# block 1

**src/rtl/button_pkg.sv**
```systemverilog
// rtl/button_pkg.sv - shared types and default timing for the button conditioning stage
package button_pkg;

    typedef enum logic [1:0] {
        IDLE,
        PRESS_WAIT,
        PRESSED,
        RELEASE_WAIT
    } btn_state_t;

    localparam int DEFAULT_DEBOUNCE_CYCLES = 270000;
    localparam int DEFAULT_HOLD_CYCLES     = 27000000;

endpackage

```
**src/rtl/sync_2ff.sv**
```systemverilog
// rtl/sync_2ff.sv - two-flop synchroniser for a single asynchronous bit
module sync_2ff #(
    parameter logic RESET_VAL = 1'b1
) (
    input  logic clk,
    input  logic rst,
    input  logic d,
    output logic q
);

    logic meta;

    always_ff @(posedge clk) begin
        if (rst) begin
            meta <= RESET_VAL;
            q    <= RESET_VAL;
        end else begin
            meta <= d;
            q    <= meta;
        end
    end

endmodule

```
**src/rtl/button_debounce.sv**
```systemverilog
// rtl/button_debounce.sv - sync + debounce of active-low button, press/release/long strobes
// Long-press detection is built only when BUTTON_LONG_PRESS_EN is defined.
module button_debounce
    import button_pkg::*;
#(
    parameter int DEBOUNCE_CYCLES = DEFAULT_DEBOUNCE_CYCLES,
    parameter int HOLD_CYCLES     = DEFAULT_HOLD_CYCLES
) (
    input  logic clk,
    input  logic rst,
    input  logic bbutton,
    output logic pressed,
    output logic press_pulse,
    output logic release_pulse,
    output logic long_pulse
);

    localparam int DW = $clog2(DEBOUNCE_CYCLES + 1);
    localparam logic [DW-1:0] DEB_LAST = DW'(DEBOUNCE_CYCLES - 1);

    if (DEBOUNCE_CYCLES < 1 || HOLD_CYCLES < 1) begin : g_bad_param
        $error("button_debounce: DEBOUNCE_CYCLES and HOLD_CYCLES must be >= 1");
    end

    logic          sync_n;
    btn_state_t    state, state_nxt;
    logic [DW-1:0] deb_cnt, deb_cnt_nxt;
    logic          press_nxt, release_nxt, pressed_nxt;

    sync_2ff #(.RESET_VAL(1'b1)) u_sync (
        .clk (clk),
        .rst (rst),
        .d   (bbutton),
        .q   (sync_n)
    );

    always_ff @(posedge clk) begin
        if (rst) begin
            state         <= IDLE;
            deb_cnt       <= '0;
            pressed       <= 1'b0;
            press_pulse   <= 1'b0;
            release_pulse <= 1'b0;
        end else begin
            state         <= state_nxt;
            deb_cnt       <= deb_cnt_nxt;
            pressed       <= pressed_nxt;
            press_pulse   <= press_nxt;
            release_pulse <= release_nxt;
        end
    end

    // A level going back to its old value during a wait state is a bounce and is dropped.
    always_comb begin
        state_nxt   = state;
        deb_cnt_nxt = deb_cnt;
        case (state)
            IDLE: begin
                if (!sync_n) begin
                    state_nxt   = PRESS_WAIT;
                    deb_cnt_nxt = '0;
                end
            end
            PRESS_WAIT: begin
                if (sync_n)                   state_nxt   = IDLE;
                else if (deb_cnt == DEB_LAST) state_nxt   = PRESSED;
                else                          deb_cnt_nxt = deb_cnt + DW'(1);
            end
            PRESSED: begin
                if (sync_n) begin
                    state_nxt   = RELEASE_WAIT;
                    deb_cnt_nxt = '0;
                end
            end
            RELEASE_WAIT: begin
                if (!sync_n)                  state_nxt   = PRESSED;
                else if (deb_cnt == DEB_LAST) state_nxt   = IDLE;
                else                          deb_cnt_nxt = deb_cnt + DW'(1);
            end
            default: state_nxt = IDLE;
        endcase
    end

    always_comb begin
        press_nxt   = (state == PRESS_WAIT)   && !sync_n && (deb_cnt == DEB_LAST);
        release_nxt = (state == RELEASE_WAIT) &&  sync_n && (deb_cnt == DEB_LAST);
        pressed_nxt = pressed;
        if (press_nxt)   pressed_nxt = 1'b1;
        if (release_nxt) pressed_nxt = 1'b0;
    end

`ifdef BUTTON_LONG_PRESS_EN
    localparam int HW = $clog2(HOLD_CYCLES + 1);
    localparam logic [HW-1:0] HOLD_LAST = HW'(HOLD_CYCLES - 1);
    localparam logic [HW-1:0] HOLD_MAX  = HW'(HOLD_CYCLES);

    logic [HW-1:0] hold_cnt;
    logic          long_done;

    // hold_cnt only advances in PRESSED, so it stays frozen across a release bounce.
    always_ff @(posedge clk) begin
        if (rst) begin
            hold_cnt   <= '0;
            long_done  <= 1'b0;
            long_pulse <= 1'b0;
        end else begin
            long_pulse <= 1'b0;
            if (press_nxt) begin
                hold_cnt  <= '0;
                long_done <= 1'b0;
            end else if (state == PRESSED) begin
                if (hold_cnt != HOLD_MAX) hold_cnt <= hold_cnt + HW'(1);
                if (hold_cnt == HOLD_LAST && !long_done) begin
                    long_pulse <= 1'b1;
                    long_done  <= 1'b1;
                end
            end
        end
    end
`else
    assign long_pulse = 1'b0;
`endif

endmodule

```
**config.mk**
```make
export PLATFORM = sky130hd
export DESIGN_NAME = button_debounce
export DESIGN_NICKNAME = d
export VERILOG_FILES = /design/src/rtl/button_pkg.sv /design/src/rtl/sync_2ff.sv /design/src/rtl/button_debounce.sv
export SDC_FILE = /design/constraint.sdc
export NUM_CORES = 1
export LEC_CHECK = 0
export CAP_MARGIN = 10
export CORE_MARGIN = 5
export CORE_UTILIZATION = 50
export DETAILED_ROUTE_END_ITERATION = 12
export GPL_TIMING_DRIVEN = 0
export HOLD_SLACK_MARGIN = 0.15
export PLACE_DENSITY_LB_ADDON = 0.08
export SETUP_SLACK_MARGIN = 0.5
export SYNTH_ARGS = -nofsm -noshare
export SYNTH_HDL_FRONTEND = slang
export SYNTH_SLANG_ARGS = --single-unit
```
**constraint.sdc**
```tcl
create_clock -name clk -period 3.5 [get_ports clk]
set_input_delay 0.525 -clock clk [delete_from_list [all_inputs] [get_ports clk]]
set_output_delay 0.525 -clock clk [all_outputs]
set_load 0.05 [all_outputs]
```
Block 1, PDN straps and rails:
The bar under the picture is 20 um long. Pins as bars on the die edge.
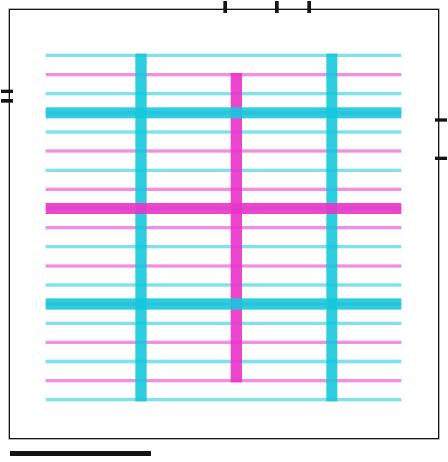
- magenta: VDD
- cyan: VSS
- met5 straps: 3
- rows: 18
- met4 straps: 3
- met1 rails: 19

Block 1, placement by cell class:
The bar under the picture is 20 um long.
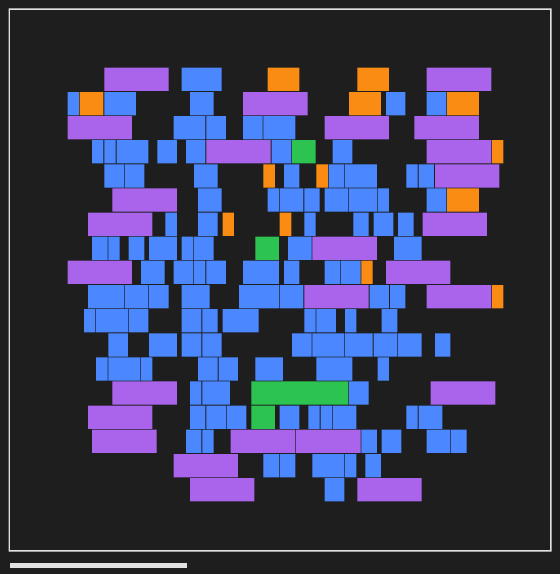
- purple: sequential cells (cells 26; share of their area 37%)
- green: clock drivers and dummy loads (cells 4; share of their area 3.8%)
- blue: combinational and other logic (cells 115; share of their area 53%)
- orange: remaining buffers and delay cells (cells 13; share of their area 6.0%)

==> run notes <==
The flow ran to the end, and the final reports show no timing, DRC or antenna violations. For the maximum root-to-sink buffer count, the log shows 2. The synthesis run shows the most used standard cells to be 26 x sky130_fd_sc_hd__dfxtp_1, 16 x sky130_fd_sc_hd__nand2_1, 10 x sky130_fd_sc_hd__a21oi_1.

Kind of critical path: flip-flop to flip-flop. Per the synth log, the flip-flop and latch total comes to 26. STA puts the critical path data required time at 3.73 ns.

The run gives 5.99 for the via count normalized by instance count. Setup slack on the critical path of the routed design comes to 1.39 ns. On met2, the global router reports a usage of 29.8%.

The tools report the capture endpoint of the worst hold path as u_sync.q. The deepest level of the CTS H-tree was 1; the routing usage on met1 was 20.7%. For the global-route wire length before repair, the log shows 4730 um.

Summed over all layers, the global routing overflow is 0. Per the OpenROAD power report, leakage power amounts to 0.473 nW.
Block 1, clock network drawn from the DEF:
The bar under the picture is 20 um long.
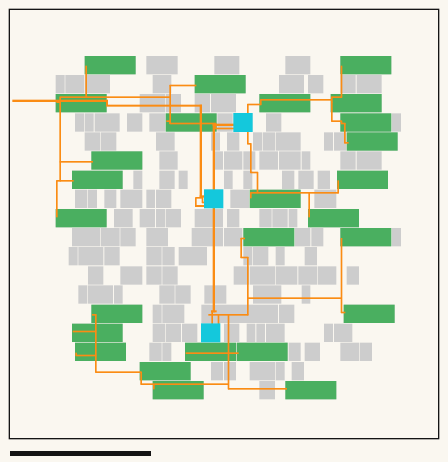
- green: flip-flops (count 26)
- orange: clock wires (length 316 um)
- cyan: clock drivers (count 3)
- flops lie: widely spread

## registers in the layout, summed over array words and instances, names as in the netlist, named ones only
register,flops
u_sync.meta,1
state,1
release_pulse,1
deb_cnt,19
u_sync.q,1
press_pulse,1
pressed,1
## metal layers
| metal | vias to the layer above | share of wire (%) |
|---|---|---|
| met5 | - | 0 |
| met4 | 0 | 1.4 |
| met3 | 5 | 3.2 |
| met2 | 15 | 48 |
| met1 | 537 | 47 |
| li1 | 569 | - |

# block 2

Block 2, PDN straps and rails:
The bar under the picture is 50 um long. Pins as bars on the die edge.
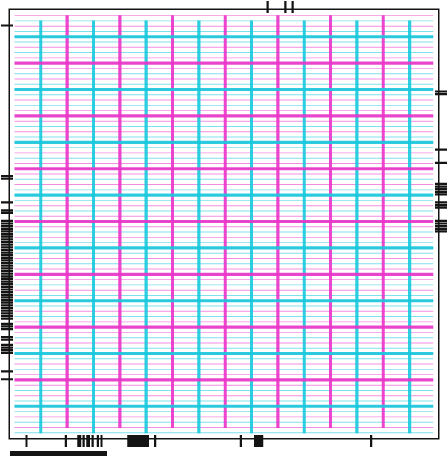
Block 2, placement by cell class:
The bar under the picture is 50 um long.
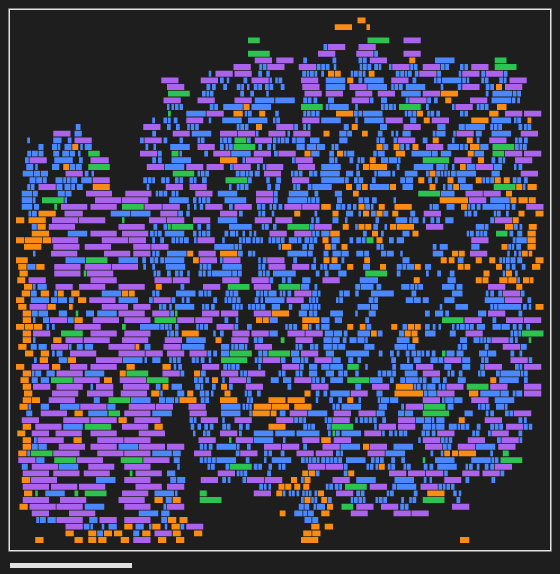
[src/rtl/regfile_pkg.sv]
// Shared definitions for the regfile write-side front end.
// Holds the data width, the zero-register test and the writeback entry layout.
package regfile_pkg;

    localparam int DWIDTH    = 16;
    localparam int WB_AWIDTH = 8;
    localparam logic [2:0] R0_MASK = 3'b000;

    // Writeback entry {addr, data} for the default 8-bit register address.
    typedef struct packed {
        logic [WB_AWIDTH-1:0] addr;
        logic [DWIDTH-1:0]    data;
    } wb_entry_t;

    // Any address whose low three bits are zero aliases the hardwired r0.
    function automatic logic is_r0(input logic [2:0] addr_lo);
        return addr_lo == R0_MASK;
    endfunction

endpackage

[src/rtl/regfile_wb_fifo.sv]
// Small synchronous FIFO holding queued memory writeback entries.
// Pointers carry one extra wrap bit so full and empty are distinguishable.
module wb_fifo #(
    parameter int WIDTH = 24,
    parameter int DEPTH = 4
) (
    input  logic             clk,
    input  logic             clear,
    input  logic             push,
    input  logic             pop,
    input  logic [WIDTH-1:0] din,
    output logic [WIDTH-1:0] head,
    output logic             full,
    output logic             empty
);

    localparam int PW = $clog2(DEPTH) + 1;

    logic [WIDTH-1:0] mem [DEPTH];
    logic [PW-1:0]    wr_ptr;
    logic [PW-1:0]    rd_ptr;
    logic             do_push;
    logic             do_pop;

    assign empty   = (wr_ptr == rd_ptr);
    assign full    = (wr_ptr[PW-1] != rd_ptr[PW-1]) &&
                     (wr_ptr[PW-2:0] == rd_ptr[PW-2:0]);
    assign do_push = push && !full;
    assign do_pop  = pop && !empty;
    assign head    = mem[rd_ptr[PW-2:0]];

    // Advance wrap-around pointers; a simultaneous push and pop keeps the fill level.
    always_ff @(posedge clk) begin
        if (clear) begin
            wr_ptr <= '0;
            rd_ptr <= '0;
        end else begin
            if (do_push) wr_ptr <= wr_ptr + PW'(1);
            if (do_pop)  rd_ptr <= rd_ptr + PW'(1);
        end
    end

    // Storage has no reset; entries are only read once the pointers cover them.
    always_ff @(posedge clk) begin
        if (do_push) mem[wr_ptr[PW-2:0]] <= din;
    end

endmodule

[src/rtl/regfile_wb.sv]
// Write-side front end of regfile_v2: merges ALU and memory writeback into
// the single regfile write port and tracks registers with loads in flight.
// Optional build macro WB_MEM_BYPASS_EN lets a memory result skip the empty
// FIFO and reach the write port one cycle earlier.
module regfile_wb
    import regfile_pkg::*;
#(
    parameter int AWIDTH = 8,
    parameter int DEPTH  = 4
) (
    input  logic              clk,
    input  logic              clear,
    input  logic              alu_valid,
    input  logic [AWIDTH-1:0] alu_addr,
    input  logic [DWIDTH-1:0] alu_data,
    input  logic              mem_valid,
    output logic              mem_ready,
    input  logic [AWIDTH-1:0] mem_addr,
    input  logic [DWIDTH-1:0] mem_data,
    input  logic              mark_valid,
    input  logic [AWIDTH-1:0] mark_addr,
    input  logic [AWIDTH-1:0] addr_rs,
    input  logic [AWIDTH-1:0] addr_rt,
    output logic              busy_rs,
    output logic              busy_rt,
    output logic [AWIDTH-1:0] addr_rd,
    output logic              req_rd,
    output logic [DWIDTH-1:0] wdata
);

    localparam int EW = AWIDTH + DWIDTH;

    logic [(1<<AWIDTH)-1:0] busy;
    logic [EW-1:0]          fifo_head;
    logic [AWIDTH-1:0]      head_addr;
    logic                   fifo_full;
    logic                   fifo_empty;
    logic                   alu_take;
    logic                   mem_take;
    logic                   pop;
    logic                   push;
    logic                   bypass;

    assign mem_ready = !clear && !fifo_full;
    assign alu_take  = alu_valid && !is_r0(alu_addr[2:0]);
    assign mem_take  = mem_valid && mem_ready && !is_r0(mem_addr[2:0]);
    assign pop       = !alu_take && !fifo_empty;
    assign head_addr = fifo_head[EW-1:DWIDTH];

`ifdef WB_MEM_BYPASS_EN
    assign bypass = mem_take && fifo_empty && !alu_take;
`else
    assign bypass = 1'b0;
`endif

    assign push = mem_take && !bypass;

    assign busy_rs = busy[addr_rs] && !is_r0(addr_rs[2:0]);
    assign busy_rt = busy[addr_rt] && !is_r0(addr_rt[2:0]);

    wb_fifo #(
        .WIDTH (EW),
        .DEPTH (DEPTH)
    ) u_fifo (
        .clk   (clk),
        .clear (clear),
        .push  (push),
        .pop   (pop),
        .din   ({mem_addr, mem_data}),
        .head  (fifo_head),
        .full  (fifo_full),
        .empty (fifo_empty)
    );

    // Output register: ALU wins, then the FIFO head, then a bypassed load; idle holds addr/data.
    always_ff @(posedge clk) begin
        if (clear) begin
            req_rd  <= 1'b0;
            addr_rd <= '0;
            wdata   <= '0;
        end else if (alu_take) begin
            req_rd  <= 1'b1;
            addr_rd <= alu_addr;
            wdata   <= alu_data;
        end else if (pop) begin
            req_rd  <= 1'b1;
            addr_rd <= head_addr;
            wdata   <= fifo_head[DWIDTH-1:0];
        end else if (bypass) begin
            req_rd  <= 1'b1;
            addr_rd <= mem_addr;
            wdata   <= mem_data;
        end else begin
            req_rd  <= 1'b0;
        end
    end

    // Pending-load scoreboard: retire on writeback, then a new mark overrides a same-cycle retire.
    always_ff @(posedge clk) begin
        if (clear) begin
            busy <= '0;
        end else begin
            if (pop)    busy[head_addr] <= 1'b0;
            if (bypass) busy[mem_addr]  <= 1'b0;
            if (mark_valid && !is_r0(mark_addr[2:0])) busy[mark_addr] <= 1'b1;
        end
    end

endmodule

[config.mk]
export PLATFORM = sky130hd
export DESIGN_NAME = regfile_wb
export DESIGN_NICKNAME = d
export VERILOG_FILES = /design/src/rtl/regfile_pkg.sv /design/src/rtl/regfile_wb_fifo.sv /design/src/rtl/regfile_wb.sv
export SDC_FILE = /design/constraint.sdc
export NUM_CORES = 1
export LEC_CHECK = 0
export ABC_AREA = 0
export CAP_MARGIN = 15
export CORE_MARGIN = 2
export CORE_UTILIZATION = 41
export DETAILED_ROUTE_END_ITERATION = 10
export RECOVER_POWER = 25
export SLEW_MARGIN = 20
export SYNTH_ARGS = -nofsm -noshare
export SYNTH_HDL_FRONTEND = slang
export SYNTH_HIERARCHICAL = 1
export SYNTH_SLANG_ARGS = --single-unit
[constraint.sdc]
create_clock -name clk -period 3.23 [get_ports clk]
set_clock_uncertainty 0.1 [all_clocks]
set_input_delay 0.8075 -clock clk [delete_from_list [all_inputs] [get_ports clk]]
set_output_delay 0.8075 -clock clk [all_outputs]
set_load 0.005 [all_outputs]
==> run notes <==
The run finished, with violations left. The final reports fail on negative setup slack. The number of top-level pins was 105; the worst hold margin was 0.372 ns. The logs give 56 for the count of instances resized after the clock tree is built and 101000 um for the global-route wire length before repair. The maximum number of pins on one net before global-route repair came out at 149. The worst ir drop on vdd was 0.658 mV. The floorplan step set the die width to 220 um. In this run the vertical extent of the chip is 220 um.

The number of global-route vias before repair was 16479; the number of cells traversed by the worst register-to-register path was 7. For this run the top cell type by instance count after synthesis was sky130_fd_sc_hd__dfxtp_1. The peak-usage layer in the global routing report was met2.

When the netlist entered floorplanning its net count stood at 2024. In the routed design, unresolved DRC markers number 0. Yosys reports that the most numerous cell types are 289 x sky130_fd_sc_hd__dfxtp_1, 284 x sky130_fd_sc_hd__nand2_1, 261 x sky130_fd_sc_hd__a21oi_1. The final layout contains 2204 nets.

With the number of buffers inserted during clock tree synthesis at 44, the part of the total power dissipated in the clock network is 42.5%. In the final layout, the multi-input gates occupy 9950 um2. During placement, the flow inserted port buffers numbering 104. Final worst slack: -0.428 ns. The deepest level of the CTS H-tree was 2; the critical path data required time was 2.32 ns.

With the final count of negative-setup-slack endpoints at 3, the simple-gate share of the synthesized area is 12.4%. In this run the critical register-to-register path is launched from u_fifo/wr_ptr[1]. The most common logic cells in the final layout are 287 x sky130_fd_sc_hd__dfxtp_1, 284 x sky130_fd_sc_hd__nand2_1, 261 x sky130_fd_sc_hd__a21oi_1.
About 'PDN straps and rails' of block 2:
- cyan: VSS
- magenta: VDD
- signal pins: 105
- met5 straps: 15

About 'placement by cell class' of block 2:
- purple: sequential cells (cells 385; share of their area 38%)
- orange: remaining buffers and delay cells (cells 285; share of their area 12%)
- blue: combinational and other logic (cells 1406; share of their area 44%)
- green: clock drivers and dummy loads (cells 78; share of their area 6.3%)

## how the worst max path moves through the flow
stage                from  endpoint  cells past startpoint
6_report       addr_rt[2]   busy_rt                     10
5_1_grt        addr_rt[2]   busy_rt                     10
4_1_cts        addr_rt[0]   busy_rt                      9
3_5_place_dp   addr_rs[2]   busy_rs                      8
3_3_place_gp   addr_rs[2]   busy_rs                      8
2_1_floorplan  addr_rt[1]   busy_rt                      9

# block 3

===== src/rtl/coin_pulse_conditioner.sv =====
// Coin sensor front end: synchronise, debounce, measure and classify
// each coin pulse into a single clean x, a reject pulse or a jam level.
module coin_pulse_conditioner #(
    parameter int SYNC_STAGES     = 2,
    parameter int DEBOUNCE_CYCLES = 8,
    parameter int MIN_PULSE       = 20,
    parameter int MAX_PULSE       = 200,
    parameter int HOLDOFF         = 16,
    parameter int CNT_W           = 16
) (
    input  logic clock,
    input  logic reset,
    input  logic coin_raw,
    input  logic enable,
    output logic x,
    output logic coin_reject,
    output logic jam,
    output logic busy
);

    localparam logic [CNT_W-1:0] ONE   = CNT_W'(1);
    localparam logic [CNT_W-1:0] DEB_N = CNT_W'(DEBOUNCE_CYCLES);
    localparam logic [CNT_W-1:0] MINP  = CNT_W'(MIN_PULSE);
    localparam logic [CNT_W-1:0] MAXP  = CNT_W'(MAX_PULSE);
    localparam logic [CNT_W-1:0] HOLDP = CNT_W'(HOLDOFF);

    typedef enum logic [1:0] {
        S_IDLE,
        S_MEASURE,
        S_HOLDOFF,
        S_JAM
    } state_t;

    logic [SYNC_STAGES-1:0] sync_q;
    logic                   s;
    logic                   deb;
    logic [CNT_W-1:0]       deb_cnt;

    state_t           state, state_d;
    logic [CNT_W-1:0] width, width_d;
    logic [CNT_W-1:0] hcnt, hcnt_d;
    logic             en_q, en_d;
    logic             x_d, rej_d, jam_d, busy_d;

    assign s = sync_q[SYNC_STAGES-1];

    always_ff @(posedge clock) begin
        if (!reset) begin
            sync_q  <= '0;
            deb     <= 1'b0;
            deb_cnt <= '0;
        end else begin
            sync_q <= {sync_q[SYNC_STAGES-2:0], coin_raw};
            if (s == deb) begin
                deb_cnt <= '0;
            end else if (deb_cnt + ONE == DEB_N) begin
                deb     <= ~deb;
                deb_cnt <= '0;
            end else begin
                deb_cnt <= deb_cnt + ONE;
            end
        end
    end

    always_comb begin
        state_d = state;
        width_d = width;
        hcnt_d  = hcnt;
        en_d    = en_q;
        x_d     = 1'b0;
        rej_d   = 1'b0;
        jam_d   = 1'b0;
        case (state)
            S_IDLE: begin
                if (deb) begin
                    state_d = S_MEASURE;
                    width_d = ONE;
                    en_d    = enable;
                end
            end
            S_MEASURE: begin
                if (deb) begin
                    // width saturates one past the limit so held lines never wrap
                    if (width >= MAXP) begin
                        state_d = S_JAM;
                        jam_d   = 1'b1;
                        width_d = MAXP + ONE;
                    end else begin
                        width_d = width + ONE;
                    end
                end else begin
                    if (en_q && width >= MINP && width <= MAXP)
                        x_d = 1'b1;
                    else
                        rej_d = 1'b1;
                    state_d = S_HOLDOFF;
                    hcnt_d  = '0;
                end
            end
            S_JAM: begin
                if (deb) begin
                    jam_d = 1'b1;
                end else begin
                    rej_d   = 1'b1;
                    state_d = S_HOLDOFF;
                    hcnt_d  = '0;
                end
            end
            S_HOLDOFF: begin
                if (hcnt < HOLDP)
                    hcnt_d = hcnt + ONE;
                if (hcnt >= HOLDP && !deb)
                    state_d = S_IDLE;
            end
            default: state_d = S_IDLE;
        endcase
        busy_d = (state_d != S_IDLE);
    end

    always_ff @(posedge clock) begin
        if (!reset) begin
            state       <= S_IDLE;
            width       <= '0;
            hcnt        <= '0;
            en_q        <= 1'b0;
            x           <= 1'b0;
            coin_reject <= 1'b0;
            jam         <= 1'b0;
            busy        <= 1'b0;
        end else begin
            state       <= state_d;
            width       <= width_d;
            hcnt        <= hcnt_d;
            en_q        <= en_d;
            x           <= x_d;
            coin_reject <= rej_d;
            jam         <= jam_d;
            busy        <= busy_d;
        end
    end

endmodule


===== config.mk =====
export PLATFORM = sky130hd
export DESIGN_NAME = coin_pulse_conditioner
export DESIGN_NICKNAME = d
export VERILOG_FILES = /design/src/rtl/coin_pulse_conditioner.sv
export SDC_FILE = /design/constraint.sdc
export NUM_CORES = 1
export LEC_CHECK = 0
export CAP_MARGIN = 5
export CORE_ASPECT_RATIO = 0.8
export CORE_MARGIN = 5
export CORE_UTILIZATION = 25
export CTS_BUF_LIST = sky130_fd_sc_hd__clkbuf_4
export DETAILED_ROUTE_END_ITERATION = 6
export GPL_ROUTABILITY_DRIVEN = 0
export GPL_TIMING_DRIVEN = 0
export PLACE_DENSITY = 0.47
export SETUP_SLACK_MARGIN = 0.5
export SLEW_MARGIN = 10
export SYNTH_ARGS = -nofsm -noshare
export SYNTH_HDL_FRONTEND = slang
export SYNTH_SLANG_ARGS = --single-unit

===== constraint.sdc =====
create_clock -name clock -period 4.9 [get_ports clock]
set_input_delay 0.735 -clock clock [delete_from_list [all_inputs] [get_ports clock]]
set_output_delay 0.735 -clock clock [all_outputs]
set_load 0.01 [all_outputs]

Block 3, wiring by layer:
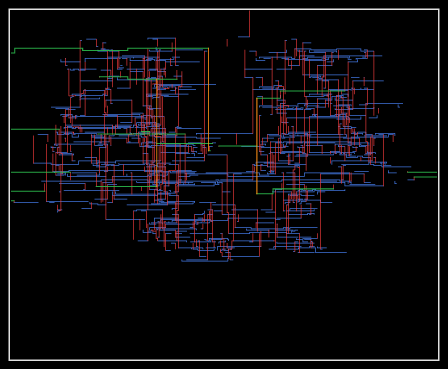
- blue: metal 1 (wire length 2750 um)
- orange: metal 4 (wire length 87.0 um)
- red: metal 2 (wire length 1900 um)
- green: metal 3 (wire length 256 um)

==> run notes <==
The flow ran to the end, and the final reports show no timing, DRC or antenna violations. Worst hold path startpoint: width[12]. Internal power comes to 733 uW. For this block, wires on met1 add up to 2750 um. The kind of path behind the tightest hold check is flip-flop to flip-flop. After routing the design area is 2930 um2. For this design the static power due to leakage is 1.02 nW. For this design, the CTS-stage hold fixing added 0 buffers.

The global-route usage over all layers is 9.10%. The share of the Yosys chip area taken by registers is 46.3%. The script computed a power per unit cell area of 319 nW/um2.

Counting along the longest clock path gives a buffer depth of 2. The tally of yosys warning messages is 0, and the layout overhead on the synthesized area is 16.6%. Per the STA report, the cell with the highest stage delay on the worst path is sky130_fd_sc_hd__or4_4. Counting instances, the worst hold path has a depth of 2.

The heaviest power group was registers. On the worst path, the slowest cell contributes a delay of 0.49 ns.
==> how the worst max path moves through the flow <==
stage          startpoint           to  slack, ns  cells past startpoint
2_1_floorplan  deb_cnt[0]   deb_cnt[2]       2.80                      8
3_3_place_gp   deb_cnt[0]  deb_cnt[14]       2.58                      8
3_5_place_dp   deb_cnt[0]   deb_cnt[6]       2.58                      8
4_1_cts        deb_cnt[0]   deb_cnt[2]       2.55                      8
5_1_grt        deb_cnt[0]   deb_cnt[5]       2.47                      8
6_report       deb_cnt[0]   deb_cnt[2]       2.57                      8

# block 4

## src/rtl/dcache_assoc_pkg.sv

```systemverilog
// Shared bus, size and state encodings plus the line record for the set-associative data cache.
package dcache_assoc_pkg;

    typedef enum logic [1:0] {
        BUS_NONE  = 2'd0,
        BUS_LOAD  = 2'd1,
        BUS_STORE = 2'd2
    } BUS_COMMAND;

    typedef enum logic [1:0] {
        BYTE   = 2'd0,
        HALF   = 2'd1,
        WORD   = 2'd2,
        DOUBLE = 2'd3
    } MEM_SIZE;

    typedef enum logic [1:0] {
        IDLE      = 2'd0,
        WB_REQ    = 2'd1,
        FILL_REQ  = 2'd2,
        FILL_WAIT = 2'd3
    } DCACHE_STATE;

    localparam int DCACHE_LINE_BYTES = 8;
    localparam int MAX_TAG_W         = 32;

    typedef struct packed {
        logic                 valid;
        logic                 dirty;
        logic [MAX_TAG_W-1:0] tag;
        logic [63:0]          data;
    } DCACHE_LINE;

endpackage

```

## src/rtl/dcache_lru.sv

```systemverilog
// Per-set age-based replacement: picks a victim for the looked-up set and ages the other ways on each access.
module dcache_lru #(
    parameter int NUM_SETS = 16,
    parameter int NUM_WAYS = 2,
    localparam int IDX_W = $clog2(NUM_SETS),
    localparam int WAY_W = (NUM_WAYS > 1) ? $clog2(NUM_WAYS) : 1
) (
    input  logic                clock,
    input  logic                reset,
    input  logic [IDX_W-1:0]    lookup_set,
    input  logic [NUM_WAYS-1:0] lookup_valid,
    input  logic                touch,
    input  logic [IDX_W-1:0]    touch_set,
    input  logic [WAY_W-1:0]    touch_way,
    output logic [WAY_W-1:0]    victim
);

    generate
        if (NUM_WAYS == 1) begin : g_direct
            logic unused;
            assign unused = ^{clock, reset, lookup_set, lookup_valid, touch, touch_set, touch_way};
            assign victim = '0;
        end else begin : g_lru
            logic [WAY_W-1:0] age [NUM_SETS][NUM_WAYS];
            logic [WAY_W-1:0] best_age;
            logic             found;

            // Invalid ways are filled first; otherwise the oldest way wins, ties to the lowest index.
            always_comb begin
                victim   = '0;
                best_age = '0;
                found    = 1'b0;
                for (int w = 0; w < NUM_WAYS; w++) begin
                    if (!found && !lookup_valid[w]) begin
                        victim = WAY_W'(w);
                        found  = 1'b1;
                    end
                end
                if (!found) begin
                    for (int w = 0; w < NUM_WAYS; w++) begin
                        if (age[lookup_set][w] > best_age) begin
                            best_age = age[lookup_set][w];
                            victim   = WAY_W'(w);
                        end
                    end
                end
            end

            // Ways no older than the touched one age by one; equal ages count so that all-zero sets still separate.
            always_ff @(posedge clock or posedge reset) begin
                if (reset) begin
                    for (int s = 0; s < NUM_SETS; s++)
                        for (int w = 0; w < NUM_WAYS; w++)
                            age[s][w] <= '0;
                end else if (touch) begin
                    for (int w = 0; w < NUM_WAYS; w++) begin
                        if (WAY_W'(w) == touch_way)
                            age[touch_set][w] <= '0;
                        else if (age[touch_set][w] <= age[touch_set][touch_way] && age[touch_set][w] != '1)
                            age[touch_set][w] <= age[touch_set][w] + 1'b1;
                    end
                end
            end
        end
    endgenerate

endmodule

```

## src/rtl/dcache_assoc.sv

```systemverilog
// Set-associative write-back, write-allocate data cache with one outstanding miss on a tagged memory bus.
module dcache_assoc #(
    parameter int NUM_SETS = 16,
    parameter int NUM_WAYS = 2,
    parameter int XLEN     = 32
) (
    input  logic            clock,
    input  logic            reset,
    input  logic [1:0]      proc2Dcache_command,
    input  logic [XLEN-1:0] proc2Dcache_addr,
    input  logic [1:0]      proc2Dcache_size,
    input  logic [63:0]     proc2Dcache_data,
    output logic [63:0]     Dcache_data_out,
    output logic            Dcache_valid_out,
    output logic [1:0]      proc2Dmem_command,
    output logic [XLEN-1:0] proc2Dmem_addr,
    output logic [63:0]     proc2Dmem_data,
    input  logic [3:0]      Dmem2proc_response,
    input  logic [63:0]     Dmem2proc_data,
    input  logic [3:0]      Dmem2proc_tag
);
    import dcache_assoc_pkg::*;

    localparam int IDX_W  = $clog2(NUM_SETS);
    localparam int WAY_W  = (NUM_WAYS > 1) ? $clog2(NUM_WAYS) : 1;
    localparam int LINE_W = XLEN - 3;
    localparam int TAG_W  = LINE_W - IDX_W;

    logic [NUM_WAYS-1:0] valid_arr [NUM_SETS];
    logic [NUM_WAYS-1:0] dirty_arr [NUM_SETS];
    logic [TAG_W-1:0]    tag_arr   [NUM_SETS][NUM_WAYS];
    logic [63:0]         data_arr  [NUM_SETS][NUM_WAYS];

    DCACHE_STATE       state;
    logic [3:0]        mem_tag;
    logic [LINE_W-1:0] miss_line;
    logic [WAY_W-1:0]  miss_way;

    logic [LINE_W-1:0] req_line;
    logic [IDX_W-1:0]  req_set;
    logic [TAG_W-1:0]  req_tag;
    logic [IDX_W-1:0]  miss_set;
    logic              active;
    logic              hit;
    logic              store_hit;
    logic              fill_done;
    logic              victim_dirty;
    logic [WAY_W-1:0]  hit_way;
    logic [WAY_W-1:0]  victim;

    function automatic logic [63:0] merge_store(input logic [63:0] line, input logic [63:0] wdata,
                                                input logic [2:0] offset, input logic [1:0] size);
        logic [63:0] merged;
        int          nbytes;
        merged = line;
        nbytes = 1 << size;
        for (int b = 0; b < DCACHE_LINE_BYTES; b++) begin
            if (b >= int'(offset) && b < int'(offset) + nbytes)
                merged[8*b +: 8] = wdata[8*(b - int'(offset)) +: 8];
        end
        return merged;
    endfunction

    assign req_line  = proc2Dcache_addr[XLEN-1:3];
    assign req_set   = req_line[IDX_W-1:0];
    assign req_tag   = req_line[LINE_W-1:IDX_W];
    assign miss_set  = miss_line[IDX_W-1:0];
    assign active    = (state == IDLE) && (proc2Dcache_command != BUS_NONE);
    assign store_hit = hit && (proc2Dcache_command == BUS_STORE);
    // A tag only completes the fill once we are actually waiting for it.
    assign fill_done = (state == FILL_WAIT) && (Dmem2proc_tag != 4'd0) && (Dmem2proc_tag == mem_tag);
    assign victim_dirty = valid_arr[req_set][victim] && dirty_arr[req_set][victim];

    always_comb begin
        hit     = 1'b0;
        hit_way = '0;
        for (int w = 0; w < NUM_WAYS; w++) begin
            if (active && valid_arr[req_set][w] && tag_arr[req_set][w] == req_tag) begin
                hit     = 1'b1;
                hit_way = WAY_W'(w);
            end
        end
    end

    assign Dcache_valid_out = hit;
    assign Dcache_data_out  = hit ? data_arr[req_set][hit_way] : 64'd0;

    dcache_lru #(
        .NUM_SETS(NUM_SETS),
        .NUM_WAYS(NUM_WAYS)
    ) u_lru (
        .clock       (clock),
        .reset       (reset),
        .lookup_set  (req_set),
        .lookup_valid(valid_arr[req_set]),
        .touch       (hit || fill_done),
        .touch_set   (fill_done ? miss_set : req_set),
        .touch_way   (fill_done ? miss_way : hit_way),
        .victim      (victim)
    );

    always_ff @(posedge clock or posedge reset) begin
        if (reset) begin
            state             <= IDLE;
            mem_tag           <= 4'd0;
            miss_line         <= '0;
            miss_way          <= '0;
            proc2Dmem_command <= BUS_NONE;
            proc2Dmem_addr    <= '0;
            proc2Dmem_data    <= '0;
            for (int s = 0; s < NUM_SETS; s++) begin
                valid_arr[s] <= '0;
                dirty_arr[s] <= '0;
            end
        end else begin
            case (state)
                IDLE: begin
                    if (store_hit) begin
                        dirty_arr[req_set][hit_way] <= 1'b1;
                    end else if (active && !hit) begin
                        miss_line <= req_line;
                        miss_way  <= victim;
                        if (victim_dirty) begin
                            state             <= WB_REQ;
                            proc2Dmem_command <= BUS_STORE;
                            proc2Dmem_addr    <= {tag_arr[req_set][victim], req_set, 3'b000};
                            proc2Dmem_data    <= data_arr[req_set][victim];
                        end else begin
                            state             <= FILL_REQ;
                            proc2Dmem_command <= BUS_LOAD;
                            proc2Dmem_addr    <= {req_line, 3'b000};
                        end
                    end
                end
                WB_REQ: begin
                    if (Dmem2proc_response != 4'd0) begin
                        state             <= FILL_REQ;
                        proc2Dmem_command <= BUS_LOAD;
                        proc2Dmem_addr    <= {miss_line, 3'b000};
                        proc2Dmem_data    <= '0;
                    end
                end
                FILL_REQ: begin
                    if (Dmem2proc_response != 4'd0) begin
                        mem_tag           <= Dmem2proc_response;
                        state             <= FILL_WAIT;
                        proc2Dmem_command <= BUS_NONE;
                        proc2Dmem_addr    <= '0;
                    end
                end
                FILL_WAIT: begin
                    if (fill_done) begin
                        valid_arr[miss_set][miss_way] <= 1'b1;
                        dirty_arr[miss_set][miss_way] <= 1'b0;
                        mem_tag                       <= 4'd0;
                        state                         <= IDLE;
                    end
                end
                default: state <= IDLE;
            endcase
        end
    end

    // Line contents carry no reset; the valid bits alone decide whether they mean anything.
    always_ff @(posedge clock) begin
        if (store_hit)
            data_arr[req_set][hit_way] <= merge_store(data_arr[req_set][hit_way], proc2Dcache_data,
                                                      proc2Dcache_addr[2:0], proc2Dcache_size);
        if (fill_done) begin
            tag_arr[miss_set][miss_way]  <= miss_line[LINE_W-1:IDX_W];
            data_arr[miss_set][miss_way] <= Dmem2proc_data;
        end
    end

endmodule

```

## config.mk

```make
export PLATFORM = sky130hd
export DESIGN_NAME = dcache_assoc
export DESIGN_NICKNAME = d
export VERILOG_FILES = /design/src/rtl/dcache_assoc_pkg.sv /design/src/rtl/dcache_lru.sv /design/src/rtl/dcache_assoc.sv
export SDC_FILE = /design/constraint.sdc
export NUM_CORES = 2
export LEC_CHECK = 0
export ABC_AREA = 1
export CAP_MARGIN = 5
export CORE_MARGIN = 2
export CORE_UTILIZATION = 35
export DETAILED_ROUTE_END_ITERATION = 6
export PLACE_DENSITY = 0.52
export SYNTH_ARGS = -nofsm -noshare
export SYNTH_HDL_FRONTEND = slang
export SYNTH_SLANG_ARGS = --single-unit
```

## constraint.sdc

```tcl
create_clock -name clock -period 9.65 [get_ports clock]
set_clock_uncertainty 0.1 [all_clocks]
set_input_delay 0.965 -clock clock [delete_from_list [all_inputs] [get_ports clock]]
set_output_delay 0.965 -clock clock [all_outputs]
set_load 0.05 [all_outputs]
```

Block 4, PDN straps and rails:
The bar under the picture is 200 um long. Pins as bars on the die edge.
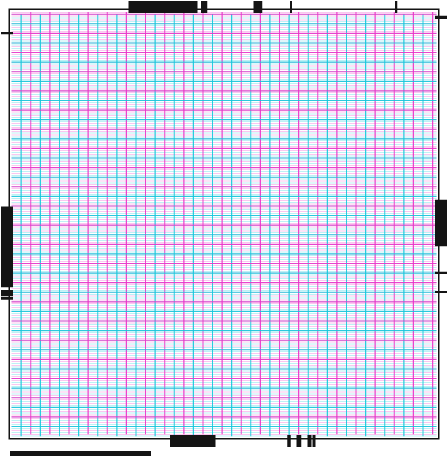
- cyan: VSS
- magenta: VDD
- signal pins: 337
- met5 straps: 44

Block 4, placement by cell class:
The bar under the picture is 200 um long.
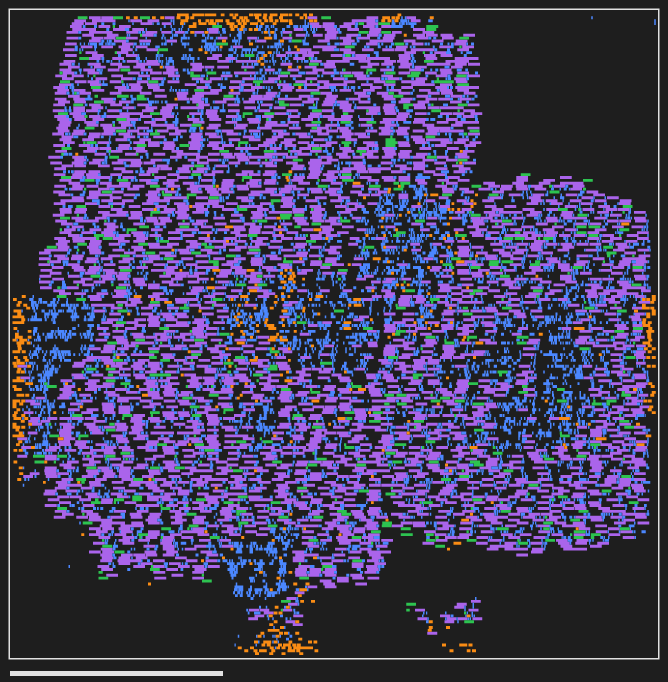
- purple: sequential cells (cells 3075; share of their area 64%)
- orange: remaining buffers and delay cells (cells 593; share of their area 4.1%)
- blue: combinational and other logic (cells 7102; share of their area 24%)
- green: clock drivers and dummy loads (cells 621; share of their area 7.6%)

Block 4, clock network drawn from the DEF:
The bar under the picture is 200 um long.
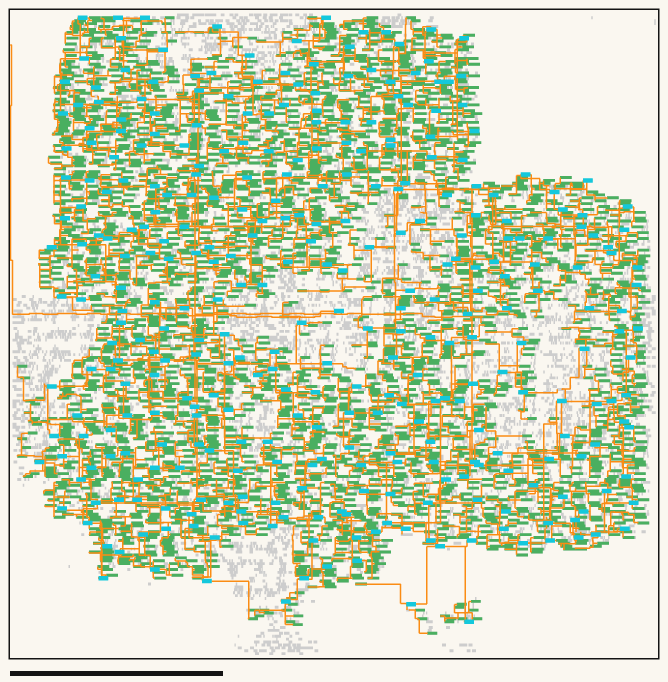
- cyan: clock drivers (count 338)
- orange: clock wires (length 38.2 mm)
- green: flip-flops (count 3075)
- flops lie: widely spread

==> run notes <==
The flow ran to the end, but the final reports show violations. The final reports fail on design-rule violations. The tally of yosys warning messages came out at 0. The slowest stage of the critical path belongs to the cell sky130_fd_sc_hd__clkdlybuf4s50_1. By count the netlist is led by 3408 x sky130_fd_sc_hd__nand2_1, 2848 x sky130_fd_sc_hd__edfxtp_1, 1040 x sky130_fd_sc_hd__a22oi_1.

By area, the combinational part of the netlist is dominated by simple AND/OR/NAND/NOR gates. Per the post-run analysis, buffers plus inverters along the critical path come to 7. For the final net count, the log shows 11305. The critical path in the final layout is reported with a setup slack of 1.97 ns. Setup repair after global routing left no endpoint under its margin. STA classifies the critical path endpoint as an output pin. The post-route netlist has 8.43% of its cells at a drive strength greater than 1. For reference, XOR and XNOR gates occupy 0.0206% of the area reported after synthesis. The cell-mix breakdown from Yosys lists the adder-cell area share as 0.212%. The routed length on met3 is 36100 um, and the total DRC errors in the routed layout is 2.

With the proportion of total power due to net switching at 29.2%, the number of antenna violations at the first check in global routing is 29.
[cell type report]
| cell class | count | area [um2] | area share, % |
|---|---|---|---|
| sequential | 3075 | 91200 | 61.6 |
| multi-input combinational | 6680 | 32600 | 22.0 |
| clock buffer | 453 | 9300 | 6.28 |
| tap | 4794 | 6000 | 4.05 |
| timing repair buffer | 593 | 5790 | 3.91 |
| inverter | 422 | 1640 | 1.11 |
| clock inverter | 168 | 1510 | 1.02 |
| antenna | 17 | 42.5 | 0.0287 |

# block 5

===== config.mk =====
export PLATFORM = sky130hd
export DESIGN_NAME = axi_line_arbiter
export DESIGN_NICKNAME = d
export VERILOG_FILES = /design/src/rtl/mem_arb_pkg.sv /design/src/rtl/axi_line_arbiter_prio_enc.sv /design/src/rtl/axi_line_arbiter.sv
export SDC_FILE = /design/constraint.sdc
export NUM_CORES = 1
export LEC_CHECK = 0
export CAP_MARGIN = 20
export CELL_PAD_IN_SITES_DETAIL_PLACEMENT = 0
export CELL_PAD_IN_SITES_GLOBAL_PLACEMENT = 1
export CORE_ASPECT_RATIO = 0.7
export CORE_MARGIN = 4
export CORE_UTILIZATION = 30
export CTS_BUF_LIST = sky130_fd_sc_hd__clkbuf_4
export CTS_CLUSTER_DIAMETER = 80
export DETAILED_ROUTE_END_ITERATION = 10
export HOLD_SLACK_MARGIN = 0.05
export PLACE_DENSITY = 0.87
export SYNTH_ARGS = -nofsm -noshare
export SYNTH_HDL_FRONTEND = slang
export SYNTH_SLANG_ARGS = --single-unit

===== constraint.sdc =====
create_clock -name i_clk -period 8.4 [get_ports i_clk]
set_clock_uncertainty 0.1 [all_clocks]
set_input_delay 1.68 -clock i_clk [delete_from_list [all_inputs] [get_ports i_clk]]
set_output_delay 1.68 -clock i_clk [all_outputs]
set_load 0.1 [all_outputs]

===== src/rtl/mem_arb_pkg.sv =====
// Shared types for the cache-line AXI4-Lite arbiter.
package mem_arb_pkg;

  localparam int unsigned AXI_RESP_W = 2;

  typedef enum logic [2:0] {
    IDLE,
    RD_ADDR,
    RD_DATA,
    WB_ADDR,
    WB_RESP,
    DONE
  } t_arb_state;

  typedef enum logic [1:0] {
    G_NONE = 2'b00,
    G_RD_I = 2'b01,
    G_RD_D = 2'b10,
    G_WB   = 2'b11
  } t_grant;

  localparam logic [AXI_RESP_W-1:0] AXI_RESP_OKAY = 2'b00;

endpackage


===== src/rtl/axi_line_arbiter_prio_enc.sv =====
// Fixed-priority encoder for the three line requesters: wb > rd_d > rd_i.
module line_req_prio_enc
  import mem_arb_pkg::*;
(
  input  logic   i_req_rd_i,
  input  logic   i_req_rd_d,
  input  logic   i_req_wb,
  output t_grant o_grant_c
);

  // Highest-priority active request wins.
  always_comb begin
    o_grant_c = G_NONE;
    if (i_req_wb) begin
      o_grant_c = G_WB;
    end else if (i_req_rd_d) begin
      o_grant_c = G_RD_D;
    end else if (i_req_rd_i) begin
      o_grant_c = G_RD_I;
    end
  end

endmodule


===== src/rtl/axi_line_arbiter.sv =====
// Shares one AXI4-Lite master between I-fill, D-fill and D write-back,
// turning each granted line into WORDS_PER_LINE single-beat transactions.
// During write-back the word index advances when the W beat is accepted, so
// the D-cache already presents the next word when the B response arrives and
// that word can be latched straight into o_wdata.
module axi_line_arbiter
  import mem_arb_pkg::*;
#(
  parameter int unsigned ADDR_WIDTH     = 64,
  parameter int unsigned DATA_WIDTH     = 32,
  parameter int unsigned WORDS_PER_LINE = 16
) (
  input  logic                                i_clk,
  input  logic                                i_arst,
  input  logic                                i_req_rd_i,
  input  logic                                i_req_rd_d,
  input  logic                                i_req_wb,
  input  logic [ADDR_WIDTH-1:0]               i_addr_i,
  input  logic [ADDR_WIDTH-1:0]               i_addr_d,
  input  logic [ADDR_WIDTH-1:0]               i_addr_wb,
  input  logic [DATA_WIDTH-1:0]               i_wb_word,
  output logic [$clog2(WORDS_PER_LINE)-1:0]   o_word_idx,
  output logic [DATA_WIDTH-1:0]               o_rd_word,
  output logic                                o_rd_word_valid,
  output logic [1:0]                          o_grant,
  output logic                                o_done,
  output logic                                o_resp_err,
  output logic [ADDR_WIDTH-1:0]               o_awaddr,
  output logic                                o_awvalid,
  input  logic                                i_awready,
  output logic [DATA_WIDTH-1:0]               o_wdata,
  output logic [DATA_WIDTH/8-1:0]             o_wstrb,
  output logic                                o_wvalid,
  input  logic                                i_wready,
  input  logic [1:0]                          i_bresp,
  input  logic                                i_bvalid,
  output logic                                o_bready,
  output logic [ADDR_WIDTH-1:0]               o_araddr,
  output logic                                o_arvalid,
  input  logic                                i_arready,
  input  logic [DATA_WIDTH-1:0]               i_rdata,
  input  logic [1:0]                          i_rresp,
  input  logic                                i_rvalid,
  output logic                                o_rready
);

  localparam int unsigned IDX_W          = $clog2(WORDS_PER_LINE);
  localparam int unsigned BYTES_PER_WORD = DATA_WIDTH / 8;
  localparam int unsigned LINE_OFF_W     = $clog2(WORDS_PER_LINE * BYTES_PER_WORD);
  localparam logic [ADDR_WIDTH-1:0] LINE_MASK = {ADDR_WIDTH{1'b1}} << LINE_OFF_W;
  localparam logic [IDX_W-1:0]      LAST_IDX  = IDX_W'(WORDS_PER_LINE - 1);

  t_arb_state state_q, state_nxt;
  t_grant     grant_q, grant_nxt, grant_c;

  logic [ADDR_WIDTH-1:0] base_q, base_nxt, req_addr_c;
  logic [ADDR_WIDTH-1:0] araddr_nxt, awaddr_nxt;
  logic [DATA_WIDTH-1:0] wdata_nxt, rd_word_nxt;
  logic [IDX_W-1:0]      idx_nxt;
  logic arvalid_nxt, awvalid_nxt, wvalid_nxt, bready_nxt, rready_nxt;
  logic rd_valid_nxt, done_nxt, err_nxt;
  logic aw_hs_c, w_hs_c;

  // Byte address of a word within the granted line; wraps at ADDR_WIDTH.
  function automatic logic [ADDR_WIDTH-1:0] beat_addr(input logic [ADDR_WIDTH-1:0] base,
                                                      input logic [IDX_W-1:0]      idx);
    return base + ADDR_WIDTH'(idx) * ADDR_WIDTH'(BYTES_PER_WORD);
  endfunction

  line_req_prio_enc u_prio_enc (
    .i_req_rd_i (i_req_rd_i),
    .i_req_rd_d (i_req_rd_d),
    .i_req_wb   (i_req_wb),
    .o_grant_c  (grant_c)
  );

  assign o_grant = grant_q;
  assign o_wstrb = '1;
  assign aw_hs_c = o_awvalid & i_awready;
  assign w_hs_c  = o_wvalid & i_wready;

  // Line-aligned address of the requester that would be granted.
  always_comb begin
    unique case (grant_c)
      G_WB:    req_addr_c = i_addr_wb & LINE_MASK;
      G_RD_D:  req_addr_c = i_addr_d & LINE_MASK;
      default: req_addr_c = i_addr_i & LINE_MASK;
    endcase
  end

  // Next-state and next-output logic.
  always_comb begin
    state_nxt    = state_q;
    grant_nxt    = grant_q;
    base_nxt     = base_q;
    idx_nxt      = o_word_idx;
    araddr_nxt   = o_araddr;
    awaddr_nxt   = o_awaddr;
    wdata_nxt    = o_wdata;
    rd_word_nxt  = o_rd_word;
    arvalid_nxt  = o_arvalid;
    awvalid_nxt  = o_awvalid;
    wvalid_nxt   = o_wvalid;
    bready_nxt   = o_bready;
    rready_nxt   = o_rready;
    err_nxt      = o_resp_err;
    rd_valid_nxt = 1'b0;
    done_nxt     = 1'b0;

    unique case (state_q)
      IDLE: begin
        err_nxt = 1'b0;
        idx_nxt = '0;
        if (grant_c != G_NONE) begin
          grant_nxt = grant_c;
          base_nxt  = req_addr_c;
          if (grant_c == G_WB) begin
            state_nxt   = WB_ADDR;
            awaddr_nxt  = req_addr_c;
            wdata_nxt   = i_wb_word;
            awvalid_nxt = 1'b1;
            wvalid_nxt  = 1'b1;
          end else begin
            state_nxt   = RD_ADDR;
            araddr_nxt  = req_addr_c;
            arvalid_nxt = 1'b1;
          end
        end
      end

      RD_ADDR: begin
        if (i_arready) begin
          state_nxt   = RD_DATA;
          arvalid_nxt = 1'b0;
          rready_nxt  = 1'b1;
        end
      end

      RD_DATA: begin
        if (i_rvalid) begin
          rready_nxt   = 1'b0;
          rd_word_nxt  = i_rdata;
          rd_valid_nxt = 1'b1;
          idx_nxt      = o_word_idx + IDX_W'(1);
          if (i_rresp != AXI_RESP_OKAY) begin
            err_nxt = 1'b1;
          end
          if (o_word_idx == LAST_IDX) begin
            state_nxt = DONE;
            done_nxt  = 1'b1;
          end else begin
            state_nxt   = RD_ADDR;
            arvalid_nxt = 1'b1;
            araddr_nxt  = beat_addr(base_q, o_word_idx + IDX_W'(1));
          end
        end
      end

      WB_ADDR: begin
        if (aw_hs_c) begin
          awvalid_nxt = 1'b0;
        end
        if (w_hs_c) begin
          wvalid_nxt = 1'b0;
          idx_nxt    = o_word_idx + IDX_W'(1);
        end
        if ((!o_awvalid || aw_hs_c) && (!o_wvalid || w_hs_c)) begin
          state_nxt  = WB_RESP;
          bready_nxt = 1'b1;
        end
      end

      WB_RESP: begin
        if (i_bvalid) begin
          bready_nxt = 1'b0;
          if (i_bresp != AXI_RESP_OKAY) begin
            err_nxt = 1'b1;
          end
          // Index already wrapped to 0 after the last W beat.
          if (o_word_idx == '0) begin
            state_nxt = DONE;
            done_nxt  = 1'b1;
          end else begin
            state_nxt   = WB_ADDR;
            awaddr_nxt  = beat_addr(base_q, o_word_idx);
            wdata_nxt   = i_wb_word;
            awvalid_nxt = 1'b1;
            wvalid_nxt  = 1'b1;
          end
        end
      end

      DONE: begin
        grant_nxt = G_NONE;
        err_nxt   = 1'b0;
        state_nxt = IDLE;
      end

      default: begin
        state_nxt = IDLE;
      end
    endcase
  end

  // State and registered outputs.
  always_ff @(posedge i_clk or posedge i_arst) begin
    if (i_arst) begin
      state_q         <= IDLE;
      grant_q         <= G_NONE;
      base_q          <= '0;
      o_word_idx      <= '0;
      o_araddr        <= '0;
      o_awaddr        <= '0;
      o_wdata         <= '0;
      o_rd_word       <= '0;
      o_arvalid       <= 1'b0;
      o_awvalid       <= 1'b0;
      o_wvalid        <= 1'b0;
      o_bready        <= 1'b0;
      o_rready        <= 1'b0;
      o_rd_word_valid <= 1'b0;
      o_done          <= 1'b0;
      o_resp_err      <= 1'b0;
    end else begin
      state_q         <= state_nxt;
      grant_q         <= grant_nxt;
      base_q          <= base_nxt;
      o_word_idx      <= idx_nxt;
      o_araddr        <= araddr_nxt;
      o_awaddr        <= awaddr_nxt;
      o_wdata         <= wdata_nxt;
      o_rd_word       <= rd_word_nxt;
      o_arvalid       <= arvalid_nxt;
      o_awvalid       <= awvalid_nxt;
      o_wvalid        <= wvalid_nxt;
      o_bready        <= bready_nxt;
      o_rready        <= rready_nxt;
      o_rd_word_valid <= rd_valid_nxt;
      o_done          <= done_nxt;
      o_resp_err      <= err_nxt;
    end
  end

endmodule


Block 5, PDN straps and rails:
The bar under the picture is 100 um long. Pins as bars on the die edge.
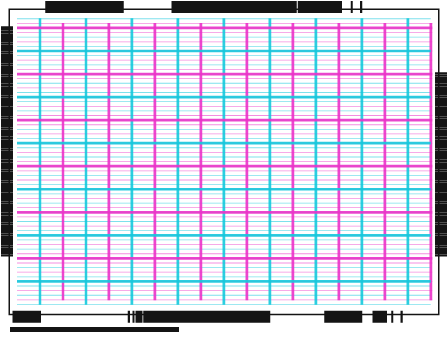
- cyan: VSS
- magenta: VDD
- met5 straps: 12
- signal pins: 480
- rows: 62

==> run notes <==
The placement stage leaves a total instance area of 17400 um2. The met2 wire length is 18200 um. In the hold report, the worst path ends at o_awaddr[34]. The floorplan report gives the top-level pin count as 480. The run gives 0 as the tally of yosys warning messages. Summed over all nets, wire length on met3 after detailed routing comes to 2890 um.

The run gives 52.4% as the proportion of synthesized chip area in sequential cells. After routing the design area is 18300 um2. The report lists the number of standard-cell rows as 62. The global-route usage over all layers came out at 16.2%.

The tools report the synthesized area as 12600 um2. The vias after detailed routing is 10210. Kind of critical path: flip-flop to output pin. The total DRC errors in the routed layout is 0, and the total detailed-routing wirelength is 37800 um.

Checking hold timing, the worst path is listed with class flip-flop to flip-flop. For the total grt overflow, the log shows 0. Setup repair after global routing left no endpoint under its margin. The peak-usage layer in the global routing report was met2. The run finished with clean final reports.
Block 5, placement by cell class:
The bar under the picture is 100 um long.
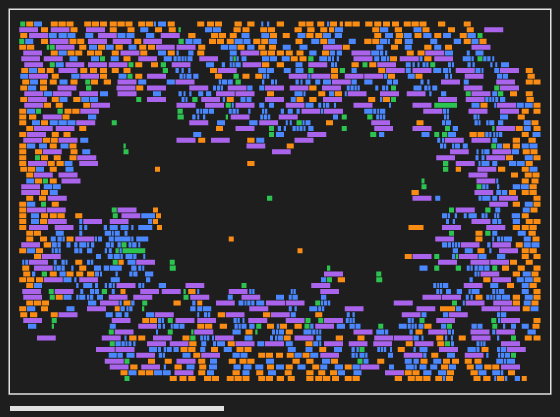
- green: clock drivers and dummy loads (cells 119; share of their area 5.1%)
- orange: remaining buffers and delay cells (cells 468; share of their area 26%)
- purple: sequential cells (cells 263; share of their area 37%)
- blue: combinational and other logic (cells 766; share of their area 31%)

layout make-up:
class / count / area [um2]
repair buffers: 468 / 4660
multi-input cells: 757 / 5460
diodes: 1 / 2.50
clock buffers: 97 / 728
clock inverters: 22 / 163
fillers: 3804 / 22900
well taps: 544 / 681
inverters: 9 / 37.5
flip-flops and latches: 263 / 6580

# block 6

===== config.mk =====
export PLATFORM = sky130hd
export DESIGN_NAME = bht_predictor
export DESIGN_NICKNAME = d
export VERILOG_FILES = /design/src/rtl/bht_predictor.sv
export SDC_FILE = /design/constraint.sdc
export NUM_CORES = 1
export LEC_CHECK = 0
export ABC_AREA = 1
export CAP_MARGIN = 20
export CORE_MARGIN = 2
export CORE_UTILIZATION = 40
export DETAILED_ROUTE_END_ITERATION = 6
export MAX_ROUTING_LAYER = met4
export PLACE_DENSITY = 0.67
export SETUP_SLACK_MARGIN = 0.3
export SYNTH_ARGS = -nofsm -noshare
export SYNTH_HDL_FRONTEND = slang
export SYNTH_SLANG_ARGS = --single-unit
export TNS_END_PERCENT = 5

===== constraint.sdc =====
create_clock -name clk -period 1.65 [get_ports clk]
set_input_delay 0.165 -clock clk [delete_from_list [all_inputs] [get_ports clk]]
set_output_delay 0.165 -clock clk [all_outputs]
set_load 0.05 [all_outputs]

===== src/rtl/bht_predictor.sv =====
// Branch history table of 2-bit saturating counters: combinational direction
// prediction in IF, training and direction-mispredict reporting from EX.
module bht_predictor #(
  parameter int         INDEX_BITS = 6,
  parameter logic [1:0] INIT_STATE = 2'b01
) (
  input  logic        clk,
  input  logic        rst,
  input  logic [31:0] PC_IF,
  input  logic        BTB_find,
  input  logic        bubbleE,
  input  logic [31:0] PC_EX,
  input  logic        is_br_EX,
  input  logic        br_EX,
  input  logic        pred_taken_EX,
  output logic        pred_taken,
  output logic        mispredict,
  output logic [31:0] br_count,
  output logic [31:0] miss_count
);

  localparam int ENTRIES = 1 << INDEX_BITS;

  logic [1:0]            ctr_table [ENTRIES];
  logic [INDEX_BITS-1:0] rd_idx;
  logic [INDEX_BITS-1:0] wr_idx;
  logic                  upd;
  logic [1:0]            cur_ctr;
  logic [1:0]            next_ctr;
  logic [31:0]           br_cnt_q;
  logic [31:0]           miss_cnt_q;
  logic                  unused_pc_bits;

  // Direct-mapped, untagged: word-aligned PC bits select the entry.
  assign rd_idx = PC_IF[INDEX_BITS+1:2];
  assign wr_idx = PC_EX[INDEX_BITS+1:2];

  assign unused_pc_bits = ^{PC_IF[31:INDEX_BITS+2], PC_IF[1:0],
                            PC_EX[31:INDEX_BITS+2], PC_EX[1:0]};

  // Read returns the stored value; a same-cycle write to this entry shows next cycle.
  assign pred_taken = BTB_find & ctr_table[rd_idx][1];

  // Independent of bubbleE so flush control sees it while EX is held.
  assign mispredict = is_br_EX & (br_EX ^ pred_taken_EX);

  assign upd     = is_br_EX & ~bubbleE;
  assign cur_ctr = ctr_table[wr_idx];

  always_comb begin
    // NOTE: default first so every path assigns next_ctr and no latch is inferred.
    next_ctr = cur_ctr;
    if (br_EX) begin
      if (cur_ctr != 2'b11) next_ctr = cur_ctr + 2'b01;
    end else begin
      if (cur_ctr != 2'b00) next_ctr = cur_ctr - 2'b01;
    end
  end

  // NOTE: the table is a flop array with async reset on every entry, so it
  // cannot map onto block RAM; that is intentional, reset must initialise it.
  always_ff @(posedge clk or negedge rst) begin
    if (!rst) begin
      for (int i = 0; i < ENTRIES; i++) ctr_table[i] <= INIT_STATE;
    end else if (upd) begin
      ctr_table[wr_idx] <= next_ctr;
    end
  end

  // Statistics wrap silently at 2**32.
  always_ff @(posedge clk or negedge rst) begin
    if (!rst) begin
      br_cnt_q   <= '0;
      miss_cnt_q <= '0;
    end else if (upd) begin
      br_cnt_q <= br_cnt_q + 32'd1;
      if (mispredict) miss_cnt_q <= miss_cnt_q + 32'd1;
    end
  end

  assign br_count   = br_cnt_q;
  assign miss_count = miss_cnt_q;

endmodule


Block 6, PDN straps and rails:
The bar under the picture is 50 um long. Pins as bars on the die edge.
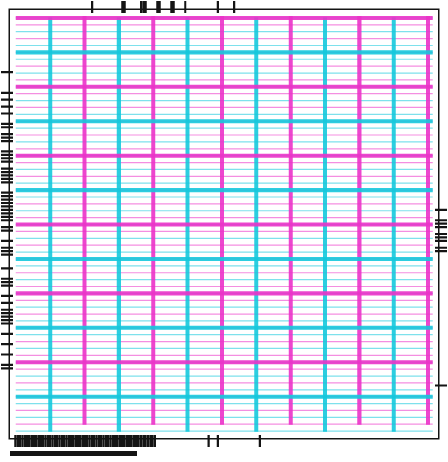
- cyan: VSS
- magenta: VDD
- rows: 60
- met4 straps: 12
- met1 rails: 61

Block 6, placement by cell class:
The bar under the picture is 50 um long.
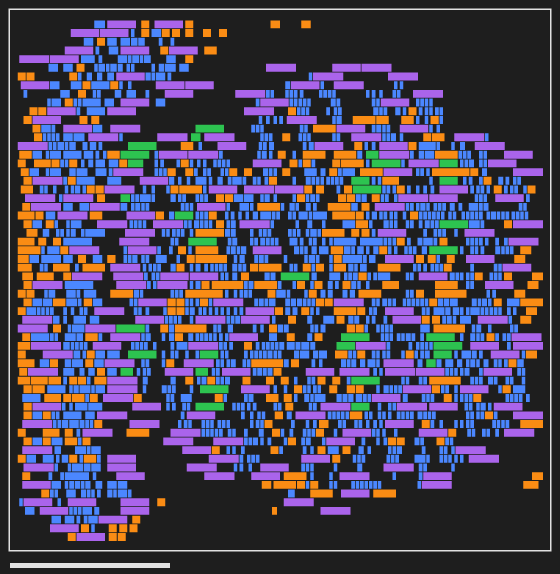
- green: clock drivers and dummy loads (cells 32; share of their area 4.2%)
- blue: combinational and other logic (cells 1312; share of their area 42%)
- orange: remaining buffers and delay cells (cells 317; share of their area 21%)
- purple: sequential cells (cells 192; share of their area 33%)

==> run notes <==
The run finished, with violations left. The final reports fail on negative setup slack. The end-of-flow timing check tallies setup violations at 130. By count the netlist is led by 691 x sky130_fd_sc_hd__nand2_1, 174 x sky130_fd_sc_hd__inv_1, 128 x sky130_fd_sc_hd__dfrtp_1. The sequential logic power came out at 5.47 mW.

The peak-usage layer in the global routing report is met2. Final net count: 1913. Broken down by cell family, the worst path's largest delay share belongs to simple AND/OR/NAND/NOR gates. For this block, the routed nets add up to 35600 um of wire.

The logs give -0.480 ns for the final worst slack and 15400 um2 for the cell area after layout. The count of nets left with antenna violations once routing finished came out at 0. The count of port buffers added during placement is 84, and the number of cells in the design after placement is 2136.

Fill cells in the final layout number 2387. Once the clock tree was built, the resizer swapped 104 gates to a different size. After layout, the minimum clock period comes to 2.13 ns. STA lists the endpoint of the worst register-to-register path as ctr_table[44]. TritonCTS built the clock tree. Via count normalized by instance count: 5.07. The peak fanout along the critical path came out at 8.
Block 6, clock network drawn from the DEF:
The bar under the picture is 50 um long.
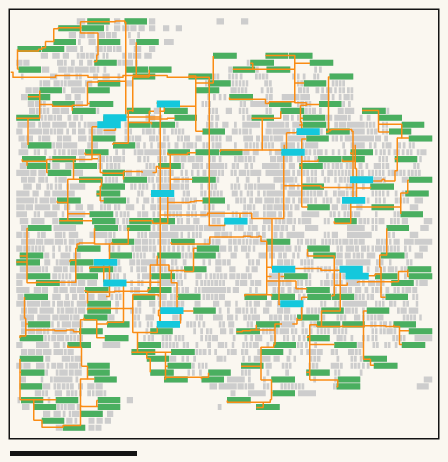
- cyan: clock drivers (count 17)
- orange: clock wires (length 2660 um)
- green: flip-flops (count 192)
- routed clock nets: 18

worst reg2reg max path, delay by kind of cell (launching register included):
| family | cells | cell delay, ns |
|---|---|---|
| AND/OR/NAND/NOR | 10 | 0.88 |
| buffers and inverters | 3 | 0.60 |
| flip-flops | 1 | 0.38 |
| AND-OR/OR-AND | 2 | 0.22 |
cell families (layout without fill, tap and decap cells):
logic type                 Yosys count  after routing  synth area share, %
adders and majority gates            2              2                0.230
AOI/OAI and AO/OA                   71             71                 3.69
and+or+nand+nor                    999            999                 37.2
buffers and inverters              232            527                 9.04
xor gates and xnor gates            62             62                 4.98
DFF                                192            192                 44.8

# block 7

**config.mk**
```make
export PLATFORM = sky130hd
export DESIGN_NAME = maxpool_2x2_stream
export DESIGN_NICKNAME = d
export VERILOG_FILES = /design/src/rtl/maxpool_2x2_stream.sv
export SDC_FILE = /design/constraint.sdc
export NUM_CORES = 1
export LEC_CHECK = 0
export ABC_AREA = 1
export CORE_MARGIN = 2
export CORE_UTILIZATION = 45
export CTS_BUF_LIST = sky130_fd_sc_hd__clkbuf_4
export DETAILED_ROUTE_END_ITERATION = 7
export SETUP_SLACK_MARGIN = 0.02
export SYNTH_ARGS = -nofsm -noshare
export SYNTH_HDL_FRONTEND = slang
export SYNTH_SLANG_ARGS = --single-unit
```
**constraint.sdc**
```tcl
create_clock -name clk -period 6.5 [get_ports clk]
set_input_delay 1.3 -clock clk [delete_from_list [all_inputs] [get_ports clk]]
set_output_delay 1.3 -clock clk [all_outputs]
set_load 0.02 [all_outputs]
```
**src/rtl/maxpool_2x2_stream.sv**
```systemverilog
// maxpool_2x2_stream: streaming 2x2 stride-2 max pooling over a raster-order IFM_SIZE x IFM_SIZE map
// Ports: clk; reset (async, active-low); start (arm/abort pulse); data_in/data_in_valid (input pixel);
//        data_out/data_out_valid (registered pooled pixel + strobe); frame_done (last pooled pixel); busy (RUN)
module maxpool_2x2_stream #(
  parameter int DATA_WIDTH = 32,
  parameter int ARITH_TYPE = 0,
  parameter int IFM_SIZE   = 10,
  parameter int COL_BITS   = $clog2(IFM_SIZE)
) (
  input  logic                  clk,
  input  logic                  reset,
  input  logic                  start,
  input  logic [DATA_WIDTH-1:0] data_in,
  input  logic                  data_in_valid,
  output logic [DATA_WIDTH-1:0] data_out,
  output logic                  data_out_valid,
  output logic                  frame_done,
  output logic                  busy
);
  localparam int LB_BITS = COL_BITS > 1 ? COL_BITS - 1 : 1;
  localparam logic [COL_BITS-1:0] LAST = COL_BITS'(IFM_SIZE - 1);
  typedef enum logic {IDLE, RUN} state_t;
  state_t state;
  logic [COL_BITS-1:0] row, col;
  logic [DATA_WIDTH-1:0] h_reg, h_max, win;
  logic [DATA_WIDTH-1:0] lb [2**LB_BITS];
  logic [LB_BITS-1:0] lb_idx;
  logic last_col, last_px, consume;
  // Tie keeps a, the earlier-arriving operand; float compare treats +0 and -0 as equal.
  function automatic logic [DATA_WIDTH-1:0] max2(input logic [DATA_WIDTH-1:0] a, input logic [DATA_WIDTH-1:0] b);
    logic b_gt;
    if (ARITH_TYPE == 1) b_gt = $signed(b) > $signed(a);
    else if (a[DATA_WIDTH-2:0] == '0 && b[DATA_WIDTH-2:0] == '0) b_gt = 1'b0;
    else if (a[DATA_WIDTH-1] != b[DATA_WIDTH-1]) b_gt = !b[DATA_WIDTH-1];
    else if (!a[DATA_WIDTH-1]) b_gt = b[DATA_WIDTH-2:0] > a[DATA_WIDTH-2:0];
    else b_gt = b[DATA_WIDTH-2:0] < a[DATA_WIDTH-2:0];
    return b_gt ? b : a;
  endfunction
  assign last_col = col == LAST;
  assign last_px  = last_col && row == LAST;
  // start normally discards a coincident pixel, except the map's final pixel, which still completes the frame
  assign consume  = state == RUN && data_in_valid && (!start || last_px);
  assign lb_idx   = LB_BITS'(col >> 1);
  assign h_max    = max2(h_reg, data_in);
  assign win      = max2(lb[lb_idx], h_max);
  always_ff @(posedge clk or negedge reset) begin
    if (!reset) begin
      state          <= IDLE;
      row            <= '0;
      col            <= '0;
      h_reg          <= '0;
      data_out       <= '0;
      data_out_valid <= 1'b0;
      frame_done     <= 1'b0;
      busy           <= 1'b0;
    end else begin
      data_out_valid <= consume && row[0] && col[0];
      frame_done     <= consume && last_px;
      if (consume && !col[0]) h_reg <= data_in;
      if (consume && row[0] && col[0]) data_out <= win;
      if (start) begin
        state <= RUN;
        busy  <= 1'b1;
        row   <= '0;
        col   <= '0;
      end else if (consume) begin
        col   <= last_col ? '0 : col + COL_BITS'(1);
        row   <= last_px ? '0 : row + COL_BITS'(last_col);
        state <= last_px ? IDLE : RUN;
        busy  <= !last_px;
      end
    end
  end
  // Line buffer holds even-row pair maxima; written only on even rows, read only on odd rows.
  always_ff @(posedge clk) begin
    if (consume && !row[0] && col[0]) lb[lb_idx] <= h_max;
  end
endmodule

```
Block 7, congestion heat map:
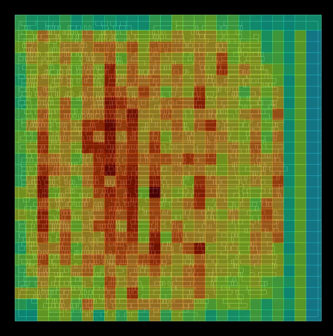
routing usage on met1: 33.7%
Post-Route Utilization: 53.2%
met3 Use GR: 4.28%

Block 7, clock network drawn from the DEF:
The bar under the picture is 50 um long.
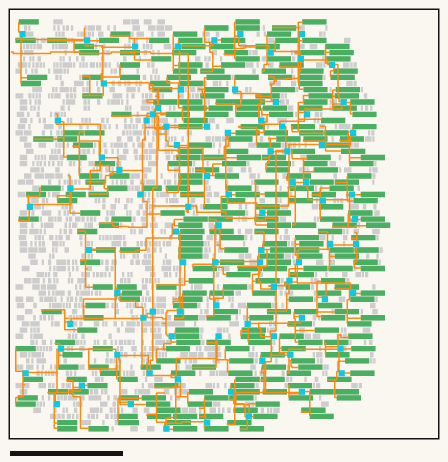
- cyan: clock drivers (count 86)
- orange: clock wires (length 4390 um)
- green: flip-flops (count 331)
- routed clock nets: 87

Block 7, wiring by layer:
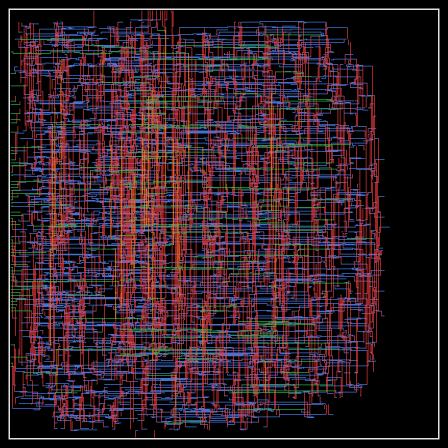
- red: metal 2 (wire length 20.9 mm)
- blue: metal 1 (wire length 18900 um)
- orange: metal 4 (wire length 1290 um)
- green: metal 3 (wire length 2960 um)

==> run notes <==
The run gives 40.7% as the met2 capacity usage during global routing. The script computed the net switching share of total power as 34.0%. For the worst reg-to-reg path, the endpoint reported by OpenROAD is data_out[4].

Per the final timing report, the hold violations number 0. The design draws 5.88 mW. The script logs the mean routed wire length per placed instance as 20.6 um. Synthesis produced a netlist with a net count of 1571. Looking at the power breakdown, combinational cells take 27.3% of the total. The count of port buffers added during placement works out to 70.

In the synthesized netlist, the cells that appear most often are 353 x sky130_fd_sc_hd__nand2_1, 256 x sky130_fd_sc_hd__edfxtp_1, 154 x sky130_fd_sc_hd__inv_1. The share of the Yosys chip area taken by registers is 62.2%. The tools report the final net count as 1724. The worst register-to-register path has a setup slack of 1.28 ns.

Tally of yosys warning messages: 0. Post-CTS repair changed the size of 0 cells. On the final layout, the worst clock skew is 0.0487 ns. The H-tree generated during clock tree synthesis spans 3 levels. After synthesis, the design contains 1472 cells according to Yosys. For the flop count, the log shows 331.

The run finished with clean final reports. The number of buffers inserted during clock tree synthesis is 86. The sequential cell area came out at 9570 um2. The timing report shows the most common cell along the critical path to be sky130_fd_sc_hd__nand2_1.

The dominant non-sequential cell family after synthesis is simple AND/OR/NAND/NOR gates.
## cell families after synthesis
| family | count (synthesis) |
|---|---|
| xor gates and xnor gates | 2 |
| DFF | 331 |
| adders and majority gates | 63 |
| and+or+nand+nor | 638 |
| buffers and inverters | 221 |
| AOI/OAI and AO/OA | 217 |
## per-layer routing
layer	up-vias	wire length, um
li1	5473	-
met1	5678	18900
met2	432	20900
met3	77	2960
met4	0	1290
met5	-	0
## worst max-delay path: cells and delay by family
family,cells,cell delay (ns)
and+or+nand+nor,22,2.96
adders and majority gates,2,0.74
buffers and inverters,3,1.11
AOI/OAI and AO/OA,2,0.41

# block 8

--- config.mk ---
export PLATFORM = sky130hd
export DESIGN_NAME = bram_arbiter
export DESIGN_NICKNAME = d
export VERILOG_FILES = /design/src/rtl/bram_pkg.sv /design/src/rtl/bram_outst_cnt.sv /design/src/rtl/bram_arbiter.sv
export SDC_FILE = /design/constraint.sdc
export NUM_CORES = 1
export LEC_CHECK = 0
export ABC_CLOCK_PERIOD_IN_PS = 4300
export CORE_ASPECT_RATIO = 0.7
export CORE_MARGIN = 2
export CORE_UTILIZATION = 35
export DETAILED_ROUTE_END_ITERATION = 6
export HOLD_SLACK_MARGIN = 0.1
export PLACE_DENSITY_LB_ADDON = 0.25
export SLEW_MARGIN = 20
export SYNTH_ARGS = -nofsm -noshare
export SYNTH_HDL_FRONTEND = slang
export SYNTH_SLANG_ARGS = --single-unit
--- constraint.sdc ---
create_clock -name clk -period 4.3 [get_ports clk]
set_input_delay 0.86 -clock clk [delete_from_list [all_inputs] [get_ports clk]]
set_output_delay 0.86 -clock clk [all_outputs]
set_load 0.01 [all_outputs]
--- src/rtl/bram_pkg.sv ---
// Shared definitions for the BRAM controller front end: widths, reader-select
// encoding and the request bundle carried from requester to controller.
package bram_pkg;

  localparam int ADDR_W  = 13;
  localparam int DATA_W  = 32;
  localparam int OUTST_W = 4;

  localparam logic SEL_DMA = 1'b0;
  localparam logic SEL_CPU = 1'b1;

  typedef struct packed {
    logic              wr;
    logic [ADDR_W-1:0] addr;
    logic [DATA_W-1:0] wdata;
  } bram_req_t;

endpackage

--- src/rtl/bram_outst_cnt.sv ---
// Outstanding-read counter for one requester: +1 on an accepted read, -1 on a
// read return, saturating at MAX_OUTST and refusing to underflow.
module bram_outst_cnt
  import bram_pkg::*;
#(
  parameter int MAX_OUTST = 8
) (
  input  logic               clk,
  input  logic               rst,
  input  logic               inc,
  input  logic               dec,
  output logic [OUTST_W-1:0] cnt,
  output logic               full
);

  localparam logic [OUTST_W-1:0] MAX_CNT = OUTST_W'(MAX_OUTST);

  logic dec_ok;
  // Sticky flag for a return that arrived with nothing outstanding; it has no
  // port and is only observed from simulation.
  logic err_underflow;

  assign dec_ok = dec && (cnt != '0);
  assign full   = (cnt == MAX_CNT);

  // NOTE: sequential state uses non-blocking assignments so every flop samples
  // pre-edge values regardless of statement order.
  always_ff @(posedge clk or posedge rst) begin
    if (rst) begin
      cnt           <= '0;
      err_underflow <= 1'b0;
    end else begin
      err_underflow <= err_underflow || (dec && (cnt == '0));
      case ({inc, dec_ok})
        2'b10:   if (!full) cnt <= cnt + 1'b1;
        2'b01:   cnt <= cnt - 1'b1;
        default: cnt <= cnt;
      endcase
    end
  end

endmodule

--- src/rtl/bram_arbiter.sv ---
// Two-requester (CPU/DMA) arbiter in front of a single-port BRAM controller.
// Default: fixed CPU priority with DMA starvation override; define
// BRAM_ARB_RR_EN for round-robin arbitration instead.
module bram_arbiter
  import bram_pkg::*;
#(
  parameter int MAX_OUTST  = 8,
  parameter int STARVE_MAX = 4
) (
  input  logic               clk,
  input  logic               rst,
  input  logic               cpu_req,
  input  logic               cpu_wr,
  input  logic [ADDR_W-1:0]  cpu_addr,
  input  logic [DATA_W-1:0]  cpu_wdata,
  output logic               cpu_gnt,
  input  logic               dma_req,
  input  logic               dma_wr,
  input  logic [ADDR_W-1:0]  dma_addr,
  input  logic [DATA_W-1:0]  dma_wdata,
  output logic               dma_gnt,
  input  logic               cpu_rvalid,
  input  logic               dma_rack,
  output logic               WR,
  output logic               In_valid,
  output logic [ADDR_W-1:0]  Addr,
  output logic [DATA_W-1:0]  Di,
  output logic               reader_sel,
  output logic [OUTST_W-1:0] cpu_outst,
  output logic [OUTST_W-1:0] dma_outst
);

  bram_req_t cpu_r;
  bram_req_t dma_r;
  bram_req_t req_q;
  logic      cpu_full;
  logic      dma_full;
  logic      cpu_elig;
  logic      dma_elig;
  logic      dma_turn;

  assign cpu_r = '{wr: cpu_wr, addr: cpu_addr, wdata: cpu_wdata};
  assign dma_r = '{wr: dma_wr, addr: dma_addr, wdata: dma_wdata};

  // Writes never consume a read slot, so they bypass the outstanding cap.
  assign cpu_elig = cpu_req && (cpu_wr || !cpu_full);
  assign dma_elig = dma_req && (dma_wr || !dma_full);

`ifdef BRAM_ARB_RR_EN
  logic prio_q;  // requester that wins the next tie

  assign dma_turn = dma_elig && (prio_q == SEL_DMA);

  always_ff @(posedge clk or posedge rst) begin
    if (rst) begin
      prio_q <= SEL_CPU;
    end else if (cpu_gnt) begin
      prio_q <= SEL_DMA;
    end else if (dma_gnt) begin
      prio_q <= SEL_CPU;
    end
  end
`else
  localparam logic [2:0] STARVE_LIM = 3'(STARVE_MAX);

  logic [2:0] starve_cnt;

  assign dma_turn = dma_elig && (starve_cnt == STARVE_LIM);

  // Counts consecutive cycles an eligible DMA lost to the CPU.
  always_ff @(posedge clk or posedge rst) begin
    if (rst) begin
      starve_cnt <= '0;
    end else if (dma_gnt || !dma_elig) begin
      starve_cnt <= '0;
    end else begin
      starve_cnt <= starve_cnt + 1'b1;
    end
  end
`endif

  always_comb begin
    // NOTE: defaults first so every path assigns both grants; no latch is inferred.
    cpu_gnt = 1'b0;
    dma_gnt = 1'b0;
    if (!rst) begin
      if (cpu_elig && !dma_turn) begin
        cpu_gnt = 1'b1;
      end else if (dma_elig) begin
        dma_gnt = 1'b1;
      end
    end
  end

  // Granted request is presented to the controller one cycle later; the
  // payload holds its last value while In_valid is low.
  always_ff @(posedge clk or posedge rst) begin
    if (rst) begin
      In_valid   <= 1'b0;
      req_q      <= '0;
      reader_sel <= SEL_DMA;
    end else begin
      In_valid <= cpu_gnt || dma_gnt;
      if (cpu_gnt) begin
        req_q      <= cpu_r;
        reader_sel <= SEL_CPU;
      end else if (dma_gnt) begin
        req_q      <= dma_r;
        reader_sel <= SEL_DMA;
      end
    end
  end

  assign WR   = req_q.wr;
  assign Addr = req_q.addr;
  assign Di   = req_q.wdata;

  bram_outst_cnt #(.MAX_OUTST(MAX_OUTST)) u_cpu_cnt (
    .clk  (clk),
    .rst  (rst),
    .inc  (cpu_gnt && !cpu_wr),
    .dec  (cpu_rvalid),
    .cnt  (cpu_outst),
    .full (cpu_full)
  );

  bram_outst_cnt #(.MAX_OUTST(MAX_OUTST)) u_dma_cnt (
    .clk  (clk),
    .rst  (rst),
    .inc  (dma_gnt && !dma_wr),
    .dec  (dma_rack),
    .cnt  (dma_outst),
    .full (dma_full)
  );

`ifndef SYNTHESIS
  a_gnt_onehot : assert property (@(posedge clk) disable iff (rst) !(cpu_gnt && dma_gnt));
  a_cpu_cap    : assert property (@(posedge clk) disable iff (rst) cpu_outst <= OUTST_W'(MAX_OUTST));
  a_dma_cap    : assert property (@(posedge clk) disable iff (rst) dma_outst <= OUTST_W'(MAX_OUTST));
`endif

endmodule

==> run notes <==
Summing all multi-input logic gate instances after layout gives 1400 um2. The number of cells in the design after placement is 570, and the power per cell area is 504 nW/um2. The tally of yosys warning messages is 0, and the transition time of the tightest slew-check pin is 0.826 ns. The number of global-route vias before repair came out at 3034. The finished layout holds 586 standard cells, fillers aside. The post-synth register bit count is 59. With the post-route met1 wirelength at 3930 um, the area of the core is 8410 um2. Per the final report, the share of cell area in non-clock buffers is 31.8%. The run finished with clean final reports.

The part of the total power dissipated in the clock network is 33.3%, and the via count normalized by instance count is 5.17. The tools report the number of maximum-capacitance violations as 0. Clock-pin slew was measured on the worst setup and hold paths at 0.05 ns. Entering global routing, the biggest net connects 47 pins.

The layout report gives the multi-input gate share of total cell area as 28.0%. Worst hold path depth: 1.
==> cells by family after synthesis <==
| group | Yosys count | synth area share [%] |
|---|---|---|
| mux | 5 | 1.70 |
| fa+ha+maj | 6 | 2.73 |
| flops | 59 | 48.8 |
| compound gates | 82 | 18.6 |
| buf+inv | 30 | 5.42 |
| simple gates | 138 | 21.5 |
| xor+xnor | 4 | 1.16 |
==> state kept, by name (all words and copies together), names as in the netlist <==
signal,count
In_valid,1
u_cpu_cnt.cnt,4
Addr,13
WR,1
u_dma_cnt.cnt,4
Di,32
reader_sel,1
starve_cnt,3
Block 8, PDN straps and rails:
The bar under the picture is 20 um long. Pins as bars on the die edge.
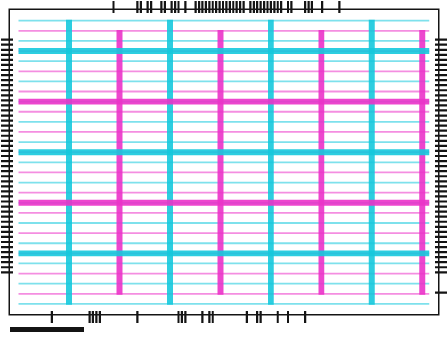
- cyan: VSS
- magenta: VDD
- met5 straps: 5
- met4 straps: 8
- signal pins: 156
- met1 rails: 29

Block 8, placement by cell class:
The bar under the picture is 20 um long.
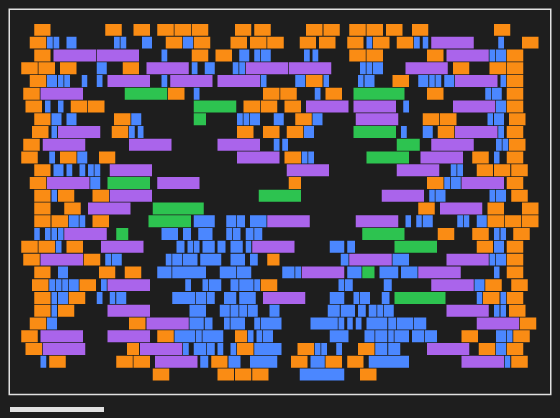
- green: clock drivers and dummy loads (cells 16; share of their area 7.2%)
- blue: combinational and other logic (cells 247; share of their area 30%)
- purple: sequential cells (cells 59; share of their area 30%)
- orange: remaining buffers and delay cells (cells 159; share of their area 33%)


# block 9

File: src/rtl/prime_pkg.sv
// Shared definitions for the prime counter: controller states, the prime
// constants and the next-prime map used by both controller and datapath.
package prime_pkg;

    typedef enum logic [1:0] {
        IDLE = 2'd0,
        RUN  = 2'd1,
        DONE = 2'd2
    } state_t;

    localparam logic [3:0] P2  = 4'd2;
    localparam logic [3:0] P3  = 4'd3;
    localparam logic [3:0] P5  = 4'd5;
    localparam logic [3:0] P7  = 4'd7;
    localparam logic [3:0] P11 = 4'd11;
    localparam logic [3:0] P13 = 4'd13;

    // Successor in the 2..13 prime ring; any value off the ring falls back
    // to 2 so a corrupted register recovers on the next advance.
    function automatic logic [3:0] next_prime(input logic [3:0] p);
        logic [3:0] n;
        case (p)
            P2:      n = P3;
            P3:      n = P5;
            P5:      n = P7;
            P7:      n = P11;
            P11:     n = P13;
            P13:     n = P2;
            default: n = P2;
        endcase
        return n;
    endfunction

endpackage

File: src/rtl/prime_step.sv
// Combinational next-prime step with a wrap flag for the 13 -> 2 transition.
// Kept standalone so the T-flip-flop datapath can reuse the same map.
module prime_step
    import prime_pkg::*;
(
    input  logic [3:0] prime,
    output logic [3:0] prime_next,
    output logic       wrap
);

    // Successor value and ring-wrap indication
    always_comb begin
        prime_next = next_prime(prime);
        wrap       = (prime == P13);
    end

endmodule

File: src/rtl/prime_seq_ctrl.sv
// Sequencing controller for the 4-bit prime counter. Steps the prime
// register on each accepted handshake, in continuous or fixed-length burst
// mode, and reports busy / done / wrap count.
//
// Handshake: out_valid is decoded from the registered RUN state only, so it
// never depends on out_ready. A transfer happens on a rising edge where
// out_valid && out_ready; until then prime is held stable. stop withdraws
// out_valid without a transfer unless out_ready is high in that same cycle.
module prime_seq_ctrl
    import prime_pkg::*;
#(
    parameter int STEP_W = 8
) (
    input  logic              clk,
    input  logic              rst,
    input  logic              start,
    input  logic              burst,
    input  logic              rewind,
    input  logic [STEP_W-1:0] steps,
    input  logic              stop,
    output logic              out_valid,
    input  logic              out_ready,
    output logic [3:0]        prime,
    output logic              busy,
    output logic              done,
    output logic [STEP_W-1:0] wrap_cnt
);

    state_t            state;
    state_t            state_nxt;
    logic              burst_mode;
    logic [STEP_W-1:0] remaining;
    logic [3:0]        prime_next;
    logic              wrap;
    logic              hs;
    logic              last_step;

    prime_step u_step (
        .prime      (prime),
        .prime_next (prime_next),
        .wrap       (wrap)
    );

    assign hs        = (state == RUN) && out_ready;
    assign last_step = burst_mode && (remaining == STEP_W'(1));

    // State register
    always_ff @(posedge clk or posedge rst) begin
        if (rst) state <= IDLE;
        else     state <= state_nxt;
    end

    // Next-state logic; stop outranks a burst-ending handshake (no done pulse)
    always_comb begin
        state_nxt = state;
        case (state)
            IDLE: begin
                if (start) begin
                    if (burst && (steps == '0)) state_nxt = DONE;
                    else                        state_nxt = RUN;
                end
            end
            RUN: begin
                if (stop)                   state_nxt = IDLE;
                else if (hs && last_step)   state_nxt = DONE;
            end
            DONE:    state_nxt = IDLE;
            default: state_nxt = IDLE;
        endcase
    end

    // Outputs decoded from registered state only
    always_comb begin
        out_valid = (state == RUN);
        busy      = (state == RUN);
        done      = (state == DONE);
    end

    // Datapath: launch-time latching and per-handshake advance
    always_ff @(posedge clk or posedge rst) begin
        if (rst) begin
            prime      <= P2;
            remaining  <= '0;
            wrap_cnt   <= '0;
            burst_mode <= 1'b0;
        end else begin
            if (state == IDLE && start) begin
                burst_mode <= burst;
                remaining  <= steps;
                wrap_cnt   <= '0;
                if (rewind) prime <= P2;
            end else if (hs) begin
                prime <= prime_next;
                if (wrap)       wrap_cnt  <= wrap_cnt + STEP_W'(1);
                if (burst_mode) remaining <= remaining - STEP_W'(1);
            end
        end
    end

endmodule

File: config.mk
export PLATFORM = sky130hd
export DESIGN_NAME = prime_seq_ctrl
export DESIGN_NICKNAME = d
export VERILOG_FILES = /design/src/rtl/prime_pkg.sv /design/src/rtl/prime_step.sv /design/src/rtl/prime_seq_ctrl.sv
export SDC_FILE = /design/constraint.sdc
export NUM_CORES = 1
export LEC_CHECK = 0
export CAP_MARGIN = 20
export CORE_MARGIN = 2
export CORE_UTILIZATION = 51
export CTS_BUF_LIST = sky130_fd_sc_hd__clkbuf_8
export DETAILED_ROUTE_END_ITERATION = 10
export PLACE_DENSITY = 0.81
export SKIP_CTS_REPAIR_TIMING = 1
export SLEW_MARGIN = 20
export SYNTH_ARGS = -nofsm -noshare
export SYNTH_HDL_FRONTEND = slang
export SYNTH_SLANG_ARGS = --single-unit
export TNS_END_PERCENT = 50
File: constraint.sdc
create_clock -name clk -period 1.6 [get_ports clk]
set_input_delay 0.32 -clock clk [delete_from_list [all_inputs] [get_ports clk]]
set_output_delay 0.32 -clock clk [all_outputs]
set_load 0.005 [all_outputs]
Block 9, PDN straps and rails:
The bar under the picture is 20 um long. Pins as bars on the die edge.
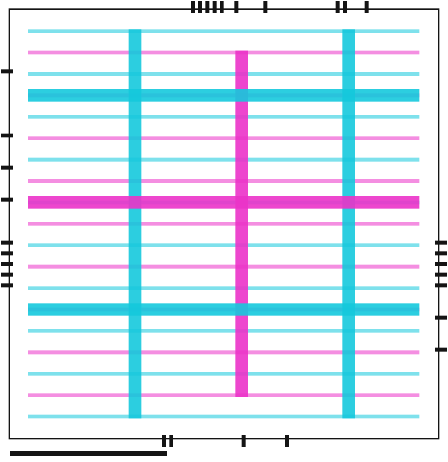
- cyan: VSS
- magenta: VDD
- met1 rails: 19
- met4 straps: 3
- rows: 18

==> run notes <==
Per the synthesis report, the single largest cell type by area occupies 42.6% of cell area. Across the VDD grid, the largest voltage drop is 0.745 mV. The run gives 202 for the number of cells in the design after placement.

With the proportion of total power due to net switching at 32.9%, the peak clock frequency supported by timing is 0.644 GHz. After synthesis, the netlist uses 38 different library cells. Global routing consumed, on the met1 layer, 25.4% of the routing resources.

The power report attributes to the clock group a share of 18.9%. The flip-flop and latch count after synthesis is 23, and the synthesized area is 1290 um2. The CTS report gives the tree buffer count as 3. For this run, the number of standard cells in the final layout without fillers is 208.

Using the TritonRoute via totals, the vias-per-cell ratio works out to 5.66. The post-synthesis cell type with the largest instance count was sky130_fd_sc_hd__dfrtp_1. The shortest clock period the worst path allows after layout is 1.55 ns. The flow ran to the end, and the final reports show no timing, DRC or antenna violations. Looking at the global route congestion table, the highest-usage layer is met2. After synthesis, the share of flip-flops with an asynchronous set or reset is 100%. The timing report gives the worst reg2reg path a setup slack of 0.08 ns.
## sequential cells by signal (all words and copies together) (netlist names)
| register | count |
|---|---|
| wrap_cnt | 8 |
| burst_mode | 1 |
| state | 2 |
| remaining | 8 |
| prime | 4 |
## cells by family (layout without fill, tap and decap cells)
| logic type | Yosys count | in the layout | share of synthesized area [%] |
|---|---|---|---|
| xor+xnor | 12 | 12 | 8.12 |
| buf+inv | 10 | 52 | 4.06 |
| compound gates | 23 | 23 | 9.96 |
| flops | 23 | 23 | 44.6 |
| simple gates | 64 | 64 | 29.5 |
| mux | 1 | 1 | 0.870 |
| fa+ha+maj | 3 | 3 | 2.90 |

# block 10

Block 10, PDN straps and rails:
The bar under the picture is 20 um long. Pins as bars on the die edge.
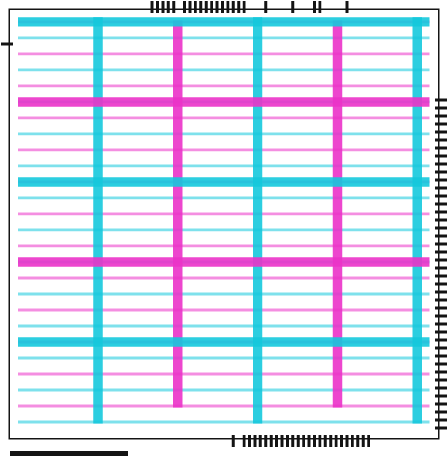
Block 10, placement by cell class:
The bar under the picture is 20 um long.
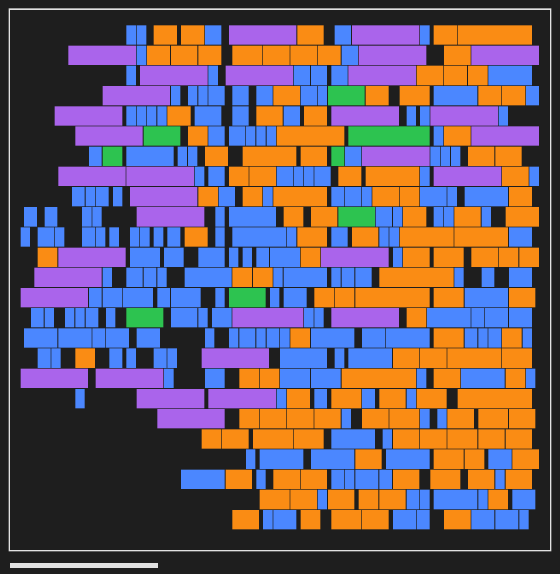
## config.mk

```make
export PLATFORM = sky130hd
export DESIGN_NAME = spell_mem_arbiter
export DESIGN_NICKNAME = d
export VERILOG_FILES = /design/src/rtl/spell_mem_arbiter_pkg.sv /design/src/rtl/spell_mem_arbiter.sv
export SDC_FILE = /design/constraint.sdc
export NUM_CORES = 1
export LEC_CHECK = 0
export ABC_AREA = 1
export CAP_MARGIN = 10
export CORE_UTILIZATION = 38
export CTS_BUF_LIST = sky130_fd_sc_hd__clkbuf_2 sky130_fd_sc_hd__clkbuf_4 sky130_fd_sc_hd__clkbuf_8
export CTS_CLUSTER_SIZE = 40
export DETAILED_ROUTE_END_ITERATION = 10
export PLACE_DENSITY = 0.78
export SYNTH_ARGS = -nofsm -noshare
export SYNTH_HDL_FRONTEND = slang
export SYNTH_SLANG_ARGS = --single-unit
```

## constraint.sdc

```tcl
create_clock -name clock -period 1.5 [get_ports clock]
set_input_delay 0.3 -clock clock [delete_from_list [all_inputs] [get_ports clock]]
set_output_delay 0.3 -clock clock [all_outputs]
set_load 0.02 [all_outputs]
```

## src/rtl/spell_mem_arbiter_pkg.sv

```systemverilog
// Shared definitions for the spell memory-port arbiter: FSM states, owner
// encoding, abort fill value and the memory-type select codes.
package spell_mem_arbiter_pkg;

  typedef enum logic [1:0] {
    SPELL_ARB_IDLE    = 2'd0,
    SPELL_ARB_BUSY    = 2'd1,
    SPELL_ARB_RELEASE = 2'd2
  } arb_state_t;

  localparam logic OWNER_CORE = 1'b0;
  localparam logic OWNER_HOST = 1'b1;

  localparam logic [7:0] TIMEOUT_FILL = 8'hFF;

  localparam logic [1:0] MEM_TYPE_CODE = 2'd0;
  localparam logic [1:0] MEM_TYPE_DATA = 2'd1;
  localparam logic [1:0] MEM_TYPE_DFF  = 2'd2;
  localparam logic [1:0] MEM_TYPE_IO   = 2'd3;

endpackage

```

## src/rtl/spell_mem_arbiter.sv

```systemverilog
// Round-robin arbiter sharing the spell memory port between the spell core
// and the host/debug loader, with a busy-cycle watchdog that aborts stuck accesses.
module spell_mem_arbiter
  import spell_mem_arbiter_pkg::*;
#(
  parameter int TIMEOUT_CYCLES = 255
) (
  input  logic       clock,
  input  logic       reset,
  input  logic       core_select,
  input  logic [7:0] core_addr,
  input  logic [7:0] core_data_in,
  input  logic [1:0] core_memory_type,
  input  logic       core_write,
  output logic [7:0] core_data_out,
  output logic       core_data_ready,
  input  logic       host_select,
  input  logic [7:0] host_addr,
  input  logic [7:0] host_data_in,
  input  logic [1:0] host_memory_type,
  input  logic       host_write,
  output logic [7:0] host_data_out,
  output logic       host_data_ready,
  output logic       mem_select,
  output logic [7:0] mem_addr,
  output logic [7:0] mem_data_in,
  output logic [1:0] mem_memory_type,
  output logic       mem_write,
  input  logic [7:0] mem_data_out,
  input  logic       mem_data_ready,
  output logic       timeout
);

  localparam logic [7:0] TIMEOUT_LAST = 8'(TIMEOUT_CYCLES - 1);

  arb_state_t r_state;
  logic       r_owner;
  logic       r_last_owner;
  logic       r_fields_live;
  logic [7:0] r_count;
  logic [7:0] r_core_data_out;
  logic [7:0] r_host_data_out;
  logic       r_core_data_ready;
  logic       r_host_data_ready;
  logic       r_timeout;

  logic       w_mux_owner;
  logic       w_owner_select;

  // Outside BUSY the fields follow last_owner; they stay zero until the first grant.
  assign w_mux_owner    = (r_state == SPELL_ARB_BUSY) ? r_owner : r_last_owner;
  assign w_owner_select = (r_owner == OWNER_HOST) ? host_select : core_select;

  assign mem_select      = (r_state == SPELL_ARB_BUSY);
  assign mem_addr        = !r_fields_live ? '0 :
                           (w_mux_owner == OWNER_HOST) ? host_addr : core_addr;
  assign mem_data_in     = !r_fields_live ? '0 :
                           (w_mux_owner == OWNER_HOST) ? host_data_in : core_data_in;
  assign mem_memory_type = !r_fields_live ? '0 :
                           (w_mux_owner == OWNER_HOST) ? host_memory_type : core_memory_type;
  assign mem_write       = r_fields_live &&
                           ((w_mux_owner == OWNER_HOST) ? host_write : core_write);

  assign core_data_out   = r_core_data_out;
  assign host_data_out   = r_host_data_out;
  assign core_data_ready = r_core_data_ready;
  assign host_data_ready = r_host_data_ready;
  assign timeout         = r_timeout;

  // NOTE: every state register uses non-blocking assignment so all updates in
  // this block see the pre-edge values, independent of statement order.
  always_ff @(posedge clock or posedge reset) begin
    if (reset) begin
      r_state           <= SPELL_ARB_IDLE;
      r_owner           <= OWNER_CORE;
      r_last_owner      <= OWNER_HOST;
      r_fields_live     <= 1'b0;
      r_count           <= '0;
      r_core_data_out   <= '0;
      r_host_data_out   <= '0;
      r_core_data_ready <= 1'b0;
      r_host_data_ready <= 1'b0;
      r_timeout         <= 1'b0;
    end else begin
      r_core_data_ready <= 1'b0;
      r_host_data_ready <= 1'b0;
      r_timeout         <= 1'b0;
      case (r_state)
        SPELL_ARB_IDLE: begin
          // On a tie the requester that did not complete last wins.
          if (core_select && (!host_select || r_last_owner == OWNER_HOST)) begin
            r_owner       <= OWNER_CORE;
            r_count       <= '0;
            r_fields_live <= 1'b1;
            r_state       <= SPELL_ARB_BUSY;
          end else if (host_select) begin
            r_owner       <= OWNER_HOST;
            r_count       <= '0;
            r_fields_live <= 1'b1;
            r_state       <= SPELL_ARB_BUSY;
          end
        end
        SPELL_ARB_BUSY: begin
          if (!w_owner_select) begin
            r_state <= SPELL_ARB_RELEASE;
          end else if (mem_data_ready) begin
            if (r_owner == OWNER_HOST) begin
              r_host_data_out   <= mem_data_out;
              r_host_data_ready <= 1'b1;
            end else begin
              r_core_data_out   <= mem_data_out;
              r_core_data_ready <= 1'b1;
            end
            r_last_owner <= r_owner;
            r_state      <= SPELL_ARB_RELEASE;
          end else if (r_count == TIMEOUT_LAST) begin
            if (r_owner == OWNER_HOST) begin
              r_host_data_out   <= TIMEOUT_FILL;
              r_host_data_ready <= 1'b1;
            end else begin
              r_core_data_out   <= TIMEOUT_FILL;
              r_core_data_ready <= 1'b1;
            end
            r_timeout <= 1'b1;
            r_state   <= SPELL_ARB_RELEASE;
          end else begin
            r_count <= r_count + 8'd1;
          end
        end
        SPELL_ARB_RELEASE: r_state <= SPELL_ARB_IDLE;
        default:           r_state <= SPELL_ARB_IDLE;
      endcase
    end
  end

endmodule
```

==> run notes <==
The checks that failed: negative setup slack. With the final worst slack at -0.509 ns, the number of filler cells placed in the layout is 267. The proportion of total power due to net switching was 43.9%. The worst register-to-register path depth is 5. Worst ir drop on vdd: 0.921 mV. The run gives 0.29 ns for the clock latency on the worst-skew pair.

Kind of critical path: flip-flop to output pin. The peak fanout along the critical path is 5. In this run the worst setup path begins at r_state[1]. The shortest clock period the worst path allows after layout was 2.01 ns. The run gives 1.20 ns as the critical path data required time. The flow reports power dissipated in the clock network as 847 uW.

The aggregate negative setup slack is -9.38 ns. The flow ran to the end, but the final reports show violations. For the global-route wire length before repair, the log shows 10100 um. After detailed routing, the number of remaining DRC violations is 0. For the final count of negative-setup-slack endpoints, the log shows 27.

Global routing used 25.5% of the available tracks. The area recorded from the Yosys report for this design is 1900 um2. With the routed wire length per instance at 19.7 um, the total power draw is 7.78 mW.
Notes on 'PDN straps and rails' of block 10 above:
- magenta: VDD
- cyan: VSS
- met5 straps: 5
- met4 straps: 5
- signal pins: 90
- met1 rails: 26

Notes on 'placement by cell class' of block 10 above:
- green: clock drivers and dummy loads (cells 8; share of their area 3.1%)
- blue: combinational and other logic (cells 209; share of their area 37%)
- orange: remaining buffers and delay cells (cells 127; share of their area 38%)
- purple: sequential cells (cells 32; share of their area 22%)

## what timing repair did
action | 4_1_cts | 5_1_grt
pin swaps | 19 | 8
gates resized | 171 | 39
setup buffers | 7 | 5
cloned | 6 | 5
endpoints found under the setup margin | 51 | 47
## cell type report
type,instances,area [um2],share of cell area (%)
inverter,37,144,3.88
tap,67,83.8,2.26
multi-input combinational,172,1190,32.2
clock inverter,2,35.0,0.946
clock buffer,6,76.3,2.06
timing repair buffer,127,1370,37.0
sequential,32,802,21.6

# block 11

--- config.mk ---
export PLATFORM = sky130hd
export DESIGN_NAME = sipo_nbit_flat
export DESIGN_NICKNAME = d
export VERILOG_FILES = /design/src/rtl/registers_pkg.sv /design/src/rtl/sipo_nbit_if.sv /design/src/rtl/sipo_shift_core.sv /design/src/rtl/sipo_nbit.sv /design/src/flat_wrapper.sv
export SDC_FILE = /design/constraint.sdc
export NUM_CORES = 1
export LEC_CHECK = 0
export CAP_MARGIN = 10
export CORE_MARGIN = 5
export CORE_UTILIZATION = 42
export CTS_BUF_LIST = sky130_fd_sc_hd__clkbuf_4 sky130_fd_sc_hd__clkbuf_8 sky130_fd_sc_hd__clkbuf_16
export CTS_CLUSTER_DIAMETER = 60
export DETAILED_ROUTE_END_ITERATION = 7
export PLACE_DENSITY_LB_ADDON = 0.05
export SLEW_MARGIN = 40
export SYNTH_ARGS = -nofsm -noshare
export SYNTH_HDL_FRONTEND = slang
export SYNTH_HIERARCHICAL = 1
export SYNTH_SLANG_ARGS = --single-unit
--- constraint.sdc ---
create_clock -name clk -period 1.75 [get_ports clk]
set_clock_uncertainty 0.15 [all_clocks]
set_input_delay 0.35 -clock clk [delete_from_list [all_inputs] [get_ports clk]]
set_output_delay 0.35 -clock clk [all_outputs]
set_load 0.05 [all_outputs]
--- src/rtl/registers_pkg.sv ---
// Shared constants and helpers for the SIPO deserializer.
// SIPO_PARITY_EN (define) adds a trailing even-parity bit to each serial frame.
`ifndef REGISTERS_PKG_SV
`define REGISTERS_PKG_SV

`ifdef SIPO_PARITY_EN
`define SIPO_FRAME_LEN(n) ((n) + 1)
`else
`define SIPO_FRAME_LEN(n) (n)
`endif

package registers_pkg;

  localparam bit SIPO_LSB_FIRST = 1'b1;

  function automatic int clog2(input int v);
    int r;
    int x;
    r = 0;
    x = v - 1;
    while (x > 0) begin
      r++;
      x = x >> 1;
    end
    return r;
  endfunction

endpackage

`endif

--- src/rtl/sipo_nbit_if.sv ---
// Serial input and parallel output handshake bundle for sipo_nbit.
// SIPO_PARITY_EN widens the frame by one bit, which sizes bit_count_out.
interface sipo_nbit_if
  import registers_pkg::*;
#(
  parameter int N = 4
);
  localparam int F  = `SIPO_FRAME_LEN(N);
  localparam int CW = clog2(F + 1);

  logic          serial_in;
  logic          serial_valid_in;
  logic          serial_ready_out;
  logic [N-1:0]  par_out;
  logic          par_valid_out;
  logic          par_ready_in;
  logic          parity_err_out;
  logic [CW-1:0] bit_count_out;

  modport master (
    output serial_in, serial_valid_in, par_ready_in,
    input  serial_ready_out, par_out, par_valid_out, parity_err_out, bit_count_out
  );

  modport slave (
    input  serial_in, serial_valid_in, par_ready_in,
    output serial_ready_out, par_out, par_valid_out, parity_err_out, bit_count_out
  );
endinterface

--- src/rtl/sipo_shift_core.sv ---
// Shift register, bit counter and frame-full flag of the deserializer.
// SIPO_PARITY_EN adds a running parity accumulator; the parity bit is never stored in sr.
module sipo_shift_core
  import registers_pkg::*;
#(
  parameter  int N  = 4,
  localparam int F  = `SIPO_FRAME_LEN(N),
  localparam int CW = clog2(F + 1)
) (
  input  logic          clk,
  input  logic          rst,
  input  logic          accept,
  input  logic          bit_in,
  input  logic          transfer,
  output logic [N-1:0]  sr,
  output logic [CW-1:0] count,
`ifdef SIPO_PARITY_EN
  output logic          par_acc,
`endif
  output logic          full
);
  logic [N-1:0]  sr_q, sr_d;
  logic [CW-1:0] cnt_q, cnt_d;
  logic          full_q, full_d;
  logic          pacc_q, pacc_d;

  function automatic logic [N-1:0] shift_in(input logic [N-1:0] s, input logic b);
    if (SIPO_LSB_FIRST) return {b, s[N-1:1]};
    else                return {s[N-2:0], b};
  endfunction

  // An accept while full only happens alongside a transfer, so it opens the next frame.
  always_comb begin
    sr_d   = sr_q;
    cnt_d  = cnt_q;
    full_d = full_q;
    pacc_d = pacc_q;
    if (transfer) begin
      full_d = 1'b0;
      cnt_d  = '0;
      pacc_d = 1'b0;
    end
    if (accept) begin
      if (transfer || (cnt_q < CW'(N))) sr_d = shift_in(sr_q, bit_in);
      cnt_d  = cnt_d + CW'(1);
      pacc_d = pacc_d ^ bit_in;
      if (cnt_d == CW'(F)) full_d = 1'b1;
    end
  end

  always_ff @(posedge clk or posedge rst) begin
    if (rst) begin
      sr_q   <= '0;
      cnt_q  <= '0;
      full_q <= 1'b0;
      pacc_q <= 1'b0;
    end else begin
      sr_q   <= sr_d;
      cnt_q  <= cnt_d;
      full_q <= full_d;
      pacc_q <= pacc_d;
    end
  end

  assign sr    = sr_q;
  assign count = cnt_q;
  assign full  = full_q;
`ifdef SIPO_PARITY_EN
  assign par_acc = pacc_q;
`endif
endmodule

--- src/rtl/sipo_nbit.sv ---
// Serial-in/parallel-out deserializer: LSB-first shift stage decoupled from a registered output.
// SIPO_PARITY_EN enables the even-parity frame bit and the registered parity_err_out flag.
module sipo_nbit
  import registers_pkg::*;
#(
  parameter int N = 4
) (
  input  logic       clk,
  input  logic       reset_ah_in,
  sipo_nbit_if.slave bus
);
  localparam int F  = `SIPO_FRAME_LEN(N);
  localparam int CW = clog2(F + 1);

  logic [N-1:0]  sr;
  logic [CW-1:0] count;
  logic          full;
  logic          out_free;
  logic          accept;
  logic          transfer;
  logic [N-1:0]  par_q, par_d;
  logic          pv_q, pv_d;
`ifdef SIPO_PARITY_EN
  logic          par_acc;
  logic          perr_q, perr_d;
`endif

  // The only combinational input-to-output path is par_ready_in -> serial_ready_out.
  assign out_free = !pv_q || bus.par_ready_in;
  assign transfer = full && out_free;
  assign accept   = bus.serial_valid_in && bus.serial_ready_out;

  sipo_shift_core #(.N(N)) u_core (
    .clk      (clk),
    .rst      (reset_ah_in),
    .accept   (accept),
    .bit_in   (bus.serial_in),
    .transfer (transfer),
    .sr       (sr),
    .count    (count),
`ifdef SIPO_PARITY_EN
    .par_acc  (par_acc),
`endif
    .full     (full)
  );

  always_comb begin
    par_d = par_q;
    pv_d  = pv_q;
    if (transfer) begin
      par_d = sr;
      pv_d  = 1'b1;
    end else if (pv_q && bus.par_ready_in) begin
      pv_d  = 1'b0;
    end
  end

  always_ff @(posedge clk or posedge reset_ah_in) begin
    if (reset_ah_in) begin
      par_q <= '0;
      pv_q  <= 1'b0;
    end else begin
      par_q <= par_d;
      pv_q  <= pv_d;
    end
  end

`ifdef SIPO_PARITY_EN
  always_comb begin
    perr_d = perr_q;
    if (transfer) perr_d = par_acc;
  end

  always_ff @(posedge clk or posedge reset_ah_in) begin
    if (reset_ah_in) perr_q <= 1'b0;
    else             perr_q <= perr_d;
  end

  assign bus.parity_err_out = perr_q;
`else
  assign bus.parity_err_out = 1'b0;
`endif

  assign bus.serial_ready_out = !full || out_free;
  assign bus.par_out          = par_q;
  assign bus.par_valid_out    = pv_q;
  assign bus.bit_count_out    = count;
endmodule

--- src/flat_wrapper.sv ---
// flat-port wrapper written by rule: the top's interface ports become plain ports
module sipo_nbit_flat import registers_pkg::*;
#(
  parameter int N = 4
)
  (clk, reset_ah_in, bus_serial_in, bus_serial_valid_in, bus_par_ready_in, bus_serial_ready_out, bus_par_out, bus_par_valid_out, bus_parity_err_out, bus_bit_count_out);
  sipo_nbit_if #(.N(N)) bus_i ();
  input  logic clk;
  input  logic reset_ah_in;
  input wire logic [$bits(bus_i.serial_in)-1:0] bus_serial_in;
  input wire logic [$bits(bus_i.serial_valid_in)-1:0] bus_serial_valid_in;
  input wire logic [$bits(bus_i.par_ready_in)-1:0] bus_par_ready_in;
  output wire logic [$bits(bus_i.serial_ready_out)-1:0] bus_serial_ready_out;
  output wire logic [$bits(bus_i.par_out)-1:0] bus_par_out;
  output wire logic [$bits(bus_i.par_valid_out)-1:0] bus_par_valid_out;
  output wire logic [$bits(bus_i.parity_err_out)-1:0] bus_parity_err_out;
  output wire logic [$bits(bus_i.bit_count_out)-1:0] bus_bit_count_out;
  assign bus_i.serial_in = bus_serial_in;
  assign bus_i.serial_valid_in = bus_serial_valid_in;
  assign bus_i.par_ready_in = bus_par_ready_in;
  assign bus_serial_ready_out = bus_i.serial_ready_out;
  assign bus_par_out = bus_i.par_out;
  assign bus_par_valid_out = bus_i.par_valid_out;
  assign bus_parity_err_out = bus_i.parity_err_out;
  assign bus_bit_count_out = bus_i.bit_count_out;
  sipo_nbit #(.N(N)) u_core (.clk(clk), .reset_ah_in(reset_ah_in), .bus(bus_i));
endmodule
Block 11, PDN straps and rails:
The bar under the picture is 10 um long. Pins as bars on the die edge.
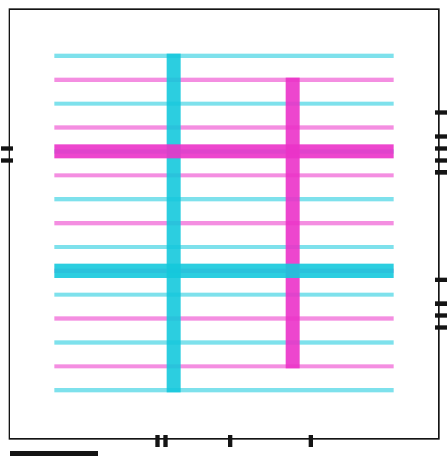
- magenta: VDD
- cyan: VSS
- met4 straps: 2
- rows: 14
- signal pins: 15
- met5 straps: 2
- met1 rails: 15

Block 11, placement by cell class:
The bar under the picture is 10 um long.
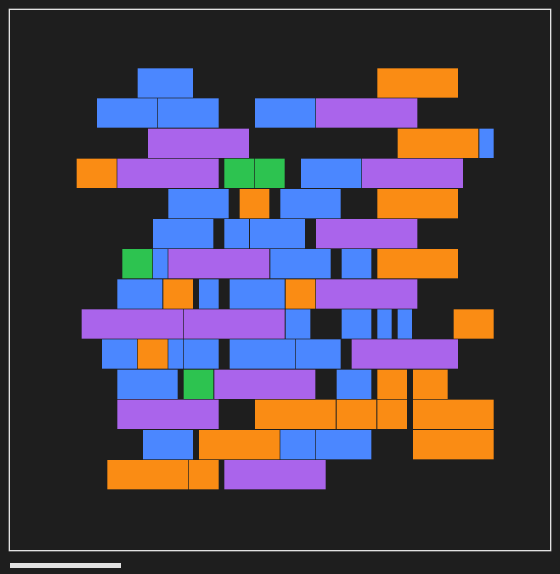
- purple: sequential cells (cells 13; share of their area 34%)
- orange: remaining buffers and delay cells (cells 20; share of their area 28%)
- blue: combinational and other logic (cells 31; share of their area 34%)
- green: clock drivers and dummy loads (cells 4; share of their area 3.1%)

==> run notes <==
The run finished with clean final reports. The critical path's slowest stage uses the library cell sky130_fd_sc_hd__dfrtp_1. Dividing the detail-routed via count by the number of cells gives 4.93.

Clock network power for this build is 198 uW. The OpenROAD report gives the critical path a required time of 1.25 ns. The met2 capacity usage during global routing is 23.3%, and the CTS clock-pin slew for the worst setup and hold paths is 0.08 ns.

The top cell types in the final layout, fill and taps aside, are 12 x sky130_fd_sc_hd__dfrtp_1, 9 x sky130_fd_sc_hd__buf_12, 8 x sky130_fd_sc_hd__mux2_4. The number of antenna violations at the first check in global routing was 0. In this run the worst setup path terminates at bus_serial_ready_out. Max-cap violations in this run came to 0. The number of distinct library cells after synthesis came out at 20. Yosys attributes the largest share of cell area to sky130_fd_sc_hd__dfrtp_1 52%, sky130_fd_sc_hd__mux2_4 19%, sky130_fd_sc_hd__nand2b_4 4.4%.

The tools report the worst hold margin as 0.148 ns. Per the detail_route report, the via count comes to 414. The critical path in this run is classified as flip-flop to output pin. The first global-routing pass estimated 2330 um of wire.

With the area reported by Yosys stat at 631 um2, the tally of yosys warning messages is 6. The heaviest power group was combinational cells. Multi-input combinational cells in the finished layout were counted as 27. The final power report lists total power as 2.20 mW.

Per the power-grid run, VDD falls by no more than 1.34 mV. With fillers left out, the area of the finished cells amounts to 976 um2. The highest clock rate this design can be run at is 0.610 GHz.
==> state kept, by name, indices dropped and copies added (netlist names) <==
register / count
u_core/bus.par_out: 4
u_core/u_core/sr: 4
u_core/u_core/count: 3
u_core/bus.par_valid_out: 1
u_core/u_core/full: 1
==> logic make-up (layout without fill, tap and decap cells) <==
group           Yosys count  after routing  synth area share, %
mux                       9              9                 20.8
compound gates            2              2                 2.38
fa+ha+maj                 2              2                 3.97
simple gates             11             11                 14.3
xor+xnor                  2              2                 2.78
flops                    13             13                 51.6
other cells               1              1                0.595
buf+inv                   5             28                 3.57

# block 12

**src/rtl/dna_serial_desc.sv**
```systemverilog
// Streams the USB serial-number string descriptor built from the 57-bit device DNA.
// Bytes are generated from a registered DNA snapshot and presented on a valid/ready byte stream.
module dna_serial_desc #(
    parameter bit         UPPERCASE = 1'b1,
    parameter logic [7:0] DESC_TYPE = 8'h03
) (
    input  logic        clk_48,
    input  logic        rst,
    input  logic [56:0] dna,
    input  logic        dna_ready,
    input  logic        start,
    input  logic [7:0]  req_len,
    input  logic        abort,
    output logic [7:0]  out_data,
    output logic        out_valid,
    input  logic        out_ready,
    output logic        out_last,
    output logic        busy,
    output logic        done
);

    typedef enum logic [1:0] {
        IDLE,
        WAIT,
        SEND
    } state_t;

    state_t      state, state_n;
    logic [56:0] snap, snap_n;
    logic [5:0]  len, len_n;
    logic [5:0]  idx, idx_n;
    logic [5:0]  idx_inc;
    logic [5:0]  req_eff;
    logic [7:0]  data_n;
    logic        valid_n;
    logic        last_n;
    logic        done_n;
    logic        xfer;

    function automatic logic [7:0] hex_ascii(input logic [3:0] n);
        if (n < 4'd10)
            return 8'h30 + {4'h0, n};
        return (UPPERCASE ? 8'h41 : 8'h61) + {4'h0, n} - 8'd10;
    endfunction

    // Even bytes from 2 up carry digit 15-b/2, so the top nibble goes out first.
    function automatic logic [7:0] desc_byte(
        input logic [56:0] s,
        input logic [4:0]  b
    );
        logic [59:0] ext;
        logic [3:0]  ni;
        ext = {3'b000, s};
        ni  = 4'd15 - b[4:1];
        if (b == 5'd0)
            return 8'd32;
        if (b == 5'd1)
            return DESC_TYPE;
        if (b[0])
            return 8'h00;
        return hex_ascii(ext[{ni, 2'b00} +: 4]);
    endfunction

    assign req_eff = (req_len > 8'd32) ? 6'd32 : req_len[5:0];
    assign idx_inc = idx + 6'd1;
    assign xfer    = out_valid && out_ready;
    assign busy    = (state != IDLE);

    always_comb begin
        state_n = state;
        snap_n  = snap;
        len_n   = len;
        idx_n   = idx;
        data_n  = out_data;
        valid_n = out_valid;
        last_n  = out_last;
        done_n  = 1'b0;
        if (abort) begin
            state_n = IDLE;
            idx_n   = 6'd0;
            valid_n = 1'b0;
            last_n  = 1'b0;
        end else begin
            unique case (state)
                IDLE: begin
                    if (start) begin
                        if (req_len == 8'd0) begin
                            done_n = 1'b1;
                        end else begin
                            len_n = req_eff;
                            idx_n = 6'd0;
                            if (dna_ready) begin
                                snap_n  = dna;
                                state_n = SEND;
                                valid_n = 1'b1;
                                data_n  = 8'd32;
                                last_n  = (req_eff == 6'd1);
                            end else begin
                                state_n = WAIT;
                            end
                        end
                    end
                end
                WAIT: begin
                    if (dna_ready) begin
                        snap_n  = dna;
                        state_n = SEND;
                        valid_n = 1'b1;
                        data_n  = 8'd32;
                        last_n  = (len == 6'd1);
                    end
                end
                SEND: begin
                    if (xfer) begin
                        if (out_last) begin
                            state_n = IDLE;
                            idx_n   = 6'd0;
                            valid_n = 1'b0;
                            last_n  = 1'b0;
                            done_n  = 1'b1;
                        end else begin
                            idx_n  = idx_inc;
                            data_n = desc_byte(snap, idx_inc[4:0]);
                            last_n = (idx_inc == len - 6'd1);
                        end
                    end
                end
                default: begin
                    state_n = IDLE;
                    valid_n = 1'b0;
                    last_n  = 1'b0;
                end
            endcase
        end
    end

    always_ff @(posedge clk_48 or posedge rst) begin
        if (rst) begin
            state     <= IDLE;
            snap      <= '0;
            len       <= '0;
            idx       <= '0;
            out_data  <= 8'h00;
            out_valid <= 1'b0;
            out_last  <= 1'b0;
            done      <= 1'b0;
        end else begin
            state     <= state_n;
            snap      <= snap_n;
            len       <= len_n;
            idx       <= idx_n;
            out_data  <= data_n;
            out_valid <= valid_n;
            out_last  <= last_n;
            done      <= done_n;
        end
    end

endmodule

```
**config.mk**
```make
export PLATFORM = sky130hd
export DESIGN_NAME = dna_serial_desc
export DESIGN_NICKNAME = d
export VERILOG_FILES = /design/src/rtl/dna_serial_desc.sv
export SDC_FILE = /design/constraint.sdc
export NUM_CORES = 1
export LEC_CHECK = 0
export CAP_MARGIN = 25
export CORE_MARGIN = 8
export CORE_UTILIZATION = 42
export DETAILED_ROUTE_END_ITERATION = 7
export GPL_TIMING_DRIVEN = 0
export PLACE_DENSITY_LB_ADDON = 0.3
export SETUP_SLACK_MARGIN = 0.15
export SYNTH_ARGS = -nofsm -noshare
export SYNTH_HDL_FRONTEND = slang
export SYNTH_SLANG_ARGS = --single-unit
```
**constraint.sdc**
```tcl
create_clock -name clk_48 -period 3.43 [get_ports clk_48]
set_input_delay 0.686 -clock clk_48 [delete_from_list [all_inputs] [get_ports clk_48]]
set_output_delay 0.686 -clock clk_48 [all_outputs]
set_load 0.01 [all_outputs]
```
Block 12, PDN straps and rails:
The bar under the picture is 20 um long. Pins as bars on the die edge.
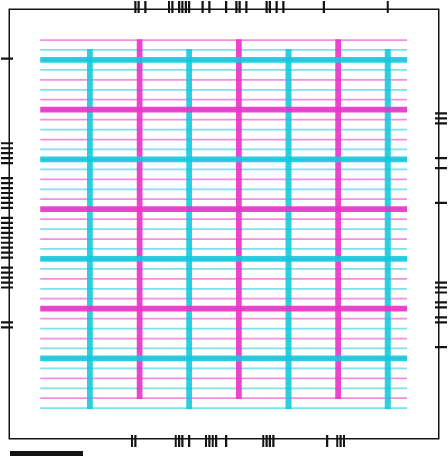
- cyan: VSS
- magenta: VDD
- rows: 37
- met1 rails: 38
- met5 straps: 7
- signal pins: 83

Block 12, placement by cell class:
The bar under the picture is 20 um long.
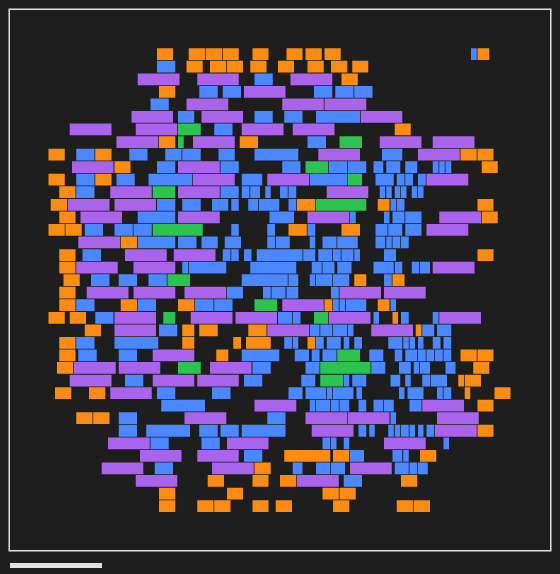
- blue: combinational and other logic (cells 245; share of their area 39%)
- orange: remaining buffers and delay cells (cells 103; share of their area 19%)
- green: clock drivers and dummy loads (cells 16; share of their area 4.5%)
- purple: sequential cells (cells 81; share of their area 38%)

[layer usage]
| metal | track usage (%) | routed length, um | up-vias |
|---|---|---|---|
| li1 | - | - | 1450 |
| met2 | 25.0 | 4750 | 69 |
| met1 | 18.2 | 4210 | 1496 |
| met4 | 4.61 | 113 | 0 |
| met3 | 4.77 | 565 | 10 |
| met5 | 0 | 0 | - |
[state kept, by name, indices dropped and copies added, names as in the netlist]
| register | flops |
|---|---|
| state | 2 |
| out_valid | 1 |
| len | 6 |
| snap | 57 |
| out_last | 1 |
| idx | 6 |
| done | 1 |
| out_data | 7 |
==> run notes <==
The flow ran to the end, and the final reports show no timing, DRC or antenna violations. Number of max-slew violations in the final report: 0. The timing report gives the worst reg2reg path a setup slack of 0.33 ns. The H-tree was split into 3 levels. The total DRC errors in the routed layout is 0. Across the run, the number of max-cap violations was 0.

The run gives 4290 um2 for the synthesized area. The run gives 81 for the flip-flop and latch count after synthesis. Registers take 2030 um2. The simple-gate share of the synthesized area came out at 10.2%.

For the global-route wire length before repair, the log shows 15800 um. According to the CTS report, the clock sink count is 81. Setup repair after global routing left no endpoint under its margin. The design has 81 sequential cells.

In the synthesized netlist, the dominant kind of combinational cell is multiplexers. 83 I/O pins were placed. The tally of yosys warning messages was 0; the proportion of total power due to net switching was 24.7%. The detailed placer's ending HPWL is 7270 um. Synthesis handed over a netlist of 346 instances.

Prior to clock tree synthesis, the placed netlist has a worst setup slack of -0.0756 ns. The timing report notes that buffer and inverter cells on the critical path total 4. The number of hold-slack violations in the final timing report was 0. After filler insertion, the fill cell instance count of the layout stands at 892. The fraction of synthesized area in multiplexers is 23.8%. The net switching power came out at 648 uW. Between the synthesized netlist and the finished layout, the area growth was recorded as 29.8%.

# block 13

===== src/rtl/mux_scan_pkg.sv =====
// Shared types and sizing for the multiplexer scan sequencer.
package mux_scan_pkg;

  localparam int unsigned NUM_INPUTS = 4;
  localparam int unsigned SEL_W      = 2;
  localparam int unsigned CNT_W      = 4;

  typedef enum logic [1:0] {
    StIdle,
    StSettle,
    StSample,
    StHold
  } state_e;

endpackage


===== src/rtl/settle_counter.sv =====
// Settle-time counter: cleared by load, counts while enabled, flags the last settle cycle.
module settle_counter
  import mux_scan_pkg::*;
#(
  parameter int unsigned Terminal = 2
) (
  input  logic clk_i,
  input  logic rst_ni,
  input  logic load_i,
  input  logic en_i,
  output logic tc_o
);

  logic [CNT_W-1:0] cnt_q, cnt_d;

  always_comb begin
    cnt_d = cnt_q;
    if (load_i) begin
      cnt_d = '0;
    end else if (en_i) begin
      cnt_d = cnt_q + 1'b1;
    end
  end

  always_ff @(posedge clk_i or negedge rst_ni) begin
    if (!rst_ni) begin
      cnt_q <= '0;
    end else begin
      cnt_q <= cnt_d;
    end
  end

  // Counter starts at 0 on SETTLE entry, so the last settle cycle sees Terminal-1.
  assign tc_o = (cnt_q == CNT_W'(Terminal - 1));

endmodule


===== src/rtl/mux_scan_sequencer.sv =====
// Steps a 4:1 mux select through all inputs, settling then sampling each into a 4-bit word.
// Optional MUX_SCAN_PARITY_EN adds a registered parity output over the captured word.
module mux_scan_sequencer
  import mux_scan_pkg::*;
#(
  parameter int unsigned SETTLE_CYCLES = 2
) (
  input  logic                  clk,
  input  logic                  rst_n,
  input  logic                  start,
  output logic                  addr0,
  output logic                  addr1,
  input  logic                  mux_out,
  output logic [NUM_INPUTS-1:0] data,
  output logic                  valid,
  input  logic                  ready,
  output logic                  busy
`ifdef MUX_SCAN_PARITY_EN
  ,
  output logic                  parity
`endif
);

  state_e                  state_q;
  logic [SEL_W-1:0]        sel_q;
  logic [NUM_INPUTS-1:0]   shadow_q;
  logic [NUM_INPUTS-1:0]   shadow_nxt;
  logic [NUM_INPUTS-1:0]   data_q;
  logic                    valid_q;
  logic                    busy_q;
  logic                    cnt_load;
  logic                    cnt_en;
  logic                    cnt_tc;
`ifdef MUX_SCAN_PARITY_EN
  logic                    parity_q;
`endif

  // Hold the counter cleared everywhere but SETTLE so every settle window starts at zero.
  assign cnt_load = (state_q != StSettle);
  assign cnt_en   = (state_q == StSettle);

  settle_counter #(
    .Terminal (SETTLE_CYCLES)
  ) u_settle_counter (
    .clk_i  (clk),
    .rst_ni (rst_n),
    .load_i (cnt_load),
    .en_i   (cnt_en),
    .tc_o   (cnt_tc)
  );

  always_comb begin
    shadow_nxt        = shadow_q;
    shadow_nxt[sel_q] = mux_out;
  end

  always_ff @(posedge clk or negedge rst_n) begin
    if (!rst_n) begin
      state_q  <= StIdle;
      sel_q    <= '0;
      shadow_q <= '0;
      data_q   <= '0;
      valid_q  <= 1'b0;
      busy_q   <= 1'b0;
`ifdef MUX_SCAN_PARITY_EN
      parity_q <= 1'b0;
`endif
    end else begin
      case (state_q)
        StIdle: begin
          if (start) begin
            state_q <= StSettle;
            sel_q   <= '0;
            busy_q  <= 1'b1;
          end
        end
        StSettle: begin
          if (cnt_tc) begin
            state_q <= StSample;
          end
        end
        StSample: begin
          shadow_q <= shadow_nxt;
          if (sel_q != SEL_W'(NUM_INPUTS - 1)) begin
            sel_q   <= sel_q + 1'b1;
            state_q <= StSettle;
          end else begin
            state_q  <= StHold;
            sel_q    <= '0;
            data_q   <= shadow_nxt;
            valid_q  <= 1'b1;
            busy_q   <= 1'b0;
`ifdef MUX_SCAN_PARITY_EN
            parity_q <= ^shadow_nxt;
`endif
          end
        end
        StHold: begin
          if (ready) begin
            valid_q <= 1'b0;
            if (start) begin
              state_q <= StSettle;
              sel_q   <= '0;
              busy_q  <= 1'b1;
            end else begin
              state_q <= StIdle;
            end
          end
        end
        default: state_q <= StIdle;
      endcase
    end
  end

  assign addr0 = sel_q[0];
  assign addr1 = sel_q[1];
  assign data  = data_q;
  assign valid = valid_q;
  assign busy  = busy_q;
`ifdef MUX_SCAN_PARITY_EN
  assign parity = parity_q;
`endif

endmodule


===== config.mk =====
export PLATFORM = sky130hd
export DESIGN_NAME = mux_scan_sequencer
export DESIGN_NICKNAME = d
export VERILOG_FILES = /design/src/rtl/mux_scan_pkg.sv /design/src/rtl/settle_counter.sv /design/src/rtl/mux_scan_sequencer.sv
export SDC_FILE = /design/constraint.sdc
export NUM_CORES = 1
export LEC_CHECK = 0
export CAP_MARGIN = 40
export CELL_PAD_IN_SITES_DETAIL_PLACEMENT = 1
export CELL_PAD_IN_SITES_GLOBAL_PLACEMENT = 2
export CORE_MARGIN = 5
export CORE_UTILIZATION = 38
export CTS_CLUSTER_SIZE = 14
export DETAILED_ROUTE_END_ITERATION = 16
export DONT_BUFFER_PORTS = 1
export GPL_TIMING_DRIVEN = 0
export MAX_ROUTING_LAYER = met4
export PLACE_DENSITY_LB_ADDON = 0.1
export SLEW_MARGIN = 30
export SYNTH_ARGS = -nofsm -noshare
export SYNTH_HDL_FRONTEND = slang
export SYNTH_SLANG_ARGS = --single-unit

===== constraint.sdc =====
create_clock -name clk -period 2.2 [get_ports clk]
set_clock_uncertainty 0.2 [all_clocks]
set_input_delay 0.22 -clock clk [delete_from_list [all_inputs] [get_ports clk]]
set_output_delay 0.22 -clock clk [all_outputs]
set_load 0.05 [all_outputs]

Block 13, PDN straps and rails:
The bar under the picture is 20 um long. Pins as bars on the die edge.
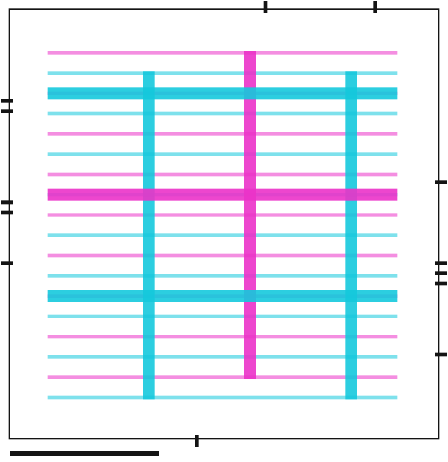
- magenta: VDD
- cyan: VSS
- met5 straps: 3
- rows: 17
- met1 rails: 18

==> run notes <==
The flow ran to the end, and the final reports show no timing, DRC or antenna violations. The first global-routing pass estimated 2820 um of wire. The xor/xnor cell area share of the yosys netlist works out to 2.05%.

The most critical setup path has its startpoint at sel_q[1]. The worst setup path is captured at a flip-flop. Global routing used 11.5% of the available tracks.

STA lists the startpoint of the worst hold path as mux_out. The logs give 106 for the number of cells in the design after placement and 0 for the number of antenna violations at the first check in global routing. STA classifies the critical path startpoint as a flip-flop. The detailed placer's ending HPWL came out at 1270 um. The capture endpoint of the worst hold path is data[2]. The warning total across the stage logs is 30, and the clock latency on the worst-skew pair is 0.28 ns. The run gives 0.20 ns for the register-to-register setup slack. The script computed a power per unit cell area of 1260 nW/um2. The logs give 0 for the number of maximum-capacitance violations and 667 uW for the sequential logic power. After detailed routing, the average wire length per cell comes to 14.8 um.

As logged by OpenROAD, the buffers inserted on ports number 0. Cell internal power was estimated by the tool at 703 uW. The tools report the number of global-route vias before repair as 612. The placed standard-cell area came out at 890 um2. For reference, the top cells by area after synthesis are sky130_fd_sc_hd__dfrtp_1 50%, sky130_fd_sc_hd__ha_1 8.8%, sky130_fd_sc_hd__mux2_2 6.6%.

Per Yosys stat, the portion of area used by sequential elements is 49.8%. With the net switching power at 530 uW, the logic gate fraction of the total cell area is 40.1%. Looking at the max-slew report, the worst-margin pin has a slew of 0.587 ns. Ranking logic cells in the layout by count gives the top entries 17 x sky130_fd_sc_hd__dfrtp_1, 12 x sky130_fd_sc_hd__nand2_1, 6 x sky130_fd_sc_hd__nor2_1, 6 x sky130_fd_sc_hd__o21ai_0, 6 x sky130_fd_sc_hd__ha_1. The number of nets produced by synthesis came out at 89.
synthesized netlist by cell type, drive strengths merged (2+ instances only):
| master | count |
|---|---|
| mux2 | 5 |
| dfrtp | 17 |
| nand3 | 3 |
| nor2b | 2 |
| mux2i | 3 |
| buf | 2 |
| o21ai | 6 |
| nor2 | 6 |
| a21oi | 2 |
| nand2 | 12 |
| ha | 6 |
| inv | 4 |
critical path, stage by stage, from the launching register on:
cell and delay (ns):
sky130_fd_sc_hd__dfrtp_1 0.73, sky130_fd_sc_hd__ha_1 0.35, sky130_fd_sc_hd__nand3b_1 0.26, sky130_fd_sc_hd__mux2_2 0.34

# block 14

$ cat config.mk
export PLATFORM = sky130hd
export DESIGN_NAME = prio_scan
export DESIGN_NICKNAME = d
export VERILOG_FILES = /design/src/rtl/prio_scan.sv
export SDC_FILE = /design/constraint.sdc
export NUM_CORES = 1
export LEC_CHECK = 0
export CORE_ASPECT_RATIO = 0.7
export CORE_MARGIN = 2
export CORE_UTILIZATION = 40
export DETAILED_ROUTE_END_ITERATION = 10
export HOLD_SLACK_MARGIN = 0.15
export PLACE_DENSITY = 0.67
export SKIP_CTS_REPAIR_TIMING = 1
export SLEW_MARGIN = 10
export SYNTH_ARGS = -nofsm -noshare
export SYNTH_HDL_FRONTEND = slang
export SYNTH_SLANG_ARGS = --single-unit
$ cat constraint.sdc
create_clock -name clk -period 6.1 [get_ports clk]
set_input_delay 1.22 -clock clk [delete_from_list [all_inputs] [get_ports clk]]
set_output_delay 1.22 -clock clk [all_outputs]
set_load 0.005 [all_outputs]
$ cat src/rtl/prio_scan.sv
// prio_scan: takes a bitmap word and emits the index of each set bit, MSB first,
// one per out handshake. Define PRIO_SCAN_LAST_EN to add the out_last end-of-word marker.
module prio_scan #(
    parameter int unsigned WIDTH_LOG = 4,
    parameter int unsigned IDX_W     = 8,
    localparam int unsigned WIDTH    = 1 << WIDTH_LOG
) (
    input  logic             clk,
    input  logic             rst_n,
    input  logic             flush,
    input  logic             in_valid,
    output logic             in_ready,
    input  logic [WIDTH-1:0] in_data,
    output logic             out_valid,
    input  logic             out_ready,
    output logic [IDX_W-1:0] out_idx,
`ifdef PRIO_SCAN_LAST_EN
    output logic             out_last,
`endif
    output logic             zero_word,
    output logic             busy
);

    if (WIDTH_LOG < 1 || WIDTH_LOG > 7 || IDX_W < WIDTH_LOG) begin : g_bad_params
        $error("prio_scan: illegal WIDTH_LOG/IDX_W combination");
    end

    typedef enum logic [0:0] {StIdle, StEmit} st_e;

    st_e              st_q, st_d;
    logic [WIDTH-1:0] mask_q, mask_d;
    logic             zero_word_q, zero_word_d;

    logic [WIDTH-1:0]     win;
    logic [WIDTH_LOG-1:0] msb_pos;
    logic [WIDTH-1:0]     clr;
    logic [WIDTH-1:0]     mask_clr;

    // Halving search: at each level keep whichever half holds the highest set bit.
    always_comb begin
        win     = mask_q;
        msb_pos = '0;
        for (int l = int'(WIDTH_LOG) - 1; l >= 0; l--) begin
            if ((win >> (1 << l)) != '0) begin
                msb_pos = msb_pos | (WIDTH_LOG'(1) << l);
                win     = win >> (1 << l);
            end
        end
    end

    assign clr      = WIDTH'(1) << msb_pos;
    assign mask_clr = mask_q & ~clr;

    always_comb begin
        st_d        = st_q;
        mask_d      = mask_q;
        zero_word_d = 1'b0;
        if (flush) begin
            st_d   = StIdle;
            mask_d = '0;
        end else begin
            unique case (st_q)
                StIdle: begin
                    if (in_valid) begin
                        if (in_data != '0) begin
                            mask_d = in_data;
                            st_d   = StEmit;
                        end else begin
                            zero_word_d = 1'b1;
                        end
                    end
                end
                StEmit: begin
                    if (out_ready) begin
                        mask_d = mask_clr;
                        if (mask_clr == '0) begin
                            st_d = StIdle;
                        end
                    end
                end
                default: begin
                    st_d   = StIdle;
                    mask_d = '0;
                end
            endcase
        end
    end

    always_ff @(posedge clk or negedge rst_n) begin
        if (!rst_n) begin
            st_q        <= StIdle;
            mask_q      <= '0;
            zero_word_q <= 1'b0;
        end else begin
            st_q        <= st_d;
            mask_q      <= mask_d;
            zero_word_q <= zero_word_d;
        end
    end

    assign in_ready  = (st_q == StIdle) && !flush;
    assign out_valid = (st_q == StEmit);
    assign busy      = (st_q == StEmit);
    assign out_idx   = IDX_W'(msb_pos);
    assign zero_word = zero_word_q;

`ifdef PRIO_SCAN_LAST_EN
    // Exactly one bit left means this index closes the word.
    assign out_last = out_valid && ((mask_q & (mask_q - WIDTH'(1))) == '0);
`endif

endmodule

Block 14, PDN straps and rails:
The bar under the picture is 20 um long. Pins as bars on the die edge.
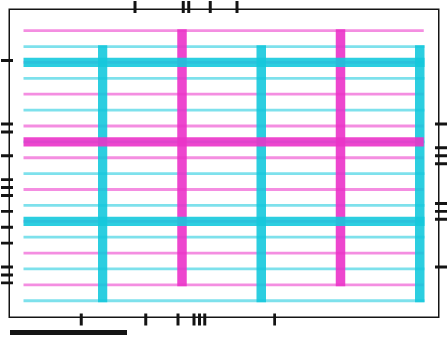
- magenta: VDD
- cyan: VSS
- signal pins: 33
- rows: 17

Block 14, placement by cell class:
The bar under the picture is 20 um long.
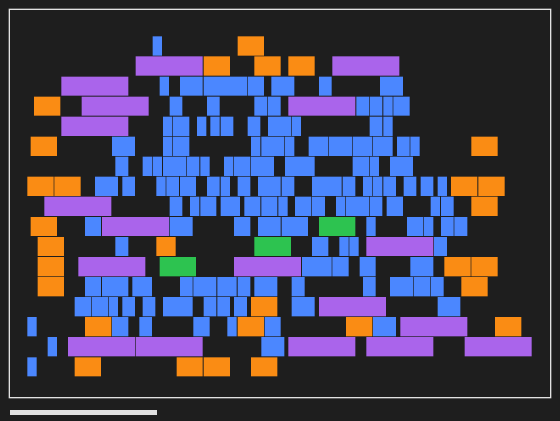
- green: clock drivers (cells 3; share of their area 2.6%)
- orange: remaining buffers and delay cells (cells 29; share of their area 18%)
- purple: sequential cells (cells 18; share of their area 28%)
- blue: combinational and other logic (cells 137; share of their area 51%)

-- power breakdown --
| group | switching [mW] | leakage, nW | internal (mW) |
|---|---|---|---|
| Sequential | 0.0192 | 0.241 | 0.128 |
| Clock | 0.0398 | 0.0216 | 0.0439 |
| Combinational | 0.0779 | 0.408 | 0.0705 |
-- kinds of logic after synthesis --
family,Yosys count,synth area share [%]
flip-flops,18,33.5
AND-OR/OR-AND,64,32.9
AND/OR/NAND/NOR,62,24.6
buffers and inverters,21,7.91
multiplexers,1,0.838
other,1,0.279
-- state kept, by name, indices dropped and copies added, names as in the netlist --
signal	cells
busy	1
mask_q	16
zero_word	1
==> run notes <==
Global routing used 31.7% of the available met2 tracks. Setup violations remaining at the end of the flow were counted as 0. The run finished with clean final reports. In the final layout, the share of cells above drive strength 1 is 8.02%. In the Yosys stats the netlist draws on 42 distinct library cells. The average instance in the mapped netlist occupies 8.05 um2. The top cell type in the final layout, fill and taps aside, is sky130_fd_sc_hd__clkdlybuf4s50_1. The violation tally from detailed-route iteration zero was 128; the count of port buffers added during placement was 28. The end of the worst register-to-register path is busy.

Counting plain and timing-repair buffers in the layout gives 29. In the post-route report, total wirelength is listed as 4030 um. The multi-input gate area in the final layout was 798 um2; the total of clock buffers placed in the layout was 3. The largest total area in the synthesized netlist belongs to sky130_fd_sc_hd__dfrtp_1.

The tool flagged a number of max-cap violations equal to 0. The congestion estimate from routability-driven global placement came to 0.956. In the layout the commonest cells are 28 x sky130_fd_sc_hd__clkdlybuf4s50_1, 22 x sky130_fd_sc_hd__o21ai_0, 21 x sky130_fd_sc_hd__nor2_1. Before placement the cells fill 42.4% of the core. Worst hold path depth: 1.

With the warning total across the stage logs at 26, the number of routed nets with antenna violations is 0. The critical path maximum fanout is 13. The worst VDD IR drop from the latest analysis is 0.128 mV.

Site row count: 17.

# block 15

Block 15, PDN straps and rails:
The bar under the picture is 20 um long. Pins as bars on the die edge.
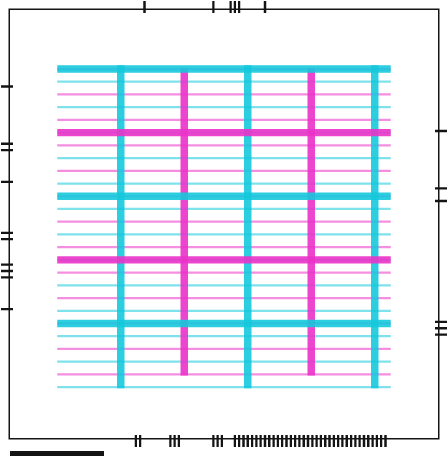
Block 15, placement by cell class:
The bar under the picture is 20 um long.
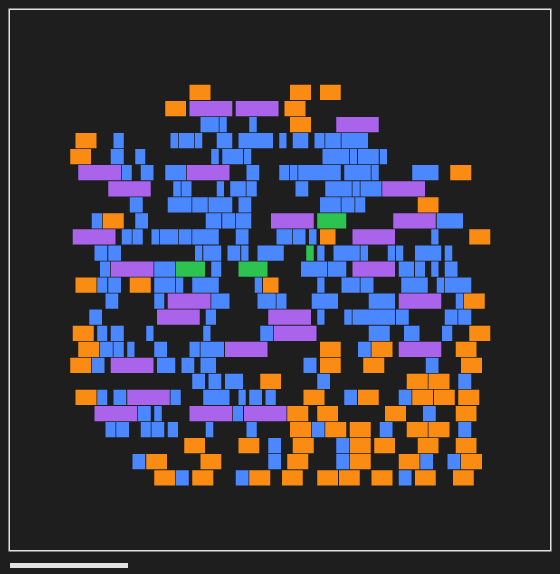
Block 15, clock network drawn from the DEF:
The bar under the picture is 20 um long.
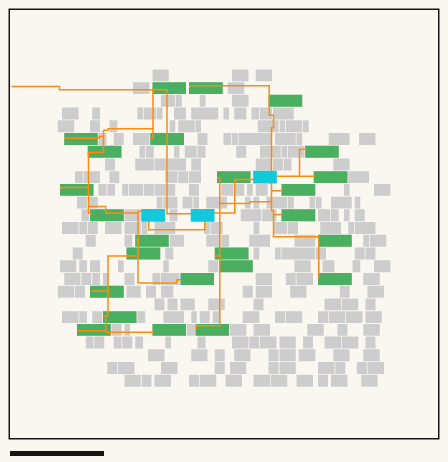
## config.mk

```make
export PLATFORM = sky130hd
export DESIGN_NAME = pe_in_feeder_flat
export DESIGN_NICKNAME = d
export VERILOG_FILES = /design/src/rtl/pe_in_feeder_if.sv /design/src/rtl/pe_in_feeder.sv /design/src/flat_wrapper.sv
export SDC_FILE = /design/constraint.sdc
export NUM_CORES = 1
export LEC_CHECK = 0
export ABC_CLOCK_PERIOD_IN_PS = 4700
export CELL_PAD_IN_SITES_DETAIL_PLACEMENT = 0
export CELL_PAD_IN_SITES_GLOBAL_PLACEMENT = 1
export CORE_MARGIN = 10
export CORE_UTILIZATION = 34
export DETAILED_ROUTE_END_ITERATION = 8
export PLACE_DENSITY_LB_ADDON = 0.25
export SYNTH_ARGS = -nofsm -noshare
export SYNTH_HDL_FRONTEND = slang
export SYNTH_SLANG_ARGS = --single-unit
export TNS_END_PERCENT = 10
```

## constraint.sdc

```tcl
create_clock -name clk -period 4.7 [get_ports clk]
set_input_delay 0.94 -clock clk [delete_from_list [all_inputs] [get_ports clk]]
set_output_delay 0.94 -clock clk [all_outputs]
set_load 0.03 [all_outputs]
```

## src/rtl/pe_in_feeder_if.sv

```systemverilog
// Command, SRAM-read and FIFO-push signals of the PE input feeder.
// master is the controller/environment side; slave is the feeder itself.
interface pe_in_feeder_if #(
  parameter int WIDTH = 4,
  parameter int AW    = 8
);
  logic               start;
  logic [AW-1:0]      base_addr;
  logic [AW-1:0]      num_words;
  logic               busy;
  logic               done;
  logic               mem_rd_en;
  logic [AW-1:0]      mem_addr;
  logic [4*WIDTH-1:0] mem_rdata;
  logic               fifo_psh;
  logic [4*WIDTH-1:0] fifo_din;
  logic [1:0]         fifo_pop;
  logic               err;

  modport master (
    output start, base_addr, num_words, mem_rdata, fifo_pop,
    input  busy, done, mem_rd_en, mem_addr, fifo_psh, fifo_din, err
  );

  modport slave (
    input  start, base_addr, num_words, mem_rdata, fifo_pop,
    output busy, done, mem_rd_en, mem_addr, fifo_psh, fifo_din, err
  );
endinterface

```

## src/rtl/pe_in_feeder.sv

```systemverilog
// Streams a block of 4-element words from local SRAM into a PE input FIFO.
// The FIFO has no full flag, so occupancy is tracked here from the pop bus
// and a read is only issued when its word is guaranteed to fit.
//
// state | meaning
// IDLE  | waiting for start; occupancy still tracks consumer pops
// RUN   | issuing SRAM reads as credit allows
// DRAIN | all reads issued, waiting for the last push
// FIN   | one-cycle done pulse
module pe_in_feeder #(
  parameter int WIDTH = 4,
  parameter int DEPTH = 2,
  parameter int AW    = 8
) (
  input logic           clk,
  input logic           rst_n,
  pe_in_feeder_if.slave bus
);
  localparam int CAP = 4 * DEPTH;
  localparam int OW  = $clog2(CAP) + 1;

  typedef enum logic [1:0] {IDLE, RUN, DRAIN, FIN} state_t;

  state_t             state, state_nxt;
  logic [AW-1:0]      addr, remaining;
  logic [OW-1:0]      occ, occ_nxt;
  logic [OW+1:0]      need;
  logic               inflight, psh_q, err_q;
  logic               issue, load;
  logic [1:0]         pop_val;
  logic               pop_bad, underflow;
  logic [4*WIDTH-1:0] din_gated;

  // Credit check uses registered occ/inflight only; same-cycle pops are not
  // credited until they land in occ.
  assign need  = (OW+2)'(occ) + (inflight ? (OW+2)'(8) : (OW+2)'(4));
  assign issue = (state == RUN) && (remaining != '0) && (need <= (OW+2)'(CAP));

  // State register.
  always_ff @(posedge clk) begin
    if (!rst_n) state <= IDLE;
    else        state <= state_nxt;
  end

  // Next-state logic and command latch strobe.
  always_comb begin
    state_nxt = state;
    load      = 1'b0;
    case (state)
      IDLE: begin
        if (bus.start) begin
          load      = 1'b1;
          state_nxt = (bus.num_words == '0) ? FIN : RUN;
        end
      end
      RUN:     if (issue && remaining == AW'(1)) state_nxt = DRAIN;
      DRAIN:   if (!inflight) state_nxt = FIN;
      FIN:     state_nxt = IDLE;
      default: state_nxt = IDLE;
    endcase
  end

  // Decode the FIFO pop bus; 2'b11 is illegal and contributes no pop.
  always_comb begin
    pop_val = 2'd0;
    pop_bad = 1'b0;
    case (bus.fifo_pop)
      2'b01:   pop_val = 2'd1;
      2'b10:   pop_val = 2'd2;
      2'b11:   pop_bad = 1'b1;
      default: pop_val = 2'd0;
    endcase
    underflow = OW'(pop_val) > occ;
    if (underflow) occ_nxt = psh_q ? OW'(4) : '0;
    else           occ_nxt = occ + (psh_q ? OW'(4) : '0) - OW'(pop_val);
  end

  // Address/count, credit tracking, push pipeline and sticky error.
  always_ff @(posedge clk) begin
    if (!rst_n) begin
      addr      <= '0;
      remaining <= '0;
      occ       <= '0;
      inflight  <= 1'b0;
      psh_q     <= 1'b0;
      err_q     <= 1'b0;
    end else begin
      if (load) begin
        addr      <= bus.base_addr;
        remaining <= bus.num_words;
      end else if (issue) begin
        addr      <= addr + AW'(1);
        remaining <= remaining - AW'(1);
      end
      // Issue wins over a same-cycle push: the new read is still in flight.
      if (issue)      inflight <= 1'b1;
      else if (psh_q) inflight <= 1'b0;
      psh_q <= issue;
      occ   <= occ_nxt;
      if (pop_bad || underflow) err_q <= 1'b1;
    end
  end

  assign din_gated = psh_q ? bus.mem_rdata : '0;

  assign bus.busy      = (state == RUN) || (state == DRAIN);
  assign bus.done      = (state == FIN);
  assign bus.mem_rd_en = issue;
  assign bus.mem_addr  = issue ? addr : '0;
  assign bus.fifo_psh  = psh_q;
  assign bus.fifo_din  = din_gated;
  assign bus.err       = err_q;

  occ_in_range: assert property (@(posedge clk) disable iff (!rst_n) occ <= OW'(CAP));
endmodule

```

## src/flat_wrapper.sv

```systemverilog
// flat-port wrapper written by rule: the top's interface ports become plain ports
module pe_in_feeder_flat 
#(
  parameter int WIDTH = 4,
  parameter int DEPTH = 2,
  parameter int AW    = 8
)
  (clk, rst_n, bus_start, bus_base_addr, bus_num_words, bus_mem_rdata, bus_fifo_pop, bus_busy, bus_done, bus_mem_rd_en, bus_mem_addr, bus_fifo_psh, bus_fifo_din, bus_err);
  pe_in_feeder_if #(.WIDTH(WIDTH), .AW(AW)) bus_i ();
  input logic clk;
  input logic rst_n;
  input wire logic [$bits(bus_i.start)-1:0] bus_start;
  input wire logic [$bits(bus_i.base_addr)-1:0] bus_base_addr;
  input wire logic [$bits(bus_i.num_words)-1:0] bus_num_words;
  input wire logic [$bits(bus_i.mem_rdata)-1:0] bus_mem_rdata;
  input wire logic [$bits(bus_i.fifo_pop)-1:0] bus_fifo_pop;
  output wire logic [$bits(bus_i.busy)-1:0] bus_busy;
  output wire logic [$bits(bus_i.done)-1:0] bus_done;
  output wire logic [$bits(bus_i.mem_rd_en)-1:0] bus_mem_rd_en;
  output wire logic [$bits(bus_i.mem_addr)-1:0] bus_mem_addr;
  output wire logic [$bits(bus_i.fifo_psh)-1:0] bus_fifo_psh;
  output wire logic [$bits(bus_i.fifo_din)-1:0] bus_fifo_din;
  output wire logic [$bits(bus_i.err)-1:0] bus_err;
  assign bus_i.start = bus_start;
  assign bus_i.base_addr = bus_base_addr;
  assign bus_i.num_words = bus_num_words;
  assign bus_i.mem_rdata = bus_mem_rdata;
  assign bus_i.fifo_pop = bus_fifo_pop;
  assign bus_busy = bus_i.busy;
  assign bus_done = bus_i.done;
  assign bus_mem_rd_en = bus_i.mem_rd_en;
  assign bus_mem_addr = bus_i.mem_addr;
  assign bus_fifo_psh = bus_i.fifo_psh;
  assign bus_fifo_din = bus_i.fifo_din;
  assign bus_err = bus_i.err;
  pe_in_feeder #(.WIDTH(WIDTH), .DEPTH(DEPTH), .AW(AW)) u_core (.clk(clk), .rst_n(rst_n), .bus(bus_i));
endmodule
```

==> run notes <==
The tally of yosys warning messages came out at 0. The finished layout holds 340 standard cells, fillers aside. The flow ran to the end, and the final reports show no timing, DRC or antenna violations.

For the worst reg-to-reg path, the startpoint reported by OpenROAD is u_core.inflight. The wire length recorded after detailed routing is 5200 um. In the post-synthesis netlist, the biggest area contributors are sky130_fd_sc_hd__dfxtp_1 29%, sky130_fd_sc_hd__ha_1 11%, sky130_fd_sc_hd__and2_1 10%. The leading register cell type out of synthesis was sky130_fd_sc_hd__dfxtp_1. The simple-gate share of the synthesized area works out to 28.8%. The run gives 66 for the number of top-level pins. Sorting the synthesized cells by how often they occur yields 28 x sky130_fd_sc_hd__and2_1, 25 x sky130_fd_sc_hd__dfxtp_1, 22 x sky130_fd_sc_hd__o21ai_0.

The tools report the clock latency on the worst-skew pair as 0.27 ns. The layout overhead on the synthesized area was 43.6%. The final layout reports a setup TNS of 0 ns. The clock sink total is 25. The dominant non-sequential cell family after synthesis is simple AND/OR/NAND/NOR gates. After layout the signal buffers, clock cells excluded, come to 26.7% of cell area.
Notes on 'PDN straps and rails' of block 15 above:
- cyan: VSS
- magenta: VDD
- rows: 25
- signal pins: 66

Notes on 'placement by cell class' of block 15 above:
- orange: remaining buffers and delay cells (cells 67; share of their area 28%)
- blue: combinational and other logic (cells 177; share of their area 50%)
- green: clock drivers and dummy loads (cells 4; share of their area 1.9%)
- purple: sequential cells (cells 25; share of their area 21%)

Notes on 'clock network drawn from the DEF' of block 15 above:
- green: flip-flops (count 25)
- orange: clock wires (length 392 um)
- cyan: clock drivers (count 3)
- routed clock nets: 4

-- power breakdown --
part	leakage (nW)	switching, mW	internal, mW	total, mW
clock	0.0228	0.0738	0.0608	0.135
combinational	0.730	0.430	0.348	0.778
sequential	0.207	0.0964	0.288	0.384
total	0.959	0.600	0.697	1.30
-- worst paths after layout --
path	depth (start not counted)	to
worst min register to register	2	u_core.addr[1]
worst max register to register	8	u_core.remaining[5]
worst min-delay path	2	u_core.addr[1]
worst max-delay path	8	bus_mem_addr[7]

# block 16

Block 16, PDN straps and rails:
The bar under the picture is 50 um long. Pins as bars on the die edge.
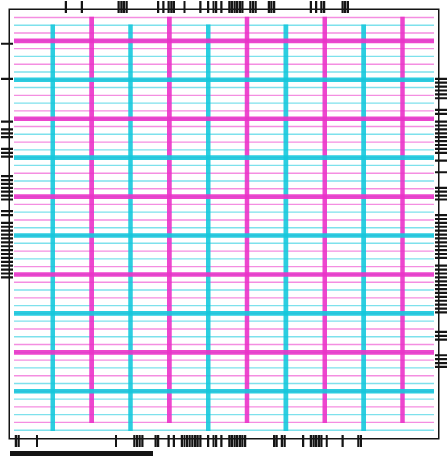
Block 16, placement by cell class:
The bar under the picture is 50 um long.
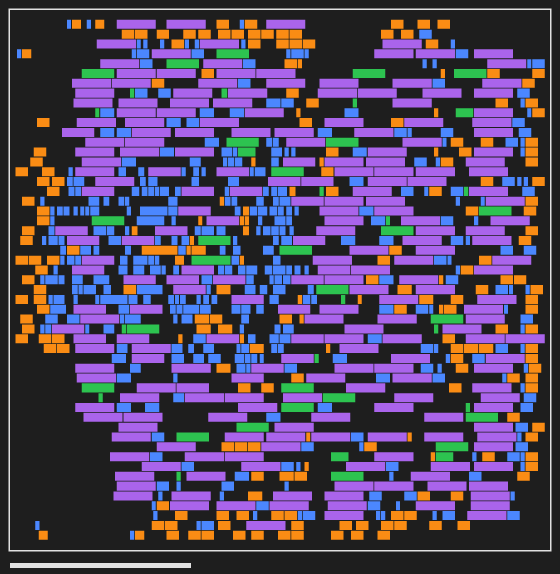
===== config.mk =====
export PLATFORM = sky130hd
export DESIGN_NAME = fetch_unit_flat
export DESIGN_NICKNAME = d
export VERILOG_FILES = /design/src/rtl/fetch_unit_if.sv /design/src/rtl/fetch_unit.sv /design/src/flat_wrapper.sv
export SDC_FILE = /design/constraint.sdc
export NUM_CORES = 1
export LEC_CHECK = 0
export CAP_MARGIN = 10
export CELL_PAD_IN_SITES_DETAIL_PLACEMENT = 0
export CELL_PAD_IN_SITES_GLOBAL_PLACEMENT = 1
export CORE_UTILIZATION = 43
export DETAILED_ROUTE_END_ITERATION = 8
export GPL_TIMING_DRIVEN = 0
export PLACE_DENSITY = 0.88
export SYNTH_ARGS = -nofsm -noshare
export SYNTH_HDL_FRONTEND = slang
export SYNTH_SLANG_ARGS = --single-unit
export TNS_END_PERCENT = 5

===== constraint.sdc =====
create_clock -name clk -period 7.48 [get_ports clk]
set_input_delay 1.87 -clock clk [delete_from_list [all_inputs] [get_ports clk]]
set_output_delay 1.87 -clock clk [all_outputs]
set_load 0.02 [all_outputs]

===== src/rtl/fetch_unit_if.sv =====
// ----------------------------------------------------------------------------
// fetch_unit_if
//   Instruction-memory request/response bus between the fetch front end and
//   instruction memory.
//
//   req     fetch -> mem   request valid
//   addr    fetch -> mem   byte address of the requested word (4-aligned)
//   ready   mem -> fetch   memory accepts the request this cycle
//   rvalid  mem -> fetch   response valid (in order, >= 1 cycle after accept)
//   rdata   mem -> fetch   response instruction word
//
//   modport master : fetch side
//   modport slave  : memory side
// ----------------------------------------------------------------------------
interface fetch_unit_if;
    logic        req;
    logic [31:0] addr;
    logic        ready;
    logic        rvalid;
    logic [31:0] rdata;

    modport master (
        output req,
        output addr,
        input  ready,
        input  rvalid,
        input  rdata
    );

    modport slave (
        input  req,
        input  addr,
        output ready,
        output rvalid,
        output rdata
    );
endinterface


===== src/rtl/fetch_unit.sv =====
// ----------------------------------------------------------------------------
// fetch_unit
//   RV32I instruction fetch front end. Generates the PC, issues in-order word
//   requests to instruction memory, buffers returned words and presents the
//   oldest one to the IF/ID register. Taken control flow (redirect) flushes the
//   output buffer and bumps a 2-bit epoch; responses tagged with an older epoch
//   are dropped when they return. A load-use stall holds the presented word.
//
//   Ports
//     clk, rst           clock, asynchronous active-high reset
//     redirect           taken Jal/Jalr/branch this cycle
//     redirect_pc        redirect target
//     stall              downstream does not consume this cycle
//     imem               instruction memory bus (fetch_unit_if.master)
//     instruction_fetch  instruction to IF/ID (0 when fetch_valid = 0)
//     pc_pre_address     PC of that instruction (0 when fetch_valid = 0)
//     fetch_valid        outputs hold a real instruction
//     misalign           sticky misaligned-redirect flag
//
//   Build option
//     FETCH_MISALIGN_TRAP_EN : a redirect to a non-word-aligned target sets the
//     sticky misalign flag and blocks fetch until an aligned redirect. Without
//     it the target is forced to word alignment and misalign is tied to 0.
// ----------------------------------------------------------------------------
module fetch_unit #(
    parameter logic [31:0] RESET_PC = 32'h0000_0000
) (
    input  logic         clk,
    input  logic         rst,
    input  logic         redirect,
    input  logic [31:0]  redirect_pc,
    input  logic         stall,
    fetch_unit_if.master imem,
    output logic [31:0]  instruction_fetch,
    output logic [31:0]  pc_pre_address,
    output logic         fetch_valid,
    output logic         misalign
);

    // Control state (reset)
    logic [31:0] pc_q, pc_d;
    logic [1:0]  epoch_q, epoch_d;
    logic [1:0]  inflight_q, inflight_d;
    logic [1:0]  buffered_q, buffered_d;
    logic        inf_rd_q, inf_rd_d;
    logic        inf_wr_q, inf_wr_d;
    logic        buf_rd_q, buf_rd_d;
    logic        buf_wr_q, buf_wr_d;

    // Storage (not reset; only read behind a non-zero count)
    logic [31:0] inf_addr_q  [2];
    logic [31:0] inf_addr_d  [2];
    logic [1:0]  inf_epoch_q [2];
    logic [1:0]  inf_epoch_d [2];
    logic [31:0] buf_addr_q  [2];
    logic [31:0] buf_addr_d  [2];
    logic [31:0] buf_data_q  [2];
    logic [31:0] buf_data_d  [2];

    logic        trap_active;
    logic [31:0] redirect_tgt;
    logic        credit_ok;
    logic        issue;
    logic        resp;
    logic        resp_keep;
    logic        pop_out;

`ifdef FETCH_MISALIGN_TRAP_EN
    logic misalign_q, misalign_d;

    // Each redirect re-evaluates the flag, so an aligned redirect clears it.
    always_comb begin
        misalign_d = misalign_q;
        if (redirect) begin
            misalign_d = (redirect_pc[1:0] != 2'b00);
        end
    end

    always_ff @(posedge clk or posedge rst) begin
        if (rst) begin
            misalign_q <= 1'b0;
        end else begin
            misalign_q <= misalign_d;
        end
    end

    assign trap_active  = misalign_q;
    assign redirect_tgt = redirect_pc;
`else
    assign trap_active  = 1'b0;
    assign redirect_tgt = redirect_pc & 32'hFFFF_FFFC;
`endif

    assign misalign = trap_active;

    // Handshake and output decode. Credits come from registered counts only,
    // so a pop this cycle does not free a slot until the next one.
    always_comb begin
        credit_ok         = ({1'b0, inflight_q} + {1'b0, buffered_q}) < 3'd2;
        imem.req          = !rst && !redirect && !trap_active && credit_ok;
        imem.addr         = pc_q;
        issue             = imem.req && imem.ready;
        resp              = imem.rvalid && (inflight_q != 2'd0);
        resp_keep         = resp && (inf_epoch_q[inf_rd_q] == epoch_q) && !redirect;
        fetch_valid       = (buffered_q != 2'd0);
        pop_out           = fetch_valid && !stall && !redirect;
        instruction_fetch = fetch_valid ? buf_data_q[buf_rd_q] : 32'h0;
        pc_pre_address    = fetch_valid ? buf_addr_q[buf_rd_q] : 32'h0;
    end

    always_comb begin
        pc_d        = pc_q;
        epoch_d     = epoch_q;
        inflight_d  = inflight_q;
        buffered_d  = buffered_q;
        inf_rd_d    = inf_rd_q;
        inf_wr_d    = inf_wr_q;
        buf_rd_d    = buf_rd_q;
        buf_wr_d    = buf_wr_q;
        inf_addr_d  = inf_addr_q;
        inf_epoch_d = inf_epoch_q;
        buf_addr_d  = buf_addr_q;
        buf_data_d  = buf_data_q;

        // In-flight FIFO: pops on every response, even stale ones.
        if (issue) begin
            inf_addr_d[inf_wr_q]  = pc_q;
            inf_epoch_d[inf_wr_q] = epoch_q;
            inf_wr_d              = ~inf_wr_q;
        end
        if (resp) begin
            inf_rd_d = ~inf_rd_q;
        end
        case ({issue, resp})
            2'b10:   inflight_d = inflight_q + 2'd1;
            2'b01:   inflight_d = inflight_q - 2'd1;
            default: inflight_d = inflight_q;
        endcase

        // Output buffer: a redirect empties it outright.
        if (redirect) begin
            buffered_d = 2'd0;
            buf_rd_d   = 1'b0;
            buf_wr_d   = 1'b0;
        end else begin
            if (resp_keep) begin
                buf_addr_d[buf_wr_q] = inf_addr_q[inf_rd_q];
                buf_data_d[buf_wr_q] = imem.rdata;
                buf_wr_d             = ~buf_wr_q;
            end
            if (pop_out) begin
                buf_rd_d = ~buf_rd_q;
            end
            case ({resp_keep, pop_out})
                2'b10:   buffered_d = buffered_q + 2'd1;
                2'b01:   buffered_d = buffered_q - 2'd1;
                default: buffered_d = buffered_q;
            endcase
        end

        if (redirect) begin
            pc_d    = redirect_tgt;
            epoch_d = epoch_q + 2'd1;
        end else if (issue) begin
            pc_d = pc_q + 32'd4;
        end
    end

    always_ff @(posedge clk or posedge rst) begin
        if (rst) begin
            pc_q       <= RESET_PC;
            epoch_q    <= 2'd0;
            inflight_q <= 2'd0;
            buffered_q <= 2'd0;
            inf_rd_q   <= 1'b0;
            inf_wr_q   <= 1'b0;
            buf_rd_q   <= 1'b0;
            buf_wr_q   <= 1'b0;
        end else begin
            pc_q       <= pc_d;
            epoch_q    <= epoch_d;
            inflight_q <= inflight_d;
            buffered_q <= buffered_d;
            inf_rd_q   <= inf_rd_d;
            inf_wr_q   <= inf_wr_d;
            buf_rd_q   <= buf_rd_d;
            buf_wr_q   <= buf_wr_d;
        end
    end

    always_ff @(posedge clk) begin
        inf_addr_q  <= inf_addr_d;
        inf_epoch_q <= inf_epoch_d;
        buf_addr_q  <= buf_addr_d;
        buf_data_q  <= buf_data_d;
    end

endmodule


===== src/flat_wrapper.sv =====
// flat-port wrapper written by rule: the top's interface ports become plain ports
module fetch_unit_flat 
#(
    parameter logic [31:0] RESET_PC = 32'h0000_0000
)
  (clk, rst, redirect, redirect_pc, stall, instruction_fetch, pc_pre_address, fetch_valid, misalign, imem_req, imem_addr, imem_ready, imem_rvalid, imem_rdata);
  fetch_unit_if imem_i ();
  input  logic clk;
  input  logic rst;
  input  logic redirect;
  input  logic [31:0] redirect_pc;
  input  logic stall;
  output logic [31:0] instruction_fetch;
  output logic [31:0] pc_pre_address;
  output logic fetch_valid;
  output logic misalign;
  output wire logic [$bits(imem_i.req)-1:0] imem_req;
  output wire logic [$bits(imem_i.addr)-1:0] imem_addr;
  input wire logic [$bits(imem_i.ready)-1:0] imem_ready;
  input wire logic [$bits(imem_i.rvalid)-1:0] imem_rvalid;
  input wire logic [$bits(imem_i.rdata)-1:0] imem_rdata;
  assign imem_req = imem_i.req;
  assign imem_addr = imem_i.addr;
  assign imem_i.ready = imem_ready;
  assign imem_i.rvalid = imem_rvalid;
  assign imem_i.rdata = imem_rdata;
  fetch_unit #(.RESET_PC(RESET_PC)) u_core (.clk(clk), .rst(rst), .redirect(redirect), .redirect_pc(redirect_pc), .stall(stall), .imem(imem_i), .instruction_fetch(instruction_fetch), .pc_pre_address(pc_pre_address), .fetch_valid(fetch_valid), .misalign(misalign));
endmodule

==> run notes <==
The final net count was 908; the routed wire length per instance was 18.3 um. The peak clock frequency supported by timing is 0.185 GHz, and the warning total across the stage logs is 28. The finished cells cover 12300 um2.

Across all hold checks on the routed design, the worst slack comes to 0.511 ns. The final count of negative-setup-slack endpoints is 0, and the number of cells traversed by the worst register-to-register path is 9. The flow ran to the end, and the final reports show no timing, DRC or antenna violations. The register with the most flip-flops in the layout has 64 of them. The run gives 22300 um2 as the total die size. The power per cell area works out to 302 nW/um2. The run gives 18.7% as the global-route usage over all layers.

In the final timing run, aggregate negative setup slack is 0 ns. Per the CTS log, the root buffer master is sky130_fd_sc_hd__clkbuf_16. The run gives 0.823 for the routability-driven placement congestion ratio.

STA classifies the critical path endpoint as an output pin. The synthesized netlist devotes 1.03% of its cell area to XOR and XNOR gates. Along the worst hold path, the cell count comes to 0. Sorting the synthesized cells by area gives the leading types as sky130_fd_sc_hd__edfxtp_1 60%, sky130_fd_sc_hd__dfrtp_1 11%, sky130_fd_sc_hd__mux2i_1 7.2%. The run gives 44.2% as the starting density of the core. The logs give 4 for the number of detailed-route iterations in the first pass and 58.0% for the end-of-flow core utilization.

For the site row count, the log shows 53. With the number of antenna violations at the first check in global routing at 0, the clock sink total is 228.
About 'PDN straps and rails' of block 16:
- magenta: VDD
- cyan: VSS
- met5 straps: 10
- signal pins: 169
- rows: 53
- met4 straps: 10
- met1 rails: 54

About 'placement by cell class' of block 16:
- orange: remaining buffers and delay cells (cells 211; share of their area 16%)
- blue: combinational and other logic (cells 370; share of their area 22%)
- purple: sequential cells (cells 228; share of their area 56%)
- green: clock drivers and dummy loads (cells 44; share of their area 6.4%)

[power by group]
part / internal [mW] / switching [mW] / leakage (nW)
logic: 0.423 / 0.508 / 1.61
registers: 1.55 / 0.0880 / 2.19
clock network: 0.688 / 0.455 / 0.371
total: 2.66 / 1.05 / 4.17
[area by class of cell]
class / instances / area [um2]
buffer: 37 / 174
tap: 275 / 344
sequential: 228 / 6650
fill: 1691 / 8880
clock inverter: 4 / 42.5
inverter: 5 / 18.8
multi-input combinational: 365 / 2550
timing repair buffer: 174 / 1770
clock buffer: 40 / 722

# block 17

### src/rtl/neo_pkg.sv
`default_nettype none
// ============================================================================
//  Module   : neo_pkg
//  Purpose  : Shared slot numbering, arbiter state encoding and small helpers
//             for the palette RAM arbiter.
//  Revision : 1.0 - initial release
// ============================================================================
package neo_pkg;

  // Slot numbering inside one 4-cycle palette RAM pass.
  typedef logic [1:0] slot_t;

  localparam slot_t SLOT_VID0 = 2'd0;
  localparam slot_t SLOT_VID1 = 2'd1;
  localparam slot_t SLOT_CPU0 = 2'd2;
  localparam slot_t SLOT_CPU1 = 2'd3;

  // Arbiter FSM state encoding.
  typedef enum logic [1:0] {
    ST_IDLE    = 2'd0,
    ST_ACCESS1 = 2'd1,
    ST_ACCESS2 = 2'd2,
    ST_ACK     = 2'd3
  } arb_state_t;

  // True while the CPU owns the RAM bus.
  function automatic logic is_access(input arb_state_t st);
    return (st == ST_ACCESS1) || (st == ST_ACCESS2);
  endfunction

  // True for the two slots that belong to video in an uncontended pass.
  function automatic logic is_video_slot(input slot_t s);
    return (s == SLOT_VID0) || (s == SLOT_VID1);
  endfunction

  // True for the two slots that form the regular CPU window.
  function automatic logic is_cpu_slot(input slot_t s);
    return (s == SLOT_CPU0) || (s == SLOT_CPU1);
  endfunction

endpackage
`default_nettype wire

### src/rtl/neo_palslot.sv
`default_nettype none
// ============================================================================
//  Module   : neo_palslot
//  Purpose  : 2-bit palette slot counter. Free-runs 0..3 and is forced back to
//             slot 0 on the edge following a PIXSYNC pulse so the video fetch
//             stays aligned with the pixel pipeline.
//  Revision : 1.0 - initial release
// ============================================================================
module neo_palslot
  import neo_pkg::*;
(
  input  logic  clk,
  input  logic  rst_n,
  input  logic  pixsync,
  output slot_t slot,
  output slot_t slot_next
);

  // Value the counter takes on the coming edge; the arbiter looks ahead with it.
  assign slot_next = pixsync ? SLOT_VID0 : slot + 2'd1;

  // Slot register, wraps naturally from 3 to 0.
  always_ff @(posedge clk or negedge rst_n) begin
    if (!rst_n) begin
      slot <= SLOT_VID0;
    end else begin
      slot <= slot_next;
    end
  end

endmodule
`default_nettype wire

### src/rtl/neo_palarb.sv
`default_nettype none
// ============================================================================
//  Module   : neo_palarb
//  Purpose  : Palette RAM arbiter. Shares one asynchronous palette SRAM
//             between the video fetch (slots 0-1) and 68k CPU accesses
//             (slots 2-3, or slots 0-1 during blanking). All RAM-side
//             outputs are registered so they are glitch free and take their
//             idle values directly from the asynchronous reset.
//  Revision : 1.0 - initial release
// ============================================================================
module neo_palarb
  import neo_pkg::*;
(
  input  logic        CLK_24M,
  input  logic        nRESET,
  // video side
  input  logic        PIXSYNC,
  input  logic        nBNKB,
  input  logic [11:0] PA_VID,
  input  logic        PALBNK,
  // CPU side
  input  logic        nPAL,
  input  logic        M68K_RW,
  input  logic [11:0] CPU_ADDR,
  input  logic [15:0] CPU_WDATA,
  input  logic        nLDS,
  input  logic        nUDS,
  output logic [15:0] CPU_RDATA,
  output logic        nPALDTACK,
  // palette RAM side
  output logic [12:0] PAL_ADDR,
  output logic [15:0] PAL_WDATA,
  input  logic [15:0] PAL_RDATA,
  output logic        nPALOE,
  output logic        nPALWEL,
  output logic        nPALWEU,
  output logic [15:0] VID_COLOR
);

  slot_t      slot;
  slot_t      slot_next;
  arb_state_t state;
  arb_state_t state_next;

  logic       grant;        // IDLE -> ACCESS1 on the coming edge
  logic       slot_ok;      // the coming slot may host ACCESS1
  logic       cap_rw;       // captured M68K_RW (1 = read)
  logic       cap_lds_n;    // captured lower data strobe
  logic       cap_uds_n;    // captured upper data strobe
  logic       access_prev;  // CPU owned the bus during the previous cycle

  neo_palslot u_slot (
    .clk       (CLK_24M),
    .rst_n     (nRESET),
    .pixsync   (PIXSYNC),
    .slot      (slot),
    .slot_next (slot_next)
  );

  // Acknowledge is a pure decode of the ACK state, so it drops back the
  // moment the FSM leaves ACK and is inactive straight out of reset.
  assign nPALDTACK = (state != ST_ACK);

  // Next-state logic: the access pair always runs to completion; the
  // acknowledge is withheld if the CPU has already given up.
  always_comb begin
    state_next = state;
    slot_ok    = (slot_next == SLOT_CPU0) || (!nBNKB && (slot_next == SLOT_VID0));
    case (state)
      ST_IDLE: begin
        if (!nPAL && slot_ok) begin
          state_next = ST_ACCESS1;
        end
      end
      ST_ACCESS1: begin
        state_next = ST_ACCESS2;
      end
      ST_ACCESS2: begin
        state_next = nPAL ? ST_IDLE : ST_ACK;
      end
      ST_ACK: begin
        if (nPAL) begin
          state_next = ST_IDLE;
        end
      end
      default: begin
        state_next = ST_IDLE;
      end
    endcase
    grant = (state == ST_IDLE) && (state_next == ST_ACCESS1);
  end

  // FSM state register.
  always_ff @(posedge CLK_24M or negedge nRESET) begin
    if (!nRESET) begin
      state <= ST_IDLE;
    end else begin
      state <= state_next;
    end
  end

  // RAM-side outputs, prepared one edge ahead from the next state and slot.
  // CPU request fields are frozen at the grant so a changing bus cannot
  // disturb an access already in flight.
  always_ff @(posedge CLK_24M or negedge nRESET) begin
    if (!nRESET) begin
      PAL_ADDR  <= '0;
      PAL_WDATA <= '0;
      nPALOE    <= 1'b1;
      nPALWEL   <= 1'b1;
      nPALWEU   <= 1'b1;
      cap_rw    <= 1'b1;
      cap_lds_n <= 1'b1;
      cap_uds_n <= 1'b1;
    end else begin
      nPALWEL <= 1'b1;
      nPALWEU <= 1'b1;
      if (grant) begin
        cap_rw    <= M68K_RW;
        cap_lds_n <= nLDS;
        cap_uds_n <= nUDS;
        PAL_ADDR  <= {PALBNK, CPU_ADDR};
        PAL_WDATA <= CPU_WDATA;
        nPALOE    <= ~M68K_RW;
      end else if (state_next == ST_ACCESS2) begin
        // Second access cycle: address and data held, byte strobes fire.
        nPALOE  <= ~cap_rw;
        nPALWEL <= cap_rw | cap_lds_n;
        nPALWEU <= cap_rw | cap_uds_n;
      end else if (is_video_slot(slot_next)) begin
        PAL_ADDR <= {PALBNK, PA_VID};
        nPALOE   <= 1'b0;
      end else begin
        // Idle CPU window: keep the video address, release the output enable.
        nPALOE <= 1'b1;
      end
    end
  end

  // Read data capture at the end of ACCESS2.
  always_ff @(posedge CLK_24M or negedge nRESET) begin
    if (!nRESET) begin
      CPU_RDATA <= '0;
    end else if ((state == ST_ACCESS2) && cap_rw) begin
      CPU_RDATA <= PAL_RDATA;
    end
  end

  // Video colour latch at the end of slot 1. A pass where the CPU held the
  // bus in either video slot would return CPU data, so that fetch is skipped
  // and the previous colour is kept.
  always_ff @(posedge CLK_24M or negedge nRESET) begin
    if (!nRESET) begin
      VID_COLOR   <= '0;
      access_prev <= 1'b0;
    end else begin
      access_prev <= is_access(state);
      if ((slot == SLOT_VID1) && !is_access(state) && !access_prev) begin
        VID_COLOR <= PAL_RDATA;
      end
    end
  end

endmodule
`default_nettype wire

### config.mk
export PLATFORM = sky130hd
export DESIGN_NAME = neo_palarb
export DESIGN_NICKNAME = d
export VERILOG_FILES = /design/src/rtl/neo_pkg.sv /design/src/rtl/neo_palslot.sv /design/src/rtl/neo_palarb.sv
export SDC_FILE = /design/constraint.sdc
export NUM_CORES = 1
export LEC_CHECK = 0
export CORE_UTILIZATION = 45
export DETAILED_ROUTE_END_ITERATION = 10
export PLACE_DENSITY = 0.84
export SETUP_SLACK_MARGIN = 0.15
export SYNTH_ARGS = -nofsm -noshare
export SYNTH_HDL_FRONTEND = slang
export SYNTH_SLANG_ARGS = --single-unit
### constraint.sdc
create_clock -name CLK_24M -period 5.1 [get_ports CLK_24M]
set_clock_uncertainty 0.15 [all_clocks]
set_input_delay 1.275 -clock CLK_24M [delete_from_list [all_inputs] [get_ports CLK_24M]]
set_output_delay 1.275 -clock CLK_24M [all_outputs]
set_load 0.02 [all_outputs]
Block 17, PDN straps and rails:
The bar under the picture is 20 um long. Pins as bars on the die edge.
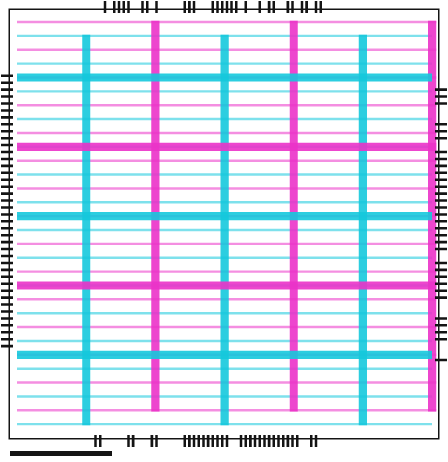
- magenta: VDD
- cyan: VSS
- signal pins: 130
- rows: 29

==> run notes <==
For the worst hold margin, the log shows 0.330 ns. The final reports fail on design-rule violations. The run gives 47.1% for the starting density of the core. Total power draw: 3.02 mW. The flow ran to the end, but the final reports show violations. The power report puts the leakage power at 1.91 nW. In the routed design, unresolved DRC markers number 18. The run gives 0.715 as the routability-driven placement congestion ratio. The tally of yosys warning messages is 0. In the power breakdown, the biggest contributor is combinational cells. Per the timing report, the biggest fanout along the worst path comes to 9. The area fraction in compound gates is 7.24%, and the clock latency on the worst-skew pair is 0.34 ns. Simple-gate share of the synthesized area: 5.96%. After technology mapping, the gate count stands at 206.
-- final timing paths --
kind | to | slack [ns] | depth (start not counted)
setup / recovery | nPALDTACK | 1.93 | 3
min in group asynchronous | VID_COLOR[8] | 0.90 | 1
max in group asynchronous | state[1] | 3.33 | 1
setup reg to reg | PAL_WDATA[5] | 2.68 | 5
hold / removal | u_slot.slot[0] | 0.33 | 1
hold reg to reg | u_slot.slot[0] | 0.33 | 1
-- final cells by class --
class,instances,area share (%)
multi-input cells,120,24.9
repair buffers,131,28.5
well taps,77,2.11
clock buffers,11,3.31
clock inverters,5,1.20
flip-flops and latches,72,39.5
inverters,5,0.410

# block 18

Block 18, PDN straps and rails:
The bar under the picture is 20 um long. Pins as bars on the die edge.
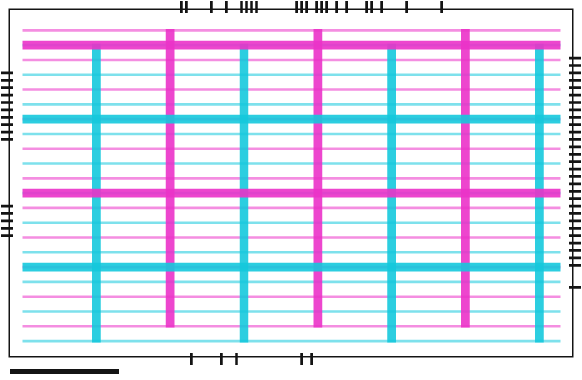
Block 18, placement by cell class:
The bar under the picture is 20 um long.
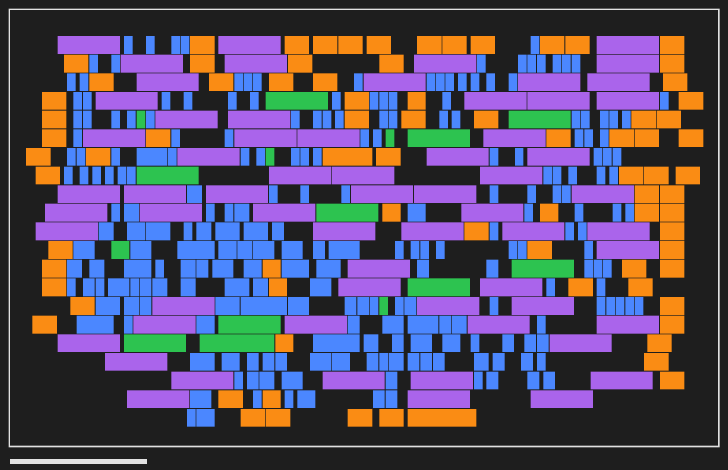
Block 18, clock network drawn from the DEF:
The bar under the picture is 20 um long.
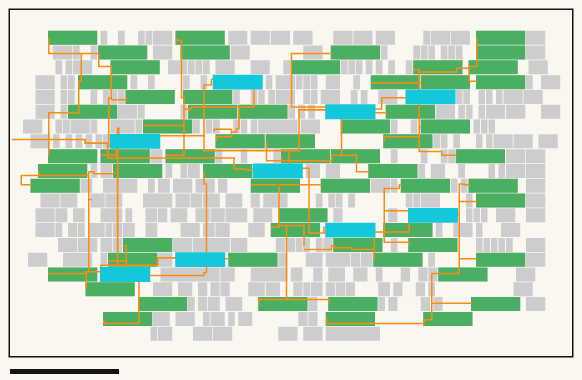
File: config.mk
export PLATFORM = sky130hd
export DESIGN_NAME = operand_fetch
export DESIGN_NICKNAME = d
export VERILOG_FILES = /design/src/rtl/fp_fetch_pkg.sv /design/src/rtl/operand_fetch.sv
export SDC_FILE = /design/constraint.sdc
export NUM_CORES = 1
export LEC_CHECK = 0
export ABC_CLOCK_PERIOD_IN_PS = 2800
export CAP_MARGIN = 25
export CORE_ASPECT_RATIO = 0.6
export CORE_MARGIN = 2
export CORE_UTILIZATION = 49
export CTS_BUF_LIST = sky130_fd_sc_hd__clkbuf_16
export DETAILED_ROUTE_END_ITERATION = 8
export PLACE_DENSITY = 0.8
export SYNTH_ARGS = -nofsm -noshare
export SYNTH_HDL_FRONTEND = slang
export SYNTH_SLANG_ARGS = --single-unit
File: constraint.sdc
create_clock -name clk -period 2.8 [get_ports clk]
set_clock_uncertainty 0.05 [all_clocks]
set_input_delay 0.56 -clock clk [delete_from_list [all_inputs] [get_ports clk]]
set_output_delay 0.56 -clock clk [all_outputs]
set_load 0.01 [all_outputs]
File: src/rtl/fp_fetch_pkg.sv
// Shared types and constants for the operand fetch sequencer.
// Latency: n/a (declarations only).
// Backpressure: n/a (declarations only).
package fp_fetch_pkg;

    localparam int DEF_DATA_WIDTH    = 16;
    localparam int DEF_ADDRESS_WIDTH = 7;

    // All-ones is the ROM's reset/unwritten value; sliced to DATA_WIDTH at use.
    localparam logic [63:0] SENTINEL = '1;

    typedef enum logic [2:0] {
        IDLE    = 3'd0,
        RD_A    = 3'd1,
        RD_B    = 3'd2,
        PRESENT = 3'd3,
        DONE    = 3'd4
    } fetch_state_t;

endpackage

File: src/rtl/operand_fetch.sv
// Walks the operand ROM two words at a time and presents (A, B) pairs downstream.
// Latency: first op_valid 3 cycles after start; 3 cycles per pair with op_ready high.
// Backpressure: PRESENT holds op_a/op_b/op_index and op_valid until op_ready; no ROM reads meanwhile.
// Optional: define FETCH_SENTINEL_EN to end a run early when operand A reads back all-ones.
module operand_fetch
    import fp_fetch_pkg::*;
#(
    parameter int ADDRESS_WIDTH = DEF_ADDRESS_WIDTH,
    parameter int DATA_WIDTH    = DEF_DATA_WIDTH,
    parameter int NUM_PAIRS     = 64,
    parameter int BASE_ADDR     = 0
) (
    input  logic                     clk,
    input  logic                     reset,
    input  logic                     start,
    output logic                     busy,
    output logic                     done,
    output logic [ADDRESS_WIDTH-1:0] rom_address,
    output logic                     rom_ren,
    output logic                     rom_cen,
    input  logic [DATA_WIDTH-1:0]    rom_data,
    output logic [DATA_WIDTH-1:0]    op_a,
    output logic [DATA_WIDTH-1:0]    op_b,
    output logic [ADDRESS_WIDTH-1:0] op_index,
    output logic                     op_valid,
    input  logic                     op_ready
);

    localparam logic [ADDRESS_WIDTH-1:0] BASE       = ADDRESS_WIDTH'(BASE_ADDR);
    localparam logic [ADDRESS_WIDTH-1:0] LAST_INDEX = ADDRESS_WIDTH'(NUM_PAIRS - 1);
    localparam logic [ADDRESS_WIDTH-1:0] ONE        = ADDRESS_WIDTH'(1);

    fetch_state_t             state;
    fetch_state_t             next_state;
    logic [ADDRESS_WIDTH-1:0] pointer;
    logic [ADDRESS_WIDTH-1:0] index;
    logic                     last_pair;

    assign last_pair = (index == LAST_INDEX);

`ifdef FETCH_SENTINEL_EN
    logic a_is_sentinel;
    assign a_is_sentinel = (rom_data == SENTINEL[DATA_WIDTH-1:0]);
`endif

    // State register.
    always_ff @(posedge clk or posedge reset) begin
        if (reset) begin
            state <= IDLE;
        end else begin
            state <= next_state;
        end
    end

    // Next-state decode; start only matters in IDLE.
    always_comb begin
        next_state = state;
        case (state)
            IDLE:    if (start) next_state = RD_A;
`ifdef FETCH_SENTINEL_EN
            RD_A:    next_state = a_is_sentinel ? DONE : RD_B;
`else
            RD_A:    next_state = RD_B;
`endif
            RD_B:    next_state = PRESENT;
            PRESENT: if (op_ready) next_state = last_pair ? DONE : RD_A;
            DONE:    next_state = IDLE;
            default: next_state = IDLE;
        endcase
    end

    // Status and strobe outputs decoded straight from the state.
    always_comb begin
        rom_ren  = (state == RD_A) || (state == RD_B);
        rom_cen  = (state == RD_A) || (state == RD_B);
        busy     = (state == RD_A) || (state == RD_B) || (state == PRESENT);
        done     = (state == DONE);
        op_valid = (state == PRESENT);
    end

    // Pointer, pair counter and operand capture; ROM data lands one cycle after issue.
    always_ff @(posedge clk or posedge reset) begin
        if (reset) begin
            pointer  <= BASE;
            index    <= '0;
            op_a     <= '0;
            op_b     <= '0;
            op_index <= '0;
        end else begin
            case (state)
                IDLE: begin
                    if (start) begin
                        pointer <= BASE;
                        index   <= '0;
                    end
                end
                RD_A: begin
                    op_a    <= rom_data;
                    pointer <= pointer + ONE;
                end
                RD_B: begin
                    op_b     <= rom_data;
                    pointer  <= pointer + ONE;
                    // op_index only moves when a pair is about to be shown, so an
                    // early-terminated run leaves it on the last presented pair.
                    op_index <= index;
                end
                PRESENT: begin
                    if (op_ready && !last_pair) index <= index + ONE;
                end
                default: ;
            endcase
        end
    end

    // ROM address is loaded ahead of each read state and otherwise holds.
    always_ff @(posedge clk or posedge reset) begin
        if (reset) begin
            rom_address <= '0;
        end else if (next_state == RD_A) begin
            rom_address <= (state == IDLE) ? BASE : pointer;
        end else if (next_state == RD_B) begin
            rom_address <= pointer + ONE;
        end
    end

endmodule

==> run notes <==
The share of flip-flops with an asynchronous set or reset works out to 100%. For the worst hold margin, the log shows 0.421 ns. For this block, wires on met1 add up to 3410 um. Once the clock tree was built, the setup fixing pass inserted 0 buffers.

Counting both buffers and inverters, the worst setup path holds a total of 2. The xor/xnor cell area share of the yosys netlist came out at 0%. The finished cells cover 3960 um2. For the number of detailed-route iterations in the first pass, the log shows 4.

The library cell with the largest summed area after synthesis was sky130_fd_sc_hd__dfrtp_1. The total inserted antenna cells was 0. The first global-routing pass estimated 11900 um of wire. In this run, post-CTS hold repair placed 0 buffers. In the global route stage, overall resource usage came out at 23.4%. The logs give 1580 um2 for the sequential cell area and 312 for the synthesized instance count.

On the reported timing paths, the clock transition at the registers reads 0.05 ns. The tools report the register-to-register setup slack as 0.76 ns. The run finished with clean final reports. Across the placement rows, the number of tap cells is 80. Of the total synthesized cell area, the portion taken by AND, OR, NAND and NOR gates is 28.1%. The static power due to leakage came out at 1.85 nW. After synthesis, the netlist uses 44 different library cells. The die extent in x came out at 103 um.
## Picture notes: 'PDN straps and rails' of block 18
- cyan: VSS
- magenta: VDD
- signal pins: 71
- rows: 21
- met4 straps: 7
- met1 rails: 22
- met5 straps: 4

## Picture notes: 'placement by cell class' of block 18
- green: clock drivers and dummy loads (cells 15; share of their area 7.2%)
- orange: remaining buffers and delay cells (cells 79; share of their area 21%)
- purple: sequential cells (cells 63; share of their area 41%)
- blue: combinational and other logic (cells 233; share of their area 31%)

## Picture notes: 'clock network drawn from the DEF' of block 18
- orange: clock wires (length 782 um)
- green: flip-flops (count 63)
- cyan: clock drivers (count 9)
- flops lie: widely spread

kinds of logic after synthesis:
| logic type | count (synthesis) |
|---|---|
| AND-OR/OR-AND | 42 |
| adder cells (fa/ha/maj) | 2 |
| buffers and inverters | 19 |
| flip-flops | 63 |
| multiplexers | 8 |
| AND/OR/NAND/NOR | 178 |
sequential cells by signal, summed over array words and instances, names as in the netlist:
| name | count |
|---|---|
| state | 3 |
| pointer | 7 |
| op_a | 16 |
| index | 7 |
| op_b | 16 |
| rom_address | 7 |
| op_index | 7 |

# block 19

Block 19, PDN straps and rails:
The bar under the picture is 20 um long. Pins as bars on the die edge.
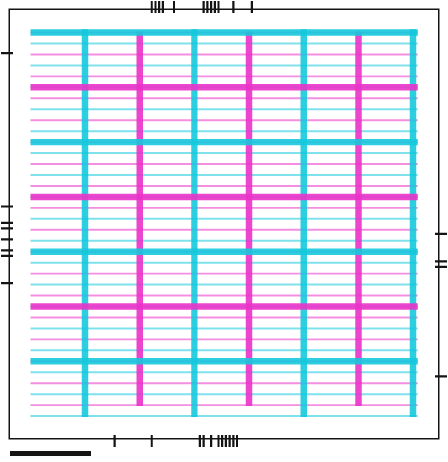
Block 19, placement by cell class:
The bar under the picture is 20 um long.
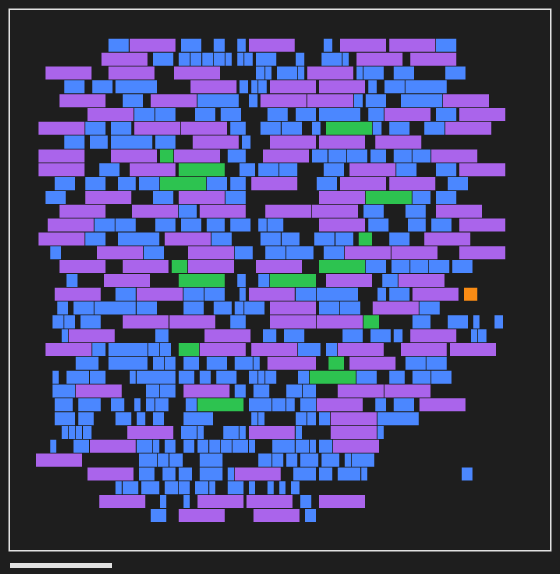
File: config.mk
export PLATFORM = sky130hd
export DESIGN_NAME = kernel_readout
export DESIGN_NICKNAME = d
export VERILOG_FILES = /design/src/rtl/kernel_readout.sv
export SDC_FILE = /design/constraint.sdc
export NUM_CORES = 1
export LEC_CHECK = 0
export CAP_MARGIN = 10
export CORE_MARGIN = 5
export CORE_UTILIZATION = 60
export CTS_BUF_LIST = sky130_fd_sc_hd__clkbuf_16
export DETAILED_ROUTE_END_ITERATION = 8
export DONT_BUFFER_PORTS = 1
export PLACE_DENSITY = 0.78
export SYNTH_ARGS = -nofsm -noshare
export SYNTH_HDL_FRONTEND = slang
export SYNTH_SLANG_ARGS = --single-unit
File: constraint.sdc
create_clock -name clk -period 8.7 [get_ports clk]
set_input_delay 2.61 -clock clk [delete_from_list [all_inputs] [get_ports clk]]
set_output_delay 2.61 -clock clk [all_outputs]
set_load 0.02 [all_outputs]
File: src/rtl/kernel_readout.sv
// Captures one ADC sample per sample-and-hold strobe into a NUM_PXL buffer, then streams the kernel out.
// Latency: strobe to ARM 1 cycle; first output word the cycle after the final capture; drain 1 word/cycle.
// Backpressure: out_data_o/out_idx_o hold while out_valid_o & ~out_ready_i; strobes during ARM/DRAIN are dropped and flagged.
module kernel_readout #(
    parameter int DATA_W  = 10,
    parameter int NUM_PXL = 9,
    parameter int ADC_TO  = 15
) (
    input  logic              clk,
    input  logic              reset,
    input  logic              clear_i,
    input  logic              sh_i,
    input  logic [DATA_W-1:0] adc_data_i,
    input  logic              adc_valid_i,
    output logic [DATA_W-1:0] out_data_o,
    output logic [3:0]        out_idx_o,
    output logic              out_valid_o,
    input  logic              out_ready_i,
    output logic              out_last_o,
    output logic              busy_o,
    output logic              overrun_o,
    output logic              timeout_o
);

    typedef enum logic [1:0] {COLLECT, ARM, DRAIN} state_t;

    localparam logic [3:0] LAST_IDX = 4'(NUM_PXL - 1);
    localparam logic [7:0] TO_LAST  = 8'(ADC_TO - 1);

    state_t            state, next_state;
    logic              sh_q;
    logic              sh_rise;
    logic [3:0]        wr_ptr;
    logic [3:0]        rd_ptr;
    logic [7:0]        to_cnt;
    logic [DATA_W-1:0] kbuf [NUM_PXL];

    logic              wr_en;
    logic [DATA_W-1:0] wr_val;
    logic              to_inc;
    logic              to_clr;
    logic              set_to;
    logic              set_ovr;
    logic              rd_adv;
    logic              kernel_full;

    assign sh_rise = sh_i & ~sh_q;

    always_comb begin
        next_state  = state;
        wr_en       = 1'b0;
        wr_val      = '0;
        to_inc      = 1'b0;
        to_clr      = 1'b0;
        set_to      = 1'b0;
        set_ovr     = 1'b0;
        rd_adv      = 1'b0;
        kernel_full = 1'b0;
        case (state)
            COLLECT: begin
                if (sh_rise) begin
                    next_state = ARM;
                    to_clr     = 1'b1;
                end
            end
            ARM: begin
                set_ovr = sh_rise;
                // A real conversion takes priority over a timeout landing in the same cycle.
                if (adc_valid_i) begin
                    wr_en  = 1'b1;
                    wr_val = adc_data_i;
                end else if (to_cnt == TO_LAST) begin
                    wr_en  = 1'b1;
                    set_to = 1'b1;
                end else begin
                    to_inc = 1'b1;
                end
                if (wr_en) begin
                    kernel_full = (wr_ptr == LAST_IDX);
                    next_state  = kernel_full ? DRAIN : COLLECT;
                end
            end
            DRAIN: begin
                set_ovr = sh_rise;
                if (out_ready_i) begin
                    if (rd_ptr == LAST_IDX) next_state = COLLECT;
                    else                    rd_adv     = 1'b1;
                end
            end
            default: next_state = COLLECT;
        endcase
        if (clear_i) next_state = COLLECT;
    end

    always_ff @(posedge clk or posedge reset) begin
        if (reset) state <= COLLECT;
        else       state <= next_state;
    end

    always_ff @(posedge clk or posedge reset) begin
        if (reset) begin
            sh_q      <= 1'b0;
            wr_ptr    <= '0;
            rd_ptr    <= '0;
            to_cnt    <= '0;
            overrun_o <= 1'b0;
            timeout_o <= 1'b0;
            for (int i = 0; i < NUM_PXL; i++) kbuf[i] <= '0;
        end else begin
            sh_q <= sh_i;
            if (clear_i) begin
                wr_ptr    <= '0;
                rd_ptr    <= '0;
                to_cnt    <= '0;
                overrun_o <= 1'b0;
                timeout_o <= 1'b0;
            end else begin
                if (to_clr)      to_cnt <= '0;
                else if (to_inc) to_cnt <= to_cnt + 8'd1;
                if (wr_en) begin
                    kbuf[wr_ptr] <= wr_val;
                    if (kernel_full) begin
                        wr_ptr <= '0;
                        rd_ptr <= '0;
                    end else begin
                        wr_ptr <= wr_ptr + 4'd1;
                    end
                end
                if (rd_adv)  rd_ptr    <= rd_ptr + 4'd1;
                if (set_ovr) overrun_o <= 1'b1;
                if (set_to)  timeout_o <= 1'b1;
            end
        end
    end

    assign out_valid_o = (state == DRAIN);
    assign out_data_o  = out_valid_o ? kbuf[rd_ptr] : '0;
    assign out_idx_o   = out_valid_o ? rd_ptr : 4'd0;
    assign out_last_o  = out_valid_o && (rd_ptr == LAST_IDX);
    assign busy_o      = (state != COLLECT);

endmodule

==> run notes <==
The deepest level of the CTS H-tree came out at 3. The signal on the critical path passes through nor4b_2 -> nand2_1 -> a21oi_1. The flow ran to the end, and the final reports show no timing, DRC or antenna violations. The final antenna diode tally reported by the flow is 0. For reference, the top logic cell family by area is multiplexers. The leading register cell type out of synthesis was sky130_fd_sc_hd__dfrtp_1. The run gives 0 as the number of routed nets with antenna violations. In this run the worst setup path terminates at out_data_o[9]. Counting the buffers created by CTS gives 9. After detailed routing, the wire length on met1 is 5430 um. Per the detail_route log, met2 wirelength is 5390 um.

The simple-gate share of the synthesized area was 9.86%. The count of buffers not belonging to the clock network in the layout is 1. Among all stages on the critical path, the largest delay is contributed by sky130_fd_sc_hd__nor4b_2.

For the starting density of the core, the log shows 60.7%. Measured on the finished design, the core utilization comes to 63.7%. The synthesized netlist devotes 2.70% of its cell area to adder and majority cells. Per the post-CTS timing run, clock transition at the registers of the reported paths is 0.07 ns.

The routability-driven placement congestion ratio was 0.839. On the critical path the largest part of the delay comes from simple AND/OR/NAND/NOR gates.
## Picture notes: 'PDN straps and rails' of block 19
- magenta: VDD
- cyan: VSS
- met5 straps: 7
- met4 straps: 7
- met1 rails: 36

## Picture notes: 'placement by cell class' of block 19
- green: clock drivers and dummy loads (cells 15; share of their area 4.9%)
- orange: remaining buffers and delay cells (cells 1; share of their area 0.13%)
- purple: sequential cells (cells 111; share of their area 49%)
- blue: combinational and other logic (cells 291; share of their area 46%)

[cells in the final DEF, fill, tap and decap left out, types with 10 or more instances in the layout]
cell type / count
sky130_fd_sc_hd__mux2_2: 90
sky130_fd_sc_hd__o21ai_0: 12
sky130_fd_sc_hd__nand2_1: 14
sky130_fd_sc_hd__a221oi_1: 10
sky130_fd_sc_hd__mux2i_1: 21
sky130_fd_sc_hd__dfrtp_1: 110
sky130_fd_sc_hd__mux4_2: 10
sky130_fd_sc_hd__and3_1: 13
sky130_fd_sc_hd__nor2_1: 16
sky130_fd_sc_hd__a21oi_1: 13
sky130_fd_sc_hd__ha_1: 12

# block 20

$ cat config.mk
export PLATFORM = sky130hd
export DESIGN_NAME = transducer_fire_sequencer
export DESIGN_NICKNAME = d
export VERILOG_FILES = /design/src/rtl/transducer_pkg.sv /design/src/rtl/transducer_fire_sequencer_cnt.sv /design/src/rtl/transducer_fire_sequencer.sv
export SDC_FILE = /design/constraint.sdc
export NUM_CORES = 1
export LEC_CHECK = 0
export CAP_MARGIN = 20
export CORE_AREA = 2 2 165 167
export CTS_CLUSTER_DIAMETER = 200
export DETAILED_ROUTE_END_ITERATION = 8
export DIE_AREA = 0 0 167 169
export PLACE_DENSITY = 0.44
export SLEW_MARGIN = 20
export SYNTH_ARGS = -nofsm -noshare
export SYNTH_HDL_FRONTEND = slang
export SYNTH_SLANG_ARGS = --single-unit
$ cat constraint.sdc
create_clock -name clk -period 6.2 [get_ports clk]
set_input_delay 1.55 -clock clk [delete_from_list [all_inputs] [get_ports clk]]
set_output_delay 1.55 -clock clk [all_outputs]
set_load 0.02 [all_outputs]
$ cat src/rtl/transducer_pkg.sv
`default_nettype none
// +----------------------------------------------------------------------------+
// | Package     : transducer_pkg                                               |
// | Description : Shared types and constants for the transducer fire           |
// |               sequencer: FSM state encoding, default counter/datapath      |
// |               widths and the minimum arm duration.                         |
// | Revision    : 1.0 - initial release                                        |
// +----------------------------------------------------------------------------+
package transducer_pkg;

  // Sequencer states; explicit 3-bit encoding.
  typedef enum logic [2:0] {
    IDLE      = 3'd0,
    ARM       = 3'd1,
    FIRE      = 3'd2,
    WAIT_DONE = 3'd3,
    RELEASE   = 3'd4,
    INTERVAL  = 3'd5
  } state_e;

  // Default widths: small counters, pulse datapath, interval datapath.
  localparam int CT_W = 9;
  localparam int PD_W = 16;
  localparam int FD_W = 32;

  // Channels need at least two mark-only cycles to enter MARK and latch delays.
  localparam int ARM_CYCLES_MIN = 2;

endpackage : transducer_pkg
`default_nettype wire

$ cat src/rtl/transducer_fire_sequencer_cnt.sv
`default_nettype none
// +----------------------------------------------------------------------------+
// | Module      : seq_down_counter                                             |
// | Description : Loadable down counter with zero flag. Load has priority      |
// |               over decrement; decrement stops at zero.                     |
// | Ports       : clk, rst_n       - clock, async active-low reset             |
// |               i_load/i_load_val - load request and value                   |
// |               i_dec            - decrement request                         |
// |               o_zero           - count is zero                             |
// | Revision    : 1.0 - initial release                                        |
// +----------------------------------------------------------------------------+
module seq_down_counter
  import transducer_pkg::*;
#(
  parameter int WIDTH = CT_W
) (
  input  logic             clk,
  input  logic             rst_n,
  input  logic             i_load,
  input  logic [WIDTH-1:0] i_load_val,
  input  logic             i_dec,
  output logic             o_zero
);

  logic [WIDTH-1:0] r_count;

  always_ff @(posedge clk or negedge rst_n) begin
    if (!rst_n) begin
      r_count <= '0;
    end else if (i_load) begin
      r_count <= i_load_val;
    end else if (i_dec && (r_count != '0)) begin
      r_count <= r_count - WIDTH'(1);
    end
  end

  assign o_zero = (r_count == '0);

endmodule : seq_down_counter
`default_nettype wire

$ cat src/rtl/transducer_fire_sequencer.sv
`default_nettype none
// +----------------------------------------------------------------------------+
// | Module      : transducer_fire_sequencer                                    |
// | Description : Runs a programmed burst of fire events across NCH channels:  |
// |               arm -> fire -> wait-for-complete -> release, with a          |
// |               programmed interval between events. All outputs registered.  |
// | Ports       : clk, rst_n           - clock, async active-low reset         |
// |               i_start, i_abort     - burst request / abort level           |
// |               i_cfg_*              - mask, pulse count, interval (latched) |
// |               i_fire_complete      - per-channel fireComplete              |
// |               o_chan_active        - isActive mask (0 in IDLE)             |
// |               o_on_your_mark/o_gogogo/o_chan_rst - channel handshake       |
// |               o_busy, o_burst_done, o_timeout_err, o_pulse_count - status  |
// | Revision    : 1.0 - initial release                                        |
// +----------------------------------------------------------------------------+
module transducer_fire_sequencer
  import transducer_pkg::*;
#(
  parameter int NCH        = 8,
  parameter int ARM_CYCLES = 2,
  parameter int TIMEOUT    = 65535,
  parameter int CNT_W      = PD_W,
  parameter int IVL_W      = FD_W
) (
  input  logic             clk,
  input  logic             rst_n,
  input  logic             i_start,
  input  logic             i_abort,
  input  logic [NCH-1:0]   i_cfg_chan_en,
  input  logic [CNT_W-1:0] i_cfg_num_pulses,
  input  logic [IVL_W-1:0] i_cfg_interval,
  input  logic [NCH-1:0]   i_fire_complete,
  output logic [NCH-1:0]   o_chan_active,
  output logic             o_on_your_mark,
  output logic             o_gogogo,
  output logic             o_chan_rst,
  output logic             o_busy,
  output logic             o_burst_done,
  output logic             o_timeout_err,
  output logic [CNT_W-1:0] o_pulse_count
);

  localparam int ARM_LOAD = (ARM_CYCLES < ARM_CYCLES_MIN) ? ARM_CYCLES_MIN : ARM_CYCLES;
  localparam int TO_LOAD  = (TIMEOUT < 1) ? 1 : TIMEOUT;
  localparam int TO_W     = (TO_LOAD < 2) ? 1 : $clog2(TO_LOAD);

  state_e r_state, w_next;

  logic [NCH-1:0]   r_mask;
  logic [CNT_W-1:0] r_num;
  logic [IVL_W-1:0] r_interval;
  logic [CNT_W-1:0] r_pulse_count;
  logic             r_timeout_err;
  logic             r_aborting;    // current RELEASE ends the burst early
  logic             r_rel_counts;  // current RELEASE follows an issued GO

  logic [NCH-1:0]   r_chan_active;
  logic             r_mark, r_go, r_chan_rst, r_busy, r_burst_done;

  logic             w_arm_zero, w_to_zero, w_ivl_zero;
  logic             w_accept, w_all_done, w_last;
  logic [CNT_W-1:0] w_pc_inc;
  logic             w_to_rel_abort, w_timeout, w_burst_end;
  logic             w_mark_d, w_go_d, w_chan_rst_d;
  logic [NCH-1:0]   w_mask_nxt;

  assign w_accept   = (r_state == IDLE) && i_start;
  assign w_all_done = &(i_fire_complete | ~r_mask);
  assign w_pc_inc   = (r_pulse_count == '1) ? r_pulse_count : r_pulse_count + CNT_W'(1);
  assign w_last     = (w_pc_inc == r_num);
  assign w_mask_nxt = w_accept ? i_cfg_chan_en : r_mask;

  // Counters are loaded one below the wanted duration so "zero" marks the last cycle.
  seq_down_counter #(.WIDTH(CT_W)) u_arm_cnt (
    .clk        (clk),
    .rst_n      (rst_n),
    .i_load     ((w_next == ARM) && (r_state != ARM)),
    .i_load_val (CT_W'(ARM_LOAD - 1)),
    .i_dec      (r_state == ARM),
    .o_zero     (w_arm_zero)
  );

  seq_down_counter #(.WIDTH(TO_W)) u_timeout_cnt (
    .clk        (clk),
    .rst_n      (rst_n),
    .i_load     (r_state == FIRE),
    .i_load_val (TO_W'(TO_LOAD - 1)),
    .i_dec      (r_state == WAIT_DONE),
    .o_zero     (w_to_zero)
  );

  seq_down_counter #(.WIDTH(IVL_W)) u_interval_cnt (
    .clk        (clk),
    .rst_n      (rst_n),
    .i_load     ((r_state == RELEASE) && (w_next == INTERVAL)),
    .i_load_val (r_interval - IVL_W'(1)),
    .i_dec      (r_state == INTERVAL),
    .o_zero     (w_ivl_zero)
  );

  // State register
  always_ff @(posedge clk or negedge rst_n) begin
    if (!rst_n) r_state <= IDLE;
    else        r_state <= w_next;
  end

  // Next-state logic; abort takes precedence over every other exit.
  always_comb begin
    w_next         = r_state;
    w_to_rel_abort = 1'b0;
    w_timeout      = 1'b0;
    w_burst_end    = 1'b0;
    case (r_state)
      IDLE: begin
        if (i_start) w_next = ARM;
      end
      ARM: begin
        if (i_abort) begin
          w_next = RELEASE; w_to_rel_abort = 1'b1;
        end else if (w_arm_zero) begin
          w_next = FIRE;
        end
      end
      FIRE: begin
        if (i_abort) begin
          w_next = RELEASE; w_to_rel_abort = 1'b1;
        end else begin
          w_next = WAIT_DONE;
        end
      end
      WAIT_DONE: begin
        if (i_abort) begin
          w_next = RELEASE; w_to_rel_abort = 1'b1;
        end else if (w_all_done) begin
          w_next = RELEASE;
        end else if (w_to_zero) begin
          w_next = RELEASE; w_to_rel_abort = 1'b1; w_timeout = 1'b1;
        end
      end
      RELEASE: begin
        if (r_aborting || i_abort) begin
          w_next = IDLE;
        end else if (w_last) begin
          w_next = IDLE; w_burst_end = 1'b1;
        end else if (r_interval == '0) begin
          w_next = ARM;
        end else begin
          w_next = INTERVAL;
        end
      end
      INTERVAL: begin
        if (i_abort) begin
          w_next = RELEASE; w_to_rel_abort = 1'b1;
        end else if (w_ivl_zero) begin
          w_next = ARM;
        end
      end
      default: w_next = IDLE;
    endcase
  end

  // Output decode from the upcoming state, so registered outputs line up with it.
  always_comb begin
    w_mark_d     = 1'b0;
    w_go_d       = 1'b0;
    w_chan_rst_d = 1'b1;
    case (w_next)
      ARM:       begin w_mark_d = 1'b1; w_chan_rst_d = 1'b0; end
      FIRE:      begin w_mark_d = 1'b1; w_go_d = 1'b1; w_chan_rst_d = 1'b0; end
      WAIT_DONE: begin w_mark_d = 1'b1; w_go_d = 1'b1; w_chan_rst_d = 1'b0; end
      default:   begin w_mark_d = 1'b0; w_go_d = 1'b0; w_chan_rst_d = 1'b1; end
    endcase
  end

  always_ff @(posedge clk or negedge rst_n) begin
    if (!rst_n) begin
      r_chan_active <= '0;
      r_mark        <= 1'b0;
      r_go          <= 1'b0;
      r_chan_rst    <= 1'b1;
      r_busy        <= 1'b0;
      r_burst_done  <= 1'b0;
    end else begin
      r_chan_active <= (w_next == IDLE) ? '0 : w_mask_nxt;
      r_mark        <= w_mark_d;
      r_go          <= w_go_d;
      r_chan_rst    <= w_chan_rst_d;
      r_busy        <= (w_next != IDLE);
      r_burst_done  <= w_burst_end;
    end
  end

  // Burst configuration and status. A RELEASE reached by abort from ARM or
  // INTERVAL never issued GO, so it does not count as a released pulse.
  always_ff @(posedge clk or negedge rst_n) begin
    if (!rst_n) begin
      r_mask        <= '0;
      r_num         <= '0;
      r_interval    <= '0;
      r_pulse_count <= '0;
      r_timeout_err <= 1'b0;
      r_aborting    <= 1'b0;
      r_rel_counts  <= 1'b0;
    end else begin
      if (w_accept) begin
        r_mask        <= i_cfg_chan_en;
        r_num         <= (i_cfg_num_pulses == '0) ? CNT_W'(1) : i_cfg_num_pulses;
        r_interval    <= i_cfg_interval;
        r_pulse_count <= '0;
        r_timeout_err <= 1'b0;
      end
      if (w_timeout) r_timeout_err <= 1'b1;
      if ((w_next == RELEASE) && (r_state != RELEASE)) begin
        r_aborting   <= w_to_rel_abort;
        r_rel_counts <= (r_state == FIRE) || (r_state == WAIT_DONE);
      end
      if ((r_state == RELEASE) && r_rel_counts) r_pulse_count <= w_pc_inc;
    end
  end

  assign o_chan_active  = r_chan_active;
  assign o_on_your_mark = r_mark;
  assign o_gogogo       = r_go;
  assign o_chan_rst     = r_chan_rst;
  assign o_busy         = r_busy;
  assign o_burst_done   = r_burst_done;
  assign o_timeout_err  = r_timeout_err;
  assign o_pulse_count  = r_pulse_count;

endmodule : transducer_fire_sequencer
`default_nettype wire

Block 20, PDN straps and rails:
The bar under the picture is 50 um long. Pins as bars on the die edge.
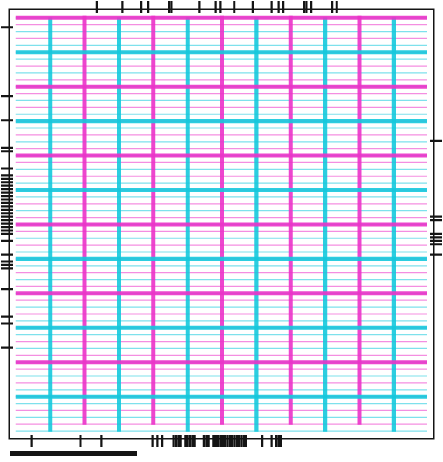
- magenta: VDD
- cyan: VSS
- rows: 60
- met1 rails: 61
- met5 straps: 12
- met4 straps: 11

==> run notes <==
The most common logic cell in the final layout is sky130_fd_sc_hd__nand2_1. Static timing analysis puts the maximum clock frequency at 0.199 GHz. Walking the critical path from launch to capture passes 17 cell instances.

The sequential cell area is 3700 um2. Number of distinct library cells after synthesis: 65. By instance count after routing, the leading logic cell types are 200 x sky130_fd_sc_hd__nand2_1, 147 x sky130_fd_sc_hd__dfrtp_1, 96 x sky130_fd_sc_hd__clkdlybuf4s50_1. In the synthesized netlist the async set-or-reset flop fraction comes to 100%.

The end point of the critical path was u_interval_cnt.r_count[30]. The end-of-flow timing check tallies setup violations at 0. The run gives 10300 um for the post-route met1 wirelength. The number of clock buffers added by TritonCTS is 17.

For this design, Yosys synthesis ends with a cell count of 878. The number of nets produced by synthesis is 950. The flow ran to the end, and the final reports show no timing, DRC or antenna violations. The final power report lists total power as 4.18 mW.

Routed length on met3: 698 um. The multi-input combinational cells in the finished layout cover a total of 3960 um2. Highest routed metal layer: met5.

The transition time of the tightest slew-check pin is 0.870 ns, and the number of logic inverters in the finished layout is 15. Once detailed placement completed, the half-perimeter wirelength came to 14400 um. The kind of path behind the tightest hold check was flip-flop to flip-flop.

At the floorplan stage, the core utilization is reported as 29.7%. The clock sink total is 148, and the net switching power is 1.51 mW. The library cell with the largest summed area after synthesis was sky130_fd_sc_hd__dfrtp_1.

The aggregate negative setup slack was 0 ns.
Block 20, placement by cell class:
The bar under the picture is 50 um long.
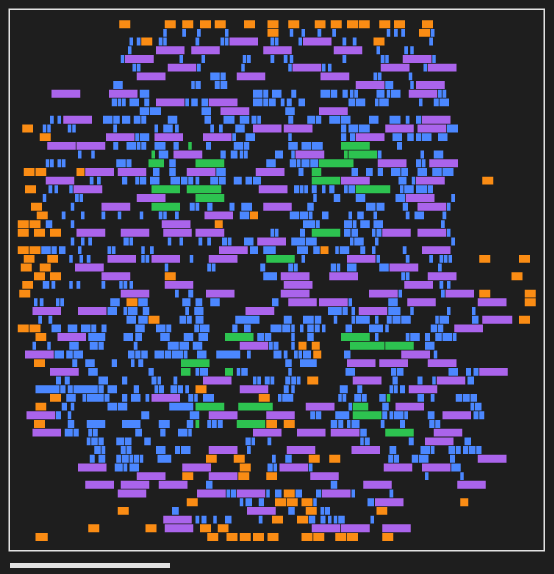
- green: clock drivers and dummy loads (cells 32; share of their area 6.9%)
- blue: combinational and other logic (cells 694; share of their area 43%)
- orange: remaining buffers and delay cells (cells 105; share of their area 11%)
- purple: sequential cells (cells 148; share of their area 39%)

[power by group through the flow]
stage               registers (mW)  clock network (mW)  logic (mW)
floorplan                     1.66                   0       0.960
global route                  1.79                1.23        1.51
global placement              1.75                   0        1.32
CTS                           1.74                1.18        1.33
detailed placement            1.75                   0        1.32
finish                        1.73                1.15        1.30
[logic make-up (layout without fill, tap and decap cells)]
kind of cell    count (synthesis)  count (layout)  share of synthesized area (%)
simple gates                  446             446                           27.3
buf+inv                        51             152                           2.78
mux                            17              17                           2.18
xor+xnor                       84              84                           9.35
flops                         148             148                           47.1
fa+ha+maj                       4               4                          0.636
compound gates                128             128                           10.7

# block 21

<file path="src/rtl/uart_rx_core.sv">
// UART receive framer: start-of-frame from an external falling-edge pulse,
// mid-bit sampling, LSB-first data, one-cycle valid / frame-error strobes.
module uart_rx_core #(
  parameter int CLK_FREQ  = 50_000_000,
  parameter int BAUD_RATE = 115200,
  parameter int DATA_BITS = 8
) (
  input  logic                 clk,
  input  logic                 rst,
  input  logic                 rx,
  input  logic                 rx_negedge,
  output logic [DATA_BITS-1:0] data_out,
  output logic                 data_valid,
  output logic                 frame_error,
  output logic                 busy
);

  localparam int CPB = CLK_FREQ / BAUD_RATE;
  localparam int HALF = CPB / 2;
  localparam int CW = (CPB > 1) ? $clog2(CPB) : 1;
  localparam int BW = (DATA_BITS > 1) ? $clog2(DATA_BITS) : 1;
  localparam logic [CW-1:0] HALF_M1 = CW'(HALF - 1);
  localparam logic [CW-1:0] CPB_M1 = CW'(CPB - 1);
  localparam logic [BW-1:0] LAST_BIT = BW'(DATA_BITS - 1);

  typedef enum logic [1:0] {
    IDLE  = 2'd0,
    START = 2'd1,
    DATA  = 2'd2,
    STOP  = 2'd3
  } state_t;

  state_t               state_q;
  logic [CW-1:0]        cnt_q;
  logic [BW-1:0]        bit_idx_q;
  logic [DATA_BITS-1:0] shift_q;
  logic [DATA_BITS-1:0] data_q;
  logic                 valid_q;
  logic                 ferr_q;
  logic                 busy_q;

  // Frame sequencer; every output is a register updated here.
  always_ff @(posedge clk or posedge rst) begin
    if (rst) begin
      state_q   <= IDLE;
      cnt_q     <= '0;
      bit_idx_q <= '0;
      shift_q   <= '0;
      data_q    <= '0;
      valid_q   <= 1'b0;
      ferr_q    <= 1'b0;
      busy_q    <= 1'b0;
    end else begin
      valid_q <= 1'b0;
      ferr_q  <= 1'b0;
      case (state_q)
        IDLE: begin
          if (rx_negedge) begin
            state_q <= START;
            cnt_q   <= '0;
            busy_q  <= 1'b1;
          end else begin
            cnt_q <= '0;
          end
        end
        START: begin
          if (cnt_q == HALF_M1) begin
            cnt_q <= '0;
            // A start bit that is high again at mid-bit was only a glitch.
            if (!rx) begin
              state_q   <= DATA;
              bit_idx_q <= '0;
            end else begin
              state_q <= IDLE;
              busy_q  <= 1'b0;
            end
          end else begin
            cnt_q <= cnt_q + CW'(1);
          end
        end
        DATA: begin
          if (cnt_q == CPB_M1) begin
            cnt_q     <= '0;
            shift_q   <= {rx, shift_q[DATA_BITS-1:1]};
            bit_idx_q <= bit_idx_q + BW'(1);
            if (bit_idx_q == LAST_BIT) begin
              state_q <= STOP;
            end else begin
              state_q <= DATA;
            end
          end else begin
            cnt_q <= cnt_q + CW'(1);
          end
        end
        STOP: begin
          if (cnt_q == CPB_M1) begin
            cnt_q   <= '0;
            state_q <= IDLE;
            busy_q  <= 1'b0;
            if (rx) begin
              data_q  <= shift_q;
              valid_q <= 1'b1;
            end else begin
              ferr_q <= 1'b1;
            end
          end else begin
            cnt_q <= cnt_q + CW'(1);
          end
        end
        default: begin
          state_q <= IDLE;
          cnt_q   <= '0;
          busy_q  <= 1'b0;
        end
      endcase
    end
  end

  assign data_out    = data_q;
  assign data_valid  = valid_q;
  assign frame_error = ferr_q;
  assign busy        = busy_q;

endmodule

</file>
<file path="config.mk">
export PLATFORM = sky130hd
export DESIGN_NAME = uart_rx_core
export DESIGN_NICKNAME = d
export VERILOG_FILES = /design/src/rtl/uart_rx_core.sv
export SDC_FILE = /design/constraint.sdc
export NUM_CORES = 1
export LEC_CHECK = 0
export CORE_MARGIN = 2
export CORE_UTILIZATION = 46
export DETAILED_ROUTE_END_ITERATION = 8
export PLACE_DENSITY = 0.65
export SLEW_MARGIN = 20
export SYNTH_ARGS = -nofsm -noshare
export SYNTH_HDL_FRONTEND = slang
export SYNTH_SLANG_ARGS = --single-unit
export TNS_END_PERCENT = 5
</file>
<file path="constraint.sdc">
create_clock -name clk -period 5 [get_ports clk]
set_input_delay 1 -clock clk [delete_from_list [all_inputs] [get_ports clk]]
set_output_delay 1 -clock clk [all_outputs]
set_load 0.005 [all_outputs]
</file>
Block 21, PDN straps and rails:
The bar under the picture is 20 um long. Pins as bars on the die edge.
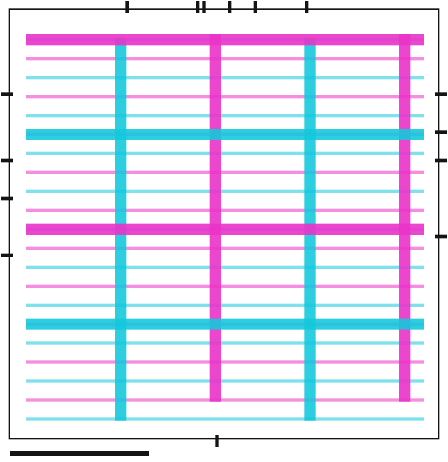
- magenta: VDD
- cyan: VSS
- rows: 20
- met5 straps: 4
- met4 straps: 4
- signal pins: 15

Block 21, placement by cell class:
The bar under the picture is 20 um long.
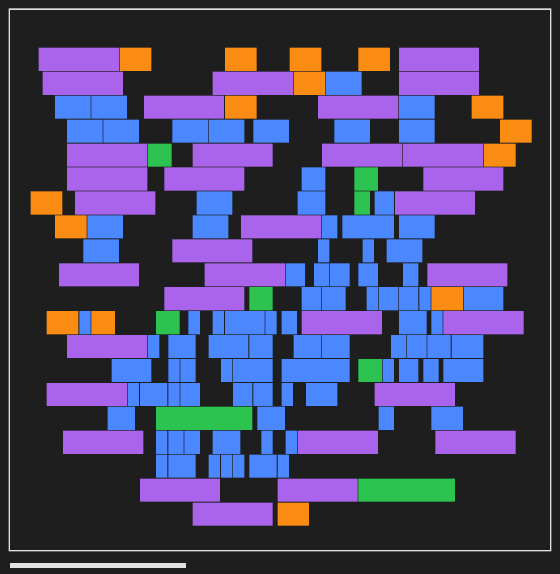
- green: clock drivers and dummy loads (cells 8; share of their area 5.9%)
- blue: combinational and other logic (cells 89; share of their area 39%)
- purple: sequential cells (cells 33; share of their area 47%)
- orange: remaining buffers and delay cells (cells 15; share of their area 8.4%)

==> through the flow <==
step,worst slack (ns),total power [mW]
3_5_place_dp,2.55,0.389
2_1_floorplan,3.20,0.369
6_report,2.77,0.631
4_1_cts,2.75,0.638
5_1_grt,2.71,0.665
3_3_place_gp,2.58,0.389
==> sequential cells by signal, summed over array words and instances, names as in the netlist, named ones only <==
name,cells
state_q,1
bit_idx_q,3
data_out,8
busy,1
data_valid,1
cnt_q,9
shift_q,8
frame_error,1
==> report_power, final <==
group,internal (mW),switching [mW]
registers,0.287,0.0297
logic,0.0298,0.0390
clock network,0.155,0.0913
==> run notes <==
The worst setup path is captured at an output pin. For this run, the final setup violation count is recorded as 0. Data on the critical path is required at its endpoint by 4.00 ns.

The met2 wire length came out at 1210 um. The run finished with clean final reports. Per STA, the startpoint of the critical path is busy. The cell sequence reported for the critical path is clkdlybuf4s50_1. The run reported a max-capacitance violation count of 0. Family of cells with the greatest summed delay on the critical path: buffers and inverters. The detailed placer reported the number of placed instances as 181. The tools report the number of max-slew violations in the final report as 0. The most critical hold endpoint after final layout shows a slack of 0.514 ns. Per the layout area report, the combinational fraction of cell area is 36.1%.

The run gives 33 for the clock sink total. The run gives 189 as the final instance count without filler cells. In the floorplan report the effective utilization is 48.8%. The launch point of the worst reg-to-reg path is cnt_q[2]. The run gives 1740 um for the detailed placer's ending HPWL.

Sequential cells placed in the final layout were counted as 33. With the count of port buffers added during placement at 14, the number of antenna violations at the first check in global routing is 0. The violation tally from detailed-route iteration zero was 37. Yosys shows that the main logic family after synthesis is simple AND/OR/NAND/NOR gates.

For the worst ir drop on vdd, the log shows 0.235 mV. For reference, the critical path is captured by busy. The fraction of final layout cells sized beyond drive strength 1 is 20.0%, and the worst hold path depth is 1. The routability-driven placement congestion ratio was 0.822. The post-route report lists met1 wire length as 1160 um. Average size of a mapped cell: 12.1 um2.

# block 22

`src/rtl/frame_sched_ctrl.sv`:
```
// rtl/frame_sched_ctrl.sv - frame request scheduler and frame/line timing monitor
module frame_sched_ctrl #(
    parameter int EXP_LINES     = 180,
    parameter int EXP_PIXELS    = 240,
    parameter int START_TIMEOUT = 1048576,
    parameter int CNT_W         = 32
) (
    input  logic             clk,
    input  logic             reset_n,
    input  logic             start,
    input  logic             stop,
    input  logic [15:0]      cfg_frames,
    input  logic [CNT_W-1:0] cfg_period,
    input  logic             gen_frame_valid,
    input  logic             gen_line_valid,
    output logic             gen_frame_req,
    output logic             busy,
    output logic             frame_done,
    output logic [15:0]      frames_sent,
    output logic [11:0]      last_lines,
    output logic             err_geom,
    output logic             err_overrun,
    output logic             err_timeout
);
    localparam logic [2:0] ST_IDLE        = 3'd0;
    localparam logic [2:0] ST_REQ         = 3'd1;
    localparam logic [2:0] ST_WAIT_FV     = 3'd2;
    localparam logic [2:0] ST_IN_FRAME    = 3'd3;
    localparam logic [2:0] ST_WAIT_PERIOD = 3'd4;

    localparam logic [CNT_W-1:0] CNT_MAX  = '1;
    // The request cycle itself counts toward the start timeout.
    localparam logic [CNT_W-1:0] TMO_LAST = CNT_W'(START_TIMEOUT - 2);
    localparam logic [CNT_W-1:0] EXP_PIX  = CNT_W'(EXP_PIXELS);
    localparam logic [11:0]      EXP_LN   = 12'(EXP_LINES);

    logic [2:0]       state;
    logic             fv_q, lv_q, stop_pending;
    logic [CNT_W-1:0] period_cnt, tmo_cnt, pix_cnt, period_lat;
    logic [11:0]      line_cnt;
    logic [15:0]      frames_tgt;
    logic             fv_rise, fv_fall, lv_rise, lv_fall;
    logic             b2b, overrun_now, req_due, last_frame, stop_req;

    assign fv_rise = gen_frame_valid & ~fv_q;
    assign fv_fall = ~gen_frame_valid & fv_q;
    assign lv_rise = gen_line_valid & ~lv_q;
    assign lv_fall = ~gen_line_valid & lv_q;

    // period_cnt lags the elapsed cycle count since the request by one, so the
    // next request is due one cycle after it reaches cfg_period-2.
    assign b2b         = period_lat <= CNT_W'(1);
    assign overrun_now = b2b || (period_cnt >= period_lat - CNT_W'(1));
    assign req_due     = b2b || (period_cnt >= period_lat - CNT_W'(2));
    assign last_frame  = (frames_tgt != 16'd0) && (frames_sent + 16'd1 == frames_tgt);
    assign stop_req    = stop | stop_pending;

    assign gen_frame_req = (state == ST_REQ);
    assign busy          = (state != ST_IDLE);

    always_ff @(posedge clk or negedge reset_n) begin
        if (!reset_n) begin
            state        <= ST_IDLE;
            fv_q         <= 1'b0;
            lv_q         <= 1'b0;
            stop_pending <= 1'b0;
            period_cnt   <= '0;
            tmo_cnt      <= '0;
            pix_cnt      <= '0;
            period_lat   <= '0;
            line_cnt     <= 12'd0;
            frames_tgt   <= 16'd0;
            frame_done   <= 1'b0;
            frames_sent  <= 16'd0;
            last_lines   <= 12'd0;
            err_geom     <= 1'b0;
            err_overrun  <= 1'b0;
            err_timeout  <= 1'b0;
        end else begin
            fv_q       <= gen_frame_valid;
            lv_q       <= gen_line_valid;
            frame_done <= 1'b0;
            if (state != ST_IDLE && state != ST_REQ && period_cnt != CNT_MAX)
                period_cnt <= period_cnt + CNT_W'(1);

            case (state)
                ST_IDLE: begin
                    if (start && !stop) begin
                        frames_sent <= 16'd0;
                        err_geom    <= 1'b0;
                        err_overrun <= 1'b0;
                        err_timeout <= 1'b0;
                        frames_tgt  <= cfg_frames;
                        period_lat  <= cfg_period;
                        state       <= ST_REQ;
                    end
                end
                ST_REQ: begin
                    period_cnt <= '0;
                    tmo_cnt    <= '0;
                    if (stop) stop_pending <= 1'b1;
                    state <= ST_WAIT_FV;
                end
                ST_WAIT_FV: begin
                    if (stop) stop_pending <= 1'b1;
                    if (fv_rise) begin
                        line_cnt <= {11'd0, lv_rise};
                        pix_cnt  <= CNT_W'(gen_line_valid);
                        state    <= ST_IN_FRAME;
                    end else if (tmo_cnt == TMO_LAST) begin
                        err_timeout  <= 1'b1;
                        stop_pending <= 1'b0;
                        state        <= ST_IDLE;
                    end else begin
                        tmo_cnt <= tmo_cnt + CNT_W'(1);
                    end
                end
                ST_IN_FRAME: begin
                    if (stop) stop_pending <= 1'b1;
                    if (lv_rise && gen_frame_valid) line_cnt <= line_cnt + 12'd1;
                    if (lv_fall) begin
                        pix_cnt <= '0;
                        if (pix_cnt != EXP_PIX) err_geom <= 1'b1;
                    end else if (gen_line_valid) begin
                        pix_cnt <= pix_cnt + CNT_W'(1);
                    end
                    if (fv_fall) begin
                        frame_done  <= 1'b1;
                        frames_sent <= frames_sent + 16'd1;
                        last_lines  <= line_cnt;
                        if (line_cnt != EXP_LN) err_geom <= 1'b1;
                        if (overrun_now) err_overrun <= 1'b1;
                        if (stop_req || last_frame) begin
                            stop_pending <= 1'b0;
                            state        <= ST_IDLE;
                        end else if (req_due) begin
                            state <= ST_REQ;
                        end else begin
                            state <= ST_WAIT_PERIOD;
                        end
                    end
                end
                ST_WAIT_PERIOD: begin
                    if (stop_req) begin
                        stop_pending <= 1'b0;
                        state        <= ST_IDLE;
                    end else if (req_due) begin
                        state <= ST_REQ;
                    end
                end
                default: state <= ST_IDLE;
            endcase
        end
    end
endmodule

```
`config.mk`:
```
export PLATFORM = sky130hd
export DESIGN_NAME = frame_sched_ctrl
export DESIGN_NICKNAME = d
export VERILOG_FILES = /design/src/rtl/frame_sched_ctrl.sv
export SDC_FILE = /design/constraint.sdc
export NUM_CORES = 1
export LEC_CHECK = 0
export CAP_MARGIN = 20
export CORE_ASPECT_RATIO = 0.8
export CORE_MARGIN = 2
export CORE_UTILIZATION = 65
export DETAILED_ROUTE_END_ITERATION = 7
export PLACE_DENSITY = 0.94
export SYNTH_ARGS = -nofsm -noshare
export SYNTH_HDL_FRONTEND = slang
export SYNTH_SLANG_ARGS = --single-unit
```
`constraint.sdc`:
```
create_clock -name clk -period 8.7 [get_ports clk]
set_input_delay 1.305 -clock clk [delete_from_list [all_inputs] [get_ports clk]]
set_output_delay 1.305 -clock clk [all_outputs]
set_load 0.05 [all_outputs]
```
Block 22, PDN straps and rails:
The bar under the picture is 50 um long. Pins as bars on the die edge.
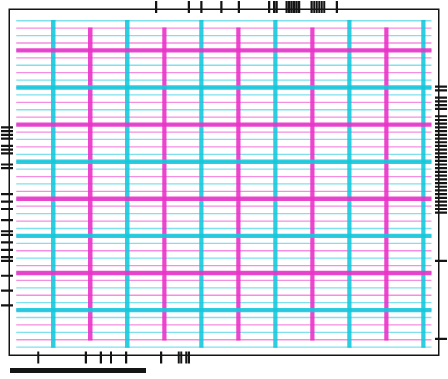
- magenta: VDD
- cyan: VSS
- rows: 44
- signal pins: 88
- met1 rails: 45
- met5 straps: 8
- met4 straps: 11

Block 22, placement by cell class:
The bar under the picture is 50 um long.
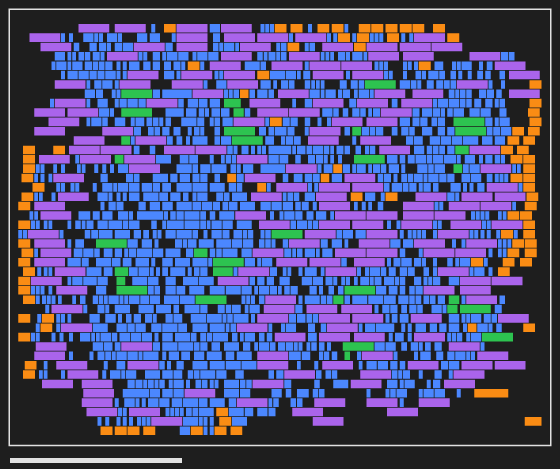
- purple: sequential cells (cells 194; share of their area 36%)
- orange: remaining buffers and delay cells (cells 94; share of their area 7.1%)
- green: clock drivers and dummy loads (cells 32; share of their area 4.2%)
- blue: combinational and other logic (cells 1137; share of their area 52%)

Block 22, clock network drawn from the DEF:
The bar under the picture is 50 um long.
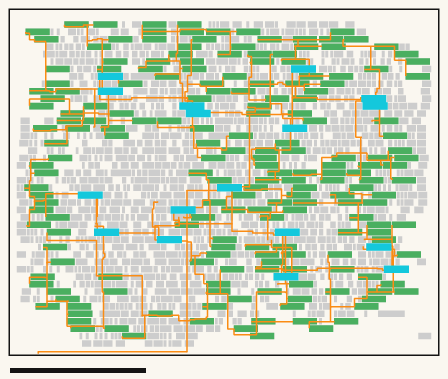
- orange: clock wires (length 2380 um)
- green: flip-flops (count 194)
- cyan: clock drivers (count 17)
- routed clock nets: 18
- flops lie: widely spread

==> run notes <==
The flow ran to the end, and the final reports show no timing, DRC or antenna violations. With the fraction of power consumed by sequential logic at 39.9%, the worst setup skew after layout is 0.0210 ns. The library cells used most frequently in the layout, excluding fill and tap cells, are 257 x sky130_fd_sc_hd__nand2_1, 194 x sky130_fd_sc_hd__dfrtp_1, 134 x sky130_fd_sc_hd__nor2_1. In the final timing run, aggregate negative setup slack is 0 ns. After detailed routing, the average wire length per cell comes to 17.9 um. The internal power of the cells totals 1.96 mW.

The congestion estimate from routability-driven global placement came to 0.957. The run gives 0 as the count of instances resized after the clock tree is built. The timing report gives the biggest stage delay along the critical path as 0.63 ns. Summing all multi-input logic gate instances after layout gives 6920 um2. The final route contains 10755 vias. The OpenROAD report gives the critical path a required time of 9.06 ns. Before any placement, the netlist area is recorded as 12200 um2. The number of maximum-capacitance violations came out at 0. The launch point of the worst reg-to-reg path was period_lat[1]. For the finished layout, the period the worst path requires is 4.58 ns. After synthesis, the share of flip-flops with an asynchronous set or reset is 100%. Buffers inserted during clock tree synthesis total 17.
-- area by class of cell --
type	count	share of cell area [%]
Timing Repair Buffer	94	6.92
Inverter	25	0.685
Tap cell	253	2.31
Multi-Input combinational cell	1112	50.5
Sequential cell	194	35.4
Clock buffer	18	3.21
Clock inverter	14	0.932
-- metal layers --
metal / global-route usage, % / wire [um] / vias to the layer above
met2: 48.8 / 13900 / 492
met5: 0 / 0 / -
met3: 6.35 / 2470 / 72
li1: - / - / 4973
met4: 10.4 / 739 / 0
met1: 46.8 / 13500 / 5218

# block 23

Block 23, PDN straps and rails:
The bar under the picture is 10 um long. Pins as bars on the die edge.
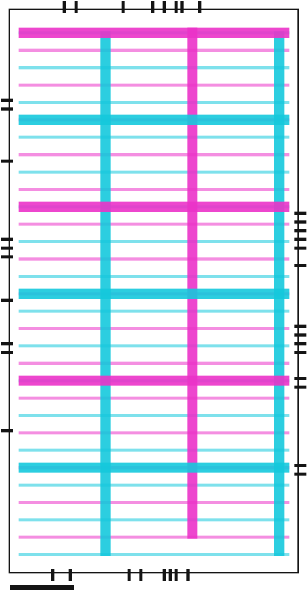
Block 23, placement by cell class:
The bar under the picture is 10 um long.
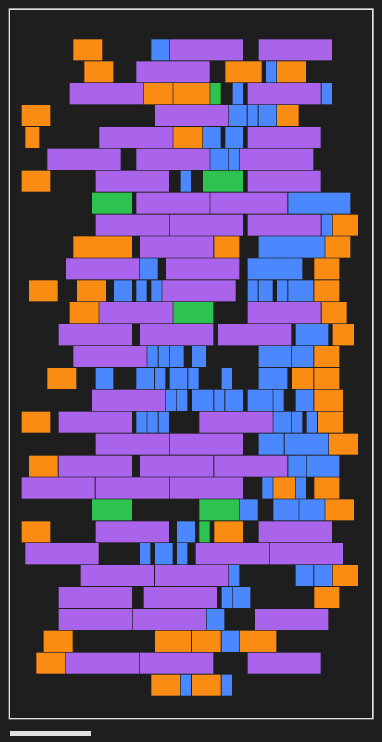
File: src/rtl/kiu_pkg.sv
// Shared types and constants for the multi-source interrupt unit.
// Holds the request/ack FSM encoding and the arbitration and latching mode selectors.
package kiu_pkg;

  typedef enum logic [1:0] {
    IDLE = 2'd0,
    REQ  = 2'd1,
    ACK  = 2'd2
  } kiu_state_t;

  localparam int PRIO_FIXED = 0;
  localparam int PRIO_RR    = 1;

  localparam logic EDGE  = 1'b1;
  localparam logic LEVEL = 1'b0;

  // Advance a source index by one with wrap-around at n.
  function automatic int wrap_inc(input int idx, input int n);
    return (idx + 1 >= n) ? 0 : idx + 1;
  endfunction

endpackage

File: src/rtl/kiu_priority_arbiter.sv
// Combinational priority search over the pending vector.
// Fixed mode always starts at index 0; round-robin mode starts at start_ptr and wraps.
module kiu_priority_arbiter
  import kiu_pkg::*;
#(
  parameter int NUM_SRC = 8,
  parameter int ID_W    = $clog2(NUM_SRC)
) (
  input  logic [NUM_SRC-1:0] pend,
  input  logic [ID_W-1:0]    start_ptr,
  input  logic               rr_mode,
  output logic               found,
  output logic [ID_W-1:0]    winner
);

  int            base;
  int            idx;
  logic [ID_W-1:0] idx_w;

  always_comb begin
    found  = 1'b0;
    winner = '0;
    base   = rr_mode ? int'(start_ptr) : 0;
    idx    = 0;
    idx_w  = '0;
    for (int k = 0; k < NUM_SRC; k++) begin
      idx = base + k;
      if (idx >= NUM_SRC) idx = idx - NUM_SRC;
      idx_w = ID_W'(idx);
      if (!found && pend[idx_w]) begin
        found  = 1'b1;
        winner = idx_w;
      end
    end
  end

endmodule

File: src/rtl/multi_source_interrupt_unit.sv
// Multi-source interrupt unit: per-source synchroniser, edge/level latching, masking,
// arbitration and a REQ/ACK handshake towards the branch/exception unit.
module multi_source_interrupt_unit
  import kiu_pkg::*;
#(
  parameter int               NUM_SRC     = 8,
  parameter int               ID_W        = $clog2(NUM_SRC),
  parameter int               SYNC_STAGES = 2,
  parameter logic [NUM_SRC-1:0] EDGE_MODE = {NUM_SRC{1'b1}},
  parameter int               PRIO_MODE   = 0
) (
  input  logic               Sys_Clock,
  input  logic               Sys_Reset,
  input  logic [NUM_SRC-1:0] Src_Req,
  input  logic [NUM_SRC-1:0] Cfg_Mask,
  input  logic               S_Mode_IF,
  input  logic               Core_IntTaken,
  output logic               KIU_IntReq,
  output logic [ID_W-1:0]    KIU_IntId,
  output logic [NUM_SRC-1:0] Src_Ack,
  output logic [NUM_SRC-1:0] Pend
);

  logic [NUM_SRC-1:0] s_sync;
  logic [NUM_SRC-1:0] s_prev_q, s_prev_d;
  logic [NUM_SRC-1:0] pend_q, pend_d;
  logic [NUM_SRC-1:0] pend_out_q, pend_out_d;
  logic [NUM_SRC-1:0] src_ack_q, src_ack_d;

  kiu_state_t         state_q, state_d;
  logic               req_q, req_d;
  logic [ID_W-1:0]    id_q, id_d;
  logic [ID_W-1:0]    rr_ptr_q, rr_ptr_d;

  logic               arb_found;
  logic [ID_W-1:0]    arb_winner;

  // Synchronisers: one shift chain per source, s is the last stage.
  for (genvar i = 0; i < NUM_SRC; i++) begin : g_sync
    logic [SYNC_STAGES-1:0] sync_q, sync_d;

    always_comb begin
      sync_d = {sync_q[SYNC_STAGES-2:0], Src_Req[i]};
    end

    always_ff @(posedge Sys_Clock or negedge Sys_Reset) begin
      if (!Sys_Reset) sync_q <= '0;
      else            sync_q <= sync_d;
    end

    assign s_sync[i] = sync_q[SYNC_STAGES-1];
  end

  // Edge sources latch and hold until acknowledged (set beats clear); level sources follow s.
  always_comb begin
    s_prev_d   = s_sync;
    pend_d     = (EDGE_MODE & ((s_sync & ~s_prev_q) | (pend_q & ~src_ack_q)))
               | (~EDGE_MODE & s_sync);
    pend_out_d = pend_d & Cfg_Mask;
  end

  always_ff @(posedge Sys_Clock or negedge Sys_Reset) begin
    if (!Sys_Reset) begin
      s_prev_q   <= '0;
      pend_q     <= '0;
      pend_out_q <= '0;
    end else begin
      s_prev_q   <= s_prev_d;
      pend_q     <= pend_d;
      pend_out_q <= pend_out_d;
    end
  end

  kiu_priority_arbiter #(
    .NUM_SRC (NUM_SRC),
    .ID_W    (ID_W)
  ) u_arb (
    .pend      (pend_out_q),
    .start_ptr (rr_ptr_q),
    .rr_mode   (PRIO_MODE == PRIO_RR),
    .found     (arb_found),
    .winner    (arb_winner)
  );

  // The ID is frozen in REQ; a take beats a simultaneous withdrawal.
  always_comb begin
    state_d   = state_q;
    req_d     = req_q;
    id_d      = id_q;
    rr_ptr_d  = rr_ptr_q;
    src_ack_d = '0;
    case (state_q)
      IDLE: begin
        if (arb_found && !S_Mode_IF) begin
          state_d = REQ;
          req_d   = 1'b1;
          id_d    = arb_winner;
        end
      end
      REQ: begin
        if (Core_IntTaken) begin
          state_d   = ACK;
          req_d     = 1'b0;
          src_ack_d = {{(NUM_SRC-1){1'b0}}, 1'b1} << id_q;
          rr_ptr_d  = ID_W'(wrap_inc(int'(id_q), NUM_SRC));
        end else if (!pend_out_q[id_q] || S_Mode_IF) begin
          state_d = IDLE;
          req_d   = 1'b0;
        end
      end
      ACK: begin
        state_d = IDLE;
      end
      default: begin
        state_d = IDLE;
        req_d   = 1'b0;
      end
    endcase
  end

  always_ff @(posedge Sys_Clock or negedge Sys_Reset) begin
    if (!Sys_Reset) begin
      state_q   <= IDLE;
      req_q     <= 1'b0;
      id_q      <= '0;
      rr_ptr_q  <= '0;
      src_ack_q <= '0;
    end else begin
      state_q   <= state_d;
      req_q     <= req_d;
      id_q      <= id_d;
      rr_ptr_q  <= rr_ptr_d;
      src_ack_q <= src_ack_d;
    end
  end

  assign KIU_IntReq = req_q;
  assign KIU_IntId  = id_q;
  assign Src_Ack    = src_ack_q;
  assign Pend       = pend_out_q;

endmodule
File: config.mk
export PLATFORM = sky130hd
export DESIGN_NAME = multi_source_interrupt_unit
export DESIGN_NICKNAME = d
export VERILOG_FILES = /design/src/rtl/kiu_pkg.sv /design/src/rtl/kiu_priority_arbiter.sv /design/src/rtl/multi_source_interrupt_unit.sv
export SDC_FILE = /design/constraint.sdc
export NUM_CORES = 1
export LEC_CHECK = 0
export ABC_AREA = 0
export CAP_MARGIN = 15
export CORE_ASPECT_RATIO = 2
export CORE_UTILIZATION = 49
export CTS_CLUSTER_DIAMETER = 60
export DETAILED_ROUTE_END_ITERATION = 6
export PLACE_DENSITY = 0.9
export SETUP_SLACK_MARGIN = 0.1
export SLEW_MARGIN = 20
export SYNTH_ARGS = -nofsm -noshare
export SYNTH_HDL_FRONTEND = slang
export SYNTH_SLANG_ARGS = --single-unit
File: constraint.sdc
create_clock -name Sys_Clock -period 1.82 [get_ports Sys_Clock]
set_clock_uncertainty 0.05 [all_clocks]
set_input_delay 0.364 -clock Sys_Clock [delete_from_list [all_inputs] [get_ports Sys_Clock]]
set_output_delay 0.364 -clock Sys_Clock [all_outputs]
set_load 0.02 [all_outputs]
==> run notes <==
The flow ran to the end, and the final reports show no timing, DRC or antenna violations. The power report puts the net switching power at 743 uW. With the via count normalized by instance count at 4.99, the number of maximum-capacitance violations is 0. The run gives 0 as the final count of negative-setup-slack endpoints. Total die size: 3950 um2. Tracing the worst setup path back leads to its startpoint at Src_Ack[1].

The count of buffering cells on the critical path with inverters included came out at 1. The most common cell after layout, fill and taps aside was sky130_fd_sc_hd__dfrtp_1. The final period utilization was 92.5%. The max-slew check reports its worst relative slack as 71.7%. Per the summary, power density relative to cell area is 1100 nW/um2. The tools report the end-of-flow core utilization as 69.3%. The run gives 14 as the violation tally from detailed-route iteration zero.

In the Yosys stats the netlist draws on 27 distinct library cells. Among all stages on the critical path, the maximum delay recorded is 0.61 ns. Number of antenna violations at the first check in global routing: 0. The capture endpoint of the worst hold path was g_sync[4].sync_q[1]. The run gives 52.4% for the starting density of the core.
About 'PDN straps and rails' of block 23:
- magenta: VDD
- cyan: VSS
- met5 straps: 6
- rows: 30
- signal pins: 40

About 'placement by cell class' of block 23:
- purple: sequential cells (cells 54; share of their area 58%)
- blue: combinational and other logic (cells 74; share of their area 20%)
- orange: remaining buffers and delay cells (cells 45; share of their area 19%)
- green: clock drivers and dummy loads (cells 7; share of their area 3.3%)

[area by class of cell]
cell class              instances  area [um2]
flip-flops and latches         54        1350
multi-input cells              57         399
fillers                       246        1060
inverters                      17        63.8
well taps                      48        60.1
clock buffers                   7        76.3
repair buffers                 45         440
[sequential cells by signal, summed over array words and instances (netlist names)]
| register | cells |
|---|---|
| KIU_IntReq | 1 |
| state_q | 2 |
| pend_q | 8 |
| Src_Ack | 8 |
| KIU_IntId | 3 |
| g_sync.sync_q | 16 |
| Pend | 8 |
| s_prev_q | 8 |

# block 24

Block 24, wiring by layer:
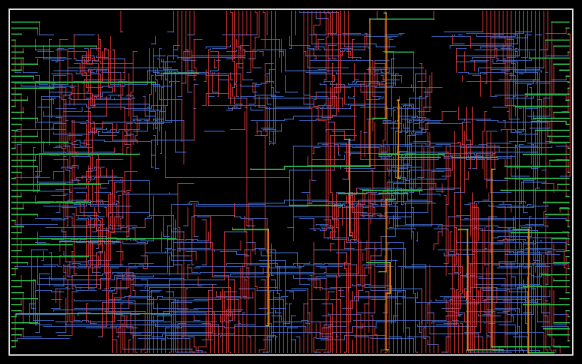
Block 24, PDN straps and rails:
The bar under the picture is 50 um long. Pins as bars on the die edge.
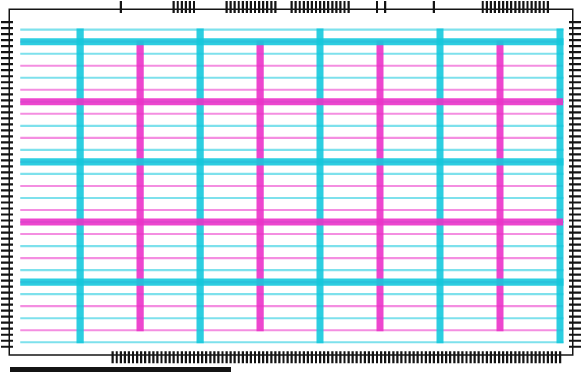
## src/rtl/mem_port_arbiter_if.sv

```systemverilog
// mem_port_arbiter_if: bundles the CPU instruction/data request ports and the shared memory port
//   slave  : arbiter side (takes requests and mem_readdata, drives responses and mem_* commands)
//   master : environment side (the CPU ports plus the RAM model)
interface mem_port_arbiter_if;
    logic        instr_read;
    logic [31:0] instr_address;
    logic [31:0] instr_readdata;
    logic        instr_valid;
    logic        instr_busy;
    logic        data_read;
    logic        data_write;
    logic [31:0] data_address;
    logic [31:0] data_writedata;
    logic [3:0]  data_byteenable;
    logic [31:0] data_readdata;
    logic        data_valid;
    logic        data_busy;
    logic [31:0] mem_address;
    logic        mem_read;
    logic        mem_write;
    logic [31:0] mem_writedata;
    logic [3:0]  mem_byteenable;
    logic [31:0] mem_readdata;
    modport slave (
        input  instr_read, instr_address, data_read, data_write, data_address,
               data_writedata, data_byteenable, mem_readdata,
        output instr_readdata, instr_valid, instr_busy, data_readdata, data_valid,
               data_busy, mem_address, mem_read, mem_write, mem_writedata, mem_byteenable
    );
    modport master (
        output instr_read, instr_address, data_read, data_write, data_address,
               data_writedata, data_byteenable, mem_readdata,
        input  instr_readdata, instr_valid, instr_busy, data_readdata, data_valid,
               data_busy, mem_address, mem_read, mem_write, mem_writedata, mem_byteenable
    );
endinterface

```

## src/rtl/mem_port_arbiter.sv

```systemverilog
// mem_port_arbiter: shares one fixed-latency single-ported RAM between instruction fetch and data ports
//   clk, reset   : rising-edge clock, synchronous active-high reset
//   bus (slave)  : instr_* / data_* request ports and the mem_* RAM port
//   conflict_err : sticky, set when a data request arrives with read and write both high
//   MEM_LATENCY  : cycles from mem_read to valid mem_readdata (1..15)
//   STARVE_LIMIT : consecutive data grants tolerated while a fetch waits (1..15)
//   MEM_ARB_RR_EN: when defined, contention alternates between the two ports instead
module mem_port_arbiter #(
    parameter int MEM_LATENCY  = 1,
    parameter int STARVE_LIMIT = 4
) (
    input  logic                clk,
    input  logic                reset,
    mem_port_arbiter_if.slave   bus,
    output logic                conflict_err
);
    typedef enum logic [1:0] {IDLE, ISSUE, WAIT} state_t;
    state_t      state, state_n;
    logic        gnt_d, wr, req_i, req_d, take_d, issue, done, ival, dval;
    logic [3:0]  cnt;
    logic [31:0] addr_q;
`ifdef MEM_ARB_RR_EN
    logic        prio_i;
    assign take_d = req_d && !(req_i && prio_i);
`else
    logic [3:0]  starve_cnt;
    assign take_d = req_d && !(req_i && int'(starve_cnt) >= STARVE_LIMIT);
`endif
    assign req_i = bus.instr_read;
    assign req_d = bus.data_read | bus.data_write;
    assign issue = state == ISSUE;
    assign done  = state == WAIT && cnt == 4'd1;
    // A withdrawn request still completes the access but gets no valid pulse
    assign ival  = done && !gnt_d && req_i;
    assign dval  = gnt_d && req_d && (done || (issue && wr));
    always_ff @(posedge clk)
        if (reset) state <= IDLE;
        else       state <= state_n;
    always_comb begin
        state_n = (state == IDLE)  ? ((req_i || req_d) ? ISSUE : IDLE) :
                  (state == ISSUE) ? (wr ? IDLE : WAIT) :
                  (state == WAIT && cnt != 4'd1) ? WAIT : IDLE;
    end
    always_ff @(posedge clk) begin
        if (reset) begin
            gnt_d        <= 1'b0;
            wr           <= 1'b0;
            cnt          <= 4'd0;
            addr_q       <= '0;
            conflict_err <= 1'b0;
`ifdef MEM_ARB_RR_EN
            prio_i       <= 1'b1;
`else
            starve_cnt   <= 4'd0;
`endif
        end else begin
            if (state == IDLE && (req_i || req_d)) begin
                gnt_d <= take_d;
                // read+write together is executed as a write
                wr    <= take_d && bus.data_write;
                if (take_d && bus.data_read && bus.data_write) conflict_err <= 1'b1;
`ifdef MEM_ARB_RR_EN
                prio_i <= take_d;
`else
                starve_cnt <= !take_d ? 4'd0 :
                              (req_i && starve_cnt != 4'hF) ? starve_cnt + 4'd1 : starve_cnt;
`endif
            end
            if (issue) begin
                addr_q <= gnt_d ? bus.data_address : bus.instr_address;
                cnt    <= 4'(MEM_LATENCY);
            end else if (state == WAIT) begin
                cnt    <= cnt - 4'd1;
            end
        end
    end
    always_comb begin
        bus.mem_read       = issue && !wr;
        bus.mem_write      = issue && wr;
        bus.mem_address    = issue ? (gnt_d ? bus.data_address : bus.instr_address) :
                             (state == WAIT) ? addr_q : '0;
        bus.mem_writedata  = (issue && wr) ? bus.data_writedata : '0;
        bus.mem_byteenable = issue ? (gnt_d ? bus.data_byteenable : 4'hF) : 4'h0;
        bus.instr_valid    = ival;
        bus.data_valid     = dval;
        bus.instr_readdata = ival ? bus.mem_readdata : '0;
        bus.data_readdata  = (dval && done) ? bus.mem_readdata : '0;
        bus.instr_busy     = req_i && !ival;
        bus.data_busy      = req_d && !dval;
    end
endmodule

```

## src/flat_wrapper.sv

```systemverilog
// flat-port wrapper written by rule: the top's interface ports become plain ports
module mem_port_arbiter_flat 
#(
    parameter int MEM_LATENCY  = 1,
    parameter int STARVE_LIMIT = 4
)
  (clk, reset, conflict_err, bus_instr_read, bus_instr_address, bus_data_read, bus_data_write, bus_data_address, bus_data_writedata, bus_data_byteenable, bus_mem_readdata, bus_instr_readdata, bus_instr_valid, bus_instr_busy, bus_data_readdata, bus_data_valid, bus_data_busy, bus_mem_address, bus_mem_read, bus_mem_write, bus_mem_writedata, bus_mem_byteenable);
  mem_port_arbiter_if bus_i ();
  input  logic clk;
  input  logic reset;
  output logic conflict_err;
  input wire logic [$bits(bus_i.instr_read)-1:0] bus_instr_read;
  input wire logic [$bits(bus_i.instr_address)-1:0] bus_instr_address;
  input wire logic [$bits(bus_i.data_read)-1:0] bus_data_read;
  input wire logic [$bits(bus_i.data_write)-1:0] bus_data_write;
  input wire logic [$bits(bus_i.data_address)-1:0] bus_data_address;
  input wire logic [$bits(bus_i.data_writedata)-1:0] bus_data_writedata;
  input wire logic [$bits(bus_i.data_byteenable)-1:0] bus_data_byteenable;
  input wire logic [$bits(bus_i.mem_readdata)-1:0] bus_mem_readdata;
  output wire logic [$bits(bus_i.instr_readdata)-1:0] bus_instr_readdata;
  output wire logic [$bits(bus_i.instr_valid)-1:0] bus_instr_valid;
  output wire logic [$bits(bus_i.instr_busy)-1:0] bus_instr_busy;
  output wire logic [$bits(bus_i.data_readdata)-1:0] bus_data_readdata;
  output wire logic [$bits(bus_i.data_valid)-1:0] bus_data_valid;
  output wire logic [$bits(bus_i.data_busy)-1:0] bus_data_busy;
  output wire logic [$bits(bus_i.mem_address)-1:0] bus_mem_address;
  output wire logic [$bits(bus_i.mem_read)-1:0] bus_mem_read;
  output wire logic [$bits(bus_i.mem_write)-1:0] bus_mem_write;
  output wire logic [$bits(bus_i.mem_writedata)-1:0] bus_mem_writedata;
  output wire logic [$bits(bus_i.mem_byteenable)-1:0] bus_mem_byteenable;
  assign bus_i.instr_read = bus_instr_read;
  assign bus_i.instr_address = bus_instr_address;
  assign bus_i.data_read = bus_data_read;
  assign bus_i.data_write = bus_data_write;
  assign bus_i.data_address = bus_data_address;
  assign bus_i.data_writedata = bus_data_writedata;
  assign bus_i.data_byteenable = bus_data_byteenable;
  assign bus_i.mem_readdata = bus_mem_readdata;
  assign bus_instr_readdata = bus_i.instr_readdata;
  assign bus_instr_valid = bus_i.instr_valid;
  assign bus_instr_busy = bus_i.instr_busy;
  assign bus_data_readdata = bus_i.data_readdata;
  assign bus_data_valid = bus_i.data_valid;
  assign bus_data_busy = bus_i.data_busy;
  assign bus_mem_address = bus_i.mem_address;
  assign bus_mem_read = bus_i.mem_read;
  assign bus_mem_write = bus_i.mem_write;
  assign bus_mem_writedata = bus_i.mem_writedata;
  assign bus_mem_byteenable = bus_i.mem_byteenable;
  mem_port_arbiter #(.MEM_LATENCY(MEM_LATENCY), .STARVE_LIMIT(STARVE_LIMIT)) u_core (.clk(clk), .reset(reset), .bus(bus_i), .conflict_err(conflict_err));
endmodule
```

## config.mk

```make
export PLATFORM = sky130hd
export DESIGN_NAME = mem_port_arbiter_flat
export DESIGN_NICKNAME = d
export VERILOG_FILES = /design/src/rtl/mem_port_arbiter_if.sv /design/src/rtl/mem_port_arbiter.sv /design/src/flat_wrapper.sv
export SDC_FILE = /design/constraint.sdc
export NUM_CORES = 1
export LEC_CHECK = 0
export CAP_MARGIN = 25
export CORE_ASPECT_RATIO = 0.6
export CORE_MARGIN = 2
export CORE_UTILIZATION = 35
export DETAILED_ROUTE_END_ITERATION = 16
export PLACE_DENSITY = 0.88
export SYNTH_ARGS = -nofsm -noshare
export SYNTH_HDL_FRONTEND = slang
export SYNTH_SLANG_ARGS = --single-unit
```

## constraint.sdc

```tcl
create_clock -name clk -period 2.4 [get_ports clk]
set_input_delay 0.36 -clock clk [delete_from_list [all_inputs] [get_ports clk]]
set_output_delay 0.36 -clock clk [all_outputs]
set_load 0.02 [all_outputs]
```

==> run notes <==
The run gives 6240 um2 as the cell area after layout. TritonCTS built the clock tree. The run gives 1.95 ns as the critical path data arrival time. Per the timing report, the biggest fanout along the worst path comes to 31.

At the end of routability-driven placement, the weighted congestion stood at 0.932. The layer flagged by global routing as most heavily used is met2. The run gives 576 for the number of nets produced by synthesis.

For the global-route usage over all layers, the log shows 23.9%. In the layout the commonest cells are 170 x sky130_fd_sc_hd__clkdlybuf4s50_1, 101 x sky130_fd_sc_hd__nand2_1, 64 x sky130_fd_sc_hd__and2_1. The number of multi-input combinational cells in the layout is 344. Yosys printed 0 warnings.

For reference, the final report shows the hold violation count at 0. The flow ran to the end, and the final reports show no timing, DRC or antenna violations. The post-route netlist has 16.3% of its cells at a drive strength greater than 1. The capture point of the worst register-to-register path is recorded as u_core.state[1]. Multi-input logic gates represent a cell area share of 34.4%. The cell-mix breakdown from Yosys lists the simple-gate area share as 42.4%.
Notes on 'wiring by layer' of block 24 above:
- red: metal 2 (wire length 6320 um)
- orange: metal 4 (wire length 251 um)
- green: metal 3 (wire length 814 um)
- blue: metal 1 (wire length 5280 um)

Notes on 'PDN straps and rails' of block 24 above:
- cyan: VSS
- magenta: VDD
- met1 rails: 27
- met5 straps: 5
- signal pins: 276
- rows: 26

## critical path: stages, from the launching register on
cell and delay [ns]:
sky130_fd_sc_hd__dfxtp_1 0.35, sky130_fd_sc_hd__inv_1 0.12, sky130_fd_sc_hd__ha_4 0.24, sky130_fd_sc_hd__buf_12 0.17, sky130_fd_sc_hd__and3_1 0.16, sky130_fd_sc_hd__clkdlybuf4s50_1 0.62
## sequential cells by signal, indices dropped and copies added, names as in the netlist
name	flops
u_core.cnt	4
u_core.wr	1
u_core.conflict_err	1
u_core.addr_q	32
u_core.state	2
u_core.starve_cnt	4
u_core.gnt_d	1

# block 25

Block 25, PDN straps and rails:
The bar under the picture is 20 um long. Pins as bars on the die edge.
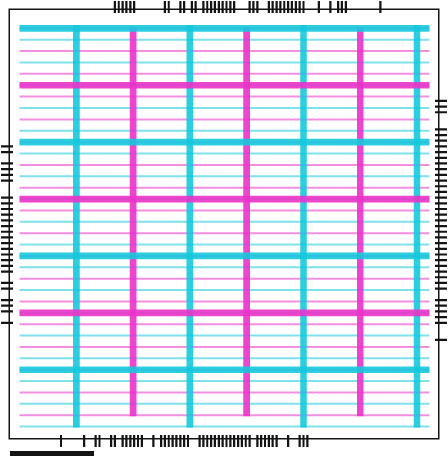
Block 25, placement by cell class:
The bar under the picture is 20 um long.
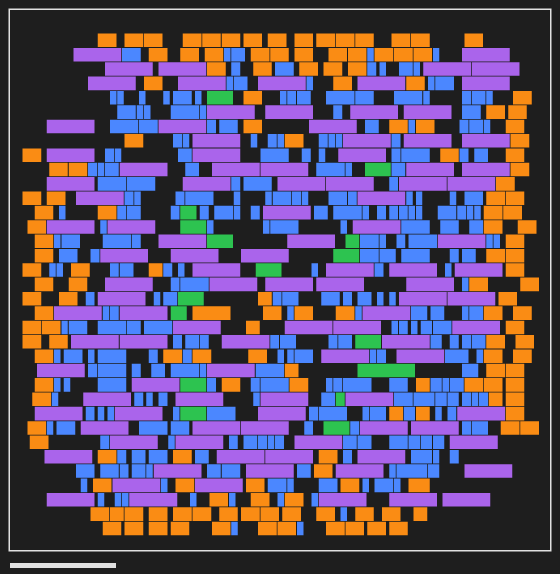
Block 25, clock network drawn from the DEF:
The bar under the picture is 20 um long.
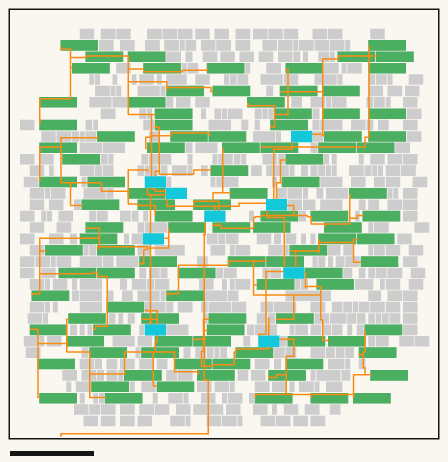
--- src/rtl/gf2_vec_packer.sv ---
// gf2_vec_packer: packs N_VEC vectors of VEC_W bits into one registered word.
// Optional running-XOR self-check output when GF2_PACK_XOR_CHECK_EN is defined.
//
// Ports:
//   clk, rst_n         clock, async active-low reset
//   flush              sync discard of partial/full word
//   in_valid/in_ready  input handshake, in_vec lands in slot fill_cnt
//   out_valid/ready    output handshake for out_vectors
//   out_vectors        packed word, vector k at [k*VEC_W +: VEC_W]
//   fill_cnt           vectors captured in current word (0..N_VEC)
//   out_xor            XOR of vectors in current word (GF2_PACK_XOR_CHECK_EN)
module gf2_vec_packer #(
    parameter  int N_VEC = 3,
    parameter  int VEC_W = 35,
    localparam int CNT_W = $clog2(N_VEC + 1)
) (
    input  logic                   clk,
    input  logic                   rst_n,
    input  logic                   flush,
    input  logic                   in_valid,
    output logic                   in_ready,
    input  logic [VEC_W-1:0]       in_vec,
    output logic                   out_valid,
    input  logic                   out_ready,
    output logic [N_VEC*VEC_W-1:0] out_vectors,
    output logic [CNT_W-1:0]       fill_cnt
`ifdef GF2_PACK_XOR_CHECK_EN
    ,
    output logic [VEC_W-1:0]       out_xor
`endif
);

    typedef enum logic {
        S_FILL = 1'b0,
        S_FULL = 1'b1
    } state_e;

    state_e                   state_q, state_d;
    logic [CNT_W-1:0]         fill_cnt_q, fill_cnt_d;
    logic [N_VEC*VEC_W-1:0]   out_vectors_q, out_vectors_d;

    logic                     in_fire;
    logic                     out_fire;
    logic [CNT_W-1:0]         slot_idx;
    logic                     first_vec;

    // State register
    always_ff @(posedge clk or negedge rst_n) begin
        if (!rst_n) begin
            state_q       <= S_FILL;
            fill_cnt_q    <= '0;
            out_vectors_q <= '0;
        end else begin
            state_q       <= state_d;
            fill_cnt_q    <= fill_cnt_d;
            out_vectors_q <= out_vectors_d;
        end
    end

    // Output / handshake logic
    always_comb begin
        out_valid = (state_q == S_FULL);
        // rst_n gates ready so nothing is offered while reset is held
        in_ready  = rst_n & ~flush & ((state_q == S_FILL) | out_ready);
        in_fire   = in_valid & in_ready;
        out_fire  = out_valid & out_ready;
        // A fire in FULL implies out_fire and starts the next word at slot 0
        slot_idx  = (state_q == S_FULL) ? '0 : fill_cnt_q;
        first_vec = (slot_idx == '0);
    end

    // Next-state logic
    always_comb begin
        state_d    = state_q;
        fill_cnt_d = fill_cnt_q;
        if (flush) begin
            state_d    = S_FILL;
            fill_cnt_d = '0;
        end else begin
            unique case (state_q)
                S_FILL: begin
                    if (in_fire) begin
                        fill_cnt_d = fill_cnt_q + CNT_W'(1);
                        if (fill_cnt_q == CNT_W'(N_VEC - 1)) begin
                            state_d = S_FULL;
                        end
                    end
                end
                S_FULL: begin
                    if (out_fire) begin
                        state_d    = S_FILL;
                        fill_cnt_d = in_fire ? CNT_W'(1) : '0;
                    end
                end
                default: begin
                    state_d    = S_FILL;
                    fill_cnt_d = '0;
                end
            endcase
        end
    end

    // Slot write: untouched slots keep stale data until flush/reset
    always_comb begin
        out_vectors_d = out_vectors_q;
        if (flush) begin
            out_vectors_d = '0;
        end else if (in_fire) begin
            for (int k = 0; k < N_VEC; k++) begin
                if (slot_idx == CNT_W'(k)) begin
                    out_vectors_d[k*VEC_W +: VEC_W] = in_vec;
                end
            end
        end
    end

    assign out_vectors = out_vectors_q;
    assign fill_cnt    = fill_cnt_q;

`ifdef GF2_PACK_XOR_CHECK_EN
    logic [VEC_W-1:0] out_xor_q, out_xor_d;

    always_ff @(posedge clk or negedge rst_n) begin
        if (!rst_n) begin
            out_xor_q <= '0;
        end else begin
            out_xor_q <= out_xor_d;
        end
    end

    // First vector of a word reloads, later ones accumulate
    always_comb begin
        out_xor_d = out_xor_q;
        if (flush) begin
            out_xor_d = '0;
        end else if (in_fire) begin
            out_xor_d = first_vec ? in_vec : (out_xor_q ^ in_vec);
        end
    end

    assign out_xor = out_xor_q;
`else
    logic unused_first;
    assign unused_first = first_vec;
`endif

endmodule

--- config.mk ---
export PLATFORM = sky130hd
export DESIGN_NAME = gf2_vec_packer
export DESIGN_NICKNAME = d
export VERILOG_FILES = /design/src/rtl/gf2_vec_packer.sv
export SDC_FILE = /design/constraint.sdc
export NUM_CORES = 1
export LEC_CHECK = 0
export CORE_MARGIN = 2
export CORE_UTILIZATION = 51
export DETAILED_ROUTE_END_ITERATION = 8
export PLACE_DENSITY = 0.86
export SLEW_MARGIN = 20
export SYNTH_ARGS = -nofsm -noshare
export SYNTH_HDL_FRONTEND = slang
export SYNTH_SLANG_ARGS = --single-unit
--- constraint.sdc ---
create_clock -name clk -period 4.6 [get_ports clk]
set_clock_uncertainty 0.1 [all_clocks]
set_input_delay 0.92 -clock clk [delete_from_list [all_inputs] [get_ports clk]]
set_output_delay 0.92 -clock clk [all_outputs]
set_load 0.05 [all_outputs]
==> run notes <==
The flow ran to the end, and the final reports show no timing, DRC or antenna violations. Per the cell usage report, the commonest logic cell in the layout is sky130_fd_sc_hd__clkdlybuf4s50_1. Fraction of synthesized area in multiplexers: 7.11%.

TritonCTS built the clock tree. The clock reaches the later pin of the worst-skew pair after 0.36 ns. The routed length on met3 was 787 um; the tally of yosys warning messages was 0. Cells fill 71.7% of the core in the end. The number of placed instances, taps included, is 702.

The routed layout has 4290 vias. For this run, design rule violations remaining after detail routing come to 0. The run gives 4 as the number of detailed-route iterations in the first pass. The worst setup path is captured at an output pin.

The flip-flop and latch count after synthesis works out to 108. The run gives 5.97 for the via count normalized by instance count. The routed wire length per instance works out to 19.5 um. Summing all placed instances gives a cell area of 6470 um2. STA on the placed design reports a worst setup slack of 1.09 ns. Setup repair after global routing left no endpoint under its margin.

The tools report the aggregate negative setup slack as 0 ns. After synthesis, the mean cell area works out to 10.8 um2. The run gives 23.5% for the proportion of final cell area spent on non-clock buffers. For the worst reg-to-reg path, the endpoint reported by OpenROAD is out_vectors[1]. The met2 wire length came out at 7320 um.
## Picture notes: 'PDN straps and rails' of block 25
- cyan: VSS
- magenta: VDD
- met5 straps: 7
- met1 rails: 36
- met4 straps: 7

## Picture notes: 'placement by cell class' of block 25
- orange: remaining buffers and delay cells (cells 158; share of their area 24%)
- purple: sequential cells (cells 108; share of their area 41%)
- green: clock drivers and dummy loads (cells 16; share of their area 3.2%)
- blue: combinational and other logic (cells 307; share of their area 31%)

## Picture notes: 'clock network drawn from the DEF' of block 25
- orange: clock wires (length 1180 um)
- green: flip-flops (count 108)
- cyan: clock drivers (count 9)
- routed clock nets: 10
- flops lie: widely spread

power groups by stage:
stage	registers (mW)	clock network [mW]	logic, mW
detailed placement	1.03	0	0.389
CTS	1.01	0.611	0.390
finish	1.01	0.607	0.389
global placement	1.03	0	0.380
global route	1.02	0.652	0.411
floorplan	1.14	0	0.125
routing by layer:
metal	global-route usage, %	up-vias
met5	0	-
met4	10.5	0
met3	3.42	21
met2	45.5	197
met1	36.4	2180
li1	-	1892
state kept, by name, summed over array words and instances (netlist names):
signal       count
out_vectors    105
fill_cnt         2
out_valid        1


==> screenshots <==
Clock network drawn from the DEF.
shot_01.png
The bar under the picture is 20 um long.
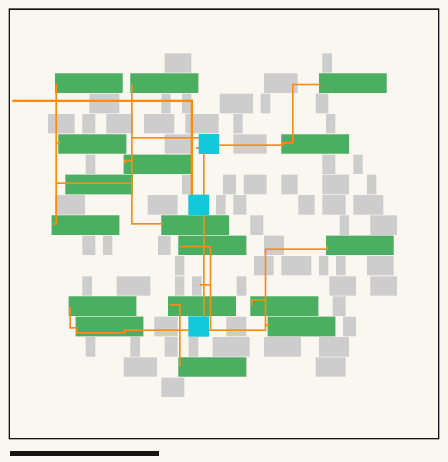
shot_02.png
The bar under the picture is 50 um long.
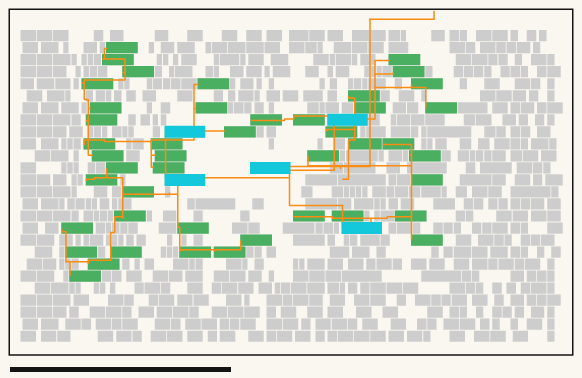
shot_03.png
The bar under the picture is 20 um long.
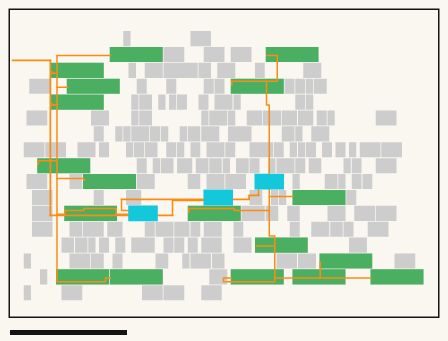
shot_04.png
The bar under the picture is 20 um long.
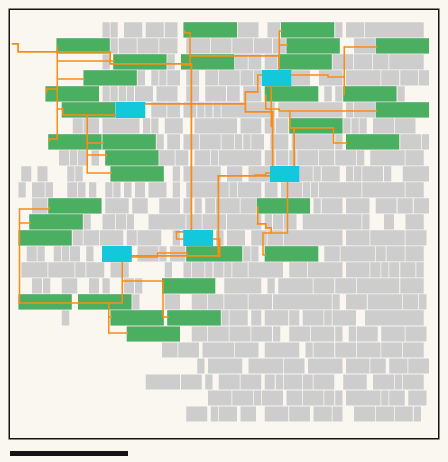
shot_05.png
The bar under the picture is 20 um long.
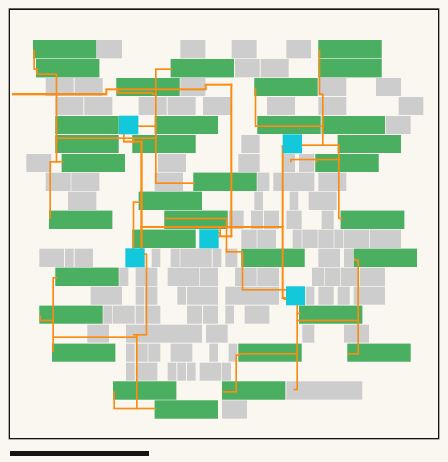
shot_06.png
The bar under the picture is 20 um long.
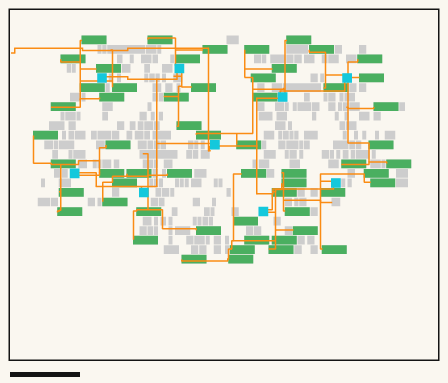
The one with the most sequential cells is shot_06.png.
The one with the largest die is shot_06.png.
shot_02.png: block 24
shot_04.png: block 10
shot_06.png: block 3
shot_01.png: block 13
shot_03.png: block 14
shot_05.png: block 21


==> gallery <==
Congestion heat map.
image #1
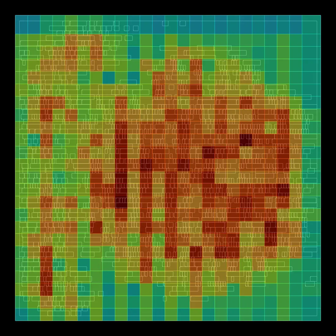
image #2
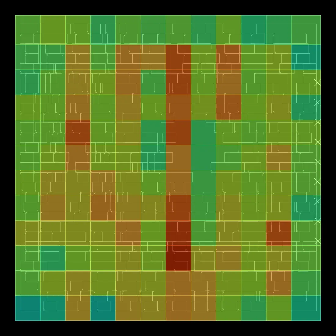
image #3
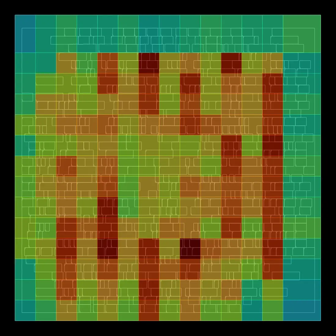
image #4
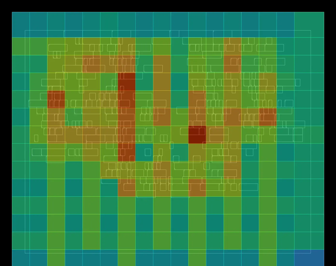
image #5
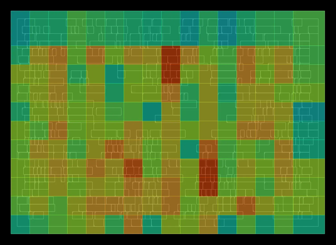
image #6
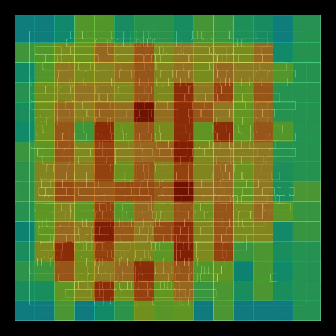
Of these, lowest utilization: image #4
Of these, lowest track usage: image #4
- block 19 = image #6
- block 8 = image #5
- block 17 = image #2
- block 6 = image #1
- block 3 = image #4
- block 25 = image #3

Power is estimated from default activity; no workload was simulated.
